==================== mono_data_tx_flat
==> mono_data_tx_flat/pdn.png <==
Drawn at 2 px/um. Pins as bars on the die edge.
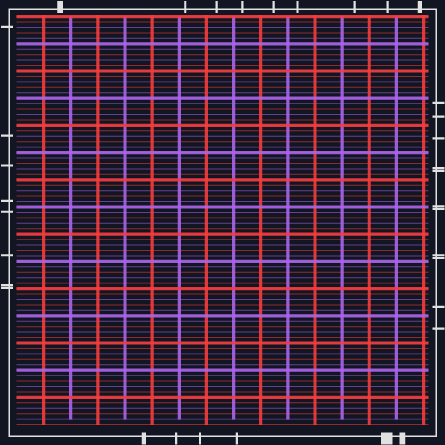
==> mono_data_tx_flat/final_clocks.png <==
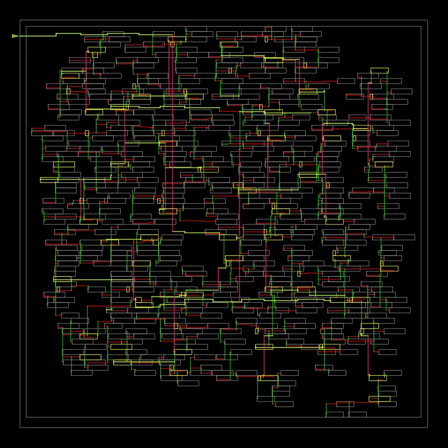
### config.mk
export PLATFORM = sky130hd
export DESIGN_NAME = mono_data_tx_flat
export DESIGN_NICKNAME = d
export VERILOG_FILES = /design/src/rtl/mono_data_pkg.sv /design/src/rtl/mono_data_tx_if.sv /design/src/rtl/mono_tx_fifo.sv /design/src/rtl/mono_data_tx.sv /design/src/flat_wrapper.sv
export SDC_FILE = /design/constraint.sdc
export NUM_CORES = 1
export LEC_CHECK = 0
export CAP_MARGIN = 15
export CORE_MARGIN = 3
export CORE_UTILIZATION = 45
export DETAILED_ROUTE_END_ITERATION = 8
export MAX_ROUTING_LAYER = met4
export SYNTH_ARGS = -nofsm -noshare
export SYNTH_HDL_FRONTEND = slang
export SYNTH_SLANG_ARGS = --single-unit
### constraint.sdc
create_clock -name CLK40 -period 8.3 [get_ports CLK40]
set_input_delay 1.245 -clock CLK40 [delete_from_list [all_inputs] [get_ports CLK40]]
set_output_delay 1.245 -clock CLK40 [all_outputs]
set_load 0.05 [all_outputs]
### src/rtl/mono_data_pkg.sv
// Shared types and constants for the MONOPIX serial hit transmitter.
// The hit word is {COL, ROW, LE, TE}, 27 bits, shifted MSB first.
package mono_data_pkg;

    localparam int HIT_W   = 27;
    localparam int COL_W   = 6;
    localparam int ROW_W   = 9;
    localparam int TS_W    = 6;

    // Field offsets inside the serial word (LSB positions).
    localparam int TE_LSB  = 0;
    localparam int LE_LSB  = TE_LSB + TS_W;
    localparam int ROW_LSB = LE_LSB + TS_W;
    localparam int COL_LSB = ROW_LSB + ROW_W;

    typedef enum logic [1:0] {
        TX_IDLE   = 2'd0,
        TX_FROZEN = 2'd1,
        TX_SHIFT  = 2'd2,
        TX_DRAIN  = 2'd3
    } tx_state_t;

    typedef struct packed {
        logic [COL_W-1:0] col;
        logic [ROW_W-1:0] row;
        logic [TS_W-1:0]  le;
        logic [TS_W-1:0]  te;
    } hit_t;

    // Snapshot counter width: log2(depth)+1, never narrower than 5 bits.
    function automatic int snap_w(input int depth);
        int w;
        w = $clog2(depth) + 1;
        return (w < 5) ? 5 : w;
    endfunction

endpackage

### src/rtl/mono_data_tx_if.sv
// Hit input and FREEZE/READ/TOKEN/DATA link of the MONOPIX transmitter.
// slave = transmitter side, master = hit source / receiver side.
interface mono_data_tx_if;
    import mono_data_pkg::*;

    logic             HIT_VALID;
    logic             HIT_READY;
    logic [HIT_W-1:0] HIT_DATA;
    logic             FREEZE;
    logic             READ;
    logic             TOKEN;
    logic             DATA;
    logic             BUSY;
    logic             PROTO_ERR;
    logic [7:0]       LOST_CNT;

    modport slave (
        input  HIT_VALID, HIT_DATA, FREEZE, READ,
        output HIT_READY, TOKEN, DATA, BUSY, PROTO_ERR, LOST_CNT
    );

    modport master (
        output HIT_VALID, HIT_DATA, FREEZE, READ,
        input  HIT_READY, TOKEN, DATA, BUSY, PROTO_ERR, LOST_CNT
    );

endinterface

### src/rtl/mono_tx_fifo.sv
// Synchronous hit buffer, DEPTH x HIT_W, with occupancy count.
// Head word is presented combinationally; push into a full buffer is ignored.
module mono_tx_fifo
    import mono_data_pkg::*;
#(
    parameter int DEPTH = 16
) (
    input  logic                   CLK40,
    input  logic                   nRST,
    input  logic                   i_push,
    input  hit_t                   i_data,
    input  logic                   i_pop,
    output hit_t                   o_data,
    output logic                   o_full,
    output logic                   o_empty,
    output logic [$clog2(DEPTH):0] o_count
);
    localparam int AW = $clog2(DEPTH);

    hit_t          r_mem [DEPTH];
    logic [AW-1:0] r_wptr;
    logic [AW-1:0] r_rptr;
    logic [AW:0]   r_count;
    logic          w_push;
    logic          w_pop;

    assign o_full  = (r_count == (AW+1)'(DEPTH));
    assign o_empty = (r_count == '0);
    assign o_count = r_count;
    assign o_data  = r_mem[r_rptr];
    assign w_push  = i_push && !o_full;
    assign w_pop   = i_pop && !o_empty;

    // Storage array; contents are don't-care until written.
    always_ff @(posedge CLK40) begin
        if (w_push) r_mem[r_wptr] <= i_data;
    end

    // Pointers wrap naturally (DEPTH is a power of two); push+pop keeps count.
    always_ff @(posedge CLK40 or negedge nRST) begin
        if (!nRST) begin
            r_wptr  <= '0;
            r_rptr  <= '0;
            r_count <= '0;
        end else begin
            if (w_push) r_wptr <= r_wptr + AW'(1);
            if (w_pop)  r_rptr <= r_rptr + AW'(1);
            r_count <= r_count + (AW+1)'(w_push) - (AW+1)'(w_pop);
        end
    end

endmodule

### src/rtl/mono_data_tx.sv
// MONOPIX serial hit transmitter: buffers hits, snapshots the buffer on the
// FREEZE rising edge, and shifts one word per READ out on DATA, MSB first.
// Optional feature macro MONO_DATA_TX_DROP_EN: never backpressure, drop hits
// into a full buffer and count them in LOST_CNT (saturating at 255).
module mono_data_tx
    import mono_data_pkg::*;
#(
    parameter int DEPTH = 16
) (
    input  logic           CLK40,
    input  logic           nRST,
    mono_data_tx_if.slave  bus
);
    localparam int CW = snap_w(DEPTH);
    localparam int FW = $clog2(DEPTH) + 1;

    localparam logic [1:0] S_IDLE   = TX_IDLE;
    localparam logic [1:0] S_FROZEN = TX_FROZEN;
    localparam logic [1:0] S_SHIFT  = TX_SHIFT;
    localparam logic [1:0] S_DRAIN  = TX_DRAIN;

    logic [1:0]       r_state;
    logic [CW-1:0]    r_snap;
    logic [4:0]       r_bitcnt;
    logic [HIT_W-1:0] r_shreg;
    logic             r_busy;
    logic             r_token;
    logic             r_perr;
    logic             r_freeze_d;
    logic             r_live;
    logic             w_rise;
    logic             w_ready;
    logic             w_push;
    logic             w_pop;
    logic             w_full;
    logic             w_empty;
    logic [FW-1:0]    w_count;
    hit_t             w_head;

    assign w_rise = bus.FREEZE && !r_freeze_d;
    // The pop happens one cycle after the READ is accepted (first SHIFT cycle).
    assign w_pop  = (r_state == S_SHIFT) && (r_bitcnt == '0) && !w_empty;

    mono_tx_fifo #(.DEPTH(DEPTH)) u_fifo (
        .CLK40   (CLK40),
        .nRST    (nRST),
        .i_push  (w_push),
        .i_data  (bus.HIT_DATA),
        .i_pop   (w_pop),
        .o_data  (w_head),
        .o_full  (w_full),
        .o_empty (w_empty),
        .o_count (w_count)
    );

    // HIT_READY stays low while in reset, then follows the buffer policy.
    always_ff @(posedge CLK40 or negedge nRST) begin
        if (!nRST) r_live <= 1'b0;
        else       r_live <= 1'b1;
    end

`ifdef MONO_DATA_TX_DROP_EN
    logic [7:0] r_lost;

    assign w_ready = r_live;
    assign w_push  = bus.HIT_VALID && r_live && !w_full;

    // Count hits offered into a full buffer, saturating.
    always_ff @(posedge CLK40 or negedge nRST) begin
        if (!nRST)
            r_lost <= '0;
        else if (bus.HIT_VALID && r_live && w_full && (r_lost != 8'hFF))
            r_lost <= r_lost + 8'd1;
    end

    assign bus.LOST_CNT = r_lost;
`else
    assign w_ready      = r_live && !w_full;
    assign w_push       = bus.HIT_VALID && w_ready;
    assign bus.LOST_CNT = '0;
`endif

    // Link FSM: snapshot on FREEZE rise, accept READs, sequence 27-bit words.
    always_ff @(posedge CLK40 or negedge nRST) begin
        if (!nRST) begin
            r_state    <= S_IDLE;
            r_snap     <= '0;
            r_bitcnt   <= '0;
            r_perr     <= 1'b0;
            r_freeze_d <= 1'b0;
        end else begin
            r_freeze_d <= bus.FREEZE;
            case (r_state)
                S_IDLE: begin
                    // READ outside a freeze (including one coincident with the
                    // FREEZE edge) is a protocol error; the edge still wins.
                    if (bus.READ) r_perr <= 1'b1;
                    if (w_rise) begin
                        r_state <= S_FROZEN;
                        r_snap  <= CW'(w_count);
                    end
                end
                S_FROZEN: begin
                    if (bus.READ) begin
                        if (r_snap != '0) begin
                            r_snap   <= r_snap - CW'(1);
                            r_bitcnt <= '0;
                            r_state  <= S_SHIFT;
                        end else begin
                            r_perr <= 1'b1;
                        end
                    end else if (!bus.FREEZE) begin
                        r_state <= S_IDLE;
                        r_snap  <= '0;
                    end
                end
                S_SHIFT: begin
                    if (bus.READ) r_perr <= 1'b1;
                    r_bitcnt <= r_bitcnt + 5'd1;
                    // Leave one edge early so the next READ can land on the
                    // edge that retires the last bit.
                    if (r_bitcnt == 5'(HIT_W - 1)) begin
                        if (bus.FREEZE) begin
                            r_state <= S_FROZEN;
                        end else begin
                            r_state <= S_IDLE;
                            r_snap  <= '0;
                        end
                    end
                end
                S_DRAIN: r_state <= S_IDLE;
                default: r_state <= S_IDLE;
            endcase
        end
    end

    // Shift register: load on pop, otherwise shift left with zero fill so
    // DATA returns to 0 once the last bit has been sent.
    always_ff @(posedge CLK40 or negedge nRST) begin
        if (!nRST) begin
            r_shreg <= '0;
            r_busy  <= 1'b0;
        end else begin
            r_busy <= (r_state == S_SHIFT);
            if (w_pop) r_shreg <= w_head;
            else       r_shreg <= {r_shreg[HIT_W-2:0], 1'b0};
        end
    end

    // TOKEN is registered one cycle behind the snapshot counter.
    always_ff @(posedge CLK40 or negedge nRST) begin
        if (!nRST) r_token <= 1'b0;
        else       r_token <= ((r_state == S_FROZEN) || (r_state == S_SHIFT)) && (r_snap != '0);
    end

    assign bus.HIT_READY = w_ready;
    assign bus.TOKEN     = r_token;
    assign bus.DATA      = r_shreg[HIT_W-1];
    assign bus.BUSY      = r_busy;
    assign bus.PROTO_ERR = r_perr;

endmodule

### src/flat_wrapper.sv
// flat-port wrapper written by rule: the top's interface ports become plain ports
module mono_data_tx_flat import mono_data_pkg::*;
#(
    parameter int DEPTH = 16
)
  (CLK40, nRST, bus_HIT_VALID, bus_HIT_DATA, bus_FREEZE, bus_READ, bus_HIT_READY, bus_TOKEN, bus_DATA, bus_BUSY, bus_PROTO_ERR, bus_LOST_CNT);
  mono_data_tx_if bus_i ();
  input  logic CLK40;
  input  logic nRST;
  input wire logic [$bits(bus_i.HIT_VALID)-1:0] bus_HIT_VALID;
  input wire logic [$bits(bus_i.HIT_DATA)-1:0] bus_HIT_DATA;
  input wire logic [$bits(bus_i.FREEZE)-1:0] bus_FREEZE;
  input wire logic [$bits(bus_i.READ)-1:0] bus_READ;
  output wire logic [$bits(bus_i.HIT_READY)-1:0] bus_HIT_READY;
  output wire logic [$bits(bus_i.TOKEN)-1:0] bus_TOKEN;
  output wire logic [$bits(bus_i.DATA)-1:0] bus_DATA;
  output wire logic [$bits(bus_i.BUSY)-1:0] bus_BUSY;
  output wire logic [$bits(bus_i.PROTO_ERR)-1:0] bus_PROTO_ERR;
  output wire logic [$bits(bus_i.LOST_CNT)-1:0] bus_LOST_CNT;
  assign bus_i.HIT_VALID = bus_HIT_VALID;
  assign bus_i.HIT_DATA = bus_HIT_DATA;
  assign bus_i.FREEZE = bus_FREEZE;
  assign bus_i.READ = bus_READ;
  assign bus_HIT_READY = bus_i.HIT_READY;
  assign bus_TOKEN = bus_i.TOKEN;
  assign bus_DATA = bus_i.DATA;
  assign bus_BUSY = bus_i.BUSY;
  assign bus_PROTO_ERR = bus_i.PROTO_ERR;
  assign bus_LOST_CNT = bus_i.LOST_CNT;
  mono_data_tx #(.DEPTH(DEPTH)) u_core (.CLK40(CLK40), .nRST(nRST), .bus(bus_i));
endmodule
==> flow_summary.yaml <==
# flow metrics
placed_design:
  preCtsSetupSlack_ns: 4.39
  place_inst: 1514
  port_buffers: 36
power_and_ir_drop:
  powerSeq_mw: 3.13
  power_density_mw_per_mm2: 316
  power_frac_comb_pct: 23.2
  p_switching_mw: 1.95
global_routing:
  track_usage_pct: 18.9
  grt_pass1_wl_mm: 60.5
job:
  log.warning_count: 37
clock_tree:
  cts_resized: 0
  cts_tree: "done"
  cts_buffers: 50
  cts_root_buf: "clkbuf_16"
route:
  viasPerCell: 5.61
  drc: 0
  firstDrtPassIters: 7
final_timing:
  period_needed_ns: 3.72
  timing.fmax_mhz: 269
  tns_ns: 0
  slew_headroom_pct: 27.9
  holdWs_ns: 0.439
  skew_ns: 0.0244
  fin_crit_sh_pct: 44.9
setup_path:
  worstReg2RegEnd: "u_core.u_fifo.o_count[4]"
  path_class: "reg -> out"
  cp-end-kind: "output pin"
  crit_cells: 5
  start_kind: "flip-flop"
  r2r_cells: 14
  critPathSlowestCell: "clkdlybuf4s50_1"
  worstSetupEndpoint: "bus_HIT_READY"
  cp_max_fo: 3
  r2r_slack_ns: 4.81
  worst_ep_required_time_ns: 7.05
  crit_start: "u_core.u_fifo.o_count[2]"
  crit_chain: "inv_1 > ha_1 > or3b_1 > o21a_1 > clkdlybuf4s50_1"
min_path:
  whs_endpoint: "u_core.r_shreg[21]"
  hold_depth: 2
  min_from: "u_core.r_shreg[20]"
floorplan:
  rows: 75
  fp-utilization_pct: 45.7
  ioPinCount: 45
logic_synthesis:
  synthMuxAreaShare_pct: 15.6
  aoi_share_pct: 2.50
  ys_cells: 976
  synthAdderAreaFrac_pct: 1.47
  top_area_cell: "edfxtp_1"
  ys.warnings.count: 0
  synthXorXnorAreaFrac_pct: 0.501
  syn_area_mm2: 0.0192
  ys.flops: 489
  synth-edff-count: 432
  top_cells_by_count: "edfxtp_1 (432), mux4_2 (108), nand2_1 (73), dfrtp_1 (57), a21oi_1 (37)"
  yosysChipArea_mm2: 0.0192
status:
  outcome: "finished clean"
cells_and_area:
  largest_register: "u_core.u_fifo.r_mem"
  largest_reg_flops: 432
  seq_area_mm2: 0.0144
About mono_data_tx_flat/pdn.png:
purple -> VDD
red -> VSS
met5 straps = 15
met4 straps = 15
met1 rails = 76
rows = 75
signal pins = 45
chip height: 213 um
DIE WIDTH: 213 um
CORE AREA: 0.0420 mm2
worst ir drop on vdd: 0.000144 V

About mono_data_tx_flat/final_clocks.png:
seq_cells: 489
Late-Pin Clk Latency: 0.58 ns

==> final cells by class <==
class	count	share of cell area (%)
clock buffers	68	6.20
clock inverters	25	1.02
inverters	20	0.345
multi-input cells	419	21.1
flip-flops and latches	489	66.2
well taps	539	3.10
repair buffers	47	2.01
==> routing by layer <==
metal	part of all wire (%)	GRT usage, %	up-vias
met5	0	-	-
met1	45	25.8	4813
met4	1.8	4.68	0
li1	-	-	3973
met3	3.7	3.47	56
met2	49	29.8	171

==================== tri_mode_ethernet_mac_tx_arbiter
==> tri_mode_ethernet_mac_tx_arbiter/met2.png <==
Drawn at 3 px/um.
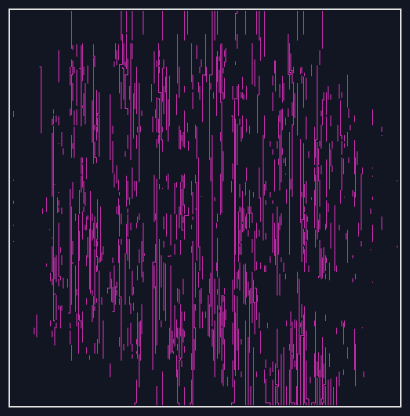
==> tri_mode_ethernet_mac_tx_arbiter/pdn.png <==
Drawn at 3 px/um. Pins as bars on the die edge.
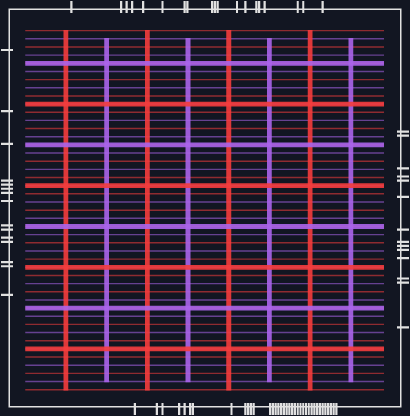
==> tri_mode_ethernet_mac_tx_arbiter/final_clocks.png <==
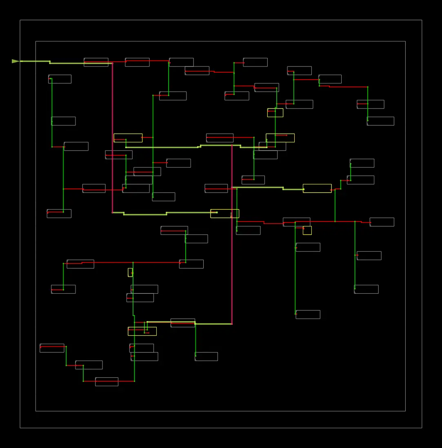
### src/rtl/tri_mode_ethernet_mac_tx_arbiter.sv
// tri_mode_ethernet_mac_tx_arbiter
// Frame-granular round-robin arbiter that lets two transmit sources share the
// MAC transmit AXIS input. A granted source keeps the MAC until its tlast beat
// is accepted. While the PHY link is down, new frames are sunk and counted.
//
// Ports:
//   tx_mac_aclk, tx_mac_reset      clock, synchronous active-high reset
//   inband_link_status             PHY link up(1)/down(0), sampled at grant time
//   s0_axis_*, s1_axis_*           source AXIS slaves (ARP, IP/UDP)
//   tx_axis_mac_*                  AXIS master towards the MAC
//   tx_frame_cnt0/1                frames forwarded per source (wrapping)
//   tx_drop_cnt                    frames sunk while the link was down (wrapping)
//   busy                           arbiter owns a frame (not IDLE)
module tri_mode_ethernet_mac_tx_arbiter #(
  parameter int unsigned C_CNT_W     = 16,
  parameter int unsigned C_PRIO_INIT = 0
) (
  input  logic               tx_mac_aclk,
  input  logic               tx_mac_reset,
  input  logic               inband_link_status,
  input  logic [7:0]         s0_axis_tdata,
  input  logic               s0_axis_tvalid,
  input  logic               s0_axis_tlast,
  output logic               s0_axis_tready,
  input  logic [7:0]         s1_axis_tdata,
  input  logic               s1_axis_tvalid,
  input  logic               s1_axis_tlast,
  output logic               s1_axis_tready,
  output logic [7:0]         tx_axis_mac_tdata,
  output logic               tx_axis_mac_tvalid,
  output logic               tx_axis_mac_tlast,
  input  logic               tx_axis_mac_tready,
  output logic [C_CNT_W-1:0] tx_frame_cnt0,
  output logic [C_CNT_W-1:0] tx_frame_cnt1,
  output logic [C_CNT_W-1:0] tx_drop_cnt,
  output logic               busy
);

  typedef enum logic [1:0] {
    IDLE = 2'd0,
    FWD  = 2'd1,
    DROP = 2'd2
  } state_t;

  localparam logic L_PRIO_INIT = 1'(C_PRIO_INIT);

  state_t             r_state;
  logic               r_sel;
  logic               r_last_grant;
  logic [C_CNT_W-1:0] r_cnt0;
  logic [C_CNT_W-1:0] r_cnt1;
  logic [C_CNT_W-1:0] r_drop;

  logic       w_req;
  logic       w_pick;
  logic       w_fwd;
  logic       w_drop;
  logic [7:0] w_sel_data;
  logic       w_sel_valid;
  logic       w_sel_last;
  logic       w_sel_ready;
  logic       w_done;

  // Arbitration: on a tie the source that did not win last time goes next.
  assign w_req  = s0_axis_tvalid | s1_axis_tvalid;
  assign w_pick = (s0_axis_tvalid & s1_axis_tvalid) ? ~r_last_grant : s1_axis_tvalid;

  // Owning-source mux
  assign w_fwd       = (r_state == FWD);
  assign w_drop      = (r_state == DROP);
  assign w_sel_data  = r_sel ? s1_axis_tdata  : s0_axis_tdata;
  assign w_sel_valid = r_sel ? s1_axis_tvalid : s0_axis_tvalid;
  assign w_sel_last  = r_sel ? s1_axis_tlast  : s0_axis_tlast;
  // Owner is paced by the MAC when forwarding, always accepted when sinking.
  assign w_sel_ready = w_fwd ? tx_axis_mac_tready : w_drop;
  assign w_done      = w_sel_valid & w_sel_ready & w_sel_last;

  assign tx_axis_mac_tdata  = w_fwd ? w_sel_data : 8'd0;
  assign tx_axis_mac_tvalid = w_fwd & w_sel_valid;
  assign tx_axis_mac_tlast  = w_fwd & w_sel_last;
  assign s0_axis_tready     = ~r_sel & w_sel_ready;
  assign s1_axis_tready     =  r_sel & w_sel_ready;

  assign tx_frame_cnt0 = r_cnt0;
  assign tx_frame_cnt1 = r_cnt1;
  assign tx_drop_cnt   = r_drop;
  assign busy          = (r_state != IDLE);

  // Frame FSM and counters; returning to IDLE after every frame guarantees a
  // gap cycle before the next grant.
  always_ff @(posedge tx_mac_aclk) begin
    if (tx_mac_reset) begin
      r_state      <= IDLE;
      r_sel        <= 1'b0;
      r_last_grant <= ~L_PRIO_INIT;
      r_cnt0       <= '0;
      r_cnt1       <= '0;
      r_drop       <= '0;
    end else begin
      case (r_state)
        IDLE: begin
          if (w_req) begin
            r_sel        <= w_pick;
            r_last_grant <= w_pick;
            r_state      <= inband_link_status ? FWD : DROP;
          end
        end
        FWD: begin
          if (w_done) begin
            r_state <= IDLE;
            if (r_sel) r_cnt1 <= r_cnt1 + C_CNT_W'(1);
            else       r_cnt0 <= r_cnt0 + C_CNT_W'(1);
          end
        end
        DROP: begin
          if (w_done) begin
            r_state <= IDLE;
            r_drop  <= r_drop + C_CNT_W'(1);
          end
        end
        default: r_state <= IDLE;
      endcase
    end
  end

endmodule
### config.mk
export PLATFORM = sky130hd
export DESIGN_NAME = tri_mode_ethernet_mac_tx_arbiter
export DESIGN_NICKNAME = d
export VERILOG_FILES = /design/src/rtl/tri_mode_ethernet_mac_tx_arbiter.sv
export SDC_FILE = /design/constraint.sdc
export NUM_CORES = 1
export LEC_CHECK = 0
export ABC_AREA = 1
export CAP_MARGIN = 10
export CELL_PAD_IN_SITES_DETAIL_PLACEMENT = 1
export CELL_PAD_IN_SITES_GLOBAL_PLACEMENT = 2
export CORE_AREA = 5 5 125 127
export CTS_CLUSTER_SIZE = 12
export DETAILED_ROUTE_END_ITERATION = 12
export DIE_AREA = 0 0 130 132
export GPL_TIMING_DRIVEN = 0
export PLACE_DENSITY_LB_ADDON = 0.12
export SLEW_MARGIN = 25
export SYNTH_ARGS = -nofsm -noshare
export SYNTH_HDL_FRONTEND = slang
export SYNTH_SLANG_ARGS = --single-unit
### constraint.sdc
create_clock -name tx_mac_aclk -period 1.75 [get_ports tx_mac_aclk]
set_clock_uncertainty 0.15 [all_clocks]
set_input_delay 0.35 -clock tx_mac_aclk [delete_from_list [all_inputs] [get_ports tx_mac_aclk]]
set_output_delay 0.35 -clock tx_mac_aclk [all_outputs]
set_load 0.005 [all_outputs]
==> flow_summary.yaml <==
# flow metrics
min_path:
  min_from: "r_last_grant"
  min_path_type: "reg -> reg"
  whs_endpoint: "r_last_grant"
cells_and_area:
  final_cells: 802
  fin_area_mm2: 0.00517
  layout.nonclk_buf_share_pct: 25.3
  n_all_buffers: 128
  finalCoreUtilization_pct: 36.1
  nFillCells: 1763
  antennaDiodeCount: 0
  comb-cell-share_pct: 41.4
  num-nonclk-inverters: 49
setup_path:
  worst_ep_required_time_ns: 1.25
  crit_chain: "clkdlybuf4s50_1 > inv_1 > nand2_4 > nand2_2 > nor2_4 > buf_2"
  timing.rr.start: "r_state[1]"
clock_tree:
  clockBufferDepth: 2
  clock.latency.late_pin_ns: 0.30
  post_cts_hold_buffer_count: 0
route:
  first_iter_violations: 89
  ant_nets: 0
  met1_length_mm: 5.23
  firstDrtPassIters: 4
  top_layer: "met4"
  wl_met2_mm: 5.97
  viasPerCell: 4.41
  drc: 0
  vias: 3537
power_and_ir_drop:
  power_leader: "sequential cells"
  p_clk_share_pct: 36.8
  power_frac_comb_pct: 21.7
  comb_power_uw: 620
  switching_share_pct: 28.7
job:
  max_cap_violations: 0
final_timing:
  slew_headroom_pct: 54.1
  worst_slack_ns: -0.104
  final-setup-viol-count: 35
  hold_violations: 0
  period_needed_ns: 1.85
  tns_ns: -1.56
status:
  outcome: "finished with violations"
  violations: "negative setup slack"
logic_synthesis:
  top_area_cell: "dfxtp_1"
  syn_inst: 497
  async_flop_share_pct: 0
global_routing:
  overflow: 0
  grt_pass1_vias: 3656
  grt_max_degree: 16
placed_design:
  preCtsSetupSlack_ns: -0.644
floorplan:
  dieArea_mm2: 0.0172
## Picture notes: tri_mode_ethernet_mac_tx_arbiter/met2.png
main direction = vertical
nets with wire on the layer = 546

## Picture notes: tri_mode_ethernet_mac_tx_arbiter/pdn.png
purple -> VDD
red -> VSS
met1 rails = 45
signal pins = 85
met5 straps = 8
DIE WIDTH: 130 um
worst ir drop on vdd: 0.000300 V
chip height: 132 um
CORE AREA: 0.0143 mm2

## Picture notes: tri_mode_ethernet_mac_tx_arbiter/final_clocks.png
clock group total power: 1.05 mW
clock net sink count: 52

==> critical path, delay by kind of cell <==
family,cells,cell delay [ns]
buf+inv,3,0.76
simple gates,3,0.25
==> registers in the layout, indices dropped and copies added (netlist names) <==
signal         count
tx_drop_cnt       16
tx_frame_cnt0     16
tx_frame_cnt1     16
r_state            2
r_last_grant       1
r_sel              1
==> kinds of logic after synthesis <==
family / synth area share [%]
and+or+nand+nor: 42.4
buffers and inverters: 9.01
AOI/OAI and AO/OA: 8.44
DFF: 33.8
xor gates and xnor gates: 3.98
adders and majority gates: 2.43

==================== mmc1_serial_loader
==> mmc1_serial_loader/final_clocks.png <==
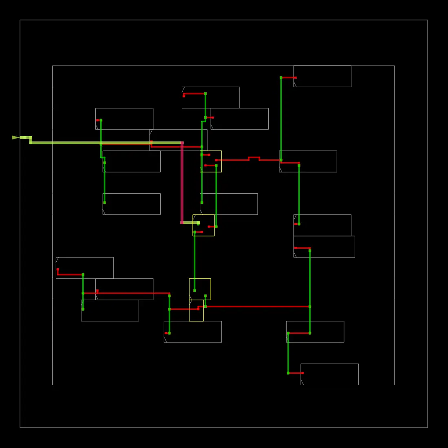
## src/rtl/mmc1_pkg.sv

```systemverilog
// Shared MMC1 definitions: register indices, serial protocol width and the
// bit-counter decode used by the serial loader and the downstream register bank.
package mmc1_pkg;

    localparam logic [1:0] REG_CONTROL        = 2'd0;
    localparam logic [1:0] REG_CHR0           = 2'd1;
    localparam logic [1:0] REG_CHR1           = 2'd2;
    localparam logic [1:0] REG_PRG            = 2'd3;

    localparam int         SERIAL_BITS        = 5;
    localparam logic [1:0] CONTROL_RESET_MODE = 2'b11;

    // Count value at which the next accepted bit completes a register value.
    localparam logic [2:0] LAST_BIT_IDX       = 3'(SERIAL_BITS - 1);

    typedef logic [2:0] bit_count_t;

    typedef struct packed {
        logic       we;
        logic [1:0] sel;
        logic [4:0] data;
    } commit_t;

    // Counts 5-7 cannot be reached; they are folded back to IDLE.
    function automatic bit_count_t count_decode(input bit_count_t cnt);
        bit_count_t res;
        if (cnt <= LAST_BIT_IDX) begin
            res = cnt;
        end else begin
            res = 3'd0;
        end
        return res;
    endfunction

endpackage

```

## src/rtl/mmc1_write_detect.sv

```systemverilog
// CPU bus write qualifier for $8000-$FFFF: flags ROM writes and, optionally,
// discards a write that directly follows another one (MMC1B read-modify-write).
module mmc1_write_detect #(
    parameter bit IGNORE_CONSECUTIVE = 1'b1
) (
    input  logic clk_i,
    input  logic reset_i,
    input  logic romsel_n_i,
    input  logic cpu_rw_i,
    output logic accept_o
);

    logic wr_hit_s;
    logic prev_hit_q;
    logic prev_hit_d;

    // Qualify the write and decide whether it is accepted this cycle.
    always_comb begin
        wr_hit_s   = 1'b0;
        prev_hit_d = 1'b0;
        accept_o   = 1'b0;
        wr_hit_s   = (~romsel_n_i) & (~cpu_rw_i);
        prev_hit_d = wr_hit_s;
        if (IGNORE_CONSECUTIVE) begin
            accept_o = wr_hit_s & (~prev_hit_q);
        end else begin
            accept_o = wr_hit_s;
        end
    end

    // Remember every hit, accepted or not, so a run of writes yields one accept.
    always_ff @(posedge clk_i) begin
        if (reset_i) begin
            prev_hit_q <= 1'b0;
        end else begin
            prev_hit_q <= prev_hit_d;
        end
    end

endmodule

```

## src/rtl/mmc1_serial_loader.sv

```systemverilog
// MMC1 serial-port front end: shifts one bit per accepted ROM write and emits a
// registered one-cycle commit (index + 5-bit value) or serial-reset pulse.
module mmc1_serial_loader
    import mmc1_pkg::*;
#(
    parameter bit IGNORE_CONSECUTIVE = 1'b1,
    parameter bit RESET_ON_BIT7      = 1'b1
) (
    input  logic       m2,
    input  logic       reset,
    input  logic       romsel,
    input  logic       cpu_rw_in,
    input  logic [1:0] cpu_addr_in,
    input  logic [7:0] cpu_data_in,
    output logic       reg_we,
    output logic [1:0] reg_sel,
    output logic [4:0] reg_data,
    output logic       serial_reset,
    output logic [2:0] bit_count
);

    logic       accept_s;
    logic       unused_data_s;
    bit_count_t count_cur_s;
    logic [4:0] shift_next_s;

    logic [4:0] shift_q,        shift_d;
    bit_count_t bit_count_q,    bit_count_d;
    commit_t    commit_q,       commit_d;
    logic       serial_reset_q, serial_reset_d;

    assign unused_data_s = ^cpu_data_in[6:1];

    mmc1_write_detect #(
        .IGNORE_CONSECUTIVE (IGNORE_CONSECUTIVE)
    ) u_write_detect (
        .clk_i      (m2),
        .reset_i    (reset),
        .romsel_n_i (romsel),
        .cpu_rw_i   (cpu_rw_in),
        .accept_o   (accept_s)
    );

    // Shift/count next state; commit index and data come from the fifth write only.
    always_comb begin
        count_cur_s    = count_decode(bit_count_q);
        shift_next_s   = {cpu_data_in[0], shift_q[4:1]};
        shift_d        = shift_q;
        bit_count_d    = count_cur_s;
        commit_d       = commit_q;
        commit_d.we    = 1'b0;
        serial_reset_d = 1'b0;
        if (accept_s) begin
            if (RESET_ON_BIT7 && cpu_data_in[7]) begin
                shift_d        = 5'd0;
                bit_count_d    = 3'd0;
                serial_reset_d = 1'b1;
            end else if (count_cur_s == LAST_BIT_IDX) begin
                commit_d.we    = 1'b1;
                commit_d.sel   = cpu_addr_in;
                commit_d.data  = shift_next_s;
                shift_d        = 5'd0;
                bit_count_d    = 3'd0;
            end else begin
                shift_d        = shift_next_s;
                bit_count_d    = count_cur_s + 3'd1;
            end
        end else begin
            shift_d     = shift_q;
            bit_count_d = count_cur_s;
        end
    end

    // State and output registers; reset wins over a simultaneous write.
    always_ff @(posedge m2) begin
        if (reset) begin
            shift_q        <= 5'd0;
            bit_count_q    <= 3'd0;
            commit_q       <= '0;
            serial_reset_q <= 1'b0;
        end else begin
            shift_q        <= shift_d;
            bit_count_q    <= bit_count_d;
            commit_q       <= commit_d;
            serial_reset_q <= serial_reset_d;
        end
    end

    assign reg_we       = commit_q.we;
    assign reg_sel      = commit_q.sel;
    assign reg_data     = commit_q.data;
    assign serial_reset = serial_reset_q;
    assign bit_count    = bit_count_q;

endmodule

```

## config.mk

```make
export PLATFORM = sky130hd
export DESIGN_NAME = mmc1_serial_loader
export DESIGN_NICKNAME = d
export VERILOG_FILES = /design/src/rtl/mmc1_pkg.sv /design/src/rtl/mmc1_write_detect.sv /design/src/rtl/mmc1_serial_loader.sv
export SDC_FILE = /design/constraint.sdc
export NUM_CORES = 1
export LEC_CHECK = 0
export CAP_MARGIN = 10
export CORE_MARGIN = 4
export CORE_UTILIZATION = 38
export DETAILED_ROUTE_END_ITERATION = 7
export HOLD_SLACK_MARGIN = 0.08
export PLACE_DENSITY = 0.83
export SLEW_MARGIN = 20
export SYNTH_ARGS = -nofsm -noshare
export SYNTH_HDL_FRONTEND = slang
export SYNTH_SLANG_ARGS = --single-unit
export TNS_END_PERCENT = 30
```

## constraint.sdc

```tcl
create_clock -name m2 -period 1.5 [get_ports m2]
set_input_delay 0.3 -clock m2 [delete_from_list [all_inputs] [get_ports m2]]
set_output_delay 0.3 -clock m2 [all_outputs]
set_load 0.03 [all_outputs]
```

==> flow_summary.yaml <==
# flow metrics
logic_synthesis:
  synthXorXnorAreaFrac_pct: 0
  yosysChipArea_um2: 738
  top_cells_by_count: "dfxtp_1 (17), nand2b_1 (15), mux2i_1 (7), o22ai_1 (4), or2_2 (4)"
  aoi_share_pct: 7.12
min_path:
  hold_depth: 3
route:
  wl_met2_um: 734
  vias: 637
setup_path:
  r2r_cells: 5
  worst_ep_required_time_ns: 1.72
  start_kind: "flip-flop"
  worstSetupEndpoint: "bit_count[2]"
  r2r_slack_ns: 0.08
power_and_ir_drop:
  p_int_uw: 605
  p_switching_uw: 183
final_timing:
  hold_violations: 0
  worst_pin_slew_ns: 0.339
  period_needed_ns: 1.42
  slew_headroom_pct: 77.3
global_routing:
  grt_max_degree: 11
cells_and_area:
  finalCoreUtilization_pct: 60.8
  comb_cells: 52
  antennaDiodeCount: 0
  clock_buffer_count: 3
clock_tree:
  cts_buffers: 3
  cts.reportedPaths.clkPinSlew_ns: 0.10
status:
  outcome: "finished clean"
About mmc1_serial_loader/final_clocks.png:
clock net sink count: 17
clock group total power: 239 uW
clk_skew: 0.000527 ns
Late-Pin Clk Latency: 0.28 ns

## placed cells by master, fill, tap and decap left out, types with 2 or more instances in the layout
cell / instances
dfxtp_1: 16
dlygate4sd2_1: 12
or2_2: 4
clkdlybuf4s50_1: 5
buf_4: 12
a21oi_1: 2
dlymetal6s2s_1: 2
clkbuf_4: 3
mux2i_1: 7
nor3_1: 2
inv_1: 2
o22ai_1: 3
nand2b_1: 15
ha_1: 2

==================== shift_right_sequencer
==> shift_right_sequencer/registers.png <==
Drawn at 6 px/um. Other sequential cells in the stronger gray, the rest of the logic in the fainter gray.
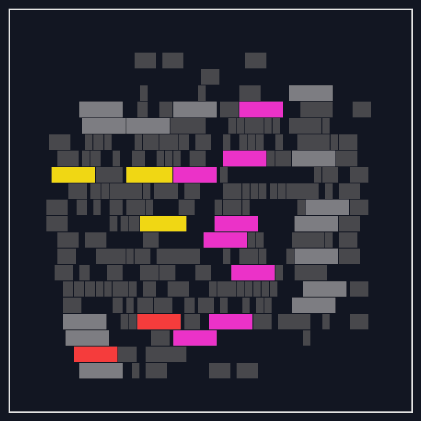
==> shift_right_sequencer/density.png <==
Drawn at 6 px/um. 7 x 7 tiles, from black (low) to pale yellow (high), 0 to 100% covered.
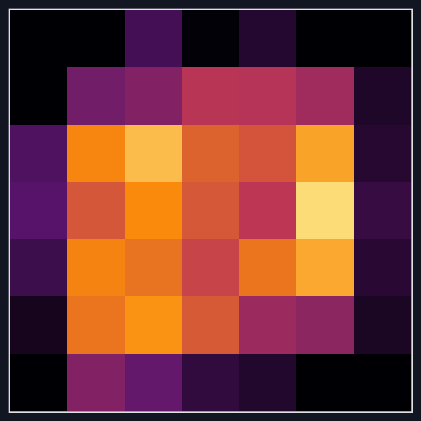
==> shift_right_sequencer/pdn.png <==
Drawn at 6 px/um. Pins as bars on the die edge.
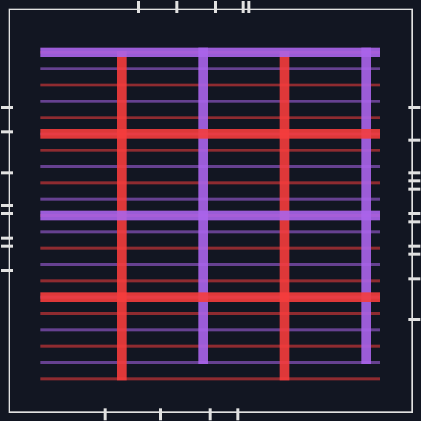
--- config.mk ---
export PLATFORM = sky130hd
export DESIGN_NAME = shift_right_sequencer
export DESIGN_NICKNAME = d
export VERILOG_FILES = /design/src/rtl/shift_right_sequencer_pkg.sv /design/src/rtl/shift_right_sequencer_step.sv /design/src/rtl/shift_right_sequencer.sv
export SDC_FILE = /design/constraint.sdc
export NUM_CORES = 1
export LEC_CHECK = 0
export CORE_MARGIN = 5
export CORE_UTILIZATION = 40
export CTS_CLUSTER_DIAMETER = 40
export DETAILED_ROUTE_END_ITERATION = 6
export PLACE_DENSITY = 0.79
export SLEW_MARGIN = 5
export SYNTH_ARGS = -nofsm -noshare
export SYNTH_HDL_FRONTEND = slang
export SYNTH_SLANG_ARGS = --single-unit
export TNS_END_PERCENT = 100
--- constraint.sdc ---
create_clock -name clk -period 1.5 [get_ports clk]
set_input_delay 0.3 -clock clk [delete_from_list [all_inputs] [get_ports clk]]
set_output_delay 0.3 -clock clk [all_outputs]
set_load 0.03 [all_outputs]
--- src/rtl/shift_right_sequencer_pkg.sv ---
// Shared encodings and width constants for the right-shift sequencer and its
// single-position shift stage.
package shift_right_sequencer_pkg;

  localparam int WIDTH = 8;
  localparam int AMT_W = 3;

  typedef enum logic [1:0] {
    SRS_LOGIC = 2'b00,
    SRS_ROT   = 2'b01,
    SRS_CARRY = 2'b10,
    SRS_ARITH = 2'b11
  } srs_mode_e;

  typedef enum logic [1:0] {
    IDLE   = 2'b00,
    SHIFT  = 2'b01,
    FINISH = 2'b10
  } srs_state_e;

endpackage

--- src/rtl/shift_right_sequencer_step.sv ---
// sru_step: combinational one-position right shift; the fill bit entering
// bit7 is chosen by mode, and the old bit0 is reported as the shifted-out bit.
module sru_step #(
  parameter int WIDTH = shift_right_sequencer_pkg::WIDTH
) (
  input  logic [WIDTH-1:0] value_i,
  input  logic [1:0]       mode_i,
  input  logic             cin_i,
  output logic [WIDTH-1:0] value_o,
  output logic             out_o
);
  import shift_right_sequencer_pkg::*;

  logic fill;

  always_comb begin
    fill = 1'b0;
    case (srs_mode_e'(mode_i))
      SRS_LOGIC: fill = 1'b0;
      SRS_ROT:   fill = value_i[0];
      SRS_CARRY: fill = cin_i;
      SRS_ARITH: fill = value_i[WIDTH-1];
      default:   fill = 1'b0;
    endcase
  end

  assign value_o = {fill, value_i[WIDTH-1:1]};
  assign out_o   = value_i[0];

endmodule

--- src/rtl/shift_right_sequencer.sv ---
// Multi-cycle right-shift controller: iterates sru_step 'amount' times.
// Optional SRS_ZERO_FLAG_EN adds a registered 'zero' flag held with result.
module shift_right_sequencer #(
  parameter int WIDTH = shift_right_sequencer_pkg::WIDTH,
  parameter int AMT_W = shift_right_sequencer_pkg::AMT_W
) (
  input  logic             clk,
  input  logic             rst,
  input  logic             start,
  input  logic [WIDTH-1:0] x,
  input  logic [AMT_W-1:0] amount,
  input  logic [1:0]       mode,
  input  logic             cin,
  output logic             busy,
  output logic             done,
  output logic [WIDTH-1:0] result,
  output logic             cout
`ifdef SRS_ZERO_FLAG_EN
  ,
  output logic             zero
`endif
);
  import shift_right_sequencer_pkg::*;

  srs_state_e       state_q;
  logic [WIDTH-1:0] work_q;
  logic [AMT_W-1:0] cnt_q;
  logic [1:0]       mode_q;
  logic             cin_q;
  logic             busy_q;
  logic             done_q;
  logic [WIDTH-1:0] result_q;
  logic             cout_q;

  logic [WIDTH-1:0] step_d;
  logic             step_out_d;

  sru_step #(.WIDTH(WIDTH)) u_step (
    .value_i (work_q),
    .mode_i  (mode_q),
    .cin_i   (cin_q),
    .value_o (step_d),
    .out_o   (step_out_d)
  );

  // Result/cout are loaded on the edge entering FINISH so they are visible
  // in the same cycle as the done pulse.
  always_ff @(posedge clk) begin
    if (rst) begin
      state_q  <= IDLE;
      work_q   <= '0;
      cnt_q    <= '0;
      mode_q   <= '0;
      cin_q    <= 1'b0;
      busy_q   <= 1'b0;
      done_q   <= 1'b0;
      result_q <= '0;
      cout_q   <= 1'b0;
    end else begin
      case (state_q)
        IDLE: begin
          done_q <= 1'b0;
          if (start) begin
            work_q <= x;
            cnt_q  <= amount;
            mode_q <= mode;
            cin_q  <= cin;
            if (amount == '0) begin
              state_q  <= FINISH;
              done_q   <= 1'b1;
              result_q <= x;
              cout_q   <= 1'b0;
            end else begin
              state_q <= SHIFT;
              busy_q  <= 1'b1;
            end
          end
        end
        SHIFT: begin
          work_q <= step_d;
          cnt_q  <= cnt_q - 1'b1;
          if (cnt_q == AMT_W'(1)) begin
            state_q  <= FINISH;
            busy_q   <= 1'b0;
            done_q   <= 1'b1;
            result_q <= step_d;
            cout_q   <= step_out_d;
          end
        end
        FINISH: begin
          done_q  <= 1'b0;
          state_q <= IDLE;
        end
        default: begin
          state_q <= IDLE;
          busy_q  <= 1'b0;
          done_q  <= 1'b0;
        end
      endcase
    end
  end

`ifdef SRS_ZERO_FLAG_EN
  logic zero_q;

  always_ff @(posedge clk) begin
    if (rst) begin
      zero_q <= 1'b0;
    end else if (state_q == IDLE && start && amount == '0) begin
      zero_q <= (x == '0);
    end else if (state_q == SHIFT && cnt_q == AMT_W'(1)) begin
      zero_q <= (step_d == '0);
    end
  end

  assign zero = zero_q;
`endif

  assign busy   = busy_q;
  assign done   = done_q;
  assign result = result_q;
  assign cout   = cout_q;

endmodule

==> flow_summary.yaml <==
# flow metrics
route:
  viasPerCell: 5.09
  drc: 0
  ant_nets: 0
  met1_length_mm: 1.30
  top_layer: "met4"
  first_iter_violations: 47
  firstDrtPassIters: 4
logic_synthesis:
  syn_area_mm2: 0.00129
  synth_area_per_cell_um2: 8.46
  synth.top_cell.area_share_pct: 41.7
  synth.logic.top_family: "simple AND/OR/NAND/NOR gates"
  yosysMostFrequentCell: "nand2_1"
  aoi_share_pct: 22.1
  ys.warnings.count: 0
  syn_inst: 153
  ys_cells: 153
final_timing:
  fin_crit_sh_pct: 95.2
  slew_violations: 0
  period_needed_ns: 1.43
  worst_pin_slew_ns: 0.419
  hold_violations: 0
clock_tree:
  cts.reportedPaths.clkPinSlew_ns: 0.15
  cts_root_buf: "clkbuf_4"
  clockBufferDepth: 2
  cts_sinks: 27
  cts_buffers: 3
power_and_ir_drop:
  p_clk_share_pct: 19.8
  power_leader: "sequential cells"
  comb_power_uw: 416
cells_and_area:
  final_common_cell: "nand2_1"
  fin_area_mm2: 0.00167
  drive_gt1_share_pct: 19.7
  n_all_buffers: 39
  comb_cells: 110
  final_cell_mix: "nand2_1 (44), dfxtp_1 (25), nor2_1 (19)"
  flops: 27
  logic_area_um2: 672
status:
  outcome: "finished clean"
floorplan:
  ioPinCount: 28
  fp-utilization_pct: 42.1
  nWellTaps: 44
global_routing:
  grt_max_degree: 26
  grt_pass1_wl_mm: 4.89
  grt.busiest_layer: "met2"
  overflow: 0
  grt_pass1_vias: 1120
  antenna_found_initial: 0
setup_path:
  cp_data_arrival_time_ns: 1.68
  timing.rr.start: "cnt_q[1]"
  cp-end-kind: "flip-flop"
  crit_start: "cnt_q[1]"
min_path:
  min_from: "cin_q"
  min_path_type: "reg -> reg"
Notes on shift_right_sequencer/registers.png above:
red -> state_q  # placed flops 2
yellow -> cnt_q  # placed flops 3
magenta -> work_q  # placed flops 8
not colored = 14
Final Util: 54.2%
P_seq: 833 uW
Register Area: 543 um2
flop share of the area: 32.6%

Notes on shift_right_sequencer/density.png above:
emptiest ninth of the die = top left
tiles over 75% full = 10%
densest ninth of the die = middle
mean over tiles = 36%

Notes on shift_right_sequencer/pdn.png above:
red -> VSS
purple -> VDD
met4 straps = 4
met5 straps = 4
met1 rails = 21
signal pins = 28
rows = 20
DIE WIDTH: 66.9 um
CORE AREA: 0.00308 mm2
chip height: 66.9 um
worst ir drop on vdd: 0.000560 V

worst max-delay path: stages (launching register included):
cell	delay, ns
dfxtp_2	0.36
inv_2	0.04
ha_2	0.16
nor2b_4	0.12
a22o_1	0.21
buf_12	0.16
buf_4	0.13
a311oi_2	0.18
path summary, 6_finish.rpt:
check	endpoint	slack, ns	depth (start not counted)
max	result[4]	0.07	7
min	cin_q	0.48	2
max reg2reg	result[4]	0.07	7
min reg2reg	cin_q	0.48	2
registers in the layout, indices dropped and copies added, names as in the netlist:
name,cells
busy,1
cin_q,1
cnt_q,3
cout,1
done,1
mode_q,2
result,8
state_q,2
work_q,8

==================== count_sequence_checker_wrap_counter_sat
==> count_sequence_checker_wrap_counter_sat/density.png <==
Drawn at 10 px/um. 8 x 8 tiles, from black (low) to pale yellow (high), 0 to 100% covered.
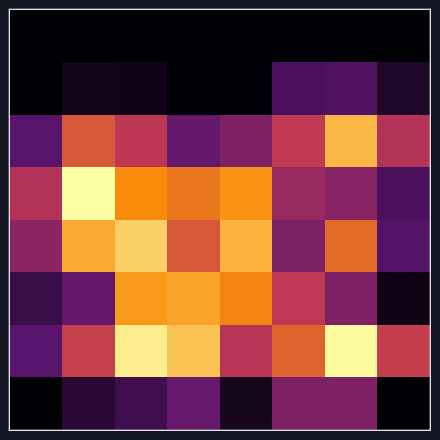
==> count_sequence_checker_wrap_counter_sat/clock_map.png <==
Drawn at 6 px/um.
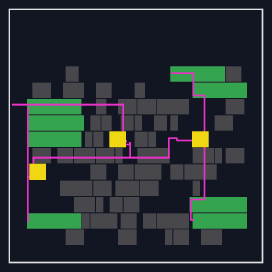
==> count_sequence_checker_wrap_counter_sat/pdn.png <==
Drawn at 10 px/um. Pins as bars on the die edge.
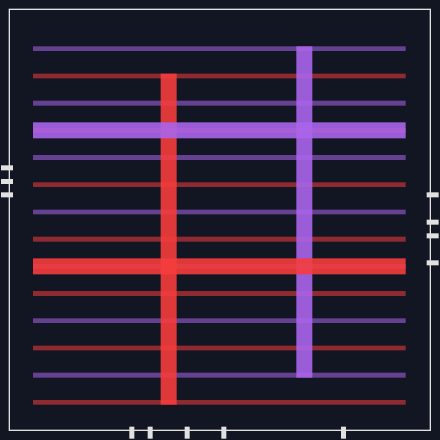
### src/rtl/count_sequence_checker_pkg.sv
// Shared definitions for the count sequence checker.
//   - DEFAULT_WIDTH  : default width of the monitored down-counter value
//   - DEFAULT_WRAP_W : default width of the saturating wrap counter
//   - state_e        : checker FSM state encoding (2-bit)
package count_sequence_checker_pkg;

  localparam int unsigned DEFAULT_WIDTH  = 3;
  localparam int unsigned DEFAULT_WRAP_W = 8;

  typedef enum logic [1:0] {
    IDLE  = 2'd0,
    TRACK = 2'd1,
    ERR   = 2'd2
  } state_e;

endpackage

### src/rtl/count_sequence_checker_wrap_counter_sat.sv
// Saturating up-counter used to count detected wrap-arounds.
//   clk   : clock, all state changes on posedge
//   rst   : asynchronous active-high reset, clears the count
//   clr   : synchronous clear, takes priority over inc
//   inc   : increment request; ignored once the count is all-ones
//   count : current count value
module count_sequence_checker_wrap_counter_sat
  import count_sequence_checker_pkg::*;
#(
  parameter int unsigned WIDTH = DEFAULT_WRAP_W
) (
  input  logic             clk,
  input  logic             rst,
  input  logic             clr,
  input  logic             inc,
  output logic [WIDTH-1:0] count
);

  localparam logic [WIDTH-1:0] MAX = '1;
  localparam logic [WIDTH-1:0] ONE = {{(WIDTH-1){1'b0}}, 1'b1};

  logic [WIDTH-1:0] count_q;

  always_ff @(posedge clk or posedge rst) begin
    if (rst) begin
      count_q <= '0;
    end else if (clr) begin
      count_q <= '0;
    end else if (inc && (count_q != MAX)) begin
      count_q <= count_q + ONE;
    end
  end

  assign count = count_q;

endmodule

### config.mk
export PLATFORM = sky130hd
export DESIGN_NAME = count_sequence_checker_wrap_counter_sat
export DESIGN_NICKNAME = d
export VERILOG_FILES = /design/src/rtl/count_sequence_checker_pkg.sv /design/src/rtl/count_sequence_checker_wrap_counter_sat.sv
export SDC_FILE = /design/constraint.sdc
export NUM_CORES = 1
export LEC_CHECK = 0
export ABC_CLOCK_PERIOD_IN_PS = 2270
export CAP_MARGIN = 20
export CELL_PAD_IN_SITES_DETAIL_PLACEMENT = 0
export CELL_PAD_IN_SITES_GLOBAL_PLACEMENT = 1
export CORE_MARGIN = 2
export CORE_UTILIZATION = 35
export CTS_CLUSTER_SIZE = 16
export DETAILED_ROUTE_END_ITERATION = 10
export HOLD_SLACK_MARGIN = 0.02
export PLACE_DENSITY = 0.83
export SETUP_SLACK_MARGIN = 0.4
export SLEW_MARGIN = 25
export SYNTH_ARGS = -nofsm -noshare
export SYNTH_HDL_FRONTEND = slang
export SYNTH_SLANG_ARGS = --single-unit
### constraint.sdc
create_clock -name clk -period 2.27 [get_ports clk]
set_clock_uncertainty 0.1 [all_clocks]
set_input_delay 0.681 -clock clk [delete_from_list [all_inputs] [get_ports clk]]
set_output_delay 0.681 -clock clk [all_outputs]
set_load 0.01 [all_outputs]
==> flow_summary.yaml <==
# flow metrics
status:
  outcome: "finished clean"
placed_design:
  globalplace.congestion: 0.780
  port_buffers: 11
route:
  wirelength_mm: 1.03
  top_layer: "met4"
  ant_nets: 0
  first_iter_violations: 7
  wl_met3_um: 63
  wl_met2_um: 452
  viasPerCell: 4.98
cells_and_area:
  clock_buffer_count: 3
  final_common_cell: "dlygate4sd2_1"
  largest_reg_flops: 8
  largestClassByArea: "multi-input combinational cells"
  num-nonclk-inverters: 2
  flops: 8
  sh_seq_area_pct: 29.9
  drive_gt1_share_pct: 30.3
  logic_area_um2: 285
  comb_cells: 37
  final_cells: 81
  antennaDiodeCount: 0
  layout.nonclk_buf_share_pct: 20.7
logic_synthesis:
  syn_area_um2: 504
  top_area_cell: "dfrtp_1"
  syn_inst: 49
  ys.flops: 8
  synth.top_cell.area_share_pct: 39.7
  top_cells_by_count: "dfrtp_1 (8), mux2_4 (4), nand2_1 (4), nor2_1 (4), nor2b_1 (4)"
  yosysUniqueCellTypes: 25
  topCellsByArea: "dfrtp_1 (40%), mux2_4 (12%), nor2b_1 (5.0%)"
  ys.warnings.count: 0
clock_tree:
  cts_sinks: 8
  post_cts_hold_buffer_count: 0
  cts_root_buf: "clkbuf_4"
  cts_buffers: 3
  clockBufferDepth: 2
setup_path:
  path_buffers: 1
  path_delay_family: "flip-flops"
  path_class: "reg -> out"
  timing.rr.start: "count[0]"
  cp-end-kind: "output pin"
  crit_chain: "dlygate4sd2_1"
power_and_ir_drop:
  peakVddDrop_v: 0.000308
  totalPowerFinal_uw: 291
  power_frac_seq_pct: 51.4
  power_frac_comb_pct: 12.6
global_routing:
  grt_pass1_wl_mm: 1.73
  antenna_found_initial: 0
  grt_pass1_vias: 375
  grt_use_met2_pct: 18.8
  grt.busiest_layer: "met2"
  grt_max_degree: 11
job:
  log.warning_count: 26
  max_cap_violations: 0
final_timing:
  holdWs_ns: 0.475
  timing.fmax_mhz: 566
  fin_crit_sh_pct: 77.8
  hold_violations: 0
  slew_headroom_pct: 77.5
  worst_pin_slew_ns: 0.337
  tns_ns: 0
  worst_slack_ns: 0.503
min_path:
  min_from: "count[1]"
  min_path_type: "reg -> reg"
  whs_endpoint: "count[1]"
floorplan:
  nWellTaps: 15
  dieArea_mm2: 0.00176
Notes on count_sequence_checker_wrap_counter_sat/density.png above:
fullest tile = 100%
tiles over 75% full = 17%
mean over tiles = 37%
emptiest ninth of the die = top middle
CORE AREA: 0.00132 mm2
Initial Utilization: 38.3%
Final Util: 51.4%

Notes on count_sequence_checker_wrap_counter_sat/clock_map.png above:
yellow -> cells driving clock nets  # count 3
green -> flip-flops  # count 8
magenta -> clock wires  # length 118 um
routed clock nets = 4
power share of the clock group: 36.0%
Late-Pin Clk Latency: 0.25 ns
clock group total power: 105 uW

Notes on count_sequence_checker_wrap_counter_sat/pdn.png above:
red -> VSS
purple -> VDD
met5 straps = 2
rows = 13
signal pins = 12
met4 straps = 2
DIE WIDTH: 42.0 um
chip height: 42.0 um

[cell families (layout without fill, tap and decap cells)]
logic type	count (synthesis)	in the layout	synth area share, %
mux	5	5	13.9
flops	8	8	39.7
buf+inv	4	21	4.47
simple gates	22	22	23.8
compound gates	9	9	15.6
fa+ha+maj	1	1	2.48
[power by group through the flow]
stage,clock (mW),combinational [mW],sequential (mW)
2_1_floorplan,0,0.0168,0.154
3_3_place_gp,0,0.0351,0.153
3_5_place_dp,0,0.0359,0.153
4_1_cts,0.111,0.0372,0.149
5_1_grt,0.119,0.0414,0.150
6_report,0.105,0.0367,0.149

==================== bram_copy_engine
## src/rtl/bram_copy_engine.sv

```systemverilog
// bram_copy_engine
//   Streams a software-selected number of words from the RX BRAM (port B) to
//   the TX BRAM (port B) at one word per cycle, with abort support.
//   Optional byte reversal on the write path is compiled in when the macro
//   BRAM_COPY_BYTE_SWAP_EN is defined; otherwise command bit 29 is ignored.
//
// Ports
//   sys_clk_pin  : single clock for all logic
//   sys_rst_pin  : synchronous active-high reset
//   conf_reg_O   : command word  {start[31], abort[30], swap[29], length[DEPTH_LOG2:0]}
//   conf_reg_I   : status word   {busy[31], done[30], error[29], aborted[28], count[DEPTH_LOG2:0]}
//   rx_*_b       : RX BRAM port B (read only; write enables/data tied to 0)
//   tx_*_b       : TX BRAM port B (write only)
module bram_copy_engine #(
    parameter int DATA_W     = 32,
    parameter int ADDR_W     = 32,
    parameter int DEPTH_LOG2 = 11
) (
    input  logic                  sys_clk_pin,
    input  logic                  sys_rst_pin,
    input  logic [31:0]           conf_reg_O,
    output logic [31:0]           conf_reg_I,
    output logic                  rx_en_b,
    output logic [DATA_W/8-1:0]   rx_wen_b,
    output logic [ADDR_W-1:0]     rx_addr_b,
    output logic [DATA_W-1:0]     rx_din_b,
    input  logic [DATA_W-1:0]     rx_dout_b,
    output logic                  tx_en_b,
    output logic [DATA_W/8-1:0]   tx_wen_b,
    output logic [ADDR_W-1:0]     tx_addr_b,
    output logic [DATA_W-1:0]     tx_din_b
);

    localparam int unsigned        NBYTES  = DATA_W / 8;
    localparam int                 IDX_W   = DEPTH_LOG2 + 1;
    localparam logic [IDX_W-1:0]   MAX_LEN = {1'b1, {DEPTH_LOG2{1'b0}}};
    localparam logic [ADDR_W-1:0]  BYTES_A = ADDR_W'(NBYTES);

    typedef enum logic [1:0] {IDLE, RUN, DRAIN} state_t;

    state_t            state, state_nxt;

    // Registered command fields
    logic              cmd_start_q, cmd_start_prev, cmd_abort_q;
    logic [IDX_W-1:0]  cmd_len_q;

    // Transfer context
    logic [IDX_W-1:0]  len_q, rd_idx, count_q;
    logic              wr_pend;

    // Sticky status
    logic              busy_q, done_q, err_q, abt_q;

    // Decode
    logic              start_edge, launch, len_zero, len_big;
    logic              rd_en, aborting, finish;
    logic [IDX_W-1:0]  rd_idx_inc;
    logic [DATA_W-1:0] wr_data;

`ifdef BRAM_COPY_BYTE_SWAP_EN
    logic              cmd_swap_q, swap_q;

    function automatic logic [DATA_W-1:0] byte_rev(input logic [DATA_W-1:0] w);
        logic [DATA_W-1:0] r;
        r = '0;
        for (int unsigned b = 0; b < NBYTES; b++)
            r[8*b +: 8] = w[8*(NBYTES-1-b) +: 8];
        return r;
    endfunction

    assign wr_data = swap_q ? byte_rev(rx_dout_b) : rx_dout_b;

    logic unused_cmd;
    assign unused_cmd = &{1'b0, conf_reg_O[28:DEPTH_LOG2+1]};
`else
    assign wr_data = rx_dout_b;

    logic unused_cmd;
    assign unused_cmd = &{1'b0, conf_reg_O[29:DEPTH_LOG2+1]};
`endif

    assign start_edge = cmd_start_q & ~cmd_start_prev;
    assign len_zero   = (cmd_len_q == '0);
    assign len_big    = (cmd_len_q > MAX_LEN);
    assign rd_idx_inc = rd_idx + 1'b1;

    always_comb begin
        state_nxt = state;
        launch    = 1'b0;
        rd_en     = 1'b0;
        aborting  = 1'b0;
        finish    = 1'b0;
        case (state)
            IDLE: begin
                if (start_edge) begin
                    launch = 1'b1;
                    if (!len_zero && !len_big)
                        state_nxt = RUN;
                end
            end
            RUN: begin
                // Abort suppresses this cycle's read; the write for the
                // previous cycle's read still goes out via wr_pend.
                if (cmd_abort_q) begin
                    aborting  = 1'b1;
                    finish    = 1'b1;
                    state_nxt = IDLE;
                end else begin
                    rd_en = 1'b1;
                    if (rd_idx_inc == len_q)
                        state_nxt = DRAIN;
                end
            end
            DRAIN: begin
                finish    = 1'b1;
                state_nxt = IDLE;
            end
            default: state_nxt = IDLE;
        endcase
    end

    always_comb begin
        rx_en_b   = rd_en;
        rx_wen_b  = '0;
        rx_din_b  = '0;
        rx_addr_b = rd_en ? ADDR_W'(rd_idx) * BYTES_A : '0;
        tx_en_b   = wr_pend;
        tx_wen_b  = wr_pend ? '1 : '0;
        tx_addr_b = wr_pend ? ADDR_W'(count_q) * BYTES_A : '0;
        tx_din_b  = wr_pend ? wr_data : '0;
    end

    always_comb begin
        conf_reg_I               = '0;
        conf_reg_I[31]           = busy_q;
        conf_reg_I[30]           = done_q;
        conf_reg_I[29]           = err_q;
        conf_reg_I[28]           = abt_q;
        conf_reg_I[DEPTH_LOG2:0] = count_q;
    end

    always_ff @(posedge sys_clk_pin) begin
        if (sys_rst_pin) begin
            state          <= IDLE;
            cmd_start_q    <= 1'b0;
            cmd_start_prev <= 1'b0;
            cmd_abort_q    <= 1'b0;
            cmd_len_q      <= '0;
            len_q          <= '0;
            rd_idx         <= '0;
            count_q        <= '0;
            wr_pend        <= 1'b0;
            busy_q         <= 1'b0;
            done_q         <= 1'b0;
            err_q          <= 1'b0;
            abt_q          <= 1'b0;
`ifdef BRAM_COPY_BYTE_SWAP_EN
            cmd_swap_q     <= 1'b0;
            swap_q         <= 1'b0;
`endif
        end else begin
            cmd_start_q    <= conf_reg_O[31];
            cmd_start_prev <= cmd_start_q;
            cmd_abort_q    <= conf_reg_O[30];
            cmd_len_q      <= conf_reg_O[DEPTH_LOG2:0];
`ifdef BRAM_COPY_BYTE_SWAP_EN
            cmd_swap_q     <= conf_reg_O[29];
`endif
            state   <= state_nxt;
            wr_pend <= rd_en;
            if (rd_en)
                rd_idx <= rd_idx_inc;
            if (wr_pend)
                count_q <= count_q + 1'b1;
            if (launch) begin
                len_q   <= cmd_len_q;
                rd_idx  <= '0;
                count_q <= '0;
                abt_q   <= 1'b0;
                err_q   <= len_big;
                done_q  <= len_zero | len_big;
                busy_q  <= ~(len_zero | len_big);
`ifdef BRAM_COPY_BYTE_SWAP_EN
                swap_q  <= cmd_swap_q;
`endif
            end
            if (finish) begin
                busy_q <= 1'b0;
                done_q <= 1'b1;
                if (aborting)
                    abt_q <= 1'b1;
            end
        end
    end

endmodule

```

## config.mk

```make
export PLATFORM = sky130hd
export DESIGN_NAME = bram_copy_engine
export DESIGN_NICKNAME = d
export VERILOG_FILES = /design/src/rtl/bram_copy_engine.sv
export SDC_FILE = /design/constraint.sdc
export NUM_CORES = 1
export LEC_CHECK = 0
export CAP_MARGIN = 20
export CORE_MARGIN = 2
export CORE_UTILIZATION = 40
export CTS_CLUSTER_DIAMETER = 40
export DETAILED_ROUTE_END_ITERATION = 8
export PLACE_DENSITY = 0.94
export SYNTH_ARGS = -nofsm -noshare
export SYNTH_HDL_FRONTEND = slang
export SYNTH_SLANG_ARGS = --single-unit
```

## constraint.sdc

```tcl
create_clock -name sys_clk_pin -period 5.6 [get_ports sys_clk_pin]
set_clock_uncertainty 0.1 [all_clocks]
set_input_delay 1.12 -clock sys_clk_pin [delete_from_list [all_inputs] [get_ports sys_clk_pin]]
set_output_delay 1.12 -clock sys_clk_pin [all_outputs]
set_load 0.02 [all_outputs]
```

==> flow_summary.yaml <==
# flow metrics
setup_path:
  worst_ep_required_time_ns: 4.38
  crit_chain: "inv_1 > ha_1 > nand2b_1 > inv_1 > and2_1 > clkdlybuf4s50_1"
  path_class: "reg -> out"
  cp-end-kind: "output pin"
  worstReg2RegEnd: "state[0]"
  critPathSlowestCell: "clkdlybuf4s50_1"
  slowest_delay_ns: 0.62
global_routing:
  overflow: 0
  grt_pass1_vias: 2712
  grt.busiest_layer: "met2"
  antenna_found_initial: 0
final_timing:
  final-setup-viol-count: 0
  worst_slack_ns: 1.92
  holdWs_ns: 0.353
  rsz0062_at_grt: "no"
  worst_pin_slew_ns: 0.981
  slew_violations: 0
cells_and_area:
  finalCoreUtilization_pct: 53.0
  clock_area_share_pct: 3.97
  final_cells: 683
  fin_area_mm2: 0.00485
  comb-cell-share_pct: 42.3
  n_all_buffers: 128
  seq_area_mm2: 0.00116
  final_cell_mix: "clkdlybuf4s50_1 (125), conb_1 (92), dfxtp_1 (58)"
  num-nonclk-inverters: 8
  flops: 58
power_and_ir_drop:
  p_leak_nw: 1.90
  powerSeq_uw: 434
  powerClk_uw: 382
  peakVddDrop_v: 0.000168
  power_density_mw_per_mm2: 206
  power_frac_comb_pct: 18.4
status:
  outcome: "finished clean"
logic_synthesis:
  synth.top_cell.area_share_pct: 31.0
  synthAdderAreaFrac_pct: 1.67
  synthMuxAreaShare_pct: 0.969
  yosysUniqueCellTypes: 49
  synth.logic.top_family: "simple AND/OR/NAND/NOR gates"
  syn_area_mm2: 0.00374
  ys.warnings.count: 0
route:
  ant_nets: 0
  drc: 0
  first_iter_violations: 115
  firstDrtPassIters: 6
  wl_met3_um: 665
  top_layer: "met4"
floorplan:
  dieArea_mm2: 0.0101
  rows: 35
  die_x_um: 101
  ioPinCount: 236
min_path:
  min_from: "cmd_len_q[9]"
  whs_endpoint: "len_q[9]"
placed_design:
  globalplace.congestion: 0.886
  place_hpwl_mm: 6.25
clock_tree:
  cts_resized: 0
  clockBufferDepth: 2
## cell usage after synthesis, drive strengths merged
master     n
a22oi      1
o41ai      2
nand3b     3
a31oi      1
dfxtp     58
o21bai     1
and3       4
nand3      7
clkbuf    18
a21o       1
nor2b     15
o22ai      1
a211oi     1
or3        6
nor3       3
nor3b      3
a21oi     22
o31ai      2
conb       1
nand2     44
nand2b     5
o221ai     1
a2111oi    2
o2111ai    1
mux2       2
o21ai      7
nor2      30
and2      56
nor4       3
xnor2     14
buf      103
xor2      15
nand4      3
inv        8
a41o       1
a31o       1
a211o      1
ha         5
and4       2
mux2i      1
o211ai     4
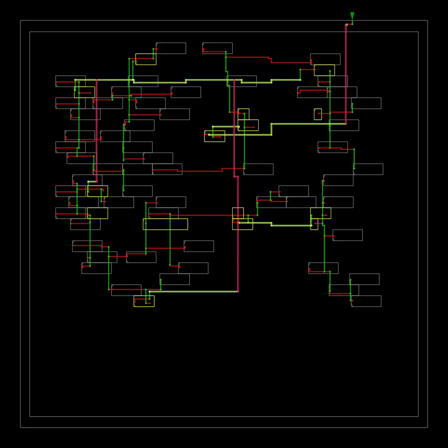
(bram_copy_engine/final_clocks.png)
clock net sink count: 58
Late-Pin Clk Latency: 0.35 ns


==================== store_narrow
==> store_narrow/final_clocks.png <==
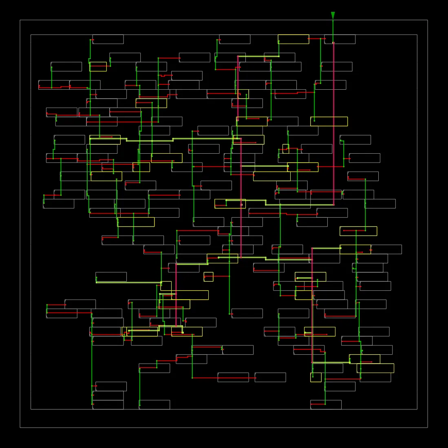
==> store_narrow/registers.png <==
Drawn at 3 px/um. Other sequential cells in the stronger gray, the rest of the logic in the fainter gray.
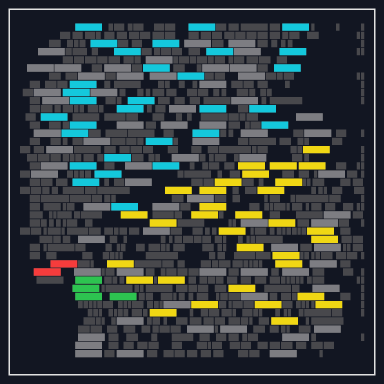
<file path="config.mk">
export PLATFORM = sky130hd
export DESIGN_NAME = store_narrow
export DESIGN_NICKNAME = d
export VERILOG_FILES = /design/src/rtl/store_pkg.sv /design/src/rtl/store_lane_align.sv /design/src/rtl/store_narrow.sv
export SDC_FILE = /design/constraint.sdc
export NUM_CORES = 1
export LEC_CHECK = 0
export ABC_AREA = 0
export CAP_MARGIN = 20
export CORE_MARGIN = 3
export CORE_UTILIZATION = 49
export DETAILED_ROUTE_END_ITERATION = 8
export MAX_ROUTING_LAYER = met4
export PLACE_DENSITY = 0.82
export SKIP_LAST_GASP = 1
export SYNTH_ARGS = -nofsm -noshare
export SYNTH_HDL_FRONTEND = slang
export SYNTH_SLANG_ARGS = --single-unit
</file>
<file path="constraint.sdc">
create_clock -name clk -period 2.4 [get_ports clk]
set_clock_uncertainty 0.05 [all_clocks]
set_input_delay 0.6 -clock clk [delete_from_list [all_inputs] [get_ports clk]]
set_output_delay 0.6 -clock clk [all_outputs]
set_load 0.005 [all_outputs]
</file>
<file path="src/rtl/store_pkg.sv">
// Shared definitions for the store-data formatter: access-size encodings,
// output/skid buffer states and byte-enable helpers.
package store_pkg;

  typedef enum logic [1:0] {
    SZ_BYTE = 2'b00,
    SZ_HALF = 2'b01,
    SZ_WORD = 2'b10,
    SZ_RSVD = 2'b11
  } storeSize_e;

  typedef enum logic [1:0] {
    ST_EMPTY = 2'b00,
    ST_ONE   = 2'b01,
    ST_TWO   = 2'b10
  } bufState_e;

  localparam logic [3:0] BE_FULL = 4'b1111;

  // Halfword lanes: upper half when address bit 1 is set, lower half otherwise.
  function automatic logic [3:0] halfBe(input logic addrBit1);
    halfBe = addrBit1 ? 4'b1100 : 4'b0011;
  endfunction

endpackage

</file>
<file path="src/rtl/store_lane_align.sv">
// Combinational lane placement for a store: replicates the operand across
// the byte lanes, builds byte enables from the low address bits and flags
// accesses whose low address bits do not suit the access size.
module store_lane_align
  import store_pkg::*;
(
  input  logic [1:0]  lane,
  input  logic [1:0]  size,
  input  logic [31:0] data,
  output logic [31:0] wdata,
  output logic [3:0]  be,
  output logic        misaligned
);

  // Size decode: reserved size is formatted like a word but always flagged.
  always_comb begin
    wdata      = data;
    be         = BE_FULL;
    misaligned = 1'b0;
    case (size)
      SZ_BYTE: begin
        wdata      = {4{data[7:0]}};
        be         = 4'b0001 << lane;
        misaligned = 1'b0;
      end
      SZ_HALF: begin
        wdata      = {2{data[15:0]}};
        be         = halfBe(lane[1]);
        misaligned = lane[0];
      end
      SZ_WORD: begin
        wdata      = data;
        be         = BE_FULL;
        misaligned = (lane != 2'b00);
      end
      default: begin
        wdata      = data;
        be         = BE_FULL;
        misaligned = 1'b1;
      end
    endcase
  end

endmodule

</file>
<file path="src/rtl/store_narrow.sv">
// Store-data formatter for the MEM stage. Narrows a register operand into a
// word-aligned, lane-replicated memory write with byte enables and queues it
// in a two-entry output/skid buffer so one store per cycle is sustained under
// memory backpressure. in_ready depends only on the registered buffer state.
// Optional build macro: STORE_ALIGN_CHECK_EN (misaligned/reserved stores are
// accepted but dropped, and raise a one-cycle fault with the address).
module store_narrow
  import store_pkg::*;
#(
  parameter int ADDR_W = 32
) (
  input  logic              clk,
  input  logic              rst_n,
  input  logic              in_valid,
  output logic              in_ready,
  input  logic [ADDR_W-1:0] in_addr,
  input  logic [31:0]       in_data,
  input  logic [1:0]        in_size,
  output logic              mem_valid,
  input  logic              mem_ready,
  output logic [ADDR_W-1:0] mem_addr,
  output logic [31:0]       mem_wdata,
  output logic [3:0]        mem_be,
  output logic              fault,
  output logic [ADDR_W-1:0] fault_addr
);

`ifdef STORE_ALIGN_CHECK_EN
  localparam logic ALIGN_CHECK = 1'b1;
`else
  localparam logic ALIGN_CHECK = 1'b0;
`endif

  bufState_e         state_r;
  bufState_e         nextState_s;
  logic              inReady_s;
  logic              memValid_s;
  logic              accept_s;
  logic              enq_s;
  logic              drain_s;
  logic [ADDR_W-1:0] newAddr_s;
  logic [31:0]       newData_s;
  logic [3:0]        newBe_s;
  logic              misaligned_s;
  logic [ADDR_W-1:0] outAddr_r;
  logic [31:0]       outData_r;
  logic [3:0]        outBe_r;
  logic [ADDR_W-1:0] skidAddr_r;
  logic [31:0]       skidData_r;
  logic [3:0]        skidBe_r;

  store_lane_align uAlign (
    .lane       (in_addr[1:0]),
    .size       (in_size),
    .data       (in_data),
    .wdata      (newData_s),
    .be         (newBe_s),
    .misaligned (misaligned_s)
  );

  assign newAddr_s = {in_addr[ADDR_W-1:2], 2'b00};
  assign accept_s  = in_valid & inReady_s;
  assign enq_s     = accept_s & ~(ALIGN_CHECK & misaligned_s);
  assign drain_s   = memValid_s & mem_ready;

  // Buffer state register.
  always_ff @(posedge clk or negedge rst_n) begin
    if (!rst_n) begin
      state_r <= ST_EMPTY;
    end else begin
      state_r <= nextState_s;
    end
  end

  // Buffer occupancy transitions from enqueue/drain events.
  always_comb begin
    nextState_s = state_r;
    case (state_r)
      ST_EMPTY: begin
        if (enq_s) nextState_s = ST_ONE;
        else       nextState_s = ST_EMPTY;
      end
      ST_ONE: begin
        if (enq_s && !drain_s)      nextState_s = ST_TWO;
        else if (!enq_s && drain_s) nextState_s = ST_EMPTY;
        else                        nextState_s = ST_ONE;
      end
      ST_TWO: begin
        if (drain_s) nextState_s = ST_ONE;
        else         nextState_s = ST_TWO;
      end
      default: nextState_s = ST_EMPTY;
    endcase
  end

  // Handshake outputs decoded from the registered state only.
  always_comb begin
    inReady_s  = 1'b1;
    memValid_s = 1'b0;
    case (state_r)
      ST_EMPTY: begin
        inReady_s  = 1'b1;
        memValid_s = 1'b0;
      end
      ST_ONE: begin
        inReady_s  = 1'b1;
        memValid_s = 1'b1;
      end
      ST_TWO: begin
        inReady_s  = 1'b0;
        memValid_s = 1'b1;
      end
      default: begin
        inReady_s  = 1'b1;
        memValid_s = 1'b0;
      end
    endcase
  end

  // Output and skid registers: out reg is the head, skid holds the second entry.
  always_ff @(posedge clk or negedge rst_n) begin
    if (!rst_n) begin
      outAddr_r  <= '0;
      outData_r  <= 32'h0000_0000;
      outBe_r    <= 4'b0000;
      skidAddr_r <= '0;
      skidData_r <= 32'h0000_0000;
      skidBe_r   <= 4'b0000;
    end else begin
      case (state_r)
        ST_EMPTY: begin
          if (enq_s) begin
            outAddr_r <= newAddr_s;
            outData_r <= newData_s;
            outBe_r   <= newBe_s;
          end
        end
        ST_ONE: begin
          if (enq_s && drain_s) begin
            outAddr_r <= newAddr_s;
            outData_r <= newData_s;
            outBe_r   <= newBe_s;
          end else if (enq_s) begin
            skidAddr_r <= newAddr_s;
            skidData_r <= newData_s;
            skidBe_r   <= newBe_s;
          end
        end
        ST_TWO: begin
          if (drain_s) begin
            outAddr_r <= skidAddr_r;
            outData_r <= skidData_r;
            outBe_r   <= skidBe_r;
          end
        end
        default: begin
          outAddr_r <= outAddr_r;
        end
      endcase
    end
  end

  assign in_ready  = inReady_s;
  assign mem_valid = memValid_s;
  assign mem_addr  = outAddr_r;
  assign mem_wdata = outData_r;
  assign mem_be    = outBe_r;

`ifdef STORE_ALIGN_CHECK_EN
  logic              fault_r;
  logic [ADDR_W-1:0] faultAddr_r;

  // One-cycle fault pulse and sticky fault address for dropped stores.
  always_ff @(posedge clk or negedge rst_n) begin
    if (!rst_n) begin
      fault_r     <= 1'b0;
      faultAddr_r <= '0;
    end else begin
      fault_r <= accept_s & misaligned_s;
      if (accept_s && misaligned_s) begin
        faultAddr_r <= in_addr;
      end
    end
  end

  assign fault      = fault_r;
  assign fault_addr = faultAddr_r;
`else
  assign fault      = 1'b0;
  assign fault_addr = '0;
`endif

endmodule

</file>
==> flow_summary.yaml <==
# flow metrics
final_timing:
  holdWs_ns: 0.0650
  slew_headroom_pct: 65.2
  fin_crit_sh_pct: 96.8
  hold_violations: 0
  rsz0062_at_grt: "no"
  final-setup-viol-count: 0
floorplan:
  ioPinCount: 173
  dieArea_mm2: 0.0147
  die_h_um: 121
route:
  wl_met2_mm: 8.47
global_routing:
  grt_pass1_wl_mm: 26.3
  overflow: 0
  grt.busiest_layer: "met2"
  track_usage_pct: 23.5
clock_tree:
  htree_levels: 4
  cts_root_buf: "clkbuf_16"
cells_and_area:
  nFillCells: 918
  antennaDiodeCount: 0
  num-nonclk-inverters: 7
  logic_area_mm2: 0.00283
  seq_area_mm2: 0.00335
  final_nets: 792
  sh_seq_area_pct: 38.1
setup_path:
  path_class: "reg -> out"
  cp_max_fo: 6
status:
  outcome: "finished clean"
logic_synthesis:
  synthMuxAreaShare_pct: 21.7
power_and_ir_drop:
  p_leak_nw: 3.67
min_path:
  min_path_type: "in -> async"
## Picture notes: store_narrow/final_clocks.png
seq_cells: 134
CTS Buf Count: 17
Late-Pin Clk Latency: 0.41 ns
clock net sink count: 134

## Picture notes: store_narrow/registers.png
yellow -> skidData_r  # placed flops 32
red -> state_r  # placed flops 2
cyan -> mem_addr  # placed flops 30
green -> skidBe_r  # placed flops 4, where bottom left
not colored = 66

==> cells in the mapped netlist (2+ instances only) <==
| cell type | count |
|---|---|
| buf_4 | 37 |
| mux2_2 | 54 |
| nand2_1 | 57 |
| o21ai_0 | 53 |
| o31a_1 | 6 |
| o21bai_1 | 6 |
| a22oi_1 | 2 |
| dfrtp_1 | 134 |
| mux2i_1 | 58 |
| a21oi_1 | 43 |
| mux2_1 | 20 |
| clkbuf_1 | 16 |
| inv_1 | 7 |
| a21o_1 | 2 |
| buf_1 | 3 |
| nor2b_1 | 6 |
| ha_1 | 4 |
| a31oi_1 | 39 |
| buf_2 | 24 |

==================== uart_cmd_sender_flat
## config.mk

```make
export PLATFORM = sky130hd
export DESIGN_NAME = uart_cmd_sender_flat
export DESIGN_NICKNAME = d
export VERILOG_FILES = /design/src/rtl/uart_cmd_pkg.sv /design/src/rtl/uart_cmd_sender_if.sv /design/src/rtl/hamming_7_4_encoder.sv /design/src/rtl/uart_cmd_sender.sv /design/src/flat_wrapper.sv
export SDC_FILE = /design/constraint.sdc
export NUM_CORES = 1
export LEC_CHECK = 0
export ABC_AREA = 1
export CAP_MARGIN = 25
export CORE_MARGIN = 4
export CORE_UTILIZATION = 48
export DETAILED_ROUTE_END_ITERATION = 16
export PLACE_DENSITY = 0.75
export SETUP_SLACK_MARGIN = 0.1
export SLEW_MARGIN = 20
export SYNTH_ARGS = -nofsm -noshare
export SYNTH_HDL_FRONTEND = slang
export SYNTH_SLANG_ARGS = --single-unit
```

## constraint.sdc

```tcl
create_clock -name clk -period 1.5 [get_ports clk]
set_input_delay 0.15 -clock clk [delete_from_list [all_inputs] [get_ports clk]]
set_output_delay 0.15 -clock clk [all_outputs]
set_load 0.1 [all_outputs]
```

## src/rtl/uart_cmd_pkg.sv

```systemverilog
// Shared command codes and FSM state encoding for the Hamming(7,4) UART command link.
package uart_cmd_pkg;

    localparam logic [3:0] CMD_TURN_ON  = 4'h6;
    localparam logic [3:0] CMD_TURN_OFF = 4'hD;
    localparam logic [3:0] CMD_TOGGLE   = 4'h9;
    localparam logic [3:0] CMD_ACK      = 4'h0;

    typedef enum logic [2:0] {
        IDLE,
        START,
        WAIT_BUSY,
        SENDING,
        WAIT_ACK,
        RETRY
    } state_t;

endpackage

```

## src/rtl/uart_cmd_sender_if.sv

```systemverilog
// Command-side and uart_tx/uart_rx-side signals of the command sender.
// master = the sender itself, slave = command logic plus the UART pair.
interface uart_cmd_sender_if;

    logic       cmd_valid;
    logic [3:0] cmd;
    logic       cmd_ready;
    logic [7:0] tx_data;
    logic       tx_start;
    logic       tx_busy;
    logic [7:0] rx_data;
    logic       rx_done;
    logic       done;
    logic       fail;
    logic [1:0] attempt;

    modport master (
        input  cmd_valid, cmd, tx_busy, rx_data, rx_done,
        output cmd_ready, tx_data, tx_start, done, fail, attempt
    );

    modport slave (
        output cmd_valid, cmd, tx_busy, rx_data, rx_done,
        input  cmd_ready, tx_data, tx_start, done, fail, attempt
    );

endinterface

```

## src/rtl/hamming_7_4_encoder.sv

```systemverilog
// Combinational Hamming(7,4) encoder, mirror of hamming_7_4_decoder.
// Code word layout {d3,d2,d1,p3,d0,p2,p1}.
module hamming_7_4_encoder (
    input  logic [3:0] data_i,
    output logic [6:0] code_o
);

    logic p1, p2, p3;

    assign p1 = data_i[0] ^ data_i[1] ^ data_i[3];
    assign p2 = data_i[0] ^ data_i[2] ^ data_i[3];
    assign p3 = data_i[1] ^ data_i[2] ^ data_i[3];

    assign code_o = {data_i[3], data_i[2], data_i[1], p3, data_i[0], p2, p1};

endmodule

```

## src/rtl/uart_cmd_sender.sv

```systemverilog
// Sends a Hamming-encoded command through uart_tx, waits for the encoded ACK, retries on
// timeout or NACK. Optional macro HAMM_EXT_PARITY_EN adds an overall even parity bit in byte[7].
//
// state     | meaning
// IDLE      | ready for a command
// START     | one-cycle tx_start pulse to uart_tx
// WAIT_BUSY | waiting for uart_tx to take the byte
// SENDING   | uart_tx shifting the frame out
// WAIT_ACK  | waiting for the reply byte from uart_rx
// RETRY     | resend or give up
module uart_cmd_sender
    import uart_cmd_pkg::*;
#(
    parameter int ACK_TIMEOUT = 1200,
    parameter int MAX_RETRY   = 3,
    parameter int CNT_W       = 16
) (
    input  logic              clk,
    input  logic              reset,
    uart_cmd_sender_if.master bus
);

    localparam logic [CNT_W-1:0] CNT_LAST   = CNT_W'(ACK_TIMEOUT - 1);
    localparam logic [1:0]       RETRY_LAST = 2'(MAX_RETRY);

    state_t           state_q;
    logic [3:0]       cmd_q;
    logic [CNT_W-1:0] cnt_q;
    logic [CNT_W-1:0] cnt_d;
    logic [1:0]       attempt_q;
    logic             cmd_ready_q;
    logic             tx_start_q;
    logic             done_q;
    logic             fail_q;

    logic [6:0]       tx_code;
    logic [6:0]       ack_code;
    logic             tx_par;
    logic             ack_ok;

    hamming_7_4_encoder u_enc_tx  (.data_i(cmd_q),   .code_o(tx_code));
    hamming_7_4_encoder u_enc_ack (.data_i(CMD_ACK), .code_o(ack_code));

`ifdef HAMM_EXT_PARITY_EN
    assign tx_par = ^tx_code;
    assign ack_ok = (bus.rx_data[6:0] == ack_code) && (bus.rx_data[7] == ^bus.rx_data[6:0]);
`else
    logic unused_rx_msb;
    assign tx_par        = 1'b0;
    assign ack_ok        = (bus.rx_data[6:0] == ack_code);
    assign unused_rx_msb = bus.rx_data[7];
`endif

    // Saturating increment; the FSM leaves before CNT_LAST is passed, saturation is a backstop.
    assign cnt_d = (cnt_q == '1) ? cnt_q : cnt_q + CNT_W'(1);

    always_ff @(posedge clk or posedge reset) begin
        if (reset) begin
            state_q     <= IDLE;
            cmd_q       <= '0;
            cnt_q       <= '0;
            attempt_q   <= '0;
            cmd_ready_q <= 1'b1;
            tx_start_q  <= 1'b0;
            done_q      <= 1'b0;
            fail_q      <= 1'b0;
        end else begin
            tx_start_q <= 1'b0;
            done_q     <= 1'b0;
            fail_q     <= 1'b0;
            case (state_q)
                IDLE: begin
                    if (bus.cmd_valid) begin
                        cmd_q       <= bus.cmd;
                        attempt_q   <= '0;
                        cmd_ready_q <= 1'b0;
                        tx_start_q  <= 1'b1;
                        state_q     <= START;
                    end
                end
                START: begin
                    cnt_q   <= '0;
                    state_q <= WAIT_BUSY;
                end
                WAIT_BUSY: begin
                    if (bus.tx_busy) begin
                        state_q <= SENDING;
                    end else if (cnt_q == CNT_LAST) begin
                        state_q <= RETRY;
                    end else begin
                        cnt_q <= cnt_d;
                    end
                end
                SENDING: begin
                    if (!bus.tx_busy) begin
                        cnt_q   <= '0;
                        state_q <= WAIT_ACK;
                    end
                end
                WAIT_ACK: begin
                    // A reply landing on the expiry cycle still counts.
                    if (bus.rx_done) begin
                        if (ack_ok) begin
                            done_q      <= 1'b1;
                            cmd_ready_q <= 1'b1;
                            state_q     <= IDLE;
                        end else begin
                            state_q <= RETRY;
                        end
                    end else if (cnt_q == CNT_LAST) begin
                        state_q <= RETRY;
                    end else begin
                        cnt_q <= cnt_d;
                    end
                end
                RETRY: begin
                    if (attempt_q < RETRY_LAST) begin
                        attempt_q  <= attempt_q + 2'd1;
                        tx_start_q <= 1'b1;
                        state_q    <= START;
                    end else begin
                        fail_q      <= 1'b1;
                        cmd_ready_q <= 1'b1;
                        state_q     <= IDLE;
                    end
                end
                default: begin
                    cmd_ready_q <= 1'b1;
                    state_q     <= IDLE;
                end
            endcase
        end
    end

    assign bus.cmd_ready = cmd_ready_q;
    assign bus.tx_data   = {tx_par, tx_code};
    assign bus.tx_start  = tx_start_q;
    assign bus.done      = done_q;
    assign bus.fail      = fail_q;
    assign bus.attempt   = attempt_q;

endmodule

```

## src/flat_wrapper.sv

```systemverilog
// flat-port wrapper written by rule: the top's interface ports become plain ports
module uart_cmd_sender_flat import uart_cmd_pkg::*;
#(
    parameter int ACK_TIMEOUT = 1200,
    parameter int MAX_RETRY   = 3,
    parameter int CNT_W       = 16
)
  (clk, reset, bus_cmd_valid, bus_cmd, bus_tx_busy, bus_rx_data, bus_rx_done, bus_cmd_ready, bus_tx_data, bus_tx_start, bus_done, bus_fail, bus_attempt);
  uart_cmd_sender_if bus_i ();
  input  logic clk;
  input  logic reset;
  input wire logic [$bits(bus_i.cmd_valid)-1:0] bus_cmd_valid;
  input wire logic [$bits(bus_i.cmd)-1:0] bus_cmd;
  input wire logic [$bits(bus_i.tx_busy)-1:0] bus_tx_busy;
  input wire logic [$bits(bus_i.rx_data)-1:0] bus_rx_data;
  input wire logic [$bits(bus_i.rx_done)-1:0] bus_rx_done;
  output wire logic [$bits(bus_i.cmd_ready)-1:0] bus_cmd_ready;
  output wire logic [$bits(bus_i.tx_data)-1:0] bus_tx_data;
  output wire logic [$bits(bus_i.tx_start)-1:0] bus_tx_start;
  output wire logic [$bits(bus_i.done)-1:0] bus_done;
  output wire logic [$bits(bus_i.fail)-1:0] bus_fail;
  output wire logic [$bits(bus_i.attempt)-1:0] bus_attempt;
  assign bus_i.cmd_valid = bus_cmd_valid;
  assign bus_i.cmd = bus_cmd;
  assign bus_i.tx_busy = bus_tx_busy;
  assign bus_i.rx_data = bus_rx_data;
  assign bus_i.rx_done = bus_rx_done;
  assign bus_cmd_ready = bus_i.cmd_ready;
  assign bus_tx_data = bus_i.tx_data;
  assign bus_tx_start = bus_i.tx_start;
  assign bus_done = bus_i.done;
  assign bus_fail = bus_i.fail;
  assign bus_attempt = bus_i.attempt;
  uart_cmd_sender #(.ACK_TIMEOUT(ACK_TIMEOUT), .MAX_RETRY(MAX_RETRY), .CNT_W(CNT_W)) u_core (.clk(clk), .reset(reset), .bus(bus_i));
endmodule
```

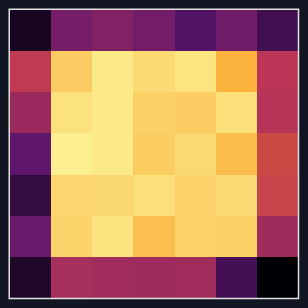
(uart_cmd_sender_flat/density.png)
Drawn at 4 px/um. 7 x 7 tiles, from black (low) to pale yellow (high), 0 to 100% covered.
mean over tiles = 63%
densest ninth of the die = middle
fullest tile = 96%
nearly empty tiles = 2.0%
tiles over 75% full = 51%
Final Util: 86.9%
Initial Utilization: 51.7%
CORE AREA: 0.00380 mm2

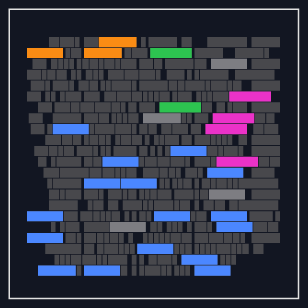
(uart_cmd_sender_flat/registers.png)
Drawn at 4 px/um. Other sequential cells in the stronger gray, the rest of the logic in the fainter gray.
magenta -> u_core.cmd_q  # placed flops 4, where right middle
blue -> u_core.cnt_q  # placed flops 16
green -> u_core.bus.attempt  # placed flops 2
orange -> u_core.state_q  # placed flops 3
not colored = 4
P_seq: 1.30 mW
flop share of the area: 22.8%
Register Area: 753 um2

==> flow_summary.yaml <==
# flow metrics
status:
  outcome: "finished with violations"
  violations: "negative setup slack"
global_routing:
  overflow: 0
floorplan:
  ioPinCount: 31
  rows: 22
  die_h_um: 72.0
cells_and_area:
  largest_register: "u_core.cnt_q"
  largestRegisters: "u_core.cnt_q (16), u_core.cmd_q (4), u_core.state_q (3)"
  final_common_cell: "nand2_1"
  comb-cell-share_pct: 42.3
  clock_buffer_count: 7
  comb_cells: 220
  largest_reg_flops: 16
  clock_area_share_pct: 3.07
  final_nets: 383
  largestClassByArea: "multi-input combinational cells"
  logic_area_mm2: 0.00140
logic_synthesis:
  yosysUniqueCellTypes: 27
  synth_area_per_cell_um2: 6.82
  async_flop_share_pct: 100
  top_area_cell: "dfrtp_1"
  synth.top_cell.area_share_pct: 35.7
  synthAdderAreaFrac_pct: 1.27
  top_cells_by_count: "nand2_1 (96), nor2_1 (45), nand3_1 (33), dfrtp_1 (28), inv_1 (22)"
  yosys.area_share.simple_pct: 45.2
  flop_cell: "dfrtp_1"
  topCellsByArea: "dfrtp_1 (36%), nand2_1 (18%), nor2_1 (8.6%)"
setup_path:
  critPathSlowestCell: "dfrtp_1"
  cp_data_arrival_time_ns: 1.85
  path_delay_family: "simple AND/OR/NAND/NOR gates"
  worst_ep_required_time_ns: 1.68
  worstSetupEndpoint: "u_core.cnt_q[7]"
  r2r_cells: 9
placed_design:
  globalplace.congestion: 0.854
  place_hpwl_mm: 3.49
  place_inst: 389
clock_tree:
  cts_sinks: 29
  cts.reportedPaths.clkPinSlew_ns: 0.08
final_timing:
  worst_slack_ns: -0.177
  final-setup-viol-count: 21
  hold_violations: 0
  skew_ns: 0.0102
power_and_ir_drop:
  comb_power_mw: 5.90
  peakVddDrop_v: 0.00152
  p_switching_mw: 4.20
route:
  ant_nets: 0
  viasPerCell: 5.89
  firstDrtPassIters: 7
-- layer usage --
metal | vias up | track usage (%) | share of wire, %
li1 | 1050 | - | -
met1 | 1148 | 32.0 | 35
met2 | 183 | 42.8 | 49
met3 | 50 | 4.29 | 9.5
met4 | 0 | 7.93 | 6.1
met5 | - | 0 | 0
-- repair_timing --
item / in CTS / in global routing
buffers inserted: 10 / 7
cloned: 1 / 0
setup endpoints to repair: 24 / 29
pin swaps: 26 / 21
gates resized: 40 / 40

==================== serial_adder
==> serial_adder/density.png <==
Drawn at 4 px/um. 8 x 5 tiles, from black (low) to pale yellow (high), 0 to 100% covered.
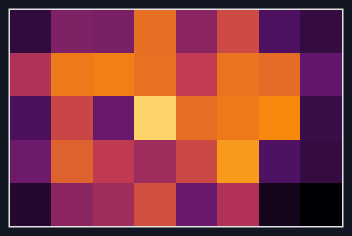
==> serial_adder/pdn.png <==
Drawn at 4 px/um. Pins as bars on the die edge.
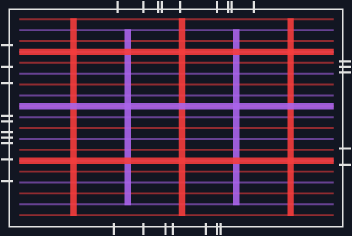
<file path="src/rtl/serial_adder_pkg.sv">
// Shared definitions for the bit-serial adder: FSM state encoding.
package serial_adder_pkg;

    typedef enum logic [1:0] {
        ST_IDLE = 2'd0,
        ST_RUN  = 2'd1,
        ST_DONE = 2'd2
    } state_t;

endpackage

</file>
<file path="src/rtl/serial_adder_fa.sv">
// One-bit full adder used by serial_adder for each bit step.
module fa (
    output logic c_out,
    output logic sum,
    input  logic a,
    input  logic b,
    input  logic c_in
);

    assign sum   = a ^ b ^ c_in;
    assign c_out = (a & b) | (c_in & (a ^ b));

endmodule

</file>
<file path="src/rtl/serial_adder.sv">
// Bit-serial unsigned adder: one result bit per clock, LSB first, WIDTH clocks per add.
// Optional signed-overflow output ovf is enabled with macro SERIAL_ADDER_OVF_EN.
module serial_adder
    import serial_adder_pkg::*;
#(
    parameter int WIDTH = 8
) (
    input  logic             clk,
    input  logic             rst,
    input  logic             start,
    input  logic [WIDTH-1:0] a,
    input  logic [WIDTH-1:0] b,
    input  logic             c_in,
    output logic             busy,
    output logic             done,
    output logic [WIDTH-1:0] sum,
    output logic             c_out
`ifdef SERIAL_ADDER_OVF_EN
    ,
    output logic             ovf
`endif
);

    localparam int CW = $clog2(WIDTH);
    localparam logic [CW-1:0] LAST = CW'(WIDTH - 1);

    state_t           state_q, state_d;
    logic [WIDTH-1:0] a_q, a_d;
    logic [WIDTH-1:0] b_q, b_d;
    logic [WIDTH-1:0] sum_q, sum_d;
    logic [CW-1:0]    cnt_q, cnt_d;
    logic             carry_q, carry_d;
    logic             c_out_q, c_out_d;
    logic             fa_sum;
    logic             fa_cout;
`ifdef SERIAL_ADDER_OVF_EN
    logic             ovf_q, ovf_d;
`endif

    fa u_fa (
        .c_out (fa_cout),
        .sum   (fa_sum),
        .a     (a_q[0]),
        .b     (b_q[0]),
        .c_in  (carry_q)
    );

    always_ff @(posedge clk or posedge rst) begin
        if (rst) begin
            state_q <= ST_IDLE;
            a_q     <= '0;
            b_q     <= '0;
            sum_q   <= '0;
            cnt_q   <= '0;
            carry_q <= 1'b0;
            c_out_q <= 1'b0;
`ifdef SERIAL_ADDER_OVF_EN
            ovf_q   <= 1'b0;
`endif
        end else begin
            state_q <= state_d;
            a_q     <= a_d;
            b_q     <= b_d;
            sum_q   <= sum_d;
            cnt_q   <= cnt_d;
            carry_q <= carry_d;
            c_out_q <= c_out_d;
`ifdef SERIAL_ADDER_OVF_EN
            ovf_q   <= ovf_d;
`endif
        end
    end

    always_comb begin
        state_d = state_q;
        a_d     = a_q;
        b_d     = b_q;
        sum_d   = sum_q;
        cnt_d   = cnt_q;
        carry_d = carry_q;
        c_out_d = c_out_q;
`ifdef SERIAL_ADDER_OVF_EN
        ovf_d   = ovf_q;
`endif
        if (state_q == ST_RUN) begin
            // Result bits enter from the MSB side so bit 0 lands in place after WIDTH steps.
            a_d     = a_q >> 1;
            b_d     = b_q >> 1;
            sum_d   = {fa_sum, sum_q[WIDTH-1:1]};
            carry_d = fa_cout;
            cnt_d   = cnt_q + 1'b1;
            if (cnt_q == LAST) begin
                state_d = ST_DONE;
                c_out_d = fa_cout;
`ifdef SERIAL_ADDER_OVF_EN
                // carry_q here is the carry into the MSB position.
                ovf_d   = carry_q ^ fa_cout;
`endif
            end
        end else if (start) begin
            state_d = ST_RUN;
            a_d     = a;
            b_d     = b;
            sum_d   = '0;
            cnt_d   = '0;
            carry_d = c_in;
        end else begin
            state_d = ST_IDLE;
        end
    end

    assign busy  = (state_q == ST_RUN);
    assign done  = (state_q == ST_DONE);
    assign sum   = sum_q;
    assign c_out = c_out_q;
`ifdef SERIAL_ADDER_OVF_EN
    assign ovf   = ovf_q;
`endif

endmodule

</file>
<file path="config.mk">
export PLATFORM = sky130hd
export DESIGN_NAME = serial_adder
export DESIGN_NICKNAME = d
export VERILOG_FILES = /design/src/rtl/serial_adder_pkg.sv /design/src/rtl/serial_adder_fa.sv /design/src/rtl/serial_adder.sv
export SDC_FILE = /design/constraint.sdc
export NUM_CORES = 1
export LEC_CHECK = 0
export CORE_AREA = 2 2 81 52
export DETAILED_ROUTE_END_ITERATION = 10
export DIE_AREA = 0 0 83 54
export PLACE_DENSITY_LB_ADDON = 0.15
export SLEW_MARGIN = 20
export SYNTH_ARGS = -nofsm -noshare
export SYNTH_HDL_FRONTEND = slang
export SYNTH_HIERARCHICAL = 1
export SYNTH_SLANG_ARGS = --single-unit
</file>
<file path="constraint.sdc">
create_clock -name clk -period 1.9 [get_ports clk]
set_input_delay 0.38 -clock clk [delete_from_list [all_inputs] [get_ports clk]]
set_output_delay 0.38 -clock clk [all_outputs]
set_load 0.02 [all_outputs]
</file>
==> flow_summary.yaml <==
# flow metrics
cells_and_area:
  num-nonclk-inverters: 4
  layout.nonclk_buf_share_pct: 16.6
  final_cells: 189
  seq_area_um2: 776
setup_path:
  r2r_slack_ns: 0.46
  start_kind: "flip-flop"
  crit_start: "state_q[0]"
  timing.rr.start: "state_q[1]"
clock_tree:
  clockBufferDepth: 2
  post_cts_hold_buffer_count: 0
power_and_ir_drop:
  peakVddDrop_v: 0.000645
  comb_power_mw: 1.31
global_routing:
  track_usage_pct: 13.3
  overflow: 0
status:
  outcome: "finished clean"
logic_synthesis:
  synth_nets: 128
route:
  first_iter_violations: 27
Notes on serial_adder/density.png above:
tiles over 75% full = 5.0%
nearly empty tiles = 2.5%
fullest tile = 90%
mean over tiles = 44%
emptiest ninth of the die = bottom right
CORE AREA: 0.00385 mm2
Final Util: 52.4%
Initial Utilization: 41.7%

Notes on serial_adder/pdn.png above:
purple -> VDD
red -> VSS
met1 rails = 19
met4 straps = 5

worst min-delay path, stage by stage:
cell             delay, ns
clkdlybuf4s50_1       0.40
inv_1                 0.05
buf_4                 0.35
registers in the layout, summed over array words and instances (netlist names):
register and cells:
c_out 1, state_q 2, cnt_q 3, a_q 8, b_q 8, carry_q 1
sum 8
logic make-up (layout without fill, tap and decap cells):
family                     after synthesis  count (layout)  synth area share, %
and+or+nand+nor                         16              16                 5.99
buffers and inverters                   10              44                 5.68
muxes                                   45              45                 37.3
DFF                                     31              31                 48.2
adders and majority gates                3               3                 2.80

==================== gpr_wb_arbiter
==> gpr_wb_arbiter/registers.png <==
Drawn at 4 px/um. Other sequential cells in the stronger gray, the rest of the logic in the fainter gray.
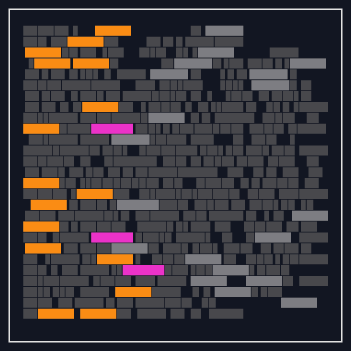
==> gpr_wb_arbiter/met2.png <==
Drawn at 4 px/um.
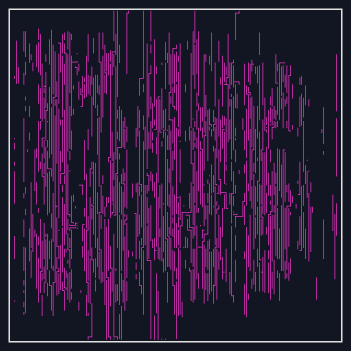
File: src/rtl/gpr_wb_arbiter.sv
// rtl/gpr_wb_arbiter.sv - register-file writeback arbiter with pending-write scoreboard
module gpr_wb_arbiter #(
  parameter int DATA_WIDTH = 16,
  parameter int ADDR_WIDTH = 3,
  parameter int NUM_REGS   = 8,
  parameter int CNT_WIDTH  = 2
) (
  input  logic                  clk,
  input  logic                  rst,
  input  logic                  alu_wb_valid,
  input  logic [ADDR_WIDTH-1:0] alu_wb_dest,
  input  logic [DATA_WIDTH-1:0] alu_wb_data,
  output logic                  alu_wb_ready,
  input  logic                  mem_wb_valid,
  input  logic [ADDR_WIDTH-1:0] mem_wb_dest,
  input  logic [DATA_WIDTH-1:0] mem_wb_data,
  output logic                  mem_wb_ready,
  input  logic                  issue_valid,
  input  logic [ADDR_WIDTH-1:0] issue_dest,
  output logic                  issue_ready,
  output logic [NUM_REGS-1:0]   busy,
  output logic                  write_en,
  output logic [ADDR_WIDTH-1:0] write_dest,
  output logic [DATA_WIDTH-1:0] write_data,
  output logic                  wb_unexpected
);

  localparam logic [CNT_WIDTH-1:0] CNT_MAX = '1;

  typedef enum logic {PRI_ALU = 1'b0, PRI_MEM = 1'b1} pri_t;

  pri_t                  pri_q;
  logic                  alu_grant;
  logic                  mem_grant;
  logic                  wb_fire;
  logic                  issue_fire;
  logic                  unexpected_now;
  logic [NUM_REGS-1:0]   inc_vec;
  logic [NUM_REGS-1:0]   dec_vec;
  logic [CNT_WIDTH-1:0]  cnt [NUM_REGS];

  // Round-robin grant: a lone requester always wins, a tie goes to the pointer.
  always_comb begin
    alu_grant = alu_wb_valid && (!mem_wb_valid || (pri_q == PRI_ALU));
    mem_grant = mem_wb_valid && (!alu_wb_valid || (pri_q == PRI_MEM));
    wb_fire   = alu_grant || mem_grant;
  end

  assign alu_wb_ready = alu_grant;
  assign mem_wb_ready = mem_grant;

  // Priority pointer flips to the other requester after every accepted writeback.
  always_ff @(posedge clk or posedge rst) begin
    if (rst) begin
      pri_q <= PRI_ALU;
    end else if (wb_fire) begin
      pri_q <= (pri_q == PRI_ALU) ? PRI_MEM : PRI_ALU;
    end
  end

  // Register the granted writeback so the register file sees it one cycle later.
  always_ff @(posedge clk or posedge rst) begin
    if (rst) begin
      write_en   <= 1'b0;
      write_dest <= '0;
      write_data <= '0;
    end else begin
      write_en <= wb_fire;
      if (wb_fire) begin
        write_dest <= alu_grant ? alu_wb_dest : mem_wb_dest;
        write_data <= alu_grant ? alu_wb_data : mem_wb_data;
      end
    end
  end

  // Issue is refused only when the destination counter is already saturated.
  always_comb begin
    issue_ready = (cnt[issue_dest] != CNT_MAX);
    issue_fire  = issue_valid && issue_ready;
  end

  // Per-register increment/decrement requests and detection of a commit nobody issued.
  always_comb begin
    inc_vec = '0;
    dec_vec = '0;
    for (int i = 0; i < NUM_REGS; i++) begin
      inc_vec[i] = issue_fire && (issue_dest == ADDR_WIDTH'(i));
      dec_vec[i] = write_en && (write_dest == ADDR_WIDTH'(i));
    end
    unexpected_now = write_en && (cnt[write_dest] == '0) && !inc_vec[write_dest];
  end

  // Pending counters: issue and commit to the same register cancel; decrement floors at zero.
  always_ff @(posedge clk or posedge rst) begin
    if (rst) begin
      for (int i = 0; i < NUM_REGS; i++) begin
        cnt[i] <= '0;
      end
    end else begin
      for (int i = 0; i < NUM_REGS; i++) begin
        if (inc_vec[i] && !dec_vec[i]) begin
          cnt[i] <= cnt[i] + 1'b1;
        end else if (dec_vec[i] && !inc_vec[i] && (cnt[i] != '0)) begin
          cnt[i] <= cnt[i] - 1'b1;
        end
      end
    end
  end

  // Sticky flag for a commit that had no matching issue.
  always_ff @(posedge clk or posedge rst) begin
    if (rst) begin
      wb_unexpected <= 1'b0;
    end else if (unexpected_now) begin
      wb_unexpected <= 1'b1;
    end
  end

  // A register is busy while any write to it is still in flight.
  always_comb begin
    busy = '0;
    for (int i = 0; i < NUM_REGS; i++) begin
      busy[i] = (cnt[i] != '0);
    end
  end

endmodule
File: config.mk
export PLATFORM = sky130hd
export DESIGN_NAME = gpr_wb_arbiter
export DESIGN_NICKNAME = d
export VERILOG_FILES = /design/src/rtl/gpr_wb_arbiter.sv
export SDC_FILE = /design/constraint.sdc
export NUM_CORES = 1
export LEC_CHECK = 0
export CAP_MARGIN = 15
export CORE_MARGIN = 3
export CORE_UTILIZATION = 44
export CTS_BUF_LIST = sky130_fd_sc_hd__clkbuf_8
export DETAILED_ROUTE_END_ITERATION = 12
export GPL_ROUTABILITY_DRIVEN = 1
export HOLD_SLACK_MARGIN = 0.02
export PLACE_DENSITY = 0.84
export SLEW_MARGIN = 20
export SYNTH_ARGS = -nofsm -noshare
export SYNTH_HDL_FRONTEND = slang
export SYNTH_SLANG_ARGS = --single-unit
File: constraint.sdc
create_clock -name clk -period 1.6 [get_ports clk]
set_input_delay 0.16 -clock clk [delete_from_list [all_inputs] [get_ports clk]]
set_output_delay 0.16 -clock clk [all_outputs]
set_load 0.1 [all_outputs]
==> flow_summary.yaml <==
# flow metrics
final_timing:
  skew_ns: 0.00990
  fin_crit_sh_pct: 107
  worst_slack_ns: -0.106
  final-setup-viol-count: 8
logic_synthesis:
  ys.warnings.count: 0
  aoi_share_pct: 18.0
  synthAdderAreaFrac_pct: 0
  synth.logic.top_family: "simple AND/OR/NAND/NOR gates"
  synth-edff-count: 0
  ys_seq_share_pct: 36.7
  top_area_cell: "dfrtp_1"
  synthXorXnorAreaFrac_pct: 1.01
  synth.top_cell.area_share_pct: 36.7
  syn_inst: 300
setup_path:
  worst_ep_required_time_ns: 1.79
  critPathSlowestCell: "or4b_4"
  worstSetupEndpoint: "cnt[14]"
status:
  violations: "negative setup slack"
  outcome: "finished with violations"
placed_design:
  dpl_cell_area_mm2: 0.00412
  port_buffers: 77
cells_and_area:
  fin_area_mm2: 0.00455
  final_nets: 480
  comb-cell-share_pct: 35.6
power_and_ir_drop:
  power_frac_comb_pct: 62.4
  power_leader: "combinational logic"
  powerClk_uw: 857
  totalPowerFinal_mw: 6.06
  p_int_mw: 3.19
clock_tree:
  cts_tree: "done"
  cts_buffers: 5
global_routing:
  use_met1_pct: 31.1
  antenna_found_initial: 0
route:
  viasPerCell: 5.99
floorplan:
  ioPinCount: 78
About gpr_wb_arbiter/registers.png:
magenta -> write_dest  # placed flops 3
orange -> write_data  # placed flops 16

About gpr_wb_arbiter/met2.png:
wire length on this layer = 5,030 um
longest straight run = 45.2 um
main direction = vertical
grt met2 use: 50.6%
Total Wirelength: 9.51 mm
vias after detailed routing: 3,037

sequential cells by signal, indices dropped and copies added (netlist names):
name / flops
write_en: 1
write_dest: 3
cnt: 16
pri_q: 1
write_data: 16
wb_unexpected: 1
repair_timing:
item / CTS / global route
resized: 16 / 24
cloned: 1 / 0
pin swaps: 4 / 13
setup endpoints to repair: 6 / 11
buffers inserted: 8 / 14
endpoints found under the hold margin: 0 / 0
tightest hold or removal path, delay by kind of cell:
| family | cells | cell delay (ns) |
|---|---|---|
| buffers and inverters | 3 | 0.70 |

==================== ram_block_writer
### src/rtl/ram_block_writer.sv
// Streams a block of words into a single-port RAM, keeps a running checksum,
// and optionally reads the block back to confirm the stored sum matches.
module ram_block_writer #(
  parameter int DATA_WIDTH = 32,
  parameter int ADDR_WIDTH = 16
) (
  input  logic                  Clock,
  input  logic                  Resetn,
  input  logic                  Start,
  input  logic [ADDR_WIDTH-1:0] BaseAddr,
  input  logic [ADDR_WIDTH-1:0] WordCount,
  input  logic                  VerifyEn,
  input  logic [DATA_WIDTH-1:0] InData,
  input  logic                  InValid,
  output logic                  InReady,
  output logic                  Enable,
  output logic                  ReadWrite,
  output logic [ADDR_WIDTH-1:0] Address,
  output logic [DATA_WIDTH-1:0] DataIn,
  input  logic [DATA_WIDTH-1:0] DataOut,
  output logic                  Busy,
  output logic                  Done,
  output logic                  Error,
  output logic [DATA_WIDTH-1:0] Checksum
);

  typedef enum logic [2:0] {
    S_IDLE, S_WRITE, S_FLUSH, S_VERIFY, S_CHECK, S_DONE
  } state_e;

  localparam logic [ADDR_WIDTH-1:0] ONE_A = ADDR_WIDTH'(1);

  state_e                state_q, state_d;
  logic [ADDR_WIDTH-1:0] base_q, base_d;
  logic [ADDR_WIDTH-1:0] count_q, count_d;
  logic                  verify_q, verify_d;
  logic [ADDR_WIDTH-1:0] idx_q, idx_d;
  logic [DATA_WIDTH-1:0] sum_q, sum_d;
  logic [DATA_WIDTH-1:0] rb_sum_q, rb_sum_d;
  logic                  error_q, error_d;
  logic                  wr_en_q, wr_en_d;
  logic [ADDR_WIDTH-1:0] addr_q, addr_d;
  logic [DATA_WIDTH-1:0] data_q, data_d;
  logic                  last_idx;

  assign last_idx = (idx_q == (count_q - ONE_A));

  always_comb begin
    // NOTE: every variable gets its hold value first so no path through the case infers a latch.
    state_d  = state_q;
    base_d   = base_q;
    count_d  = count_q;
    verify_d = verify_q;
    idx_d    = idx_q;
    sum_d    = sum_q;
    rb_sum_d = rb_sum_q;
    error_d  = error_q;
    wr_en_d  = 1'b0;
    addr_d   = addr_q;
    data_d   = data_q;

    unique case (state_q)
      S_IDLE: begin
        if (Start) begin
          base_d   = BaseAddr;
          count_d  = WordCount;
          verify_d = VerifyEn;
          sum_d    = '0;
          error_d  = 1'b0;
          idx_d    = '0;
          state_d  = (WordCount == '0) ? S_DONE : S_WRITE;
        end
      end
      S_WRITE: begin
        // The write strobe is registered, so the RAM sees it the cycle after the handshake.
        if (InValid) begin
          wr_en_d = 1'b1;
          addr_d  = base_q + idx_q;
          data_d  = InData;
          sum_d   = sum_q + InData;
          idx_d   = idx_q + ONE_A;
          if (last_idx) state_d = S_FLUSH;
        end
      end
      S_FLUSH: begin
        idx_d    = '0;
        rb_sum_d = '0;
        state_d  = verify_q ? S_VERIFY : S_DONE;
      end
      S_VERIFY: begin
        rb_sum_d = rb_sum_q + DataOut;
        idx_d    = idx_q + ONE_A;
        if (last_idx) state_d = S_CHECK;
      end
      S_CHECK: begin
        error_d = (rb_sum_q != sum_q);
        state_d = S_DONE;
      end
      S_DONE:  state_d = S_IDLE;
      default: state_d = S_IDLE;
    endcase
  end

  always_ff @(posedge Clock or negedge Resetn) begin
    if (!Resetn) begin
      state_q  <= S_IDLE;
      base_q   <= '0;
      count_q  <= '0;
      verify_q <= 1'b0;
      idx_q    <= '0;
      sum_q    <= '0;
      rb_sum_q <= '0;
      error_q  <= 1'b0;
      wr_en_q  <= 1'b0;
      addr_q   <= '0;
      data_q   <= '0;
    end else begin
      // NOTE: non-blocking assignments so every register samples pre-edge values.
      state_q  <= state_d;
      base_q   <= base_d;
      count_q  <= count_d;
      verify_q <= verify_d;
      idx_q    <= idx_d;
      sum_q    <= sum_d;
      rb_sum_q <= rb_sum_d;
      error_q  <= error_d;
      wr_en_q  <= wr_en_d;
      addr_q   <= addr_d;
      data_q   <= data_d;
    end
  end

  // Reads are driven straight from state so DataOut is valid within the same cycle.
  assign InReady   = (state_q == S_WRITE);
  assign Enable    = wr_en_q | (state_q == S_VERIFY);
  assign ReadWrite = ~wr_en_q;
  assign Address   = (state_q == S_VERIFY) ? (base_q + idx_q) : addr_q;
  assign DataIn    = data_q;
  assign Busy      = (state_q != S_IDLE);
  assign Done      = (state_q == S_DONE);
  assign Error     = error_q;
  assign Checksum  = sum_q;

endmodule

### config.mk
export PLATFORM = sky130hd
export DESIGN_NAME = ram_block_writer
export DESIGN_NICKNAME = d
export VERILOG_FILES = /design/src/rtl/ram_block_writer.sv
export SDC_FILE = /design/constraint.sdc
export NUM_CORES = 1
export LEC_CHECK = 0
export CORE_MARGIN = 3
export CORE_UTILIZATION = 59
export CTS_BUF_LIST = sky130_fd_sc_hd__clkbuf_8 sky130_fd_sc_hd__clkbuf_16
export DETAILED_ROUTE_END_ITERATION = 7
export PLACE_DENSITY = 0.87
export SYNTH_ARGS = -nofsm -noshare
export SYNTH_HDL_FRONTEND = slang
export SYNTH_SLANG_ARGS = --single-unit
### constraint.sdc
create_clock -name Clock -period 8 [get_ports Clock]
set_clock_uncertainty 0.15 [all_clocks]
set_input_delay 1.6 -clock Clock [delete_from_list [all_inputs] [get_ports Clock]]
set_output_delay 1.6 -clock Clock [all_outputs]
set_load 0.02 [all_outputs]
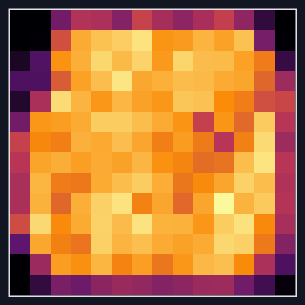
(ram_block_writer/density.png)
Drawn at 2 px/um. 14 x 14 tiles, from black (low) to pale yellow (high), 0 to 100% covered.
fullest tile = 99%
mean over tiles = 66%
nearly empty tiles = 4.6%
emptiest ninth of the die = top left
tiles over 75% full = 53%

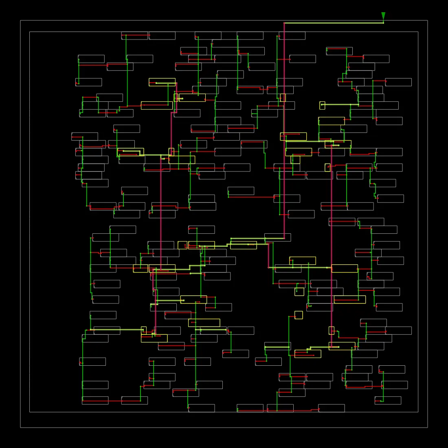
(ram_block_writer/final_clocks.png)
clock buffers: 18
Late-Pin Clk Latency: 0.43 ns

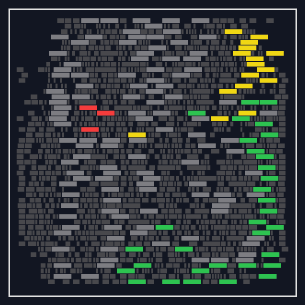
(ram_block_writer/registers.png)
Drawn at 2 px/um. Other sequential cells in the stronger gray, the rest of the logic in the fainter gray.
yellow -> addr_q  # placed flops 16, where top right
green -> DataIn  # placed flops 32
red -> state_q  # placed flops 3

==> flow_summary.yaml <==
# flow metrics
status:
  outcome: "finished clean"
job:
  log.warning_count: 28
min_path:
  whs_endpoint: "DataIn[23]"
setup_path:
  r2r_slack_ns: 4.59
  critPathSlowestCell: "clkdlybuf4s50_1"
  cp-end-kind: "output pin"
  path_class: "reg -> out"
  crit_start: "idx_q[0]"
  timing.rr.start: "count_q[0]"
  worstSetupEndpoint: "Address[14]"
route:
  viasPerCell: 5.99
  vias: 10200
  ant_nets: 0
  wl_met2_mm: 14.1
  top_layer: "met4"
  first_iter_violations: 824
  drc: 0
  wire_per_inst_um: 18.0
  wirelength_mm: 30.5
power_and_ir_drop:
  power_frac_seq_pct: 30.2
  peakVddDrop_v: 0.000207
  comb_power_mw: 2.42
  power_frac_comb_pct: 51.8
  p_switching_mw: 2.01
  p_leak_nw: 6.36
  totalPowerFinal_mw: 4.67
  powerClk_uw: 840
  switching_share_pct: 43.0
cells_and_area:
  sh_seq_area_pct: 30.5
  final_common_cell: "nand2_1"
  largestClassByArea: "multi-input combinational cells"
  n_all_buffers: 192
  final_cell_mix: "nand2_1 (307), clkdlybuf4s50_1 (185), dfrtp_1 (166)"
  logic_area_mm2: 0.00656
  antennaDiodeCount: 0
  comb_cells: 1046
  layout.nonclk_buf_share_pct: 14.0
logic_synthesis:
  yosysUniqueCellTypes: 74
  synth_area_per_cell_um2: 8.51
  synth.top_cell.area_share_pct: 37.7
  yosys.area_share.simple_pct: 20.4
  async_flop_share_pct: 100
  synthAdderAreaFrac_pct: 9.51
  synthMuxAreaShare_pct: 0.670
  top_cells_by_count: "nand2_1 (308), dfrtp_1 (166), o21ai_0 (93), ha_1 (79), a21oi_1 (73)"
  top_area_cell: "dfrtp_1"
  ys.warnings.count: 0
global_routing:
  overflow: 0
  antenna_found_initial: 0
  track_usage_pct: 30.2
placed_design:
  globalplace.congestion: 0.951
  place_inst: 1665
  preCtsSetupSlack_ns: 2.86
  dpl_cell_area_mm2: 0.0130
clock_tree:
  post_cts_buffers: 0
  cts.reportedPaths.clkPinSlew_ns: 0.06
  cts_tree: "done"
  cts_sinks: 166
final_timing:
  hold_violations: 0
  fin_crit_sh_pct: 71.0
  timing.fmax_mhz: 176
floorplan:
  ioPinCount: 187
## worst max-delay path: cells and delay by family, from the launching register on
kind	cells	cell delay, ns
AND-OR/OR-AND	8	1.41
XOR/XNOR	1	0.17
flip-flops	1	0.46
buffers and inverters	2	0.70
AND/OR/NAND/NOR	1	0.12
adder cells (fa/ha/maj)	2	0.63
## per-layer routing
layer | track usage (%) | vias up
li1 | - | 4845
met1 | 42.3 | 4806
met2 | 48.4 | 445
met3 | 4.49 | 70
met4 | 10.4 | 0
met5 | 0 | -

==================== if_fetch_queue
==> if_fetch_queue/pdn.png <==
Drawn at 2 px/um. Pins as bars on the die edge.
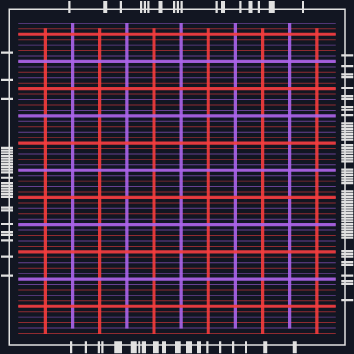
==> if_fetch_queue/met2.png <==
Drawn at 2 px/um.
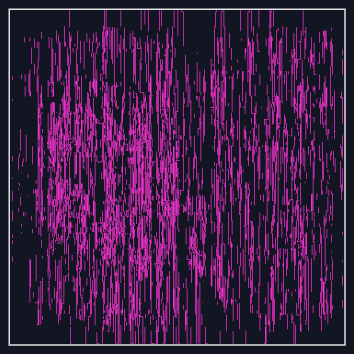
## config.mk

```make
export PLATFORM = sky130hd
export DESIGN_NAME = if_fetch_queue
export DESIGN_NICKNAME = d
export VERILOG_FILES = /design/src/rtl/if_pkg.sv /design/src/rtl/if_queue.sv /design/src/rtl/if_fetch_queue.sv
export SDC_FILE = /design/constraint.sdc
export NUM_CORES = 1
export LEC_CHECK = 0
export CAP_MARGIN = 20
export CORE_MARGIN = 4
export CORE_UTILIZATION = 55
export DETAILED_ROUTE_END_ITERATION = 12
export GPL_TIMING_DRIVEN = 0
export PLACE_DENSITY = 0.8
export SLEW_MARGIN = 25
export SYNTH_ARGS = -nofsm -noshare
export SYNTH_HDL_FRONTEND = slang
export SYNTH_SLANG_ARGS = --single-unit
export TNS_END_PERCENT = 10
```

## constraint.sdc

```tcl
create_clock -name clk -period 4.5 [get_ports clk]
set_input_delay 1.35 -clock clk [delete_from_list [all_inputs] [get_ports clk]]
set_output_delay 1.35 -clock clk [all_outputs]
set_load 0.03 [all_outputs]
```

## src/rtl/if_pkg.sv

```systemverilog
// Shared types and constants for the instruction-fetch slice.
package if_pkg;

  localparam logic [4:0] HALT_OPCODE = 5'b11111;

  localparam int unsigned IF_PC_W   = 32;
  localparam int unsigned IF_INST_W = 32;

  typedef enum logic {
    RUN  = 1'b0,
    HALT = 1'b1
  } fetch_state_e;

  typedef struct packed {
    logic [IF_PC_W-1:0]   pc;
    logic [IF_INST_W-1:0] inst;
  } if_entry_t;

  function automatic logic is_halt(input logic [4:0] opcode);
    return opcode == HALT_OPCODE;
  endfunction

endpackage

```

## src/rtl/if_queue.sv

```systemverilog
// Synchronous prefetch FIFO holding (pc, inst) entries, with whole-queue flush.
module if_queue
  import if_pkg::*;
#(
  parameter int unsigned DEPTH   = 4,
  parameter type         entry_t = if_entry_t,
  localparam int unsigned AW     = $clog2(DEPTH)
) (
  input  logic   clk,
  input  logic   rst,
  input  logic   flush,
  input  logic   push,
  input  logic   pop,
  input  entry_t din,
  output entry_t head,
  output logic [AW:0] count,
  output logic   full,
  output logic   empty
);

  entry_t        mem [DEPTH];
  logic [AW-1:0] rd_ptr;
  logic [AW-1:0] wr_ptr;

  // Pointer and occupancy update; flush empties the queue and wins over push/pop.
  always_ff @(posedge clk) begin
    if (!rst) begin
      rd_ptr <= '0;
      wr_ptr <= '0;
      count  <= '0;
    end else if (flush) begin
      rd_ptr <= '0;
      wr_ptr <= '0;
      count  <= '0;
    end else begin
      if (push) wr_ptr <= wr_ptr + AW'(1);
      if (pop)  rd_ptr <= rd_ptr + AW'(1);
      case ({push, pop})
        2'b10:   count <= count + (AW+1)'(1);
        2'b01:   count <= count - (AW+1)'(1);
        default: count <= count;
      endcase
    end
  end

  // Entry storage; data needs no reset since occupancy gates its use.
  always_ff @(posedge clk) begin
    if (push && !flush) mem[wr_ptr] <= din;
  end

  assign head  = mem[rd_ptr];
  assign full  = (count == (AW+1)'(DEPTH));
  assign empty = (count == '0);

endmodule

```

## src/rtl/if_fetch_queue.sv

```systemverilog
// Instruction-fetch unit: PC, RUN/HALT FSM, credit-based issue into a
// prefetch queue, branch redirect with flush, halt on the stop opcode.
// Optional IFQ_BYPASS_EN: an arriving response may drive the outputs
// combinationally when the queue is empty.
module if_fetch_queue
  import if_pkg::*;
#(
  parameter int unsigned PC_W   = 32,
  parameter int unsigned IM_AW  = 7,
  parameter int unsigned DEPTH  = 4,
  parameter int unsigned INST_W = 32
) (
  input  logic              clk,
  input  logic              rst,
  output logic              im_en,
  output logic [IM_AW-1:0]  im_addr,
  input  logic [INST_W-1:0] im_rdata,
  output logic              out_valid,
  input  logic              out_ready,
  output logic [INST_W-1:0] out_inst,
  output logic [PC_W-1:0]   out_pc,
  input  logic              branch_taken,
  input  logic [PC_W-1:0]   branch_pc,
  output logic              stop,
  output logic              halted
);

  localparam int unsigned CW = $clog2(DEPTH) + 1;

  typedef struct packed {
    logic [PC_W-1:0]   pc;
    logic [INST_W-1:0] inst;
  } entry_t;

  fetch_state_e    state, state_nx;
  logic [PC_W-1:0] pc, pc_nx;
  logic [PC_W-1:0] fetch_pc;
  logic            inflight;
  logic            kill;

  logic [CW-1:0]   count;
  logic            q_full, q_empty, q_push, q_pop;
  entry_t          resp, head;

  logic            issue, live, halt_cap, byp;

  assign resp.pc   = fetch_pc;
  assign resp.inst = im_rdata;

  // A response is live unless a halt in its issue cycle killed it.
  assign live     = inflight && !kill;
  assign halt_cap = live && !branch_taken && is_halt(im_rdata[31:27]);

  // Issue credit and next PC/state; branch beats halt capture beats issue.
  always_comb begin
    state_nx = state;
    pc_nx    = pc;
    issue    = 1'b0;
    if (rst && state == RUN && !branch_taken && !q_full &&
        (count + CW'(inflight) < CW'(DEPTH)))
      issue = 1'b1;
    if (branch_taken) begin
      state_nx = RUN;
      pc_nx    = branch_pc;
    end else if (halt_cap) begin
      state_nx = HALT;
      pc_nx    = fetch_pc + PC_W'(1);
    end else if (issue) begin
      pc_nx = pc + PC_W'(1);
    end
  end

  // Fetch state, PC and in-flight tracking.
  always_ff @(posedge clk) begin
    if (!rst) begin
      state    <= RUN;
      pc       <= '0;
      fetch_pc <= '0;
      inflight <= 1'b0;
      kill     <= 1'b0;
    end else begin
      state    <= state_nx;
      pc       <= pc_nx;
      inflight <= issue;
      kill     <= issue && halt_cap;
      if (issue) fetch_pc <= pc;
    end
  end

  assign im_en   = issue;
  assign im_addr = pc[IM_AW-1:0];
  assign halted  = (state == HALT);

`ifdef IFQ_BYPASS_EN
  assign byp       = live && !branch_taken && q_empty;
  assign out_valid = !q_empty || byp;
  assign out_inst  = q_empty ? im_rdata : head.inst;
  assign out_pc    = q_empty ? fetch_pc : head.pc;
`else
  assign byp       = 1'b0;
  assign out_valid = !q_empty;
  assign out_inst  = head.inst;
  assign out_pc    = head.pc;
`endif

  // A bypassed response that decode accepts never enters the queue.
  assign q_pop  = out_valid && out_ready && !q_empty;
  assign q_push = live && !branch_taken && !(byp && out_ready);
  assign stop   = out_valid && is_halt(out_inst[31:27]);

  if_queue #(
    .DEPTH   (DEPTH),
    .entry_t (entry_t)
  ) u_queue (
    .clk   (clk),
    .rst   (rst),
    .flush (branch_taken),
    .push  (q_push),
    .pop   (q_pop),
    .din   (resp),
    .head  (head),
    .count (count),
    .full  (q_full),
    .empty (q_empty)
  );

endmodule

```

==> flow_summary.yaml <==
# flow metrics
cells_and_area:
  n_all_buffers: 202
  finalCoreUtilization_pct: 69.8
  fin_area_mm2: 0.0172
  final_cell_mix: "edfxtp_1 (256), clkdlybuf4s50_1 (134), dfxtp_1 (76)"
  clock_buffer_count: 48
  largest_reg_flops: 256
  largest_register: "u_queue.mem"
  final_nets: 1163
  largestClassByArea: "sequential cells"
  comb_cells: 507
  flops: 332
setup_path:
  r2r_slack_ns: 1.14
  start_kind: "flip-flop"
  slowest_delay_ns: 0.61
  path_class: "reg -> out"
  timing.rr.start: "kill"
  cp-end-kind: "output pin"
final_timing:
  skew_ns: 0.0156
  slew_headroom_pct: 42.1
  worst_slack_ns: 0.257
  slew_violations: 0
  rsz0062_at_grt: "no"
  worst_pin_slew_ns: 0.862
route:
  wl_met2_mm: 16.3
  wire_per_inst_um: 23.6
  met1_length_mm: 14.2
  top_layer: "met5"
  first_iter_violations: 1048
logic_synthesis:
  aoi_share_pct: 5.57
  synth-edff-count: 256
  yosysUniqueCellTypes: 67
  synthMuxAreaShare_pct: 15.3
  synth.top_cell.area_share_pct: 55.2
  yosysChipArea_mm2: 0.0139
  syn_inst: 909
power_and_ir_drop:
  power_frac_comb_pct: 5.8
  powerClk_mw: 3.00
  p_int_mw: 5.39
clock_tree:
  cts_sinks: 332
  clock.latency.late_pin_ns: 0.52
  htree_levels: 2
  cts.reportedPaths.clkPinSlew_ns: 0.06
placed_design:
  place_hpwl_mm: 22.2
  globalplace.congestion: 0.947
  dpl_cell_area_mm2: 0.0159
global_routing:
  use_met1_pct: 33.8
  use_met3_pct: 4.81
  track_usage_pct: 24.2
  grt_max_degree: 45
floorplan:
  coreArea_mm2: 0.0246
status:
  outcome: "finished clean"
job:
  max_cap_violations: 0
About if_fetch_queue/pdn.png:
red -> VSS
purple -> VDD
signal pins = 143
met5 straps = 11
DIE WIDTH: 167 um
worst ir drop on vdd: 0.000286 V
chip height: 167 um

About if_fetch_queue/met2.png:
nets with wire on the layer = 1,019
main direction = vertical
grt met2 use: 39.6%
vias after detailed routing: 8,888
Total Wirelength: 33.9 mm

worst paths after layout:
check	endpoint	cells past startpoint
worst min-delay path	u_queue.count[2]	2
worst max-delay path	out_pc[7]	4
worst min register to register	u_queue.count[2]	2
worst max register to register	pc[22]	11
per-stage QoR:
stage / power (mW) / TNS [ns]
final: 6.80 / 0
after CTS: 6.84 / -0.550
after global placement: 3.84 / -382.32
after global routing: 7.03 / 0
after floorplan: 3.66 / 0
after detailed placement: 3.86 / -10.97
what timing repair did:
item,in CTS,in global routing
gates resized,23,11
endpoints found under the hold margin,0,0
setup endpoints to repair,63,32

==================== ltc2208_ctrl_seq
**config.mk**
```make
export PLATFORM = sky130hd
export DESIGN_NAME = ltc2208_ctrl_seq
export DESIGN_NICKNAME = d
export VERILOG_FILES = /design/src/rtl/ltc2208_ctrl_seq.sv
export SDC_FILE = /design/constraint.sdc
export NUM_CORES = 1
export LEC_CHECK = 0
export CAP_MARGIN = 20
export CORE_ASPECT_RATIO = 0.5
export CORE_UTILIZATION = 60
export DETAILED_ROUTE_END_ITERATION = 16
export HOLD_SLACK_MARGIN = 0.12
export PLACE_DENSITY_LB_ADDON = 0.3
export SETUP_SLACK_MARGIN = 0.5
export SLEW_MARGIN = 20
export SYNTH_ARGS = -nofsm -noshare
export SYNTH_HDL_FRONTEND = slang
export SYNTH_SLANG_ARGS = --single-unit
```
**constraint.sdc**
```tcl
create_clock -name clk -period 6.1 [get_ports clk]
set_input_delay 0.915 -clock clk [delete_from_list [all_inputs] [get_ports clk]]
set_output_delay 0.915 -clock clk [all_outputs]
set_load 0.02 [all_outputs]
```
**src/rtl/ltc2208_ctrl_seq.sv**
```systemverilog
// LTC2208 front-end control sequencer.
// Owns the static ADC control pins, applies configuration requests through a
// valid/ready handshake, blanks downstream data while the ADC pipeline and the
// derandomiser settle, and monitors/stretches the ADC overrange pin.
module ltc2208_ctrl_seq #(
    parameter int unsigned SETTLE_CYCLES = 16,
    parameter int unsigned WAKE_CYCLES   = 4096,
    parameter int unsigned OVR_HOLD      = 1024
) (
    input  logic        clk,
    input  logic        rst,
    // Configuration request
    input  logic        cfg_rand,
    input  logic        cfg_dither,
    input  logic        cfg_pga,
    input  logic        cfg_shdn,
    input  logic        cfg_valid,
    output logic        cfg_ready,
    // ADC static pins (adc_rand also drives the derandomiser select)
    output logic        adc_rand,
    output logic        adc_dither,
    output logic        adc_pga,
    output logic        adc_shdn,
    // Data qualification and overrange monitor
    input  logic        adc_ovr,
    output logic        data_en,
    output logic        ovr_flag,
    output logic [15:0] ovr_count,
    input  logic        ovr_clr
);

    // Counter reload values; the settle counter holds "cycles remaining - 1".
    localparam logic [15:0] SettleLoad = 16'(SETTLE_CYCLES - 1);
    localparam logic [15:0] WakeLoad   = 16'(WAKE_CYCLES - 1);
    localparam logic [15:0] HoldLoad   = 16'(OVR_HOLD);
    localparam logic [15:0] CountMax   = 16'hFFFF;

    localparam logic [1:0] StSettle = 2'd0;
    localparam logic [1:0] StRun    = 2'd1;
    localparam logic [1:0] StShdn   = 2'd2;

    // Pin vector layout: {shdn, pga, dither, rand}
    localparam int unsigned PinShdn = 3;

    logic [1:0]  state_q, state_d;
    logic [15:0] cnt_q, cnt_d;
    logic [3:0]  pins_q, pins_d;
    logic        data_en_q;
    logic        cfg_ready_q;
    logic [3:0]  cfg_pins;
    logic        accept;

    logic        ovr_q;
    logic        ovr_hit;
    logic [15:0] hold_q, hold_d;
    logic        ovr_flag_q;
    logic [15:0] ovr_count_q, ovr_count_d;

    assign cfg_pins = {cfg_shdn, cfg_pga, cfg_dither, cfg_rand};
    assign accept   = cfg_valid & cfg_ready_q;

    // Sequencer next state: settle countdown, request decode, pin updates.
    always_comb begin
        state_d = state_q;
        cnt_d   = cnt_q;
        pins_d  = pins_q;
        case (state_q)
            StSettle: begin
                if (cnt_q == 16'd0) begin
                    state_d = StRun;
                end else begin
                    cnt_d = cnt_q - 16'd1;
                end
            end
            StRun: begin
                if (accept) begin
                    if (cfg_pins[PinShdn]) begin
                        pins_d  = cfg_pins;
                        state_d = StShdn;
                    end else if (cfg_pins != pins_q) begin
                        pins_d  = cfg_pins;
                        cnt_d   = SettleLoad;
                        state_d = StSettle;
                    end
                    // Identical request: nothing moves, no blanking.
                end
            end
            StShdn: begin
                if (accept) begin
                    pins_d = cfg_pins;
                    if (!cfg_pins[PinShdn]) begin
                        cnt_d   = WakeLoad;
                        state_d = StSettle;
                    end
                end
            end
            default: begin
                // Unreachable encoding: recover through a full wake blanking.
                state_d = StSettle;
                cnt_d   = WakeLoad;
            end
        endcase
    end

    // Sequencer registers; data_en/cfg_ready are registered decodes of the next state.
    always_ff @(posedge clk) begin
        if (rst) begin
            state_q     <= StSettle;
            cnt_q       <= WakeLoad;
            pins_q      <= 4'b0000;
            data_en_q   <= 1'b0;
            cfg_ready_q <= 1'b0;
        end else begin
            state_q     <= state_d;
            cnt_q       <= cnt_d;
            pins_q      <= pins_d;
            data_en_q   <= (state_d == StRun);
            cfg_ready_q <= (state_d != StSettle);
        end
    end

    // Overrange only counts while samples are valid downstream.
    assign ovr_hit = ovr_q & data_en_q;

    // Overrange next state: hold stretch and saturating counter with clear.
    always_comb begin
        hold_d      = hold_q;
        ovr_count_d = ovr_count_q;
        if (ovr_hit) begin
            hold_d = HoldLoad;
        end else if (hold_q != 16'd0) begin
            hold_d = hold_q - 16'd1;
        end
        if (ovr_clr) begin
            // A hit coinciding with the clear survives as a count of one.
            ovr_count_d = {15'd0, ovr_hit};
        end else if (ovr_hit && (ovr_count_q != CountMax)) begin
            ovr_count_d = ovr_count_q + 16'd1;
        end
    end

    // Overrange registers; the flag tracks the updated hold counter.
    always_ff @(posedge clk) begin
        if (rst) begin
            ovr_q       <= 1'b0;
            hold_q      <= 16'd0;
            ovr_flag_q  <= 1'b0;
            ovr_count_q <= 16'd0;
        end else begin
            ovr_q       <= adc_ovr;
            hold_q      <= hold_d;
            ovr_flag_q  <= (hold_d != 16'd0);
            ovr_count_q <= ovr_count_d;
        end
    end

    assign cfg_ready  = cfg_ready_q;
    assign data_en    = data_en_q;
    assign adc_rand   = pins_q[0];
    assign adc_dither = pins_q[1];
    assign adc_pga    = pins_q[2];
    assign adc_shdn   = pins_q[3];
    assign ovr_flag   = ovr_flag_q;
    assign ovr_count  = ovr_count_q;

endmodule

```
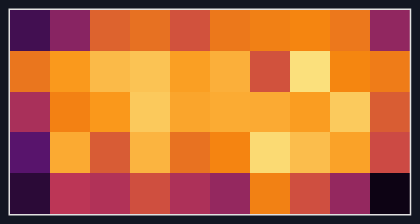
(ltc2208_ctrl_seq/density.png)
Drawn at 4 px/um. 10 x 5 tiles, from black (low) to pale yellow (high), 0 to 100% covered.
fullest tile = 93%
mean over tiles = 64%
tiles over 75% full = 36%
emptiest ninth of the die = bottom left
CORE AREA: 0.00451 mm2
Final Util: 74.6%
Initial Utilization: 63.8%

==> flow_summary.yaml <==
# flow metrics
cells_and_area:
  flops: 58
  sh_seq_area_pct: 34.5
global_routing:
  grt_pass1_vias: 2419
floorplan:
  ioPinCount: 32
route:
  ant_nets: 0
min_path:
  min_path_type: "reg -> reg"
  min_from: "cnt_q[10]"
  whs_endpoint: "cnt_q[10]"
final_timing:
  holdWs_ns: 0.505
  tns_ns: 0
  skew_ns: 0.00762
placed_design:
  place_inst: 432
  dpl_cell_area_mm2: 0.00320
logic_synthesis:
  yosysUniqueCellTypes: 50
  syn_area_mm2: 0.00288
  yosysMostFrequentCell: "nor2_1"
  aoi_share_pct: 14.5
  yosys.area_share.simple_pct: 28.3
clock_tree:
  clockBufferDepth: 2
  cts_sinks: 58
setup_path:
  path_buffers: 0
  r2r_cells: 7
power_and_ir_drop:
  p_switching_uw: 452
  switching_share_pct: 36.9
status:
  outcome: "finished clean"
-- sequential cells by signal, summed over array words and instances, names as in the netlist --
register	cells
data_en	1
ovr_count	16
ovr_flag	1
pins_q	4
cnt_q	16
hold_q	16
cfg_ready	1
ovr_q	1
state_q	2
-- metal layers --
metal | global-route usage (%) | up-vias | wire length [um]
met2 | 43.6 | 57 | 2990
met5 | 0 | - | 0
met1 | 31.0 | 1231 | 2890
met3 | 9.17 | 7 | 245
met4 | 12.7 | 0 | 46
li1 | - | 1287 | -

==================== ls161_divider_ctrl
==> ls161_divider_ctrl/pdn.png <==
Drawn at 6 px/um. Pins as bars on the die edge.
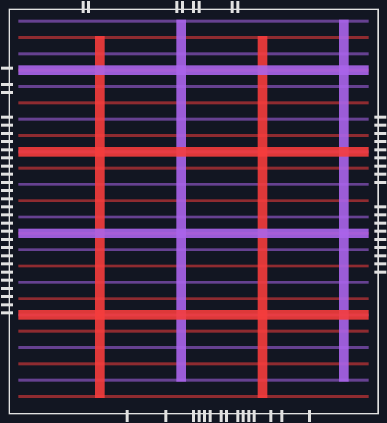
==> src/rtl/ls161_pkg.sv <==
// Shared types and constants for the LS161 divide-by-N control stage.
package ls161_pkg;

  typedef enum logic [1:0] {
    IDLE    = 2'd0,
    PRELOAD = 2'd1,
    RUN     = 2'd2
  } state_t;

  localparam logic MODE_ONESHOT = 1'b0;
  localparam logic MODE_CONT    = 1'b1;

  localparam int unsigned TICKS_W   = 8;
  localparam logic [7:0]  TICKS_MAX = 8'hFF;

endpackage

==> src/rtl/ls161_divider_ctrl.sv <==
// Control stage that turns a cascade of LS161a counters into a divide-by-N timer.
// The chain is preloaded with 2^W - N and counts up to all-ones; RCO marks the
// end of each period.
module ls161_divider_ctrl
  import ls161_pkg::*;
#(
  parameter  int unsigned NSTAGES = 4,
  localparam int unsigned W       = 4 * NSTAGES
) (
  input  logic               CLK,
  input  logic               CLR,
  input  logic               START,
  input  logic               STOP,
  input  logic               MODE,
  input  logic [W-1:0]       N,
  input  logic [W-1:0]       CHAIN_Q,
  input  logic               CHAIN_RCO,
  output logic [W-1:0]       CHAIN_D,
  output logic               CHAIN_LOAD_n,
  output logic               CHAIN_ENP,
  output logic               CHAIN_ENT,
  output logic               CHAIN_CLR_n,
  output logic               TICK,
  output logic               BUSY,
  output logic               DONE,
  output logic [TICKS_W-1:0] TICKS
);

  state_t               state, state_nxt;
  logic [W-1:0]         n_lat;
  logic                 mode_lat;
  logic                 done_q;
  logic [TICKS_W-1:0]   ticks_q;

  logic                 latch_c;
  logic                 done_nxt;
  logic                 terminal;

  // RCO already implies ENT and Q all-ones; qualifying with Q keeps CHAIN_Q meaningful
  assign terminal = CHAIN_RCO && (&CHAIN_Q);

  // Preload so that the chain spends exactly n_lat states before all-ones (0 -> 2^W)
  assign CHAIN_D     = W'(0) - n_lat;
  assign CHAIN_CLR_n = ~CLR;
  assign BUSY        = (state != IDLE);
  assign DONE        = done_q;
  assign TICKS       = ticks_q;

  // State and datapath registers, synchronous clear
  always_ff @(posedge CLK) begin
    if (CLR) begin
      state    <= IDLE;
      n_lat    <= '0;
      mode_lat <= MODE_ONESHOT;
      done_q   <= 1'b0;
      ticks_q  <= '0;
    end else begin
      state  <= state_nxt;
      done_q <= done_nxt;
      if (latch_c) begin
        n_lat    <= N;
        mode_lat <= MODE;
        ticks_q  <= '0;
      end else if (TICK && (ticks_q != TICKS_MAX)) begin
        ticks_q <= ticks_q + TICKS_W'(1);
      end
    end
  end

  // Next-state and chain control; STOP beats START beats terminal
  always_comb begin
    state_nxt    = state;
    CHAIN_LOAD_n = 1'b1;
    CHAIN_ENP    = 1'b0;
    CHAIN_ENT    = 1'b0;
    TICK         = 1'b0;
    latch_c      = 1'b0;
    done_nxt     = 1'b0;

    case (state)
      IDLE: begin
        if (START && !STOP) begin
          latch_c   = 1'b1;
          state_nxt = PRELOAD;
        end
      end

      PRELOAD: begin
        if (STOP) begin
          state_nxt = IDLE;
        end else if (START) begin
          latch_c   = 1'b1;
          state_nxt = PRELOAD;
        end else begin
          CHAIN_LOAD_n = 1'b0;
          state_nxt    = RUN;
        end
      end

      RUN: begin
        if (STOP) begin
          state_nxt = IDLE;
        end else if (START) begin
          latch_c   = 1'b1;
          state_nxt = PRELOAD;
        end else begin
          CHAIN_ENP = 1'b1;
          CHAIN_ENT = 1'b1;
          if (terminal) begin
            TICK = 1'b1;
            if (mode_lat == MODE_CONT) begin
              CHAIN_LOAD_n = 1'b0;
            end else begin
              // freeze the chain at all-ones and finish the one-shot period
              CHAIN_ENP = 1'b0;
              done_nxt  = 1'b1;
              state_nxt = IDLE;
            end
          end
        end
      end

      default: state_nxt = IDLE;
    endcase
  end

endmodule
==> config.mk <==
export PLATFORM = sky130hd
export DESIGN_NAME = ls161_divider_ctrl
export DESIGN_NICKNAME = d
export VERILOG_FILES = /design/src/rtl/ls161_pkg.sv /design/src/rtl/ls161_divider_ctrl.sv
export SDC_FILE = /design/constraint.sdc
export NUM_CORES = 1
export LEC_CHECK = 0
export CAP_MARGIN = 15
export CORE_ASPECT_RATIO = 1.1
export CORE_UTILIZATION = 43
export DETAILED_ROUTE_END_ITERATION = 7
export GPL_ROUTABILITY_DRIVEN = 0
export PLACE_DENSITY_LB_ADDON = 0.25
export SYNTH_ARGS = -nofsm -noshare
export SYNTH_HDL_FRONTEND = slang
export SYNTH_SLANG_ARGS = --single-unit
==> constraint.sdc <==
create_clock -name CLK -period 2.7 [get_ports CLK]
set_clock_uncertainty 0.15 [all_clocks]
set_input_delay 0.405 -clock CLK [delete_from_list [all_inputs] [get_ports CLK]]
set_output_delay 0.405 -clock CLK [all_outputs]
set_load 0.01 [all_outputs]
==> flow_summary.yaml <==
# flow metrics
status:
  outcome: "finished clean"
global_routing:
  overflow: 0
  grt_pass1_vias: 1427
  grt_pass1_wl_mm: 6.17
  antenna_found_initial: 0
  grt_max_degree: 20
  track_usage_pct: 19.7
min_path:
  min_from: "TICKS[5]"
setup_path:
  path_buffers: 2
  r2r_slack_ns: 0.70
  crit_cells: 6
  path_class: "reg -> out"
  worstReg2RegEnd: "TICKS[4]"
  start_kind: "flip-flop"
  worstSetupEndpoint: "CHAIN_D[10]"
  crit_start: "n_lat[3]"
  timing.rr.start: "TICKS[0]"
  cp_data_arrival_time_ns: 2.09
  worst_ep_required_time_ns: 2.14
logic_synthesis:
  ys_seq_share_pct: 33.8
  flop_cell: "dfxtp_1"
  async_flop_share_pct: 0
  synthMuxAreaShare_pct: 13.9
  top_cells_by_count: "nor2_1 (30), dfxtp_1 (28), mux2i_1 (23), nand2_1 (12), inv_1 (11)"
  ys.warnings.count: 0
  synth_area_per_cell_um2: 8.51
cells_and_area:
  seq_area_um2: 561
  largest_reg_flops: 16
  final_common_cell: "clkdlybuf4s50_1"
  final_cell_mix: "clkdlybuf4s50_1 (59), nor2_1 (30), dfxtp_1 (28)"
  largest_register: "n_lat"
  logic_area_mm2: 0.00105
  flops: 28
  clock_area_share_pct: 1.64
  largestClassByArea: "multi-input combinational cells"
  drive_gt1_share_pct: 11.1
  clock_buffer_count: 3
  finalCoreUtilization_pct: 69.0
  layout.nonclk_buf_share_pct: 30.3
  final_nets: 317
  sh_seq_area_pct: 22.2
  comb_cells: 147
route:
  firstDrtPassIters: 4
  drc: 0
  wirelength_mm: 3.90
power_and_ir_drop:
  peakVddDrop_v: 0.000283
final_timing:
  final-setup-viol-count: 0
  slew_violations: 0
  hold_violations: 0
  fin_crit_sh_pct: 98.1
floorplan:
  die_x_um: 61.2
  fp-utilization_pct: 45.4
  coreArea_mm2: 0.00365
clock_tree:
  cts.reportedPaths.clkPinSlew_ns: 0.09
  cts_resized: 11
  cts_buffers: 3
  post_cts_hold_buffer_count: 0
job:
  log.warning_count: 29
About ls161_divider_ctrl/pdn.png:
purple -> VDD
red -> VSS
met1 rails = 24
rows = 23
signal pins = 69

per-layer routing:
layer | share of wire (%) | vias up | GRT usage, %
met5 | 0 | - | 0
met2 | 49 | 50 | 35.1
met1 | 45 | 720 | 24.5
met4 | 1.1 | 0 | 5.97
li1 | - | 840 | -
met3 | 4.9 | 4 | 2.30
report_power, final:
group          internal, mW  switching, mW  leakage (nW)
Combinational         0.311          0.239         0.712
Clock                0.0999          0.116        0.0216
Sequential            0.437         0.0275         0.228
Total                 0.848          0.383         0.961

==================== spin_sequencer_flat
==> spin_sequencer_flat/final_clocks.png <==
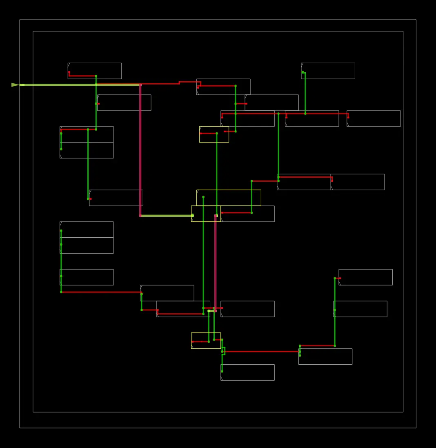
[src/rtl/spin_sequencer_if.sv]
// Command and result handshake bundle between the spinner command source and
// the sequencer.
interface spin_sequencer_if #(
  parameter int unsigned WIDTH = 4,
  parameter int unsigned CNTW  = 2
);
  logic             cmd_valid;
  logic             cmd_ready;
  logic [WIDTH-1:0] cmd_data;
  logic [1:0]       cmd_amount;
  logic [CNTW-1:0]  cmd_count;
  logic             res_valid;
  logic             res_ready;
  logic [WIDTH-1:0] res_data;

  modport master (
    output cmd_valid, cmd_data, cmd_amount, cmd_count, res_ready,
    input  cmd_ready, res_valid, res_data
  );

  modport slave (
    input  cmd_valid, cmd_data, cmd_amount, cmd_count, res_ready,
    output cmd_ready, res_valid, res_data
  );
endinterface

[src/rtl/spin_sequencer.sv]
// Command stage for the 4-bit spinner: loads a word, recirculates it through
// the spinner count+1 times, captures the result and checks it against a model.
module spin_sequencer #(
  parameter int unsigned WIDTH = 4,
  parameter int unsigned CNTW  = 2
) (
  input  logic             clock,
  input  logic             reset,
  spin_sequencer_if.slave  bus,
  output logic             busy,
  output logic             err,
  output logic [WIDTH-1:0] sp_din,
  output logic             sp_spin,
  output logic [1:0]       sp_amount,
  input  logic [WIDTH-1:0] sp_dout
);

  localparam int unsigned PASSW = CNTW + 1;
  localparam int unsigned CYCW  = PASSW + 1;
  localparam int unsigned PRODW = PASSW + 2;

  typedef enum logic [2:0] {
    IDLE = 3'd0,
    LOAD = 3'd1,
    RUN  = 3'd2,
    LAST = 3'd3,
    CAPT = 3'd4
  } state_t;

  state_t           state;
  logic [WIDTH-1:0] d_q;
  logic [1:0]       a_q;
  logic [PASSW-1:0] c_q;
  logic [CYCW-1:0]  cnt;
  logic [1:0]       total_rot;
  logic [WIDTH-1:0] model;

  function automatic logic [WIDTH-1:0] rotr(input logic [WIDTH-1:0] x,
                                            input logic [1:0] amt);
    logic [WIDTH-1:0] r;
    for (int unsigned i = 0; i < WIDTH; i++) begin
      r[i] = x[(i + 32'(amt)) % WIDTH];
    end
    return r;
  endfunction

  // Expected result: the word rotated by A per pass, C passes, modulo 4.
  assign total_rot = 2'(PRODW'(a_q) * PRODW'(c_q));
  assign model     = rotr(d_q, total_rot);

  assign bus.cmd_ready = (state == IDLE) && !bus.res_valid;

  always_ff @(posedge clock or posedge reset) begin
    if (reset) begin
      state         <= IDLE;
      d_q           <= '0;
      a_q           <= '0;
      c_q           <= '0;
      cnt           <= '0;
      busy          <= 1'b0;
      err           <= 1'b0;
      sp_din        <= '0;
      sp_spin       <= 1'b0;
      sp_amount     <= '0;
      bus.res_valid <= 1'b0;
      bus.res_data  <= '0;
    end else begin
      if (bus.res_valid && bus.res_ready) begin
        bus.res_valid <= 1'b0;
      end
      case (state)
        IDLE: begin
          if (bus.cmd_valid && bus.cmd_ready) begin
            d_q       <= bus.cmd_data;
            a_q       <= bus.cmd_amount;
            c_q       <= PASSW'(bus.cmd_count) + PASSW'(1);
            sp_din    <= bus.cmd_data;
            sp_amount <= bus.cmd_amount;
            sp_spin   <= 1'b1;
            busy      <= 1'b1;
            state     <= LOAD;
          end
        end
        LOAD: begin
          // Single pass needs no recirculation cycles.
          if (c_q == PASSW'(1)) begin
            sp_spin <= 1'b0;
            state   <= LAST;
          end else begin
            cnt     <= (CYCW'(c_q) << 1) - CYCW'(2);
            sp_spin <= 1'b1;
            state   <= RUN;
          end
        end
        RUN: begin
          if (cnt == CYCW'(1)) begin
            sp_spin <= 1'b0;
            state   <= LAST;
          end else begin
            cnt <= cnt - CYCW'(1);
          end
        end
        LAST: begin
          state <= CAPT;
        end
        CAPT: begin
          bus.res_data  <= sp_dout;
          bus.res_valid <= 1'b1;
          err           <= err | (sp_dout != model);
          busy          <= 1'b0;
          state         <= IDLE;
        end
        default: begin
          sp_spin <= 1'b0;
          busy    <= 1'b0;
          state   <= IDLE;
        end
      endcase
    end
  end

endmodule
[src/flat_wrapper.sv]
// flat-port wrapper written by rule: the top's interface ports become plain ports
module spin_sequencer_flat 
#(
  parameter int unsigned WIDTH = 4,
  parameter int unsigned CNTW  = 2
)
  (clock, reset, busy, err, sp_din, sp_spin, sp_amount, sp_dout, bus_cmd_valid, bus_cmd_data, bus_cmd_amount, bus_cmd_count, bus_res_ready, bus_cmd_ready, bus_res_valid, bus_res_data);
  spin_sequencer_if #(.WIDTH(WIDTH), .CNTW(CNTW)) bus_i ();
  input  logic clock;
  input  logic reset;
  output logic busy;
  output logic err;
  output logic [WIDTH-1:0] sp_din;
  output logic sp_spin;
  output logic [1:0] sp_amount;
  input  logic [WIDTH-1:0] sp_dout;
  input wire logic [$bits(bus_i.cmd_valid)-1:0] bus_cmd_valid;
  input wire logic [$bits(bus_i.cmd_data)-1:0] bus_cmd_data;
  input wire logic [$bits(bus_i.cmd_amount)-1:0] bus_cmd_amount;
  input wire logic [$bits(bus_i.cmd_count)-1:0] bus_cmd_count;
  input wire logic [$bits(bus_i.res_ready)-1:0] bus_res_ready;
  output wire logic [$bits(bus_i.cmd_ready)-1:0] bus_cmd_ready;
  output wire logic [$bits(bus_i.res_valid)-1:0] bus_res_valid;
  output wire logic [$bits(bus_i.res_data)-1:0] bus_res_data;
  assign bus_i.cmd_valid = bus_cmd_valid;
  assign bus_i.cmd_data = bus_cmd_data;
  assign bus_i.cmd_amount = bus_cmd_amount;
  assign bus_i.cmd_count = bus_cmd_count;
  assign bus_i.res_ready = bus_res_ready;
  assign bus_cmd_ready = bus_i.cmd_ready;
  assign bus_res_valid = bus_i.res_valid;
  assign bus_res_data = bus_i.res_data;
  spin_sequencer #(.WIDTH(WIDTH), .CNTW(CNTW)) u_core (.clock(clock), .reset(reset), .bus(bus_i), .busy(busy), .err(err), .sp_din(sp_din), .sp_spin(sp_spin), .sp_amount(sp_amount), .sp_dout(sp_dout));
endmodule
[config.mk]
export PLATFORM = sky130hd
export DESIGN_NAME = spin_sequencer_flat
export DESIGN_NICKNAME = d
export VERILOG_FILES = /design/src/rtl/spin_sequencer_if.sv /design/src/rtl/spin_sequencer.sv /design/src/flat_wrapper.sv
export SDC_FILE = /design/constraint.sdc
export NUM_CORES = 1
export LEC_CHECK = 0
export CORE_AREA = 2 2 66 68
export DETAILED_ROUTE_END_ITERATION = 10
export DIE_AREA = 0 0 68 70
export GPL_TIMING_DRIVEN = 0
export PLACE_DENSITY = 0.56
export SYNTH_ARGS = -nofsm -noshare
export SYNTH_HDL_FRONTEND = slang
export SYNTH_SLANG_ARGS = --single-unit
[constraint.sdc]
create_clock -name clock -period 2.3 [get_ports clock]
set_input_delay 0.23 -clock clock [delete_from_list [all_inputs] [get_ports clock]]
set_output_delay 0.23 -clock clock [all_outputs]
set_load 0.01 [all_outputs]
==> flow_summary.yaml <==
# flow metrics
status:
  outcome: "finished clean"
setup_path:
  critPathSlowestCell: "clkdlybuf4s50_1"
  path_delay_family: "buffers and inverters"
  slowest_delay_ns: 0.63
  crit_chain: "clkbuf_1 > nor4_1 > clkdlybuf4s50_1"
  r2r_cells: 7
  worst_ep_required_time_ns: 2.07
  path_class: "reg -> out"
  crit_cells: 3
cells_and_area:
  n_all_buffers: 34
  fin_area_mm2: 0.00182
  layout.nonclk_buf_share_pct: 17.4
  clock_area_share_pct: 3.91
  nFillCells: 386
  finalCoreUtilization_pct: 44.0
  final_cells: 218
  final_common_cell: "clkdlybuf4s50_1"
  logic_area_um2: 736
  num-nonclk-inverters: 9
  seq_area_um2: 601
  comb-cell-share_pct: 40.4
  comb_cells: 95
  antennaDiodeCount: 0
logic_synthesis:
  yosys.area_share.simple_pct: 17.9
  flop_cell: "dfrtp_1"
  top_cells_by_count: "dfrtp_1 (24), mux2_2 (14), nand2_1 (10), o21ai_0 (10), inv_1 (9)"
  ys.warnings.count: 0
  yosysChipArea_mm2: 0.00139
  ys_seq_share_pct: 43.3
  synth.logic.top_family: "simple AND/OR/NAND/NOR gates"
  syn_inst: 132
  syn_area_mm2: 0.00139
  yosysMostFrequentCell: "dfrtp_1"
  top_area_cell: "dfrtp_1"
  synth_area_per_cell_um2: 10.5
  ys.flops: 24
power_and_ir_drop:
  powerSeq_uw: 799
  p_switching_uw: 907
  switching_share_pct: 37.4
  power_density_mw_per_mm2: 1330
  peakVddDrop_v: 0.000563
  p_clk_share_pct: 15.6
global_routing:
  overflow: 0
  track_usage_pct: 13.1
  grt_max_degree: 25
placed_design:
  port_buffers: 30
  globalplace.congestion: 0.698
route:
  wirelength_mm: 2.87
  wire_per_inst_um: 13.1
  drc: 0
  ant_nets: 0
final_timing:
  timing.fmax_mhz: 468
  tns_ns: 0
  rsz0062_at_grt: "no"
  holdWs_ns: 0.448
  hold_violations: 0
  worst_slack_ns: 0.165
job:
  log.warning_count: 28
  max_cap_violations: 0
floorplan:
  fp-utilization_pct: 33.5
  die_x_um: 68
  coreArea_mm2: 0.00414
  ioPinCount: 31
clock_tree:
  htree_levels: 1
  cts.reportedPaths.clkPinSlew_ns: 0.09
  clockBufferDepth: 2
  cts_sinks: 24
Notes on spin_sequencer_flat/final_clocks.png above:
clock buffers: 3
Late-Pin Clk Latency: 0.27 ns
seq_cells: 24
clock group total power: 378 uW
clk_skew: 0.00766 ns

worst paths after layout:
kind                            startpoint                    to
setup / recovery           u_core.state[0]         bus_cmd_ready
setup reg to reg             u_core.c_q[0]         u_core.cnt[3]
max in group asynchronous            reset         u_core.cnt[0]
hold / removal                       reset  u_core.bus.res_valid
min in group clock              u_core.err            u_core.err
hold reg to reg                 u_core.err            u_core.err
layer usage:
layer  GRT usage, %  routed length [um]  vias up
li1               -                   -      548
met1           16.9                1290      531
met2           20.9                1390       30
met3           2.58                 147        4
met4           5.33                  38        0
met5              0                   0        -

==================== aes_rng_sched_flat
==> aes_rng_sched_flat/final_clocks.png <==
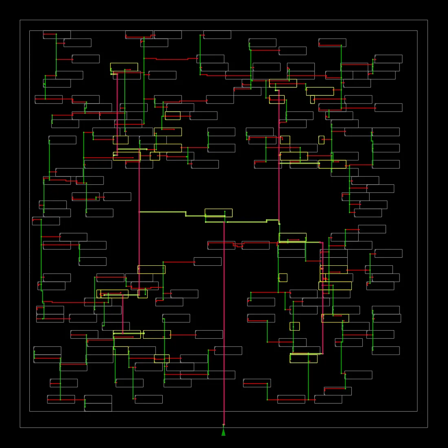
### config.mk
export PLATFORM = sky130hd
export DESIGN_NAME = aes_rng_sched_flat
export DESIGN_NICKNAME = d
export VERILOG_FILES = /design/src/rtl/aes_rng_sched_if.sv /design/src/rtl/aes_rng_sched.sv /design/src/flat_wrapper.sv
export SDC_FILE = /design/constraint.sdc
export NUM_CORES = 1
export LEC_CHECK = 0
export CORE_MARGIN = 3
export CORE_UTILIZATION = 38
export CTS_CLUSTER_SIZE = 40
export DETAILED_ROUTE_END_ITERATION = 8
export PLACE_DENSITY = 0.78
export SYNTH_ARGS = -nofsm -noshare
export SYNTH_HDL_FRONTEND = slang
export SYNTH_SLANG_ARGS = --single-unit
### constraint.sdc
create_clock -name clk -period 4.65 [get_ports clk]
set_input_delay 0.465 -clock clk [delete_from_list [all_inputs] [get_ports clk]]
set_output_delay 0.465 -clock clk [all_outputs]
set_load 0.01 [all_outputs]
### src/rtl/aes_rng_sched_if.sv
// aes_rng_sched_if: seed, RNG and requester signal bundle for the RNG scheduler.
interface aes_rng_sched_if #(
    parameter int NUM_REQ = 4,
    parameter int CNT_W   = 16
);
    logic [127:0]       seed_i;
    logic               seed_valid_i;
    logic               seed_ready_o;
    logic [127:0]       rng_seed_o;
    logic               rng_reseed_o;
    logic               rng_enable_o;
    logic               rng_valid_i;
    logic [NUM_REQ-1:0] req_i;
    logic [NUM_REQ-1:0] gnt_o;
    logic               busy_o;
    logic [CNT_W-1:0]   draw_cnt_o;
    logic               err_o;
    modport slave (
        input  seed_i, seed_valid_i, rng_valid_i, req_i,
        output seed_ready_o, rng_seed_o, rng_reseed_o, rng_enable_o, gnt_o, busy_o, draw_cnt_o, err_o
    );
    modport master (
        output seed_i, seed_valid_i, rng_valid_i, req_i,
        input  seed_ready_o, rng_seed_o, rng_reseed_o, rng_enable_o, gnt_o, busy_o, draw_cnt_o, err_o
    );
endinterface

### src/rtl/aes_rng_sched.sv
// aes_rng_sched: round-robin scheduler sharing one masked-AES RNG, with forced periodic reseed.
// Defining RNG_WDOG_EN adds a DRAW timeout that sets a sticky err_o and retries the draw.
module aes_rng_sched #(
    parameter int NUM_REQ         = 4,
    parameter int RESEED_INTERVAL = 1024,
    parameter int CNT_W           = 16,
    parameter int WDOG_CYCLES     = 64
) (
    input  logic           clk,
    input  logic           reset,
    aes_rng_sched_if.slave bus
);
    localparam int PW = $clog2(NUM_REQ);
    typedef enum logic [1:0] {SEED_WAIT, IDLE, DRAW, GRANT} state_e;
    state_e             state_q, state_d;
    logic [127:0]       seed_q, seed_d;
    logic               reseed_q, reseed_d, en_q, en_d, err_q, err_d;
    logic [NUM_REQ-1:0] gnt_q, gnt_d;
    logic [CNT_W-1:0]   cnt_q, cnt_d, cnt_inc;
    logic [PW-1:0]      ptr_q, ptr_d, sel_q, sel_d, rr_sel;
`ifdef RNG_WDOG_EN
    localparam int WW = $clog2(WDOG_CYCLES) + 1;
    logic [WW-1:0]      wdog_q, wdog_d;
`endif
    if (NUM_REQ < 2 || RESEED_INTERVAL < 1 || RESEED_INTERVAL >= 2 ** CNT_W || WDOG_CYCLES < 1) begin : g_bad_cfg
        $error("aes_rng_sched: invalid parameter set");
    end
    // Scan downwards so the requester closest to ptr_q wins.
    always_comb begin
        rr_sel = ptr_q;
        for (int i = NUM_REQ - 1; i >= 0; i--)
            if (bus.req_i[PW'((int'(ptr_q) + i) % NUM_REQ)]) rr_sel = PW'((int'(ptr_q) + i) % NUM_REQ);
    end
    always_comb begin
        state_d  = state_q;
        seed_d   = seed_q;
        reseed_d = 1'b0;
        en_d     = 1'b0;
        gnt_d    = '0;
        cnt_d    = cnt_q;
        ptr_d    = ptr_q;
        sel_d    = sel_q;
        err_d    = err_q;
        cnt_inc  = cnt_q + CNT_W'(1);
`ifdef RNG_WDOG_EN
        wdog_d   = '0;
`endif
        case (state_q)
            SEED_WAIT: if (bus.seed_valid_i) begin
                seed_d   = bus.seed_i;
                reseed_d = 1'b1;
                cnt_d    = '0;
                state_d  = IDLE;
            end
            IDLE: if (|bus.req_i) begin
                sel_d   = rr_sel;
                en_d    = 1'b1;
                state_d = DRAW;
            end
            // en_q marks the first DRAW cycle, whose rng_valid_i belongs to the previous draw.
            DRAW: if (!en_q && bus.rng_valid_i) begin
                gnt_d[sel_q] = 1'b1;
                state_d      = GRANT;
            end
`ifdef RNG_WDOG_EN
            else if (wdog_q == WW'(WDOG_CYCLES - 1)) begin
                err_d   = 1'b1;
                state_d = IDLE;
            end else wdog_d = wdog_q + WW'(1);
`endif
            GRANT: begin
                ptr_d   = PW'((int'(sel_q) + 1) % NUM_REQ);
                cnt_d   = cnt_inc;
                state_d = cnt_inc == CNT_W'(RESEED_INTERVAL) ? SEED_WAIT : IDLE;
            end
            default: state_d = SEED_WAIT;
        endcase
    end
    always_ff @(posedge clk or posedge reset) begin
        if (reset) begin
            state_q  <= SEED_WAIT;
            seed_q   <= '0;
            reseed_q <= 1'b0;
            en_q     <= 1'b0;
            gnt_q    <= '0;
            cnt_q    <= '0;
            ptr_q    <= '0;
            sel_q    <= '0;
            err_q    <= 1'b0;
`ifdef RNG_WDOG_EN
            wdog_q   <= '0;
`endif
        end else begin
            state_q  <= state_d;
            seed_q   <= seed_d;
            reseed_q <= reseed_d;
            en_q     <= en_d;
            gnt_q    <= gnt_d;
            cnt_q    <= cnt_d;
            ptr_q    <= ptr_d;
            sel_q    <= sel_d;
            err_q    <= err_d;
`ifdef RNG_WDOG_EN
            wdog_q   <= wdog_d;
`endif
        end
    end
    assign bus.seed_ready_o = state_q == SEED_WAIT;
    assign bus.busy_o       = state_q == DRAW || state_q == GRANT;
    assign bus.rng_seed_o   = seed_q;
    assign bus.rng_reseed_o = reseed_q;
    assign bus.rng_enable_o = en_q;
    assign bus.gnt_o        = gnt_q;
    assign bus.draw_cnt_o   = cnt_q;
    assign bus.err_o        = err_q;
endmodule
### src/flat_wrapper.sv
// flat-port wrapper written by rule: the top's interface ports become plain ports
module aes_rng_sched_flat 
#(
    parameter int NUM_REQ         = 4,
    parameter int RESEED_INTERVAL = 1024,
    parameter int CNT_W           = 16,
    parameter int WDOG_CYCLES     = 64
)
  (clk, reset, bus_seed_i, bus_seed_valid_i, bus_rng_valid_i, bus_req_i, bus_seed_ready_o, bus_rng_seed_o, bus_rng_reseed_o, bus_rng_enable_o, bus_gnt_o, bus_busy_o, bus_draw_cnt_o, bus_err_o);
  aes_rng_sched_if #(.NUM_REQ(NUM_REQ), .CNT_W(CNT_W)) bus_i ();
  input  logic clk;
  input  logic reset;
  input wire logic [$bits(bus_i.seed_i)-1:0] bus_seed_i;
  input wire logic [$bits(bus_i.seed_valid_i)-1:0] bus_seed_valid_i;
  input wire logic [$bits(bus_i.rng_valid_i)-1:0] bus_rng_valid_i;
  input wire logic [$bits(bus_i.req_i)-1:0] bus_req_i;
  output wire logic [$bits(bus_i.seed_ready_o)-1:0] bus_seed_ready_o;
  output wire logic [$bits(bus_i.rng_seed_o)-1:0] bus_rng_seed_o;
  output wire logic [$bits(bus_i.rng_reseed_o)-1:0] bus_rng_reseed_o;
  output wire logic [$bits(bus_i.rng_enable_o)-1:0] bus_rng_enable_o;
  output wire logic [$bits(bus_i.gnt_o)-1:0] bus_gnt_o;
  output wire logic [$bits(bus_i.busy_o)-1:0] bus_busy_o;
  output wire logic [$bits(bus_i.draw_cnt_o)-1:0] bus_draw_cnt_o;
  output wire logic [$bits(bus_i.err_o)-1:0] bus_err_o;
  assign bus_i.seed_i = bus_seed_i;
  assign bus_i.seed_valid_i = bus_seed_valid_i;
  assign bus_i.rng_valid_i = bus_rng_valid_i;
  assign bus_i.req_i = bus_req_i;
  assign bus_seed_ready_o = bus_i.seed_ready_o;
  assign bus_rng_seed_o = bus_i.rng_seed_o;
  assign bus_rng_reseed_o = bus_i.rng_reseed_o;
  assign bus_rng_enable_o = bus_i.rng_enable_o;
  assign bus_gnt_o = bus_i.gnt_o;
  assign bus_busy_o = bus_i.busy_o;
  assign bus_draw_cnt_o = bus_i.draw_cnt_o;
  assign bus_err_o = bus_i.err_o;
  aes_rng_sched #(.NUM_REQ(NUM_REQ), .RESEED_INTERVAL(RESEED_INTERVAL), .CNT_W(CNT_W), .WDOG_CYCLES(WDOG_CYCLES)) u_core (.clk(clk), .reset(reset), .bus(bus_i));
endmodule
==> flow_summary.yaml <==
# flow metrics
logic_synthesis:
  synth.top_cell.area_share_pct: 60.0
  synth_nets: 611
  syn_area_mm2: 0.00651
  syn_inst: 465
  synthAdderAreaFrac_pct: 1.92
  topCellsByArea: "dfrtp_1 (60%), mux2_2 (22%), ha_1 (1.9%)"
  synth-edff-count: 0
  yosys.area_share.simple_pct: 6.27
  yosysUniqueCellTypes: 49
  flop_cell: "dfrtp_1"
  yosysMostFrequentCell: "dfrtp_1"
placed_design:
  preCtsSetupSlack_ns: 2.21
cells_and_area:
  final_cells: 982
  seq_area_mm2: 0.00390
  finalCoreUtilization_pct: 60.8
  flops: 156
  largest_reg_flops: 128
  comb_cells: 270
  n_all_buffers: 291
  layout.nonclk_buf_share_pct: 28.8
route:
  wirelength_mm: 17.2
  drc: 0
  wl_met3_mm: 1.43
floorplan:
  fp-utilization_pct: 39.1
  coreArea_mm2: 0.0166
power_and_ir_drop:
  power_density_mw_per_mm2: 645
  totalPowerFinal_mw: 6.53
clock_tree:
  cts.reportedPaths.clkPinSlew_ns: 0.06
  cts_resized: 0
  post_cts_buffers: 0
setup_path:
  cp_max_fo: 10
  crit_chain: "ha_1 > or2_2 > clkdlybuf4s50_1"
  path_delay_family: "buffers and inverters"
  worstSetupEndpoint: "bus_busy_o"
  path_class: "reg -> out"
  r2r_slack_ns: 2.30
  worstReg2RegEnd: "u_core.bus.draw_cnt_o[8]"
  critPathSlowestCell: "clkdlybuf4s50_1"
final_timing:
  worst_slack_ns: 2.09
  hold_violations: 0
  period_needed_ns: 2.56
status:
  outcome: "finished clean"
global_routing:
  grt.busiest_layer: "met2"
  antenna_found_initial: 0
## Picture notes: aes_rng_sched_flat/final_clocks.png
clk_skew: 0.0118 ns
clock buffers: 24

==> layout by cell type (no fill, tap or decap), types with 3 or more instances in the layout <==
master and count:
buf_4 3, ha_1 10, nand2_1 16, xor2_1 3, o41ai_1 3, clkinv_4 3
nand3_1 9, xnor2_1 5, clkbuf_16 17, nor2_1 17, nor2b_1 4, dfrtp_1 156
mux2_2 129, o21ai_0 23, a21oi_1 5, inv_1 12, o22ai_1 3, clkbuf_8 5
o31ai_1 4, clkdlybuf4s50_1 287, and3_1 7
==> power by group <==
group	switching, mW	internal (mW)
clock network	0.539	0.811
logic	1.09	1.75
registers	0.359	1.98

==================== mutex_req_ctl
**config.mk**
```make
export PLATFORM = sky130hd
export DESIGN_NAME = mutex_req_ctl
export DESIGN_NICKNAME = d
export VERILOG_FILES = /design/src/rtl/mutex_req_ctl.sv
export SDC_FILE = /design/constraint.sdc
export NUM_CORES = 1
export LEC_CHECK = 0
export CORE_MARGIN = 8
export CORE_UTILIZATION = 45
export DETAILED_ROUTE_END_ITERATION = 10
export PLACE_DENSITY = 0.64
export SYNTH_ARGS = -nofsm -noshare
export SYNTH_HDL_FRONTEND = slang
export SYNTH_SLANG_ARGS = --single-unit
```
**constraint.sdc**
```tcl
create_clock -name clk -period 1.6 [get_ports clk]
set_input_delay 0.16 -clock clk [delete_from_list [all_inputs] [get_ports clk]]
set_output_delay 0.16 -clock clk [all_outputs]
set_load 0.01 [all_outputs]
```
**src/rtl/mutex_req_ctl.sv**
```systemverilog
// mutex_req_ctl: per-port four-phase request front end for an asynchronous M-to-1 mutex arbiter.
// Define MUTEX_REQ_SYNC_EN for a two-flop grant synchroniser; otherwise a single register stage is used.
`timescale 1ns/1ps
module mutex_req_ctl #(
   parameter int wd   = 4,
   parameter int HOLD = 8,
   parameter int HW   = 4
) (
   input  logic          clk,
   input  logic          rst,
   input  logic [wd-1:0] cli_req,
   output logic [wd-1:0] cli_gnt,
   output logic [wd-1:0] cli_exp,
   output logic [wd-1:0] arb_req,
   input  logic [wd-1:0] arb_gnt,
   output logic          err
);
   typedef enum logic [1:0] {IDLE, WAIT, OWN, REL} state_t;
   logic [wd-1:0] gnt_s;
`ifdef MUTEX_REQ_SYNC_EN
   logic [wd-1:0] gnt_m;
   always_ff @(posedge clk) begin
      gnt_m <= rst ? '0 : arb_gnt;
      gnt_s <= rst ? '0 : gnt_m;
   end
`else
   always_ff @(posedge clk)
      gnt_s <= rst ? '0 : arb_gnt;
`endif
   // more than one bit set means the mutex broke its exclusion guarantee
   always_ff @(posedge clk)
      err <= rst ? 1'b0 : err | ((gnt_s & (gnt_s - wd'(1))) != '0);
   for (genvar i = 0; i < wd; i++) begin : g_port
      state_t st, nx;
      logic [HW-1:0] cnt;
      logic lim, exp_q;
      assign lim = (HOLD != 0) && (cnt == HW'(HOLD - 1));
      assign arb_req[i] = (st == WAIT) || (st == OWN);
      assign cli_gnt[i] = st == OWN;
      assign cli_exp[i] = exp_q;
      always_comb begin
         nx = st;
         case (st)
            IDLE: nx = (cli_req[i] && !gnt_s[i]) ? WAIT : IDLE;
            WAIT: nx = !cli_req[i] ? REL : gnt_s[i] ? OWN : WAIT;
            OWN:  nx = (!cli_req[i] || lim) ? REL : OWN;
            default: nx = (!gnt_s[i] && !cli_req[i]) ? IDLE : REL;
         endcase
      end
      // cnt rests at zero outside OWN, so it is already clear on entry
      always_ff @(posedge clk) begin
         if (rst) begin
            st    <= IDLE;
            cnt   <= '0;
            exp_q <= 1'b0;
         end else begin
            st    <= nx;
            cnt   <= (st != OWN) ? '0 : (cnt != '1) ? cnt + HW'(1) : cnt;
            exp_q <= (st == OWN) && cli_req[i] && lim;
         end
      end
   end
endmodule

```
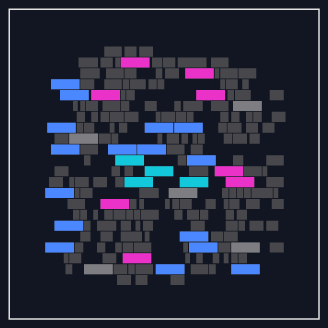
(mutex_req_ctl/registers.png)
Drawn at 4 px/um. Other sequential cells in the stronger gray, the rest of the logic in the fainter gray.
cyan -> gnt_s  # placed flops 4, where middle
magenta -> g_port.st  # placed flops 8
blue -> g_port.cnt  # placed flops 16

==> flow_summary.yaml <==
# flow metrics
cells_and_area:
  comb_cells: 128
  drive_gt1_share_pct: 6.47
  num-nonclk-inverters: 8
  antennaDiodeCount: 0
  nFillCells: 338
  comb-cell-share_pct: 46.8
  finalCoreUtilization_pct: 56.0
  sh_seq_area_pct: 32.5
  logic_area_um2: 952
  flops: 33
  fin_area_mm2: 0.00203
  final_cells: 249
status:
  outcome: "finished clean"
placed_design:
  preCtsSetupSlack_ns: 0.190
  port_buffers: 22
global_routing:
  use_met1_pct: 11.9
  grt.busiest_layer: "met2"
  grt_pass1_wl_mm: 5.93
  grt_use_met2_pct: 21.8
  overflow: 0
  track_usage_pct: 12.1
logic_synthesis:
  synth_nets: 205
  yosys.area_share.simple_pct: 24.7
  syn_area_mm2: 0.00168
  synth-edff-count: 0
  synthXorXnorAreaFrac_pct: 2.09
  ys_seq_share_pct: 39.4
  synth.logic.top_family: "simple AND/OR/NAND/NOR gates"
  syn_inst: 175
  synth_area_per_cell_um2: 9.58
  yosysUniqueCellTypes: 26
  synth.top_cell.area_share_pct: 39.4
  synthAdderAreaFrac_pct: 14.9
route:
  met1_length_mm: 1.42
  wl_met3_um: 178
  first_iter_violations: 50
  viasPerCell: 5.23
  wirelength_mm: 3.33
clock_tree:
  cts_resized: 10
  htree_levels: 2
  cts_root_buf: "clkbuf_8"
  post_cts_buffers: 0
  clockBufferDepth: 2
power_and_ir_drop:
  p_int_mw: 1.38
  power_frac_comb_pct: 17.9
  p_switching_uw: 480
  p_clk_share_pct: 33.8
final_timing:
  slew_headroom_pct: 83.4
  period_needed_ns: 1.46
floorplan:
  rows: 22
  dieArea_mm2: 0.00594
  ioPinCount: 23
setup_path:
  path_buffers: 2
  path_delay_family: "flip-flops"
  path_class: "reg -> out"
  cp_data_arrival_time_ns: 1.30
  critPathSlowestCell: "dfxtp_1"
  start_kind: "flip-flop"
  crit_cells: 3
  r2r_cells: 5
min_path:
  whs_endpoint: "gnt_s[3]"
  hold_depth: 2
  min_from: "arb_gnt[3]"
job:
  max_cap_violations: 0
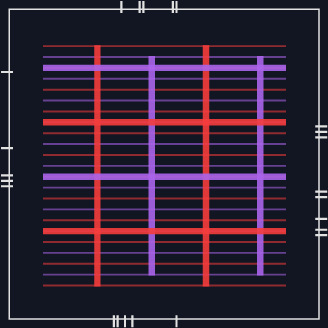
(mutex_req_ctl/pdn.png)
Drawn at 4 px/um. Pins as bars on the die edge.
purple -> VDD
red -> VSS
met5 straps = 4
signal pins = 23
chip height: 77.0 um
CORE AREA: 0.00363 mm2
DIE WIDTH: 77.0 um
worst ir drop on vdd: 0.000500 V

==> layout by cell type, fill, tap and decap left out, types with 6 or more instances in the layout <==
master	n
nand3_1	8
dlygate4sd2_1	8
a21oi_1	7
mux2i_1	6
inv_1	8
clkdlybuf4s50_1	14
ha_1	18
nor2_1	15
nand2b_1	10
clkbuf_8	6
dfxtp_1	33
nor3_1	18
==> registers in the layout, summed over array words and instances (netlist names) <==
signal	flops
g_port.cnt	16
gnt_s	4
err	1
g_port.st	8
g_port.exp_q	4

==================== key_striker
==> key_striker/pdn.png <==
Drawn at 2 px/um. Pins as bars on the die edge.
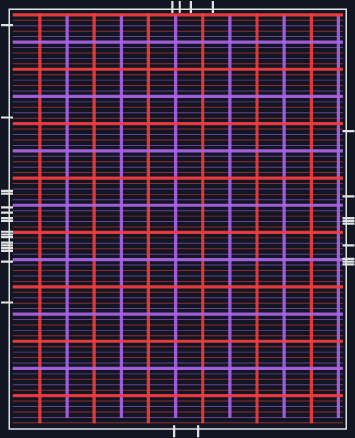
==> key_striker/density.png <==
Drawn at 2 px/um. 17 x 21 tiles, from black (low) to pale yellow (high), 0 to 100% covered.
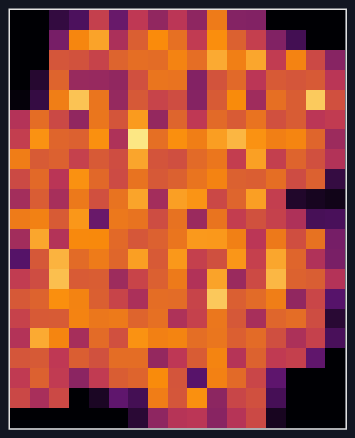
===== config.mk =====
export PLATFORM = sky130hd
export DESIGN_NAME = key_striker
export DESIGN_NICKNAME = d
export VERILOG_FILES = /design/src/rtl/key_striker.sv
export SDC_FILE = /design/constraint.sdc
export NUM_CORES = 1
export LEC_CHECK = 0
export CORE_ASPECT_RATIO = 1.25
export CORE_UTILIZATION = 50
export DETAILED_ROUTE_END_ITERATION = 6
export HOLD_SLACK_MARGIN = 0.03
export PLACE_DENSITY = 0.69
export REMOVE_ABC_BUFFERS = 1
export SLEW_MARGIN = 0
export SYNTH_ARGS = -nofsm -noshare
export SYNTH_HDL_FRONTEND = slang
export SYNTH_SLANG_ARGS = --single-unit

===== constraint.sdc =====
create_clock -name clk -period 13.5 [get_ports clk]
set_clock_uncertainty 0.1 [all_clocks]
set_input_delay 2.025 -clock clk [delete_from_list [all_inputs] [get_ports clk]]
set_output_delay 2.025 -clock clk [all_outputs]
set_load 0.005 [all_outputs]

===== src/rtl/key_striker.sv =====
// Timed solenoid driver: turns note requests into fixed-width strike pulses while
// enforcing a per-key rest time and a cap on simultaneously energised keys.
module key_striker #(
  parameter int STRIKE_CYCLES = 50000,
  parameter int REST_CYCLES   = 100000,
  parameter int MAX_ACTIVE    = 4,
  parameter int CNT_W         = 20
) (
  input  logic        clk,
  input  logic        reset,
  input  logic        note_strobe,
  input  logic [11:0] note_word,
  output logic [3:0]  gpioBank1,
  output logic [3:0]  gpioBank2,
  output logic [3:0]  gpioBank3,
  output logic        busy,
  output logic [3:0]  active_count
);

  typedef enum logic [1:0] {S_IDLE, S_STRIKE, S_REST} state_e;

  localparam logic [CNT_W-1:0] STRIKE_LD = CNT_W'(STRIKE_CYCLES);
  localparam logic [CNT_W-1:0] REST_LD   = CNT_W'(REST_CYCLES);
  localparam logic [CNT_W-1:0] CNT_LAST  = CNT_W'(1);
  localparam logic [3:0]       MAX_ACT   = 4'(MAX_ACTIVE);

  state_e           state_q [12];
  state_e           state_d [12];
  logic [CNT_W-1:0] cnt_q   [12];
  logic [CNT_W-1:0] cnt_d   [12];
  logic [11:0]      pend_q, pend_d;
  logic [11:0]      elig, grant, strike_v, busy_v;
  logic [3:0]       act;
  logic             found;

  // Status is derived from registered state only, so reset clears it immediately.
  always_comb begin
    act      = '0;
    strike_v = '0;
    busy_v   = '0;
    elig     = '0;
    for (int i = 0; i < 12; i++) begin
      strike_v[i] = (state_q[i] == S_STRIKE);
      busy_v[i]   = pend_q[i] || (state_q[i] != S_IDLE);
      elig[i]     = pend_q[i] && ((state_q[i] == S_IDLE) ||
                                  ((state_q[i] == S_REST) && (cnt_q[i] == CNT_LAST)));
      act         = act + {3'b000, strike_v[i]};
    end
  end

  // One launch per edge, lowest eligible index first, only while below the supply cap.
  always_comb begin
    grant = '0;
    found = 1'b0;
    if (act < MAX_ACT) begin
      for (int i = 0; i < 12; i++) begin
        if (elig[i] && !found) begin
          grant[i] = 1'b1;
          found    = 1'b1;
        end
      end
    end
  end

  always_comb begin
    pend_d = (pend_q & ~grant) | (note_strobe ? note_word : 12'h000);
    for (int i = 0; i < 12; i++) begin
      state_d[i] = state_q[i];
      cnt_d[i]   = cnt_q[i];
      if (grant[i]) begin
        state_d[i] = S_STRIKE;
        cnt_d[i]   = STRIKE_LD;
      end else begin
        case (state_q[i])
          S_STRIKE: begin
            if (cnt_q[i] == CNT_LAST) begin
              state_d[i] = S_REST;
              cnt_d[i]   = REST_LD;
            end else begin
              cnt_d[i] = cnt_q[i] - CNT_LAST;
            end
          end
          S_REST: begin
            if (cnt_q[i] == CNT_LAST) begin
              state_d[i] = S_IDLE;
              cnt_d[i]   = '0;
            end else begin
              cnt_d[i] = cnt_q[i] - CNT_LAST;
            end
          end
          default: begin
            state_d[i] = S_IDLE;
          end
        endcase
      end
    end
  end

  always_ff @(posedge clk or posedge reset) begin
    if (reset) begin
      pend_q <= '0;
      for (int i = 0; i < 12; i++) begin
        state_q[i] <= S_IDLE;
        cnt_q[i]   <= '0;
      end
    end else begin
      pend_q <= pend_d;
      for (int i = 0; i < 12; i++) begin
        state_q[i] <= state_d[i];
        cnt_q[i]   <= cnt_d[i];
      end
    end
  end

  assign gpioBank1    = strike_v[3:0];
  assign gpioBank2    = strike_v[7:4];
  assign gpioBank3    = strike_v[11:8];
  assign busy         = |busy_v;
  assign active_count = act;

endmodule


==> flow_summary.yaml <==
# flow metrics
status:
  outcome: "finished clean"
floorplan:
  dieArea_mm2: 0.0351
  fp-utilization_pct: 50.9
  nWellTaps: 423
  ioPinCount: 32
global_routing:
  grt_use_met2_pct: 43.0
  grt_pass1_wl_mm: 73.8
  antenna_found_initial: 0
  overflow: 0
  grt_max_degree: 142
cells_and_area:
  logic_area_mm2: 0.00961
  drive_gt1_share_pct: 5.86
  n_all_buffers: 39
  flops: 276
  final_cell_mix: "dfrtp_1 (276), o21ai_0 (271), nand2_1 (258)"
  seq_area_mm2: 0.00691
  nFillCells: 3061
  layout.nonclk_buf_share_pct: 2.04
route:
  ant_nets: 0
  wirelength_mm: 44.4
  first_iter_violations: 1097
  top_layer: "met4"
final_timing:
  fin_crit_sh_pct: 55.9
  tns_ns: 0
  hold_violations: 0
  worst_pin_slew_ns: 1.06
  period_needed_ns: 7.54
  timing.fmax_mhz: 133
  rsz0062_at_grt: "no"
setup_path:
  path_buffers: 5
  worstSetupEndpoint: "active_count[2]"
  r2r_cells: 18
  crit_chain: "inv_1 > nor2_1 > fa_1 > inv_1 > fa_1 > fa_1 > fa_1 > inv_1 > ha_1 > inv_1 > fa_1 > nor2b_1 > nor2_1 > clkdlybuf4s50_1"
  path_class: "reg -> out"
  worstReg2RegEnd: "cnt_q[107]"
  crit_start: "state_q[4]"
job:
  max_cap_violations: 0
logic_synthesis:
  ys.flops: 276
  ys.warnings.count: 0
  topCellsByArea: "dfrtp_1 (40%), o21ai_0 (7.9%), nand2_1 (5.6%)"
  synthXorXnorAreaFrac_pct: 1.22
  aoi_share_pct: 23.6
  synth.top_cell.area_share_pct: 40.2
  synthMuxAreaShare_pct: 0.795
  synth.logic.top_family: "simple AND/OR/NAND/NOR gates"
  async_flop_share_pct: 100
  top_area_cell: "dfrtp_1"
  yosysUniqueCellTypes: 83
min_path:
  min_from: "cnt_q[88]"
  min_path_type: "reg -> reg"
power_and_ir_drop:
  power_density_mw_per_mm2: 235
  totalPowerFinal_mw: 4.41
  p_int_mw: 2.52
  p_clk_share_pct: 21.4
  power_frac_seq_pct: 33.3
  p_leak_nw: 7.54
  powerSeq_mw: 1.47
  power_leader: "combinational logic"
clock_tree:
  clock.latency.late_pin_ns: 0.57
  cts.reportedPaths.clkPinSlew_ns: 0.06
  cts_root_buf: "clkbuf_16"
Notes on key_striker/pdn.png above:
red -> VSS
purple -> VDD
met5 straps = 15
met4 straps = 12
rows = 75
met1 rails = 76
signal pins = 32
worst ir drop on vdd: 0.000557 V
CORE AREA: 0.0337 mm2
chip height: 209 um

Notes on key_striker/density.png above:
emptiest ninth of the die = bottom right
tiles over 75% full = 11%
nearly empty tiles = 8.7%
mean over tiles = 52%
fullest tile = 95%

==> logic make-up (layout without fill, tap and decap cells) <==
group                      after synthesis  after routing
buffers and inverters                  165            160
adders and majority gates               35             35
xor gates and xnor gates                24             24
AOI/OAI and AO/OA                      651            651
DFF                                    276            276
and+or+nand+nor                        956            956
muxes                                   13             13
==> stage by stage <==
stage,setup WS [ns],hold WS (ns)
after floorplan,3.77,0.339
after global placement,6.76,0.366
after detailed placement,6.54,0.366
after CTS,5.98,0.380
after global routing,5.72,0.404
final,5.96,0.381
==> registers in the layout, summed over array words and instances (netlist names) <==
signal / cells
pend_q: 12
cnt_q: 240
state_q: 24

==================== ram_dp_clear
==> ram_dp_clear/registers.png <==
Drawn at 1 px/um. Other sequential cells in the stronger gray, the rest of the logic in the fainter gray.
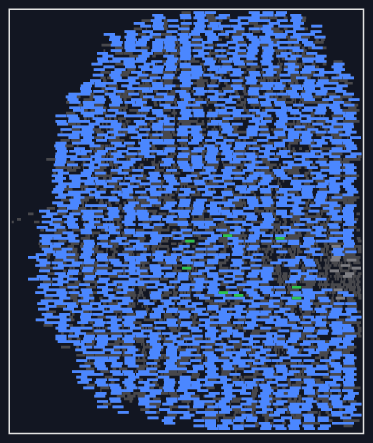
==> ram_dp_clear/density.png <==
Drawn at 1 px/um. 18 x 21 tiles, from black (low) to pale yellow (high), 0 to 100% covered.
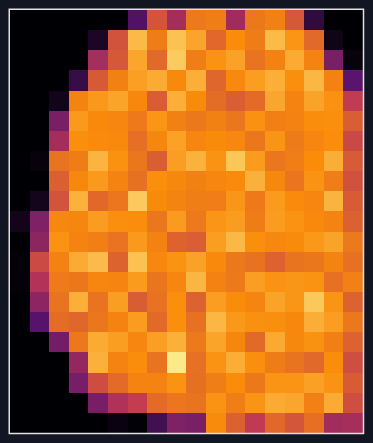
==> ram_dp_clear/met2.png <==
Drawn at 1 px/um.
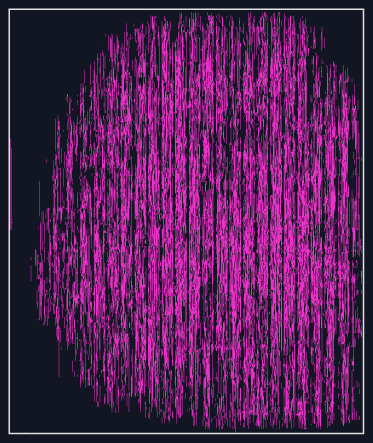
**src/rtl/ram_dp_clear.sv**
```systemverilog
// Simple-dual-port RAM with a built-in clear engine.
// One write port and one registered read port share a single clock. After reset
// release, and again on clr_req, the clear engine sweeps every word to CLEAR_VALUE
// through the write port while user accesses are blocked.
// Optional macro RAM_BYPASS_EN: a same-cycle write and read to the same address
// returns the new write data (write-first). Without it the old word is returned.
module ram_dp_clear #(
    parameter int unsigned ADDR_WIDTH  = 8,
    parameter int unsigned DATA_WIDTH  = 8,
    parameter int unsigned CLEAR_VALUE = 0
) (
    input  logic                  clk,
    input  logic                  reset_n,
    input  logic                  clr_req,
    output logic                  clr_busy,
    input  logic                  wr_en,
    input  logic [ADDR_WIDTH-1:0] wr_addr,
    input  logic [DATA_WIDTH-1:0] wr_data,
    input  logic                  rd_en,
    input  logic [ADDR_WIDTH-1:0] rd_addr,
    output logic [DATA_WIDTH-1:0] rd_data,
    output logic                  rd_valid
);

    localparam int unsigned           Depth     = 2 ** ADDR_WIDTH;
    localparam logic [ADDR_WIDTH-1:0] LastAddr  = ADDR_WIDTH'(Depth - 1);
    localparam logic [DATA_WIDTH-1:0] ClearWord = DATA_WIDTH'(CLEAR_VALUE);

    typedef enum logic [0:0] {
        StClear,
        StIdle
    } state_e;

    state_e                  state_q;
    logic [ADDR_WIDTH-1:0]   clr_cnt_q;
    logic                    busy_q;

    logic                    mem_we;
    logic [ADDR_WIDTH-1:0]   mem_waddr;
    logic [DATA_WIDTH-1:0]   mem_wdata;
    logic [DATA_WIDTH-1:0]   mem_q [Depth];

    logic                    rd_fire;
    logic [DATA_WIDTH-1:0]   rd_word;
    logic [DATA_WIDTH-1:0]   rd_data_q;
    logic                    rd_valid_q;

    // Clear FSM: sweep DEPTH words once, then idle until the next clr_req.
    always_ff @(posedge clk or negedge reset_n) begin
        if (!reset_n) begin
            state_q   <= StClear;
            clr_cnt_q <= '0;
            busy_q    <= 1'b1;
        end else begin
            unique case (state_q)
                StClear: begin
                    // clr_req is deliberately ignored here: no restart, no queuing.
                    clr_cnt_q <= clr_cnt_q + 1'b1;
                    if (clr_cnt_q == LastAddr) begin
                        state_q <= StIdle;
                        busy_q  <= 1'b0;
                    end
                end
                StIdle: begin
                    if (clr_req) begin
                        state_q   <= StClear;
                        clr_cnt_q <= '0;
                        busy_q    <= 1'b1;
                    end
                end
                default: begin
                    state_q   <= StClear;
                    clr_cnt_q <= '0;
                    busy_q    <= 1'b1;
                end
            endcase
        end
    end

    // Single write port, owned by the clear engine while sweeping.
    always_comb begin
        mem_we    = 1'b0;
        mem_waddr = wr_addr;
        mem_wdata = wr_data;
        if (state_q == StClear) begin
            mem_we    = 1'b1;
            mem_waddr = clr_cnt_q;
            mem_wdata = ClearWord;
        end else if (wr_en) begin
            mem_we = 1'b1;
        end
    end

    // Storage array; contents are untouched by reset.
    always_ff @(posedge clk) begin
        if (mem_we) begin
            mem_q[mem_waddr] <= mem_wdata;
        end
    end

    assign rd_fire = rd_en && (state_q == StIdle);

    // Read word selection; forwarding only matters when the write lands this cycle.
    always_comb begin
`ifdef RAM_BYPASS_EN
        rd_word = mem_q[rd_addr];
        if (wr_en && (wr_addr == rd_addr)) begin
            rd_word = wr_data;
        end
`else
        rd_word = mem_q[rd_addr];
`endif
    end

    // Registered read port; data holds when no read fires.
    always_ff @(posedge clk or negedge reset_n) begin
        if (!reset_n) begin
            rd_data_q  <= '0;
            rd_valid_q <= 1'b0;
        end else begin
            rd_valid_q <= rd_fire;
            if (rd_fire) begin
                rd_data_q <= rd_word;
            end
        end
    end

    assign clr_busy = busy_q;
    assign rd_data  = rd_data_q;
    assign rd_valid = rd_valid_q;

endmodule

```
**config.mk**
```make
export PLATFORM = sky130hd
export DESIGN_NAME = ram_dp_clear
export DESIGN_NICKNAME = d
export VERILOG_FILES = /design/src/rtl/ram_dp_clear.sv
export SDC_FILE = /design/constraint.sdc
export NUM_CORES = 2
export LEC_CHECK = 0
export CAP_MARGIN = 30
export CORE_ASPECT_RATIO = 1.2
export CORE_UTILIZATION = 55
export DETAILED_ROUTE_END_ITERATION = 8
export GPL_ROUTABILITY_DRIVEN = 0
export MAX_ROUTING_LAYER = met4
export PLACE_DENSITY = 0.71
export SYNTH_ARGS = -nofsm -noshare
export SYNTH_HDL_FRONTEND = slang
export SYNTH_SLANG_ARGS = --single-unit
```
**constraint.sdc**
```tcl
create_clock -name clk -period 6.35 [get_ports clk]
set_input_delay 1.27 -clock clk [delete_from_list [all_inputs] [get_ports clk]]
set_output_delay 1.27 -clock clk [all_outputs]
set_load 0.02 [all_outputs]
```
==> flow_summary.yaml <==
# flow metrics
clock_tree:
  clock.latency.late_pin_ns: 0.84
power_and_ir_drop:
  power_frac_seq_pct: 52.6
  totalPowerFinal_mw: 28.9
  power_frac_comb_pct: 7.5
cells_and_area:
  clock_area_share_pct: 6.96
setup_path:
  worst_ep_required_time_ns: 7.07
  slowest_delay_ns: 0.72
  timing.rr.start: "state_q"
  crit_chain: "buf_6 > buf_4 > nand3b_1 > buf_4 > o22ai_1 > a211oi_1 > nor2_1 > o2bb2ai_1 > nor4_1 > a221o_1"
logic_synthesis:
  synth_nets: 4196
status:
  outcome: "finished clean"
job:
  max_cap_violations: 0
  log.warning_count: 47
floorplan:
  rows: 154
  die_h_um: 423
route:
  firstDrtPassIters: 6
placed_design:
  preCtsSetupSlack_ns: 0.994
min_path:
  min_from: "clr_busy"
## Picture notes: ram_dp_clear/registers.png
green -> rd_data  # placed flops 8
blue -> mem_q  # placed flops 2,048, where widely spread
Register Area: 0.0620 mm2
P_seq: 15.2 mW
Final Util: 61.2%
flop share of the area: 69.0%

## Picture notes: ram_dp_clear/density.png
emptiest ninth of the die = top left
mean over tiles = 59%
fullest tile = 95%

## Picture notes: ram_dp_clear/met2.png
longest straight run = 149 um
share of all routed wire = 49%
wire length on this layer = 102 mm

==> worst register-to-register path, delay by kind of cell (launching register included) <==
kind / cells / cell delay, ns
buffers and inverters: 3 / 1.08
DFF: 1 / 0.36
AOI/OAI and AO/OA: 1 / 0.47
and+or+nand+nor: 3 / 1.56
==> flip-flops by register name, summed over array words and instances (netlist names) <==
signal	count
rd_data	8
state_q	1
clr_cnt_q	8
rd_valid	1
mem_q	2048
clr_busy	1
==> routing by layer <==
layer	routed length (um)	up-vias	track usage, %
met5	0	-	-
met4	9570	0	12.3
met3	20000	425	5.88
met2	102000	2463	45.5
met1	75100	21800	36.2
li1	-	17400	-

==================== perm_check_flat
==> perm_check_flat/final_clocks.png <==
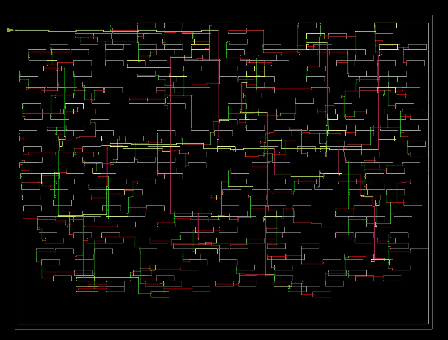
===== config.mk =====
export PLATFORM = sky130hd
export DESIGN_NAME = perm_check_flat
export DESIGN_NICKNAME = d
export VERILOG_FILES = /design/src/rtl/perm_check_pkg.sv /design/src/rtl/perm_check_if.sv /design/src/rtl/perm_check_rd_tag_pipe.sv /design/src/rtl/perm_check.sv /design/src/flat_wrapper.sv
export SDC_FILE = /design/constraint.sdc
export NUM_CORES = 1
export LEC_CHECK = 0
export ABC_AREA = 1
export CORE_ASPECT_RATIO = 0.75
export CORE_MARGIN = 1.5
export CORE_UTILIZATION = 43
export DETAILED_ROUTE_END_ITERATION = 8
export HOLD_SLACK_MARGIN = 0.06
export PLACE_DENSITY = 0.61
export SKIP_CTS_REPAIR_TIMING = 1
export SYNTH_ARGS = -nofsm -noshare
export SYNTH_HDL_FRONTEND = slang
export SYNTH_SLANG_ARGS = --single-unit

===== constraint.sdc =====
create_clock -name clk -period 2.7 [get_ports clk]
set_clock_uncertainty 0.05 [all_clocks]
set_input_delay 0.27 -clock clk [delete_from_list [all_inputs] [get_ports clk]]
set_output_delay 0.27 -clock clk [all_outputs]
set_load 0.01 [all_outputs]

===== src/rtl/perm_check_pkg.sv =====
// Shared types and constants for the S-array permutation checker.
package perm_check_pkg;
  typedef enum logic [1:0] {IDLE, READ, DRAIN, REPORT} state_t;

  localparam int          ADDR_W_DEF = 8;
  localparam int          DEPTH      = 2**ADDR_W_DEF;
  localparam logic [15:0] PERM_SUM   = 16'h7F80;
endpackage


===== src/rtl/perm_check_if.sv =====
// Start handshake, S-memory read port and result bus of perm_check.
// PERM_CHECK_SUM_EN adds the 16-bit byte-sum result.
interface perm_check_if #(parameter int ADDR_W = 8, parameter int DATA_W = 8);
  logic              en;
  logic              rdy;
  logic [ADDR_W-1:0] addr;
  logic [DATA_W-1:0] rddata;
  logic              res_valid;
  logic              is_perm;
  logic              is_ident;
  logic [ADDR_W-1:0] dup_addr;
`ifdef PERM_CHECK_SUM_EN
  logic [15:0]       sum;

  modport master (output en, rddata,
                  input  rdy, addr, res_valid, is_perm, is_ident, dup_addr, sum);
  modport slave  (input  en, rddata,
                  output rdy, addr, res_valid, is_perm, is_ident, dup_addr, sum);
`else
  modport master (output en, rddata,
                  input  rdy, addr, res_valid, is_perm, is_ident, dup_addr);
  modport slave  (input  en, rddata,
                  output rdy, addr, res_valid, is_perm, is_ident, dup_addr);
`endif
endinterface


===== src/rtl/perm_check_rd_tag_pipe.sv =====
// Delays {valid, tag} by the memory read latency so each tag meets its rddata.
module rd_tag_pipe #(
  parameter int LAT = 1,
  parameter int W   = 8
) (
  input  logic         clk,
  input  logic         rst_n,
  input  logic         in_vld,
  input  logic [W-1:0] in_tag,
  output logic         out_vld,
  output logic [W-1:0] out_tag
);
  logic [LAT:1]        vld_pipe;
  logic [LAT:1][W-1:0] tag_pipe;

  always_ff @(posedge clk or negedge rst_n) begin
    if (!rst_n) begin
      vld_pipe <= '0;
      tag_pipe <= '0;
    end else begin
      vld_pipe[1] <= in_vld;
      tag_pipe[1] <= in_tag;
      for (int i = 2; i <= LAT; i++) begin
        vld_pipe[i] <= vld_pipe[i-1];
        tag_pipe[i] <= tag_pipe[i-1];
      end
    end
  end

  assign out_vld = vld_pipe[LAT];
  assign out_tag = tag_pipe[LAT];
endmodule


===== src/rtl/perm_check.sv =====
// Scans the S memory and reports permutation / identity / first duplicate.
// PERM_CHECK_SUM_EN adds a modulo-2^16 sum of all bytes read.
module perm_check
  import perm_check_pkg::*;
#(
  parameter int ADDR_W = $clog2(DEPTH),
  parameter int DATA_W = ADDR_W,
  parameter int RD_LAT = 1
) (
  input  logic        clk,
  input  logic        rst_n,
  perm_check_if.slave io
);
  state_t              state;
  logic                rdy_r;
  logic [ADDR_W-1:0]   addr_r;
  logic [2:0]          drain_cnt;
  logic [2**ADDR_W-1:0] seen;
  logic                dup_r;
  logic                ident_r;
  logic [ADDR_W-1:0]   dup_addr_r;
  logic                res_valid_r;
  logic                is_perm_r;
  logic                is_ident_r;
  logic [ADDR_W-1:0]   dup_addr_o;

  logic                out_vld;
  logic [ADDR_W-1:0]   out_tag;
  logic [DATA_W-1:0]   word;

  rd_tag_pipe #(.LAT(RD_LAT), .W(ADDR_W)) u_tag_pipe (
    .clk    (clk),
    .rst_n  (rst_n),
    .in_vld (state == READ),
    .in_tag (addr_r),
    .out_vld(out_vld),
    .out_tag(out_tag)
  );

  assign word = io.rddata;

  // Next-state of the scan flags including the word retiring this cycle, so the
  // report edge can publish a result that already accounts for the last word.
  logic              word_dup;
  logic              dup_nxt;
  logic              ident_nxt;
  logic [ADDR_W-1:0] dup_addr_nxt;

  always_comb begin
    word_dup     = out_vld && seen[word];
    dup_nxt      = dup_r | word_dup;
    dup_addr_nxt = (word_dup && !dup_r) ? out_tag : dup_addr_r;
    ident_nxt    = ident_r & ~(out_vld && (word != out_tag));
  end

`ifdef PERM_CHECK_SUM_EN
  logic [15:0] sum_acc;
  logic [15:0] sum_nxt;
  logic [15:0] sum_r;

  assign sum_nxt = sum_acc + (out_vld ? 16'(word) : 16'd0);

  always_ff @(posedge clk or negedge rst_n) begin
    if (!rst_n) begin
      sum_acc <= '0;
      sum_r   <= '0;
    end else if (state == IDLE && io.en) begin
      sum_acc <= '0;
    end else begin
      sum_acc <= sum_nxt;
      if (state == DRAIN && drain_cnt == 3'(RD_LAT-1))
        sum_r <= sum_nxt;
    end
  end

  assign io.sum = sum_r;
`endif

  always_ff @(posedge clk or negedge rst_n) begin
    if (!rst_n) begin
      state       <= IDLE;
      rdy_r       <= 1'b1;
      addr_r      <= '0;
      drain_cnt   <= '0;
      seen        <= '0;
      dup_r       <= 1'b0;
      ident_r     <= 1'b0;
      dup_addr_r  <= '0;
      res_valid_r <= 1'b0;
      is_perm_r   <= 1'b0;
      is_ident_r  <= 1'b0;
      dup_addr_o  <= '0;
    end else begin
      res_valid_r <= 1'b0;
      if (out_vld) begin
        seen[word] <= 1'b1;
        dup_r      <= dup_nxt;
        dup_addr_r <= dup_addr_nxt;
        ident_r    <= ident_nxt;
      end
      case (state)
        IDLE: if (io.en) begin
          state      <= READ;
          rdy_r      <= 1'b0;
          addr_r     <= '0;
          seen       <= '0;
          dup_r      <= 1'b0;
          ident_r    <= 1'b1;
          dup_addr_r <= '0;
        end
        READ: if (addr_r == '1) begin
          state     <= DRAIN;
          drain_cnt <= '0;
        end else begin
          addr_r <= addr_r + 1'b1;
        end
        DRAIN: if (drain_cnt == 3'(RD_LAT-1)) begin
          state       <= REPORT;
          res_valid_r <= 1'b1;
          is_perm_r   <= !dup_nxt;
          is_ident_r  <= ident_nxt && !dup_nxt;
          dup_addr_o  <= dup_addr_nxt;
        end else begin
          drain_cnt <= drain_cnt + 3'd1;
        end
        REPORT: begin
          state  <= IDLE;
          rdy_r  <= 1'b1;
          addr_r <= '0;
        end
        default: state <= IDLE;
      endcase
    end
  end

  assign io.rdy       = rdy_r;
  assign io.addr      = addr_r;
  assign io.res_valid = res_valid_r;
  assign io.is_perm   = is_perm_r;
  assign io.is_ident  = is_ident_r;
  assign io.dup_addr  = dup_addr_o;
endmodule


===== src/flat_wrapper.sv =====
// flat-port wrapper written by rule: the top's interface ports become plain ports
module perm_check_flat import perm_check_pkg::*;
#(
  parameter int ADDR_W = $clog2(DEPTH),
  parameter int DATA_W = ADDR_W,
  parameter int RD_LAT = 1
)
  (clk, rst_n, io_en, io_rddata, io_rdy, io_addr, io_res_valid, io_is_perm, io_is_ident, io_dup_addr);
  perm_check_if #(.ADDR_W(ADDR_W), .DATA_W(DATA_W)) io_i ();
  input  logic clk;
  input  logic rst_n;
  input wire logic [$bits(io_i.en)-1:0] io_en;
  input wire logic [$bits(io_i.rddata)-1:0] io_rddata;
  output wire logic [$bits(io_i.rdy)-1:0] io_rdy;
  output wire logic [$bits(io_i.addr)-1:0] io_addr;
  output wire logic [$bits(io_i.res_valid)-1:0] io_res_valid;
  output wire logic [$bits(io_i.is_perm)-1:0] io_is_perm;
  output wire logic [$bits(io_i.is_ident)-1:0] io_is_ident;
  output wire logic [$bits(io_i.dup_addr)-1:0] io_dup_addr;
  assign io_i.en = io_en;
  assign io_i.rddata = io_rddata;
  assign io_rdy = io_i.rdy;
  assign io_addr = io_i.addr;
  assign io_res_valid = io_i.res_valid;
  assign io_is_perm = io_i.is_perm;
  assign io_is_ident = io_i.is_ident;
  assign io_dup_addr = io_i.dup_addr;
  perm_check #(.ADDR_W(ADDR_W), .DATA_W(DATA_W), .RD_LAT(RD_LAT)) u_core (.clk(clk), .rst_n(rst_n), .io(io_i));
endmodule

==> flow_summary.yaml <==
# flow metrics
logic_synthesis:
  synth-edff-count: 0
  ys_seq_share_pct: 53.9
  yosysUniqueCellTypes: 29
  topCellsByArea: "dfrtp_1 (54%), nand2_1 (18%), a21oi_1 (9.3%)"
  ys.warnings.count: 0
  syn_area_mm2: 0.0139
power_and_ir_drop:
  comb_power_mw: 1.85
  switching_share_pct: 29.2
clock_tree:
  cts_tree: "done"
  htree_levels: 1
floorplan:
  ioPinCount: 31
setup_path:
  critPathSlowestCell: "o21ai_0"
  path_buffers: 0
  crit_start: "u_core.seen[210]"
  crit_cells: 16
  r2r_cells: 16
  path_class: "reg -> reg"
route:
  viasPerCell: 5.37
cells_and_area:
  largest_reg_flops: 256
  largestClassByArea: "sequential cells"
  antennaDiodeCount: 0
  final_cell_mix: "nand2_1 (661), dfrtp_1 (299), nor2_1 (295)"
  flops: 300
status:
  outcome: "finished clean"
global_routing:
  antenna_found_initial: 0
min_path:
  min_path_type: "in -> async"
placed_design:
  port_buffers: 30
  dpl_cell_area_mm2: 0.0152
  place_hpwl_mm: 26.1
## Picture notes: perm_check_flat/final_clocks.png
Late-Pin Clk Latency: 0.59 ns
clock buffers: 40
clock net sink count: 300
clock group total power: 4.72 mW

[metrics by stage]
step | instances | total power, mW | setup TNS (ns)
final | 2297 | 11.4 | 0
after global routing | 2297 | 11.9 | 0
after CTS | 2296 | 11.5 | 0
after detailed placement | 2240 | 6.78 | -2.41
after global placement | 2240 | 6.77 | -3.01
after floorplan | 1831 | 5.96 | 0
[routing by layer]
layer | GRT usage (%) | up-vias | routed length [um]
li1 | - | 5880 | -
met1 | 39.5 | 5892 | 19900
met2 | 35.2 | 483 | 17200
met3 | 4.75 | 72 | 3420
met4 | 5.62 | 0 | 909
met5 | 0 | - | 0

==================== alu_seq
==> alu_seq/final_clocks.png <==
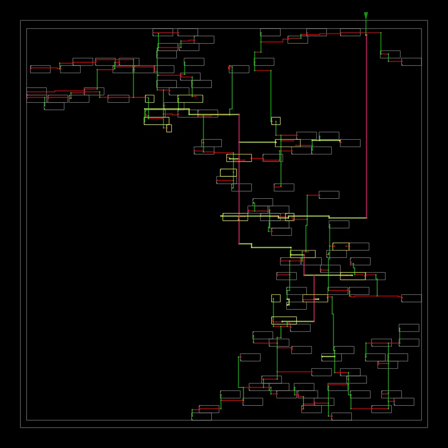
==> alu_seq/pdn.png <==
Drawn at 2 px/um. Pins as bars on the die edge.
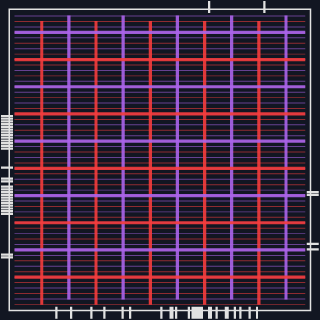
==> alu_seq/met2.png <==
Drawn at 2 px/um.
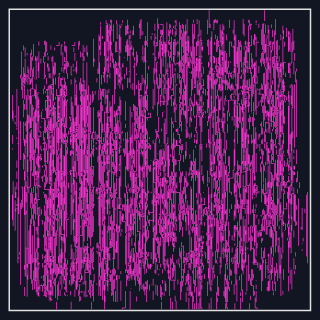
[src/rtl/alu_seq.sv]
// -----------------------------------------------------------------------------
// alu_seq
// Sequential BW-bit ALU that holds one operation in flight between the issue
// stage and the writeback stage. Single-cycle opcodes produce a result one
// cycle after acceptance. MUL runs a signed shift-add multiplier for BW
// cycles.
//
// Ports
//   clk        rising-edge clock
//   rst        synchronous, active-high reset
//   in_valid   operands/opcode valid
//   in_ready   block can accept an operation this cycle (combinational)
//   in_a/in_b  BW-bit two's complement operands
//   opcode     4-bit operation select (0..8 legal, 9..15 illegal)
//   out_valid  out/flags hold a completed result
//   out_ready  consumer accepts the result
//   out        BW-bit result
//   flags      {overflow, negative, zero}, registered together with out
// -----------------------------------------------------------------------------
module alu_seq #(
    parameter int BW = 16,
    parameter int SW = $clog2(BW)
) (
    input  logic          clk,
    input  logic          rst,
    input  logic          in_valid,
    output logic          in_ready,
    input  logic [BW-1:0] in_a,
    input  logic [BW-1:0] in_b,
    input  logic [3:0]    opcode,
    output logic          out_valid,
    input  logic          out_ready,
    output logic [BW-1:0] out,
    output logic [2:0]    flags
);

    localparam int PW = 2 * BW;

    localparam logic [3:0] OP_ADD = 4'd0;
    localparam logic [3:0] OP_SUB = 4'd1;
    localparam logic [3:0] OP_AND = 4'd2;
    localparam logic [3:0] OP_OR  = 4'd3;
    localparam logic [3:0] OP_XOR = 4'd4;
    localparam logic [3:0] OP_INC = 4'd5;
    localparam logic [3:0] OP_SHL = 4'd6;
    localparam logic [3:0] OP_ASR = 4'd7;
    localparam logic [3:0] OP_MUL = 4'd8;

    // Iteration index of the final (sign-bit) partial product.
    localparam logic [SW-1:0] CNT_LAST = SW'(BW - 1);

    typedef enum logic [1:0] {
        S_IDLE = 2'd0,
        S_BUSY = 2'd1,
        S_DONE = 2'd2
    } state_t;

    // {overflow, negative, zero} for a given result.
    function automatic logic [2:0] make_flags(input logic ovf, input logic [BW-1:0] r);
        return {ovf, r[BW-1], (r == {BW{1'b0}})};
    endfunction

    // The signed product fits in BW bits only if its top BW+1 bits are
    // all copies of the sign bit.
    function automatic logic mul_overflow(input logic [PW-1:0] p);
        logic [BW:0] top;
        top = p[PW-1:BW-1];
        return !((&top) || !(|top));
    endfunction

    state_t        state_q, state_d;
    logic [BW-1:0] out_q, out_d;
    logic [2:0]    flags_q, flags_d;
    logic [PW-1:0] mcand_q, mcand_d;
    logic [BW-1:0] mplier_q, mplier_d;
    logic [PW-1:0] acc_q, acc_d;
    logic [SW-1:0] cnt_q, cnt_d;

    logic          in_ready_s;
    logic          accept_s;
    logic [SW-1:0] shamt_s;
    logic [BW-1:0] alu_res_s;
    logic          alu_ovf_s;
    logic [PW-1:0] acc_step_s;

    assign in_ready_s = (state_q == S_IDLE) || ((state_q == S_DONE) && out_ready);
    assign accept_s   = in_valid && in_ready_s;
    assign in_ready   = in_ready_s;
    assign out_valid  = (state_q == S_DONE);
    assign out        = out_q;
    assign flags      = flags_q;

    // Single-cycle ALU result and overflow, straight from the input operands.
    always_comb begin
        shamt_s   = in_b[SW-1:0];
        alu_res_s = {BW{1'b0}};
        alu_ovf_s = 1'b0;
        case (opcode)
            OP_ADD: begin
                alu_res_s = in_a + in_b;
                alu_ovf_s = (in_a[BW-1] == in_b[BW-1]) && (alu_res_s[BW-1] != in_a[BW-1]);
            end
            OP_SUB: begin
                alu_res_s = in_a - in_b;
                alu_ovf_s = (in_a[BW-1] != in_b[BW-1]) && (alu_res_s[BW-1] != in_a[BW-1]);
            end
            OP_AND: alu_res_s = in_a & in_b;
            OP_OR:  alu_res_s = in_a | in_b;
            OP_XOR: alu_res_s = in_a ^ in_b;
            OP_INC: begin
                alu_res_s = in_a + {{(BW-1){1'b0}}, 1'b1};
                // +1 is positive, so only a positive a can overflow.
                alu_ovf_s = !in_a[BW-1] && alu_res_s[BW-1];
            end
            OP_SHL: alu_res_s = in_a << shamt_s;
            OP_ASR: alu_res_s = $unsigned($signed(in_a) >>> shamt_s);
            default: begin
                // MUL is produced by the iterative path; illegal opcodes yield 0.
                alu_res_s = {BW{1'b0}};
                alu_ovf_s = 1'b0;
            end
        endcase
    end

    // One shift-add step. The multiplier's sign bit carries weight
    // -2^(BW-1), so the last partial product is subtracted instead of added.
    always_comb begin
        if (mplier_q[0]) begin
            if (cnt_q == CNT_LAST) begin
                acc_step_s = acc_q - mcand_q;
            end else begin
                acc_step_s = acc_q + mcand_q;
            end
        end else begin
            acc_step_s = acc_q;
        end
    end

    // Next-state and datapath update for the IDLE/BUSY/DONE controller.
    always_comb begin
        state_d  = state_q;
        out_d    = out_q;
        flags_d  = flags_q;
        mcand_d  = mcand_q;
        mplier_d = mplier_q;
        acc_d    = acc_q;
        cnt_d    = cnt_q;
        case (state_q)
            S_IDLE, S_DONE: begin
                if (accept_s) begin
                    if (opcode == OP_MUL) begin
                        state_d  = S_BUSY;
                        mcand_d  = {{BW{in_a[BW-1]}}, in_a};
                        mplier_d = in_b;
                        acc_d    = {PW{1'b0}};
                        cnt_d    = {SW{1'b0}};
                    end else begin
                        state_d = S_DONE;
                        out_d   = alu_res_s;
                        flags_d = make_flags(alu_ovf_s, alu_res_s);
                    end
                end else if ((state_q == S_DONE) && out_ready) begin
                    state_d = S_IDLE;
                end else begin
                    state_d = state_q;
                end
            end
            S_BUSY: begin
                acc_d    = acc_step_s;
                mcand_d  = mcand_q << 1;
                mplier_d = mplier_q >> 1;
                if (cnt_q == CNT_LAST) begin
                    state_d = S_DONE;
                    out_d   = acc_step_s[BW-1:0];
                    flags_d = make_flags(mul_overflow(acc_step_s), acc_step_s[BW-1:0]);
                    cnt_d   = {SW{1'b0}};
                end else begin
                    cnt_d = cnt_q + {{(SW-1){1'b0}}, 1'b1};
                end
            end
            default: begin
                state_d = S_IDLE;
            end
        endcase
    end

    // State and datapath registers with synchronous reset.
    always_ff @(posedge clk) begin
        if (rst) begin
            state_q  <= S_IDLE;
            out_q    <= {BW{1'b0}};
            flags_q  <= 3'b000;
            mcand_q  <= {PW{1'b0}};
            mplier_q <= {BW{1'b0}};
            acc_q    <= {PW{1'b0}};
            cnt_q    <= {SW{1'b0}};
        end else begin
            state_q  <= state_d;
            out_q    <= out_d;
            flags_q  <= flags_d;
            mcand_q  <= mcand_d;
            mplier_q <= mplier_d;
            acc_q    <= acc_d;
            cnt_q    <= cnt_d;
        end
    end

endmodule
[config.mk]
export PLATFORM = sky130hd
export DESIGN_NAME = alu_seq
export DESIGN_NICKNAME = d
export VERILOG_FILES = /design/src/rtl/alu_seq.sv
export SDC_FILE = /design/constraint.sdc
export NUM_CORES = 1
export LEC_CHECK = 0
export CAP_MARGIN = 20
export CORE_MARGIN = 2
export CORE_UTILIZATION = 55
export CTS_CLUSTER_DIAMETER = 200
export DETAILED_ROUTE_END_ITERATION = 7
export GPL_TIMING_DRIVEN = 1
export PLACE_DENSITY = 0.78
export SYNTH_ARGS = -nofsm -noshare
export SYNTH_HDL_FRONTEND = slang
export SYNTH_SLANG_ARGS = --single-unit
[constraint.sdc]
create_clock -name clk -period 5.4 [get_ports clk]
set_input_delay 0.81 -clock clk [delete_from_list [all_inputs] [get_ports clk]]
set_output_delay 0.81 -clock clk [all_outputs]
set_load 0.005 [all_outputs]
==> flow_summary.yaml <==
# flow metrics
logic_synthesis:
  top_area_cell: "dfxtp_1"
  ys_seq_share_pct: 17.8
  aoi_share_pct: 27.1
  syn_inst: 1617
  synth.top_cell.area_share_pct: 17.8
  synth-edff-count: 0
  yosys.area_share.simple_pct: 26.2
  ys.flops: 104
  flop_cell: "dfxtp_1"
  yosysMostFrequentCell: "nor2_1"
setup_path:
  slowest_delay_ns: 0.60
  r2r_slack_ns: 0.47
  worstReg2RegEnd: "flags[2]"
  timing.rr.start: "mcand_q[20]"
  critPathSlowestCell: "or4b_1"
  path_delay_family: "simple AND/OR/NAND/NOR gates"
  crit_start: "mcand_q[20]"
final_timing:
  tns_ns: 0
  worst_pin_slew_ns: 1.10
  slew_headroom_pct: 26.5
  rsz0062_at_grt: "no"
  final-setup-viol-count: 0
  holdWs_ns: 0.453
  worst_slack_ns: 0.470
  slew_violations: 0
global_routing:
  grt_max_degree: 109
  track_usage_pct: 37.0
  antenna_found_initial: 0
  overflow: 0
  use_met3_pct: 5.85
  grt_use_met2_pct: 59.5
  grt_pass1_wl_mm: 65.8
status:
  outcome: "finished clean"
clock_tree:
  post_cts_buffers: 0
  cts_root_buf: "clkbuf_16"
  cts_resized: 0
  cts_sinks: 104
  cts.reportedPaths.clkPinSlew_ns: 0.08
  cts_buffers: 9
power_and_ir_drop:
  totalPowerFinal_mw: 2.68
  power_leader: "combinational logic"
  power_density_mw_per_mm2: 209
  power_frac_seq_pct: 30.1
  switching_share_pct: 40.9
  comb_power_mw: 1.21
job:
  max_cap_violations: 0
  log.warning_count: 60
route:
  drc: 0
  viasPerCell: 6.83
  first_iter_violations: 1257
  firstDrtPassIters: 6
  top_layer: "met4"
  ant_nets: 0
cells_and_area:
  antennaDiodeCount: 0
  largestRegisters: "acc_q (32), mcand_q (32), mplier_q (16)"
  area_growth_pct: 9.70
  fin_area_mm2: 0.0128
min_path:
  min_from: "out[6]"
floorplan:
  ioPinCount: 61
placed_design:
  place_hpwl_mm: 31.7
  preCtsSetupSlack_ns: 0.499
  dpl_cell_area_mm2: 0.0125
  globalplace.congestion: 1.05
## Picture notes: alu_seq/final_clocks.png
Late-Pin Clk Latency: 0.36 ns
clock group total power: 663 uW
clk_skew: 0.0142 ns

## Picture notes: alu_seq/pdn.png
red -> VSS
purple -> VDD
signal pins = 61
rows = 53
met1 rails = 54
chip height: 150 um
worst ir drop on vdd: 0.000129 V
DIE WIDTH: 150 um

## Picture notes: alu_seq/met2.png
main direction = vertical
longest straight run = 60.5 um
vias after detailed routing: 12,800
Total Wirelength: 41.7 mm

## per-stage QoR
| stage | std cells | utilization (%) |
|---|---|---|
| after floorplan | 1617 | - |
| after global placement | 1861 | 59.9 |
| after detailed placement | 1861 | 59.9 |
| after CTS | 1877 | 61.3 |
| after global routing | 1877 | 61.3 |
| final | 1877 | 61.3 |
## area by class of cell
class | count | area [um2]
Sequential cell | 104 | 2080
Multi-Input combinational cell | 1308 | 8900
Timing Repair Buffer | 113 | 986
Fill cell | 1978 | 8110
Clock buffer | 9 | 225
Inverter | 61 | 229
Clock inverter | 7 | 72.6
Tap cell | 275 | 344

==================== gray_ptr_sync
## src/rtl/gray_ptr_sync.sv

```systemverilog
// Multi-stage synchronizer for Gray-coded FIFO pointers. It also provides a registered binary
// decode, an update strobe, a warm-up valid flag and a sticky multi-bit-change error flag.
module gray_ptr_sync #(
    parameter int unsigned          PTR_WIDTH = 7,
    parameter int unsigned          STAGES    = 2,
    parameter logic [PTR_WIDTH-1:0] RESET_VAL = '0
) (
    input  logic                 clk,
    input  logic                 rst,
    input  logic [PTR_WIDTH-1:0] gray_in,
    input  logic                 err_clr,
    output logic [PTR_WIDTH-1:0] sync_gray,
    output logic [PTR_WIDTH-1:0] sync_bin,
    output logic                 ptr_upd,
    output logic                 sync_vld,
    output logic                 gray_err
);

    // Elaboration-time legality checks.
    if (STAGES < 2 || STAGES > 4) begin : g_bad_stages
        $error("gray_ptr_sync: STAGES must be in 2..4");
    end
    if (PTR_WIDTH < 2) begin : g_bad_width
        $error("gray_ptr_sync: PTR_WIDTH must be >= 2");
    end

    function automatic logic [PTR_WIDTH-1:0] gray2bin(input logic [PTR_WIDTH-1:0] g);
        logic [PTR_WIDTH-1:0] b;
        b[PTR_WIDTH-1] = g[PTR_WIDTH-1];
        for (int i = int'(PTR_WIDTH) - 2; i >= 0; i--) begin
            b[i] = b[i+1] ^ g[i];
        end
        return b;
    endfunction

    localparam logic [PTR_WIDTH-1:0] ResetBin = gray2bin(RESET_VAL);
    // The counter saturates at STAGES+1. It is 2 bits wide for STAGES=2 and wider for deeper chains.
    localparam int unsigned          CntMax   = STAGES + 1;
    localparam int unsigned          CntW     = $clog2(CntMax + 1);
    localparam logic [CntW-1:0]      CntMaxV  = CntW'(CntMax);

    logic [STAGES-1:0][PTR_WIDTH-1:0] stage_q, stage_d;
    logic [PTR_WIDTH-1:0]             sync_bin_q, sync_bin_d;
    logic [PTR_WIDTH-1:0]             prev_gray_q, prev_gray_d;
    logic                             ptr_upd_q, ptr_upd_d;
    logic                             gray_err_q, gray_err_d;
    logic [CntW-1:0]                  cnt_q, cnt_d;
    logic [PTR_WIDTH-1:0]             diff;
    logic                             multi_bit;

    assign sync_gray = stage_q[STAGES-1];
    assign sync_bin  = sync_bin_q;
    assign ptr_upd   = ptr_upd_q;
    assign gray_err  = gray_err_q;
    assign sync_vld  = (cnt_q == CntMaxV);

    // More than one set bit in the difference means more than one bit changed (x & (x-1) != 0).
    assign diff      = sync_gray ^ prev_gray_q;
    assign multi_bit = (diff & (diff - PTR_WIDTH'(1))) != '0;

    // Next state: a plain shift chain, then decode, update strobe, warm-up and integrity check.
    always_comb begin
        stage_d     = {stage_q[STAGES-2:0], gray_in};
        sync_bin_d  = gray2bin(sync_gray);
        prev_gray_d = sync_gray;
        ptr_upd_d   = sync_vld && (sync_bin_d != sync_bin_q);
        cnt_d       = cnt_q;
        if (cnt_q != CntMaxV) begin
            cnt_d = cnt_q + CntW'(1);
        end
        // A new error takes priority over a clear on the same edge.
        gray_err_d = gray_err_q;
        if (err_clr) begin
            gray_err_d = 1'b0;
        end
        if (sync_vld && multi_bit) begin
            gray_err_d = 1'b1;
        end
    end

    // State registers. Reset discards in-flight samples and restarts warm-up.
    always_ff @(posedge clk or posedge rst) begin
        if (rst) begin
            stage_q     <= {STAGES{RESET_VAL}};
            sync_bin_q  <= ResetBin;
            prev_gray_q <= RESET_VAL;
            ptr_upd_q   <= 1'b0;
            gray_err_q  <= 1'b0;
            cnt_q       <= '0;
        end else begin
            stage_q     <= stage_d;
            sync_bin_q  <= sync_bin_d;
            prev_gray_q <= prev_gray_d;
            ptr_upd_q   <= ptr_upd_d;
            gray_err_q  <= gray_err_d;
            cnt_q       <= cnt_d;
        end
    end

endmodule

```

## config.mk

```make
export PLATFORM = sky130hd
export DESIGN_NAME = gray_ptr_sync
export DESIGN_NICKNAME = d
export VERILOG_FILES = /design/src/rtl/gray_ptr_sync.sv
export SDC_FILE = /design/constraint.sdc
export NUM_CORES = 1
export LEC_CHECK = 0
export CAP_MARGIN = 20
export CORE_UTILIZATION = 25
export DETAILED_ROUTE_END_ITERATION = 12
export SYNTH_ARGS = -nofsm -noshare
export SYNTH_HDL_FRONTEND = slang
export SYNTH_SLANG_ARGS = --single-unit
```

## constraint.sdc

```tcl
create_clock -name clk -period 4.3 [get_ports clk]
set_input_delay 0.645 -clock clk [delete_from_list [all_inputs] [get_ports clk]]
set_output_delay 0.645 -clock clk [all_outputs]
set_load 0.02 [all_outputs]
```

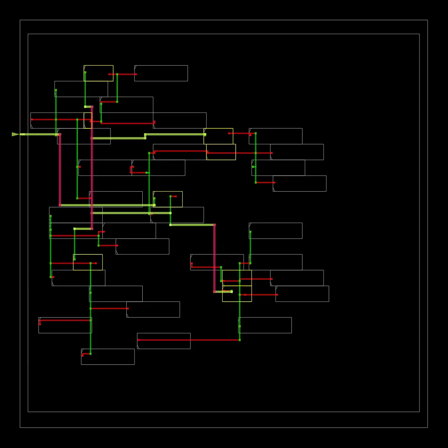
(gray_ptr_sync/final_clocks.png)
Late-Pin Clk Latency: 0.28 ns
clock group total power: 243 uW
clock net sink count: 31

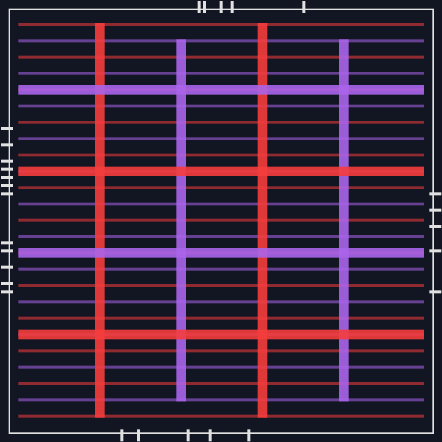
(gray_ptr_sync/pdn.png)
Drawn at 6 px/um. Pins as bars on the die edge.
purple -> VDD
red -> VSS
met5 straps = 4
met1 rails = 25
met4 straps = 4
rows = 24
chip height: 70.4 um
worst ir drop on vdd: 0.000224 V
CORE AREA: 0.00441 mm2

==> flow_summary.yaml <==
# flow metrics
route:
  met1_length_um: 814
  drc: 0
  wire_per_inst_um: 11.4
  top_layer: "met4"
  wl_met3_um: 120
  ant_nets: 0
  firstDrtPassIters: 2
final_timing:
  hold_violations: 0
  slew_headroom_pct: 77.4
  slew_violations: 0
  timing.fmax_mhz: 461
  worst_pin_slew_ns: 0.337
  worst_slack_ns: 2.13
  tns_ns: 0
cells_and_area:
  finalCoreUtilization_pct: 36.4
  final_common_cell: "dfrtp_1"
  final_cell_mix: "dfrtp_1 (31), clkdlybuf4s50_1 (26), xnor2_1 (10)"
  final_cells: 168
  fin_area_mm2: 0.00161
  area_growth_pct: 37.4
global_routing:
  track_usage_pct: 8.92
  grt_pass1_vias: 699
  use_met3_pct: 4.76
  antenna_found_initial: 0
  overflow: 0
  grt_max_degree: 32
  use_met1_pct: 10.5
  grt.busiest_layer: "met2"
logic_synthesis:
  synth-edff-count: 0
  ys_cells: 83
  yosysUniqueCellTypes: 25
  synthXorXnorAreaFrac_pct: 15.4
  ys_seq_share_pct: 66.3
  synth.top_cell.area_share_pct: 66.3
  yosysChipArea_mm2: 0.00117
  synthMuxAreaShare_pct: 3.64
  synth_nets: 94
  top_cells_by_count: "dfrtp_1 (31), xnor2_1 (10), inv_1 (6), xor2_1 (5), nand2_1 (4)"
  yosys.area_share.simple_pct: 5.45
  synth_area_per_cell_um2: 14.1
job:
  log.warning_count: 26
  max_cap_violations: 0
setup_path:
  start_kind: "flip-flop"
  worst_ep_required_time_ns: 3.65
  worstSetupEndpoint: "sync_vld"
  slowest_delay_ns: 0.63
  path_class: "reg -> out"
  crit_start: "cnt_q[0]"
  r2r_slack_ns: 2.50
  critPathSlowestCell: "clkdlybuf4s50_1"
power_and_ir_drop:
  p_leak_nw: 0.698
status:
  outcome: "finished clean"
placed_design:
  place_hpwl_mm: 1.36
  place_inst: 159
  port_buffers: 26
  dpl_cell_area_mm2: 0.00148
  globalplace.congestion: 0.757
min_path:
  hold_depth: 0
  min_path_type: "reg -> reg"
  min_from: "stage_d[11]"
  whs_endpoint: "sync_gray[4]"
clock_tree:
  cts_tree: "done"
  post_cts_buffers: 0
  cts_buffers: 5
  cts.reportedPaths.clkPinSlew_ns: 0.06
  cts_resized: 0
floorplan:
  dieArea_mm2: 0.00496
  die_x_um: 70.4
  ioPinCount: 27
  fp-utilization_pct: 26.5
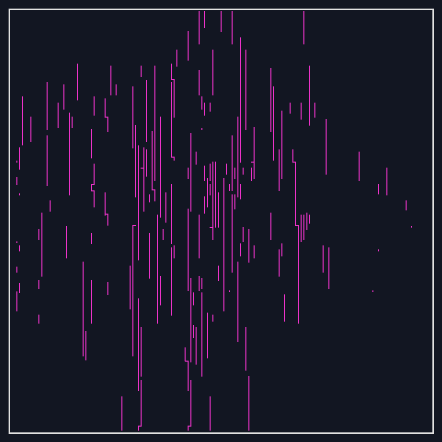
(gray_ptr_sync/met2.png)
Drawn at 6 px/um.
longest straight run = 22.1 um
nets with wire on the layer = 115
share of all routed wire = 49%
wire length on this layer = 930 um
vias after detailed routing: 695
Total Wirelength: 1.91 mm
grt met2 use: 12.7%

==> where the power goes <==
part | switching, mW | internal [mW]
Combinational | 0.0648 | 0.0718
Clock | 0.0972 | 0.146
Sequential | 0.0182 | 0.315
Total | 0.180 | 0.533
==> final cells by class <==
type	instances	area, um2
sequential	31	776
inverter	6	22.5
timing repair buffer	27	288
fill	429	2810
clock buffer	8	100
multi-input combinational	44	357
tap	52	65.1
==> worst max-delay path, delay by kind of cell (launching register included) <==
family | cells | cell delay [ns]
buf+inv | 1 | 0.63
flops | 1 | 0.37
fa+ha+maj | 1 | 0.25

==================== instr_fetch
### config.mk
export PLATFORM = sky130hd
export DESIGN_NAME = instr_fetch
export DESIGN_NICKNAME = d
export VERILOG_FILES = /design/src/rtl/instr_fetch.sv
export SDC_FILE = /design/constraint.sdc
export NUM_CORES = 1
export LEC_CHECK = 0
export CAP_MARGIN = 10
export CORE_MARGIN = 1.5
export CORE_UTILIZATION = 43
export DETAILED_ROUTE_END_ITERATION = 10
export PLACE_DENSITY_LB_ADDON = 0.05
export SLEW_MARGIN = 15
export SYNTH_ARGS = -nofsm -noshare
export SYNTH_HDL_FRONTEND = slang
export SYNTH_SLANG_ARGS = --single-unit
### constraint.sdc
create_clock -name clk -period 3.5 [get_ports clk]
set_input_delay 0.7 -clock clk [delete_from_list [all_inputs] [get_ports clk]]
set_output_delay 0.7 -clock clk [all_outputs]
set_load 0.05 [all_outputs]
### src/rtl/instr_fetch.sv
`timescale 1ns/1ps
// Instruction fetch stage: program counter, ready/valid instruction-memory
// request, and the IF/ID register feeding decode. Handles hazard stalls,
// EX redirects and halting on SYSTEM opcodes (ECALL/EBREAK).
//
// state  | meaning
// -------+-----------------------------------------------------------
// BOOT   | first cycle after reset, no request, moves to RUN
// RUN    | fetching at pc whenever not stalled or redirected
// HALTED | SYSTEM opcode delivered, idle until redirect or reset
module instr_fetch #(
    parameter int               PC_W     = 8,
    parameter logic [PC_W-1:0]  RESET_PC = '0
) (
    input  logic             clk,
    input  logic             rst,
    input  logic             stall,
    input  logic             redirect_en,
    input  logic [PC_W-1:0]  redirect_pc,
    output logic             imem_req,
    output logic [PC_W-1:0]  imem_addr,
    input  logic             imem_valid,
    input  logic [31:0]      imem_rdata,
    output logic             ifid_valid,
    output logic [31:0]      ifid_instr,
    output logic [PC_W-1:0]  ifid_pc,
    output logic             halted
);

    localparam logic [31:0] NOP        = 32'h0000_0013;
    localparam logic [6:0]  OP_SYSTEM  = 7'b111_0011;

    typedef enum logic [1:0] {
        BOOT   = 2'd0,
        RUN    = 2'd1,
        HALTED = 2'd2
    } state_t;

    state_t          state;
    logic [PC_W-1:0] pc;
    logic            fetch_done;

    // Request only while running and neither flushing nor frozen; the
    // memory keeps no outstanding state, so dropping the request is free.
    assign imem_req   = (state == RUN) && !stall && !redirect_en;
    assign imem_addr  = pc;
    assign halted     = (state == HALTED);
    assign fetch_done = imem_req && imem_valid;

    // PC, IF/ID register and FSM; priority rst > redirect > stall > fetch.
    always_ff @(posedge clk or posedge rst) begin
        if (rst) begin
            state      <= BOOT;
            pc         <= RESET_PC;
            ifid_valid <= 1'b0;
            ifid_instr <= NOP;
            ifid_pc    <= '0;
        end else if (redirect_en) begin
            // Target alignment is forced; any same-cycle fetch is already
            // suppressed because imem_req is low.
            state      <= RUN;
            pc         <= {redirect_pc[PC_W-1:2], 2'b00};
            ifid_valid <= 1'b0;
            ifid_instr <= NOP;
        end else if (stall) begin
            state      <= state;
        end else if (fetch_done) begin
            ifid_valid <= 1'b1;
            ifid_instr <= imem_rdata;
            ifid_pc    <= pc;
            pc         <= pc + PC_W'(4);
            // The SYSTEM instruction itself still goes down the pipe.
            if (imem_rdata[6:0] == OP_SYSTEM) begin
                state <= HALTED;
            end
        end else begin
            // Wait state, BOOT or HALTED: bubble into IF/ID, PC holds.
            ifid_valid <= 1'b0;
            ifid_instr <= NOP;
            if (state == BOOT) begin
                state <= RUN;
            end
        end
    end

endmodule

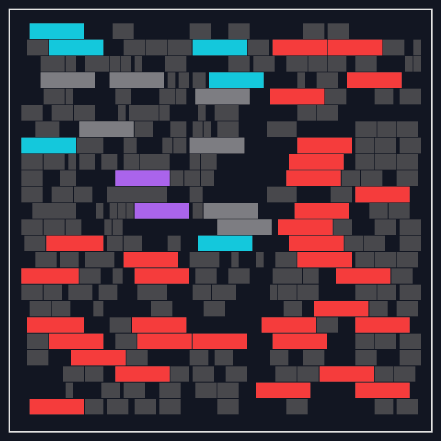
(instr_fetch/registers.png)
Drawn at 6 px/um. Other sequential cells in the stronger gray, the rest of the logic in the fainter gray.
red -> ifid_instr  # placed flops 32, where widely spread
purple -> state  # placed flops 2
cyan -> ifid_pc  # placed flops 6
not colored = 7

==> flow_summary.yaml <==
# flow metrics
global_routing:
  grt_pass1_vias: 1544
  overflow: 0
  grt.busiest_layer: "met2"
  grt_max_degree: 48
  use_met3_pct: 4.33
power_and_ir_drop:
  peakVddDrop_v: 0.000285
  p_clk_share_pct: 26.5
  power_leader: "sequential cells"
  switching_share_pct: 31.9
  power_frac_seq_pct: 45.5
  power_frac_comb_pct: 28.1
  p_int_uw: 913
setup_path:
  r2r_slack_ns: 1.68
  cp_max_fo: 6
  worstReg2RegEnd: "ifid_instr[20]"
  timing.rr.start: "state[1]"
cells_and_area:
  num-nonclk-inverters: 3
  logic_area_um2: 684
  comb_cells: 91
  clock_buffer_count: 8
  largestClassByArea: "sequential cells"
  drive_gt1_share_pct: 10.0
  sh_seq_area_pct: 39.9
  final_cell_mix: "clkdlybuf4s50_1 (88), dfrtp_1 (44), a22o_1 (29)"
  finalCoreUtilization_pct: 67.9
  nFillCells: 333
final_timing:
  timing.fmax_mhz: 384
  rsz0062_at_grt: "no"
  slew_violations: 0
  worst_pin_slew_ns: 0.964
  hold_violations: 0
floorplan:
  die_h_um: 70.2
  die_x_um: 70.2
  fp-utilization_pct: 44.6
  dieArea_mm2: 0.00493
logic_synthesis:
  synthXorXnorAreaFrac_pct: 0
  synthAdderAreaFrac_pct: 0.645
  aoi_share_pct: 17.2
  topCellsByArea: "dfrtp_1 (57%), a22o_1 (13%), dfstp_2 (4.1%)"
  ys.flops: 47
  ys.warnings.count: 0
route:
  first_iter_violations: 60
job:
  log.warning_count: 28
placed_design:
  place_hpwl_mm: 3.13
  dpl_cell_area_mm2: 0.00285
clock_tree:
  cts_sinks: 47
  post_cts_hold_buffer_count: 0
status:
  outcome: "finished clean"
[worst max-delay path: stages]
cell,delay [ns]
clkdlybuf4s50_1,0.49
nor4b_1,0.51
buf_12,0.21
[flip-flops by register name, indices dropped and copies added (netlist names)]
register / count
state: 2
imem_addr: 6
ifid_instr: 32
ifid_pc: 6
ifid_valid: 1
[layer usage]
layer,vias to the layer above,part of all wire [%]
li1,725,-
met3,4,5.5
met4,0,1.0
met2,60,48
met1,718,46
met5,-,0

==================== ser_arbiter_flat
$ cat config.mk
export PLATFORM = sky130hd
export DESIGN_NAME = ser_arbiter_flat
export DESIGN_NICKNAME = d
export VERILOG_FILES = /design/src/rtl/ser_arbiter_pkg.sv /design/src/rtl/ser_arbiter_if.sv /design/src/rtl/ser_arbiter_rr_pick.sv /design/src/rtl/ser_arbiter.sv /design/src/flat_wrapper.sv
export SDC_FILE = /design/constraint.sdc
export NUM_CORES = 1
export LEC_CHECK = 0
export ABC_CLOCK_PERIOD_IN_PS = 3100
export CAP_MARGIN = 25
export CORE_MARGIN = 1
export CORE_UTILIZATION = 45
export DETAILED_ROUTE_END_ITERATION = 6
export PLACE_DENSITY = 0.85
export SYNTH_ARGS = -nofsm -noshare
export SYNTH_HDL_FRONTEND = slang
export SYNTH_SLANG_ARGS = --single-unit
$ cat constraint.sdc
create_clock -name i_clk -period 3.1 [get_ports i_clk]
set_clock_uncertainty 0.05 [all_clocks]
set_input_delay 0.465 -clock i_clk [delete_from_list [all_inputs] [get_ports i_clk]]
set_output_delay 0.465 -clock i_clk [all_outputs]
set_load 0.005 [all_outputs]
$ cat src/rtl/ser_arbiter_pkg.sv
`default_nettype none
// ============================================================================
// Module   : ser_arb_pkg
// Purpose  : Shared types and constants for the serializer arbiter.
// Revision : 1.0 - initial release
// ============================================================================
package ser_arb_pkg;

    // Sequencer states; the encoding is fixed so it can be probed externally
    typedef enum logic [2:0] {
        ST_IDLE      = 3'd0,
        ST_LOAD      = 3'd1,
        ST_WAIT_BUSY = 3'd2,
        ST_SHIFT     = 3'd3,
        ST_GAP       = 3'd4
    } state_t;

    // Inter-word gap counter width (GAP is limited to 0..15)
    localparam int c_gap_cw = 4;

    // Busy-timeout counter width (TIMEOUT is limited to 1..256)
    localparam int c_to_cw = 8;

endpackage
`default_nettype wire

$ cat src/rtl/ser_arbiter_if.sv
`default_nettype none
// ============================================================================
// Module   : ser_arbiter_if
// Purpose  : Requester handshake and serializer-side bundle of ser_arbiter.
// Revision : 1.0 - initial release
// ============================================================================
interface ser_arbiter_if #(
    parameter int WIDTH = 8,
    parameter int N     = 4
);
    logic [N-1:0]         i_req_valid;
    logic [N*WIDTH-1:0]   i_req_data;
    logic [N-1:0]         o_req_ready;
    logic                 o_ser_wen;
    logic [WIDTH-1:0]     o_ser_data;
    logic                 i_ser_busy;
    logic [$clog2(N)-1:0] o_grant_id;
    logic                 o_active;
    logic                 o_err;

    // Arbiter side
    modport master (
        input  i_req_valid, i_req_data, i_ser_busy,
        output o_req_ready, o_ser_wen, o_ser_data, o_grant_id, o_active, o_err
    );

    // Environment side (requesters + serializer)
    modport slave (
        output i_req_valid, i_req_data, i_ser_busy,
        input  o_req_ready, o_ser_wen, o_ser_data, o_grant_id, o_active, o_err
    );
endinterface
`default_nettype wire

$ cat src/rtl/ser_arbiter_rr_pick.sv
`default_nettype none
// ============================================================================
// Module   : rr_pick
// Purpose  : Combinational round-robin picker: first set request searching
//            upward from last+1, wrapping modulo N.
// Revision : 1.0 - initial release
// ============================================================================
module rr_pick #(
    parameter int N  = 4,
    parameter int IW = $clog2(N)
) (
    input  logic [N-1:0]  i_req,
    input  logic [IW-1:0] i_last,
    output logic [N-1:0]  o_gnt,
    output logic [IW-1:0] o_idx,
    output logic          o_any
);
    logic [IW-1:0] w_k;
    logic          w_found;

    // Scan N candidates starting after the previous winner; keep the first hit
    always_comb begin
        o_gnt   = '0;
        o_idx   = '0;
        w_found = 1'b0;
        w_k     = '0;
        for (int i = 1; i <= N; i++) begin
            w_k = IW'((int'(i_last) + i) % N);
            if (!w_found && i_req[w_k]) begin
                w_found    = 1'b1;
                o_gnt[w_k] = 1'b1;
                o_idx      = w_k;
            end
        end
    end

    assign o_any = |i_req;

endmodule
`default_nettype wire

$ cat src/rtl/ser_arbiter.sv
`default_nettype none
// ============================================================================
// Module   : ser_arbiter
// Purpose  : Round-robin arbiter/sequencer sharing one serializer among N
//            word-wide requesters (grant, load, track busy, optional gap).
// Revision : 1.0 - initial release
// ============================================================================
module ser_arbiter
    import ser_arb_pkg::*;
#(
    parameter int WIDTH   = 8,
    parameter int N       = 4,
    parameter int GAP     = 1,
    parameter int TIMEOUT = 4
) (
    input  logic          i_clk,
    input  logic          i_rst,
    ser_arbiter_if.master bus
);
    localparam int c_iw = $clog2(N);

    state_t            r_state;
    state_t            w_next;
    logic [c_iw-1:0]   r_last;
    logic [c_iw-1:0]   r_grant_id;
    logic [WIDTH-1:0]  r_ser_data;
    logic              r_ser_wen;
    logic              r_err;
    logic [c_gap_cw-1:0] r_gap_cnt;
    logic [c_to_cw-1:0]  r_to_cnt;

    logic [N-1:0]      w_gnt;
    logic [c_iw-1:0]   w_idx;
    logic              w_any;
    logic              w_accept;
    logic              w_timeout;

    rr_pick #(.N(N), .IW(c_iw)) u_pick (
        .i_req  (bus.i_req_valid),
        .i_last (r_last),
        .o_gnt  (w_gnt),
        .o_idx  (w_idx),
        .o_any  (w_any)
    );

    // Next-state logic; accept only from IDLE with the serializer free
    always_comb begin
        w_next    = r_state;
        w_accept  = 1'b0;
        w_timeout = 1'b0;
        case (r_state)
            ST_IDLE: begin
                if (w_any && !bus.i_ser_busy && !i_rst) begin
                    w_accept = 1'b1;
                    w_next   = ST_LOAD;
                end
            end
            ST_LOAD:      w_next = ST_WAIT_BUSY;
            ST_WAIT_BUSY: begin
                if (bus.i_ser_busy) begin
                    w_next = ST_SHIFT;
                end else if (r_to_cnt == c_to_cw'(TIMEOUT - 1)) begin
                    w_timeout = 1'b1;
                    w_next    = ST_IDLE;
                end
            end
            ST_SHIFT: begin
                if (!bus.i_ser_busy) begin
                    w_next = (GAP > 0) ? ST_GAP : ST_IDLE;
                end
            end
            ST_GAP: begin
                if (r_gap_cnt == c_gap_cw'(GAP - 1)) begin
                    w_next = ST_IDLE;
                end
            end
            default: w_next = ST_IDLE;
        endcase
    end

    // State register
    always_ff @(posedge i_clk) begin
        if (i_rst) begin
            r_state <= ST_IDLE;
        end else begin
            r_state <= w_next;
        end
    end

    // Capture registers, strobes and the gap/timeout counters
    always_ff @(posedge i_clk) begin
        if (i_rst) begin
            r_last     <= c_iw'(N - 1);
            r_grant_id <= '0;
            r_ser_data <= '0;
            r_ser_wen  <= 1'b0;
            r_err      <= 1'b0;
            r_gap_cnt  <= '0;
            r_to_cnt   <= '0;
        end else begin
            r_ser_wen <= w_accept;
            r_err     <= w_timeout;
            if (w_accept) begin
                r_ser_data <= bus.i_req_data[w_idx*WIDTH +: WIDTH];
                r_grant_id <= w_idx;
                r_last     <= w_idx;
            end
            // LOAD always precedes WAIT_BUSY, so clearing here clears on entry
            if (r_state == ST_LOAD) begin
                r_to_cnt <= '0;
            end else if (r_state == ST_WAIT_BUSY) begin
                r_to_cnt <= r_to_cnt + c_to_cw'(1);
            end
            if (r_state == ST_SHIFT) begin
                r_gap_cnt <= '0;
            end else if (r_state == ST_GAP) begin
                r_gap_cnt <= r_gap_cnt + c_gap_cw'(1);
            end
        end
    end

    assign bus.o_req_ready = w_accept ? w_gnt : '0;
    assign bus.o_ser_wen   = r_ser_wen;
    assign bus.o_ser_data  = r_ser_data;
    assign bus.o_grant_id  = r_grant_id;
    assign bus.o_active    = (r_state != ST_IDLE);
    assign bus.o_err       = r_err;

endmodule
`default_nettype wire

$ cat src/flat_wrapper.sv
// flat-port wrapper written by rule: the top's interface ports become plain ports
module ser_arbiter_flat import ser_arb_pkg::*;
#(
    parameter int WIDTH   = 8,
    parameter int N       = 4,
    parameter int GAP     = 1,
    parameter int TIMEOUT = 4
)
  (i_clk, i_rst, bus_i_req_valid, bus_i_req_data, bus_i_ser_busy, bus_o_req_ready, bus_o_ser_wen, bus_o_ser_data, bus_o_grant_id, bus_o_active, bus_o_err);
  ser_arbiter_if #(.WIDTH(WIDTH), .N(N)) bus_i ();
  input  logic i_clk;
  input  logic i_rst;
  input wire logic [$bits(bus_i.i_req_valid)-1:0] bus_i_req_valid;
  input wire logic [$bits(bus_i.i_req_data)-1:0] bus_i_req_data;
  input wire logic [$bits(bus_i.i_ser_busy)-1:0] bus_i_ser_busy;
  output wire logic [$bits(bus_i.o_req_ready)-1:0] bus_o_req_ready;
  output wire logic [$bits(bus_i.o_ser_wen)-1:0] bus_o_ser_wen;
  output wire logic [$bits(bus_i.o_ser_data)-1:0] bus_o_ser_data;
  output wire logic [$bits(bus_i.o_grant_id)-1:0] bus_o_grant_id;
  output wire logic [$bits(bus_i.o_active)-1:0] bus_o_active;
  output wire logic [$bits(bus_i.o_err)-1:0] bus_o_err;
  assign bus_i.i_req_valid = bus_i_req_valid;
  assign bus_i.i_req_data = bus_i_req_data;
  assign bus_i.i_ser_busy = bus_i_ser_busy;
  assign bus_o_req_ready = bus_i.o_req_ready;
  assign bus_o_ser_wen = bus_i.o_ser_wen;
  assign bus_o_ser_data = bus_i.o_ser_data;
  assign bus_o_grant_id = bus_i.o_grant_id;
  assign bus_o_active = bus_i.o_active;
  assign bus_o_err = bus_i.o_err;
  ser_arbiter #(.WIDTH(WIDTH), .N(N), .GAP(GAP), .TIMEOUT(TIMEOUT)) u_core (.i_clk(i_clk), .i_rst(i_rst), .bus(bus_i));
endmodule
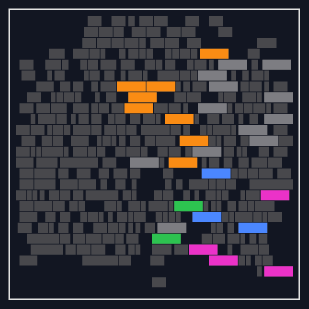
(ser_arbiter_flat/registers.png)
Drawn at 4 px/um. Other sequential cells in the stronger gray, the rest of the logic in the fainter gray.
orange -> u_core.bus.o_ser_data  # placed flops 8
blue -> u_core.r_state  # placed flops 3
magenta -> u_core.r_gap_cnt  # placed flops 4, where bottom right
green -> u_core.bus.o_grant_id  # placed flops 2

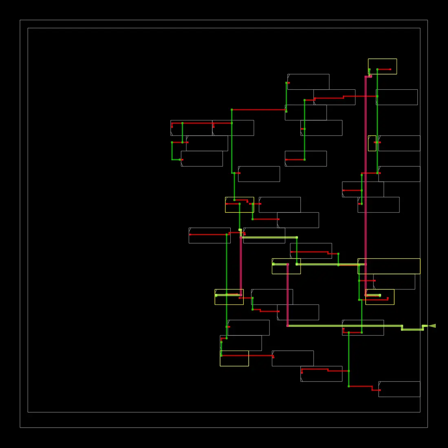
(ser_arbiter_flat/final_clocks.png)
clock net sink count: 29
clock group total power: 405 uW
CTS Buf Count: 5
seq_cells: 29
Late-Pin Clk Latency: 0.28 ns

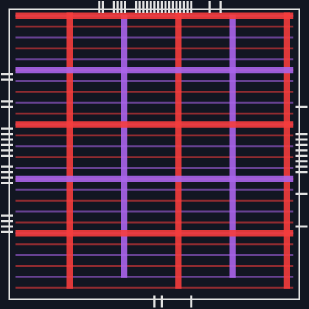
(ser_arbiter_flat/pdn.png)
Drawn at 4 px/um. Pins as bars on the die edge.
red -> VSS
purple -> VDD
met1 rails = 26
rows = 25
signal pins = 56
met4 straps = 5

[registers in the layout (all words and copies together) (netlist names)]
signal	flops
u_core.bus.o_ser_data	8
u_core.r_gap_cnt	4
u_core.r_last	2
u_core.bus.o_ser_wen	1
u_core.bus.o_err	1
u_core.r_to_cnt	8
u_core.bus.o_grant_id	2
u_core.r_state	3
[layer usage]
layer | global-route usage [%] | part of all wire [%] | up-vias
met5 | 0 | 0 | -
met2 | 40.7 | 49 | 86
met1 | 27.2 | 45 | 1132
met3 | 3.19 | 5.3 | 11
met4 | 8.28 | 1.3 | 0
li1 | - | - | 1176
==> flow_summary.yaml <==
# flow metrics
global_routing:
  grt_pass1_wl_mm: 9.43
  grt_max_degree: 24
  track_usage_pct: 22.6
  antenna_found_initial: 0
  grt_pass1_vias: 2198
logic_synthesis:
  yosysUniqueCellTypes: 51
  flop_cell: "dfxtp_1"
  ys.warnings.count: 0
  synthXorXnorAreaFrac_pct: 2.77
  top_cells_by_count: "nor2_1 (40), dfxtp_1 (29), o21ai_0 (21), o211ai_1 (15), inv_1 (13)"
  syn_inst: 279
  yosys.area_share.simple_pct: 21.8
  ys_seq_share_pct: 26.2
  synth_nets: 329
  ys_cells: 279
  aoi_share_pct: 27.3
cells_and_area:
  antennaDiodeCount: 0
  final_nets: 399
  seq_area_um2: 581
  layout.nonclk_buf_share_pct: 24.5
  logic_area_mm2: 0.00155
  drive_gt1_share_pct: 16.6
  final_cells: 417
  sh_seq_area_pct: 18.4
  fin_area_mm2: 0.00316
  comb-cell-share_pct: 49.2
power_and_ir_drop:
  p_clk_share_pct: 28.2
  totalPowerFinal_mw: 1.43
  power_density_mw_per_mm2: 454
  p_int_uw: 969
placed_design:
  globalplace.congestion: 0.850
  place_hpwl_mm: 4.33
final_timing:
  final-setup-viol-count: 0
  tns_ns: 0
  worst_slack_ns: 0.0334
  worst_pin_slew_ns: 0.537
  timing.fmax_mhz: 326
  slew_headroom_pct: 63.9
  holdWs_ns: 0.416
status:
  outcome: "finished clean"
setup_path:
  worstSetupEndpoint: "bus_o_req_ready[3]"
  start_kind: "primary input"
  cp-end-kind: "output pin"
  r2r_slack_ns: 0.38
  crit_start: "bus_i_req_valid[3]"
  crit_cells: 8
  path_delay_family: "buffers and inverters"
  critPathSlowestCell: "clkdlybuf4s50_1"
  worst_ep_required_time_ns: 2.58
  r2r_cells: 11
  path_class: "in -> out"
  slowest_delay_ns: 0.50
clock_tree:
  cts_tree: "done"
  cts_root_buf: "clkbuf_8"
  cts_resized: 0
  htree_levels: 2
  clockBufferDepth: 2
job:
  log.warning_count: 34
  max_cap_violations: 0
route:
  drc: 0
  first_iter_violations: 97
  viasPerCell: 5.77
  wirelength_mm: 6.09
floorplan:
  rows: 25
  coreArea_mm2: 0.00472
  fp-utilization_pct: 46.9
  nWellTaps: 67
min_path:
  whs_endpoint: "u_core.bus.o_grant_id[1]"

==================== srcnn_frame_sequencer_flat
==> srcnn_frame_sequencer_flat/final_clocks.png <==
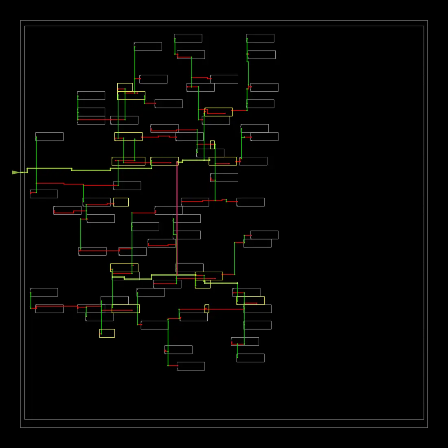
==> srcnn_frame_sequencer_flat/met2.png <==
Drawn at 3 px/um.
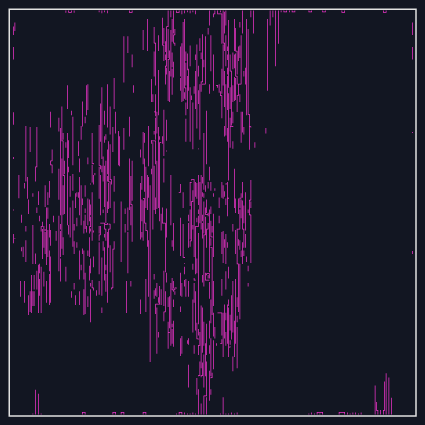
[config.mk]
export PLATFORM = sky130hd
export DESIGN_NAME = srcnn_frame_sequencer_flat
export DESIGN_NICKNAME = d
export VERILOG_FILES = /design/src/rtl/srcnn_frame_sequencer_if.sv /design/src/rtl/srcnn_frame_sequencer.sv /design/src/flat_wrapper.sv
export SDC_FILE = /design/constraint.sdc
export NUM_CORES = 1
export LEC_CHECK = 0
export CELL_PAD_IN_SITES_DETAIL_PLACEMENT = 1
export CELL_PAD_IN_SITES_GLOBAL_PLACEMENT = 2
export CORE_UTILIZATION = 22
export CTS_BUF_LIST = sky130_fd_sc_hd__clkbuf_8 sky130_fd_sc_hd__clkbuf_16
export DETAILED_ROUTE_END_ITERATION = 8
export PLACE_DENSITY = 0.83
export SLEW_MARGIN = 30
export SYNTH_ARGS = -nofsm -noshare
export SYNTH_HDL_FRONTEND = slang
export SYNTH_SLANG_ARGS = --single-unit
[constraint.sdc]
create_clock -name clock_i -period 6.8 [get_ports clock_i]
set_input_delay 1.36 -clock clock_i [delete_from_list [all_inputs] [get_ports clock_i]]
set_output_delay 1.36 -clock clock_i [all_outputs]
set_load 0.01 [all_outputs]
[src/rtl/srcnn_frame_sequencer_if.sv]
// Stream bundle between the input DMA, the SRCNN core ports and the output DMA.
// slave is the sequencer's view; master is the surrounding environment's view.
interface srcnn_frame_sequencer_if #(
  parameter int unsigned DataWidth = 48
);
  logic                 s_valid_i;
  logic                 s_ready_o;
  logic [DataWidth-1:0] s_data_i;
  logic                 s_user_i;
  logic                 s_last_i;
  logic                 core_valid_o;
  logic                 core_ready_i;
  logic [DataWidth-1:0] core_data_o;
  logic                 core_m_valid_i;
  logic                 core_m_ready_o;
  logic [DataWidth-1:0] core_m_data_i;
  logic                 m_valid_o;
  logic                 m_ready_i;
  logic [DataWidth-1:0] m_data_o;
  logic                 m_user_o;
  logic                 m_last_o;

  modport slave (
    input  s_valid_i, s_data_i, s_user_i, s_last_i,
    input  core_ready_i, core_m_valid_i, core_m_data_i, m_ready_i,
    output s_ready_o, core_valid_o, core_data_o, core_m_ready_o,
    output m_valid_o, m_data_o, m_user_o, m_last_o
  );

  modport master (
    output s_valid_i, s_data_i, s_user_i, s_last_i,
    output core_ready_i, core_m_valid_i, core_m_data_i, m_ready_i,
    input  s_ready_o, core_valid_o, core_data_o, core_m_ready_o,
    input  m_valid_o, m_data_o, m_user_o, m_last_o
  );
endinterface

[src/rtl/srcnn_frame_sequencer.sv]
// Frame controller around the SRCNN core: admits Height*Width input pixels per start,
// counts output pixels, tags SOF/EOL and reports done, framing errors and frame count.
module srcnn_frame_sequencer #(
  parameter int unsigned DataWidth = 48,
  parameter int unsigned Height    = 480,
  parameter int unsigned Width     = 640
) (
  input  logic        clock_i,
  input  logic        reset_ni,
  input  logic        start_i,
  output logic        busy_o,
  output logic        done_o,
  output logic        err_o,
  output logic [15:0] frame_count_o,
  srcnn_frame_sequencer_if.slave bus
);
  // Single-column/row frames still need a 1-bit counter to stay legal.
  localparam int unsigned XW = (Width  > 1) ? $clog2(Width)  : 1;
  localparam int unsigned YW = (Height > 1) ? $clog2(Height) : 1;
  localparam logic [XW-1:0] XLast = XW'(Width - 1);
  localparam logic [YW-1:0] YLast = YW'(Height - 1);

  typedef enum logic [1:0] {IDLE, RUN, DRAIN} state_e;

  state_e        state_q, state_d;
  logic [XW-1:0] in_x_q, in_x_d, out_x_q, out_x_d;
  logic [YW-1:0] in_y_q, in_y_d, out_y_q, out_y_d;
  logic          done_q, done_d;
  logic          err_q, err_d;
  logic [15:0]   frame_count_q, frame_count_d;

  logic in_en, out_en, in_hs, out_hs, in_end, out_end, frame_err;

  always_comb begin
    in_en  = (state_q == RUN);
    out_en = (state_q == RUN) || (state_q == DRAIN);

    bus.core_valid_o   = bus.s_valid_i & in_en;
    bus.s_ready_o      = bus.core_ready_i & in_en;
    bus.core_data_o    = bus.s_data_i[DataWidth-1:0];
    bus.m_valid_o      = bus.core_m_valid_i & out_en;
    bus.core_m_ready_o = bus.m_ready_i & out_en;
    bus.m_data_o       = bus.core_m_data_i;
    bus.m_user_o       = (out_x_q == '0) && (out_y_q == '0);
    bus.m_last_o       = (out_x_q == XLast);

    in_hs     = bus.s_valid_i & bus.core_ready_i & in_en;
    out_hs    = bus.core_m_valid_i & bus.m_ready_i & out_en;
    in_end    = (in_x_q == XLast) && (in_y_q == YLast);
    out_end   = (out_x_q == XLast) && (out_y_q == YLast);
    frame_err = (bus.s_last_i != (in_x_q == XLast)) ||
                (bus.s_user_i != ((in_x_q == '0) && (in_y_q == '0)));
  end

  always_comb begin
    state_d       = state_q;
    in_x_d        = in_x_q;
    in_y_d        = in_y_q;
    out_x_d       = out_x_q;
    out_y_d       = out_y_q;
    done_d        = 1'b0;
    err_d         = err_q;
    frame_count_d = frame_count_q;

    if (in_hs) begin
      if (in_x_q == XLast) begin
        in_x_d = '0;
        in_y_d = (in_y_q == YLast) ? '0 : in_y_q + 1'b1;
      end else begin
        in_x_d = in_x_q + 1'b1;
      end
      if (frame_err) err_d = 1'b1;
    end

    if (out_hs) begin
      if (out_x_q == XLast) begin
        out_x_d = '0;
        out_y_d = (out_y_q == YLast) ? '0 : out_y_q + 1'b1;
      end else begin
        out_x_d = out_x_q + 1'b1;
      end
    end

    // Last input and last output may land together in RUN; skip DRAIN then.
    unique case (state_q)
      IDLE: begin
        if (start_i) begin
          state_d = RUN;
          in_x_d  = '0;
          in_y_d  = '0;
          out_x_d = '0;
          out_y_d = '0;
          err_d   = 1'b0;
        end
      end
      RUN: begin
        if (in_hs && in_end) begin
          if (out_hs && out_end) begin
            state_d       = IDLE;
            done_d        = 1'b1;
            frame_count_d = frame_count_q + 16'd1;
          end else begin
            state_d = DRAIN;
          end
        end
      end
      DRAIN: begin
        if (out_hs && out_end) begin
          state_d       = IDLE;
          done_d        = 1'b1;
          frame_count_d = frame_count_q + 16'd1;
        end
      end
      default: state_d = IDLE;
    endcase
  end

  always_ff @(posedge clock_i or negedge reset_ni) begin
    if (!reset_ni) begin
      state_q       <= IDLE;
      in_x_q        <= '0;
      in_y_q        <= '0;
      out_x_q       <= '0;
      out_y_q       <= '0;
      done_q        <= 1'b0;
      err_q         <= 1'b0;
      frame_count_q <= '0;
    end else begin
      state_q       <= state_d;
      in_x_q        <= in_x_d;
      in_y_q        <= in_y_d;
      out_x_q       <= out_x_d;
      out_y_q       <= out_y_d;
      done_q        <= done_d;
      err_q         <= err_d;
      frame_count_q <= frame_count_d;
    end
  end

  always_comb begin
    busy_o        = (state_q != IDLE);
    done_o        = done_q;
    err_o         = err_q;
    frame_count_o = frame_count_q;
  end
endmodule

[src/flat_wrapper.sv]
// flat-port wrapper written by rule: the top's interface ports become plain ports
module srcnn_frame_sequencer_flat 
#(
  parameter int unsigned DataWidth = 48,
  parameter int unsigned Height    = 480,
  parameter int unsigned Width     = 640
)
  (clock_i, reset_ni, start_i, busy_o, done_o, err_o, frame_count_o, bus_s_valid_i, bus_s_data_i, bus_s_user_i, bus_s_last_i, bus_core_ready_i, bus_core_m_valid_i, bus_core_m_data_i, bus_m_ready_i, bus_s_ready_o, bus_core_valid_o, bus_core_data_o, bus_core_m_ready_o, bus_m_valid_o, bus_m_data_o, bus_m_user_o, bus_m_last_o);
  srcnn_frame_sequencer_if #(.DataWidth(DataWidth)) bus_i ();
  input  logic clock_i;
  input  logic reset_ni;
  input  logic start_i;
  output logic busy_o;
  output logic done_o;
  output logic err_o;
  output logic [15:0] frame_count_o;
  input wire logic [$bits(bus_i.s_valid_i)-1:0] bus_s_valid_i;
  input wire logic [$bits(bus_i.s_data_i)-1:0] bus_s_data_i;
  input wire logic [$bits(bus_i.s_user_i)-1:0] bus_s_user_i;
  input wire logic [$bits(bus_i.s_last_i)-1:0] bus_s_last_i;
  input wire logic [$bits(bus_i.core_ready_i)-1:0] bus_core_ready_i;
  input wire logic [$bits(bus_i.core_m_valid_i)-1:0] bus_core_m_valid_i;
  input wire logic [$bits(bus_i.core_m_data_i)-1:0] bus_core_m_data_i;
  input wire logic [$bits(bus_i.m_ready_i)-1:0] bus_m_ready_i;
  output wire logic [$bits(bus_i.s_ready_o)-1:0] bus_s_ready_o;
  output wire logic [$bits(bus_i.core_valid_o)-1:0] bus_core_valid_o;
  output wire logic [$bits(bus_i.core_data_o)-1:0] bus_core_data_o;
  output wire logic [$bits(bus_i.core_m_ready_o)-1:0] bus_core_m_ready_o;
  output wire logic [$bits(bus_i.m_valid_o)-1:0] bus_m_valid_o;
  output wire logic [$bits(bus_i.m_data_o)-1:0] bus_m_data_o;
  output wire logic [$bits(bus_i.m_user_o)-1:0] bus_m_user_o;
  output wire logic [$bits(bus_i.m_last_o)-1:0] bus_m_last_o;
  assign bus_i.s_valid_i = bus_s_valid_i;
  assign bus_i.s_data_i = bus_s_data_i;
  assign bus_i.s_user_i = bus_s_user_i;
  assign bus_i.s_last_i = bus_s_last_i;
  assign bus_i.core_ready_i = bus_core_ready_i;
  assign bus_i.core_m_valid_i = bus_core_m_valid_i;
  assign bus_i.core_m_data_i = bus_core_m_data_i;
  assign bus_i.m_ready_i = bus_m_ready_i;
  assign bus_s_ready_o = bus_i.s_ready_o;
  assign bus_core_valid_o = bus_i.core_valid_o;
  assign bus_core_data_o = bus_i.core_data_o;
  assign bus_core_m_ready_o = bus_i.core_m_ready_o;
  assign bus_m_valid_o = bus_i.m_valid_o;
  assign bus_m_data_o = bus_i.m_data_o;
  assign bus_m_user_o = bus_i.m_user_o;
  assign bus_m_last_o = bus_i.m_last_o;
  srcnn_frame_sequencer #(.DataWidth(DataWidth), .Height(Height), .Width(Width)) u_core (.clock_i(clock_i), .reset_ni(reset_ni), .start_i(start_i), .busy_o(busy_o), .done_o(done_o), .err_o(err_o), .frame_count_o(frame_count_o), .bus(bus_i));
endmodule
==> flow_summary.yaml <==
# flow metrics
floorplan:
  die_x_um: 135
cells_and_area:
  comb_cells: 249
  nFillCells: 2022
  n_all_buffers: 35
  comb-cell-share_pct: 39.9
global_routing:
  track_usage_pct: 9.85
  overflow: 0
final_timing:
  hold_violations: 0
  timing.fmax_mhz: 255
power_and_ir_drop:
  p_leak_nw: 1.78
setup_path:
  path_buffers: 2
route:
  wirelength_mm: 8.80
  wl_met3_um: 422
  firstDrtPassIters: 4
  drc: 0
logic_synthesis:
  ys_cells: 429
  synthXorXnorAreaFrac_pct: 9.21
status:
  outcome: "finished clean"
About srcnn_frame_sequencer_flat/final_clocks.png:
clk_skew: 0.00783 ns
seq_cells: 58
clock buffers: 13
Late-Pin Clk Latency: 0.32 ns
CTS Buf Count: 9

About srcnn_frame_sequencer_flat/met2.png:
nets with wire on the layer = 396
wire length on this layer = 4,470 um
share of all routed wire = 51%

==> final timing paths <==
path / depth (start not counted) / startpoint / slack [ns] / endpoint
worst min register to register: 1 / u_core.frame_count_o[15] / 0.47 / u_core.frame_count_o[15]
max in group asynchronous: 2 / reset_ni / 5.10 / u_core.out_x_q[8]
min in group asynchronous: 2 / reset_ni / 1.21 / u_core.in_y_q[0]
worst max register to register: 7 / u_core.state_q[1] / 3.80 / u_core.frame_count_o[1]
worst max-delay path: 3 / bus_s_valid_i / 2.88 / bus_core_valid_o
worst min-delay path: 1 / u_core.frame_count_o[15] / 0.47 / u_core.frame_count_o[15]


==> gallery <==
Placement density heat map.
picture 1
Drawn at 4 px/um. 7 x 7 tiles, from black (low) to pale yellow (high), 0 to 100% covered.
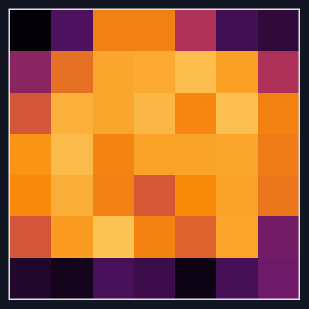
picture 2
Drawn at 2 px/um. 17 x 17 tiles, from black (low) to pale yellow (high), 0 to 100% covered.
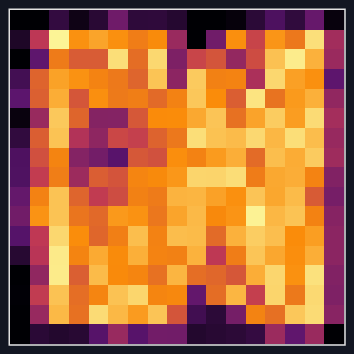
picture 3
Drawn at 4 px/um. 8 x 8 tiles, from black (low) to pale yellow (high), 0 to 100% covered.
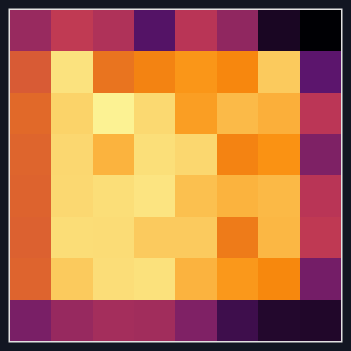
picture 4
Drawn at 3 px/um. 12 x 12 tiles, from black (low) to pale yellow (high), 0 to 100% covered.
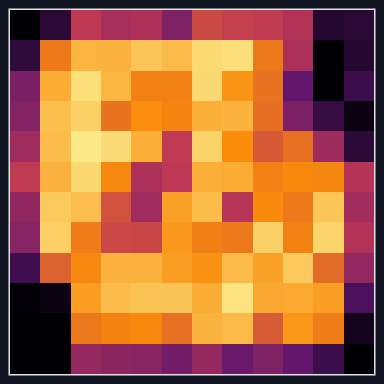
picture 5
Drawn at 3 px/um. 14 x 14 tiles, from black (low) to pale yellow (high), 0 to 100% covered.
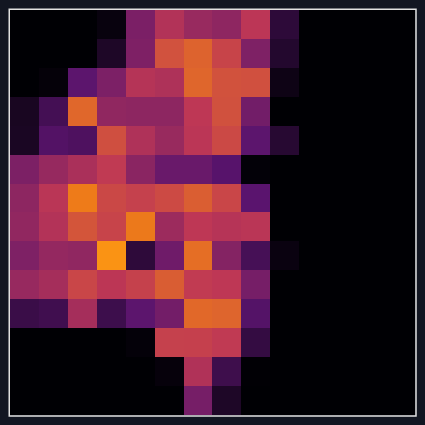
picture 6
Drawn at 6 px/um. 6 x 7 tiles, from black (low) to pale yellow (high), 0 to 100% covered.
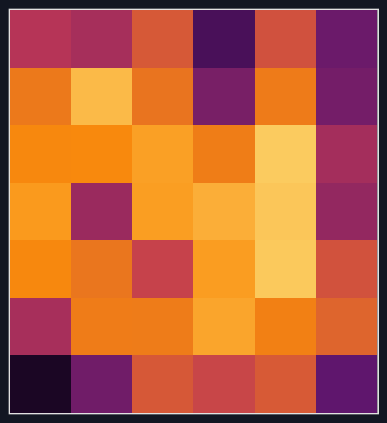
| picture | from |
|---|---|
| picture 6 | ls161_divider_ctrl |
| picture 5 | srcnn_frame_sequencer_flat |
| picture 4 | store_narrow |
| picture 2 | if_fetch_queue |
| picture 1 | ser_arbiter_flat |
| picture 3 | gpr_wb_arbiter |

Key to picture 4:
nearly empty tiles = 6.2%
emptiest ninth of the die = top right
tiles over 75% full = 37%
fullest tile = 95%
mean over tiles = 58%


==> notes/layouts.md <==
Pictures saved along the way, in no particular order.

The clock network.
(a)
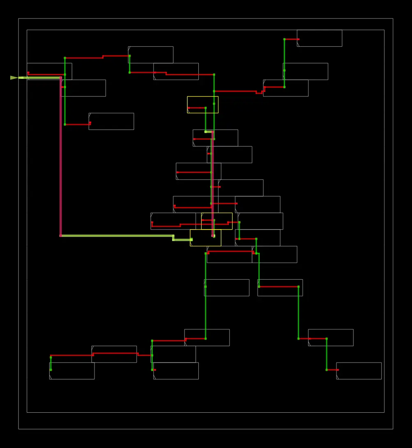
(b)
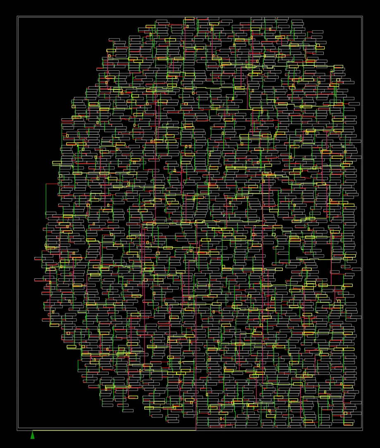
(c)
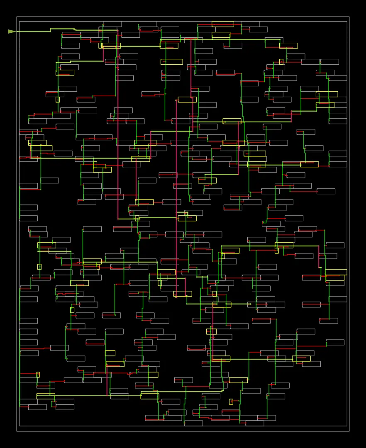
(d)
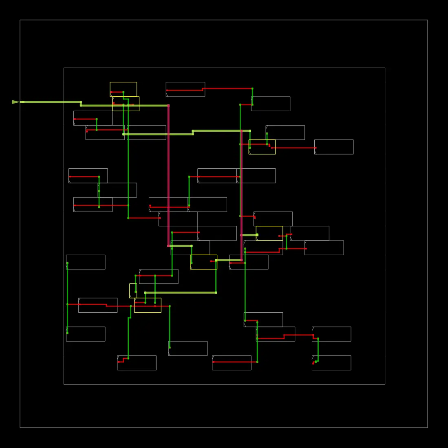
(e)
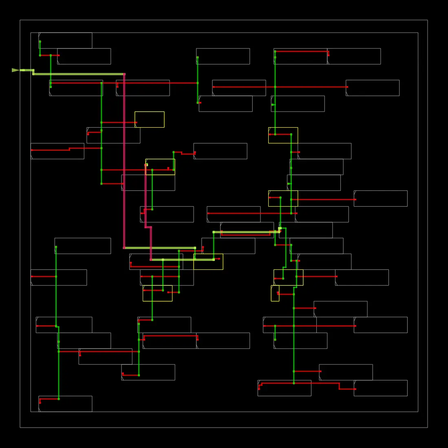
(f)
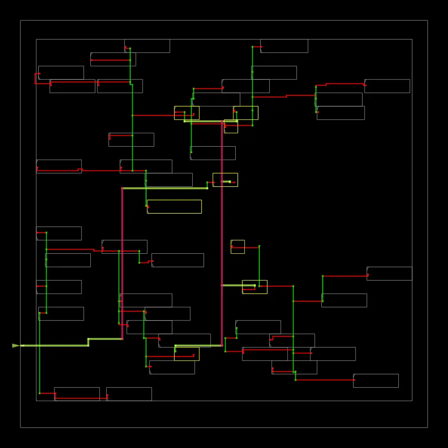
The one with the most sequential cells is (b).
The one with the most clock buffers is (b).
| picture | from |
|---|---|
| (c) | key_striker |
| (d) | mutex_req_ctl |
| (e) | instr_fetch |
| (a) | ls161_divider_ctrl |
| (f) | gpr_wb_arbiter |
| (b) | ram_dp_clear |

Power is estimated from default activity; no workload was simulated.
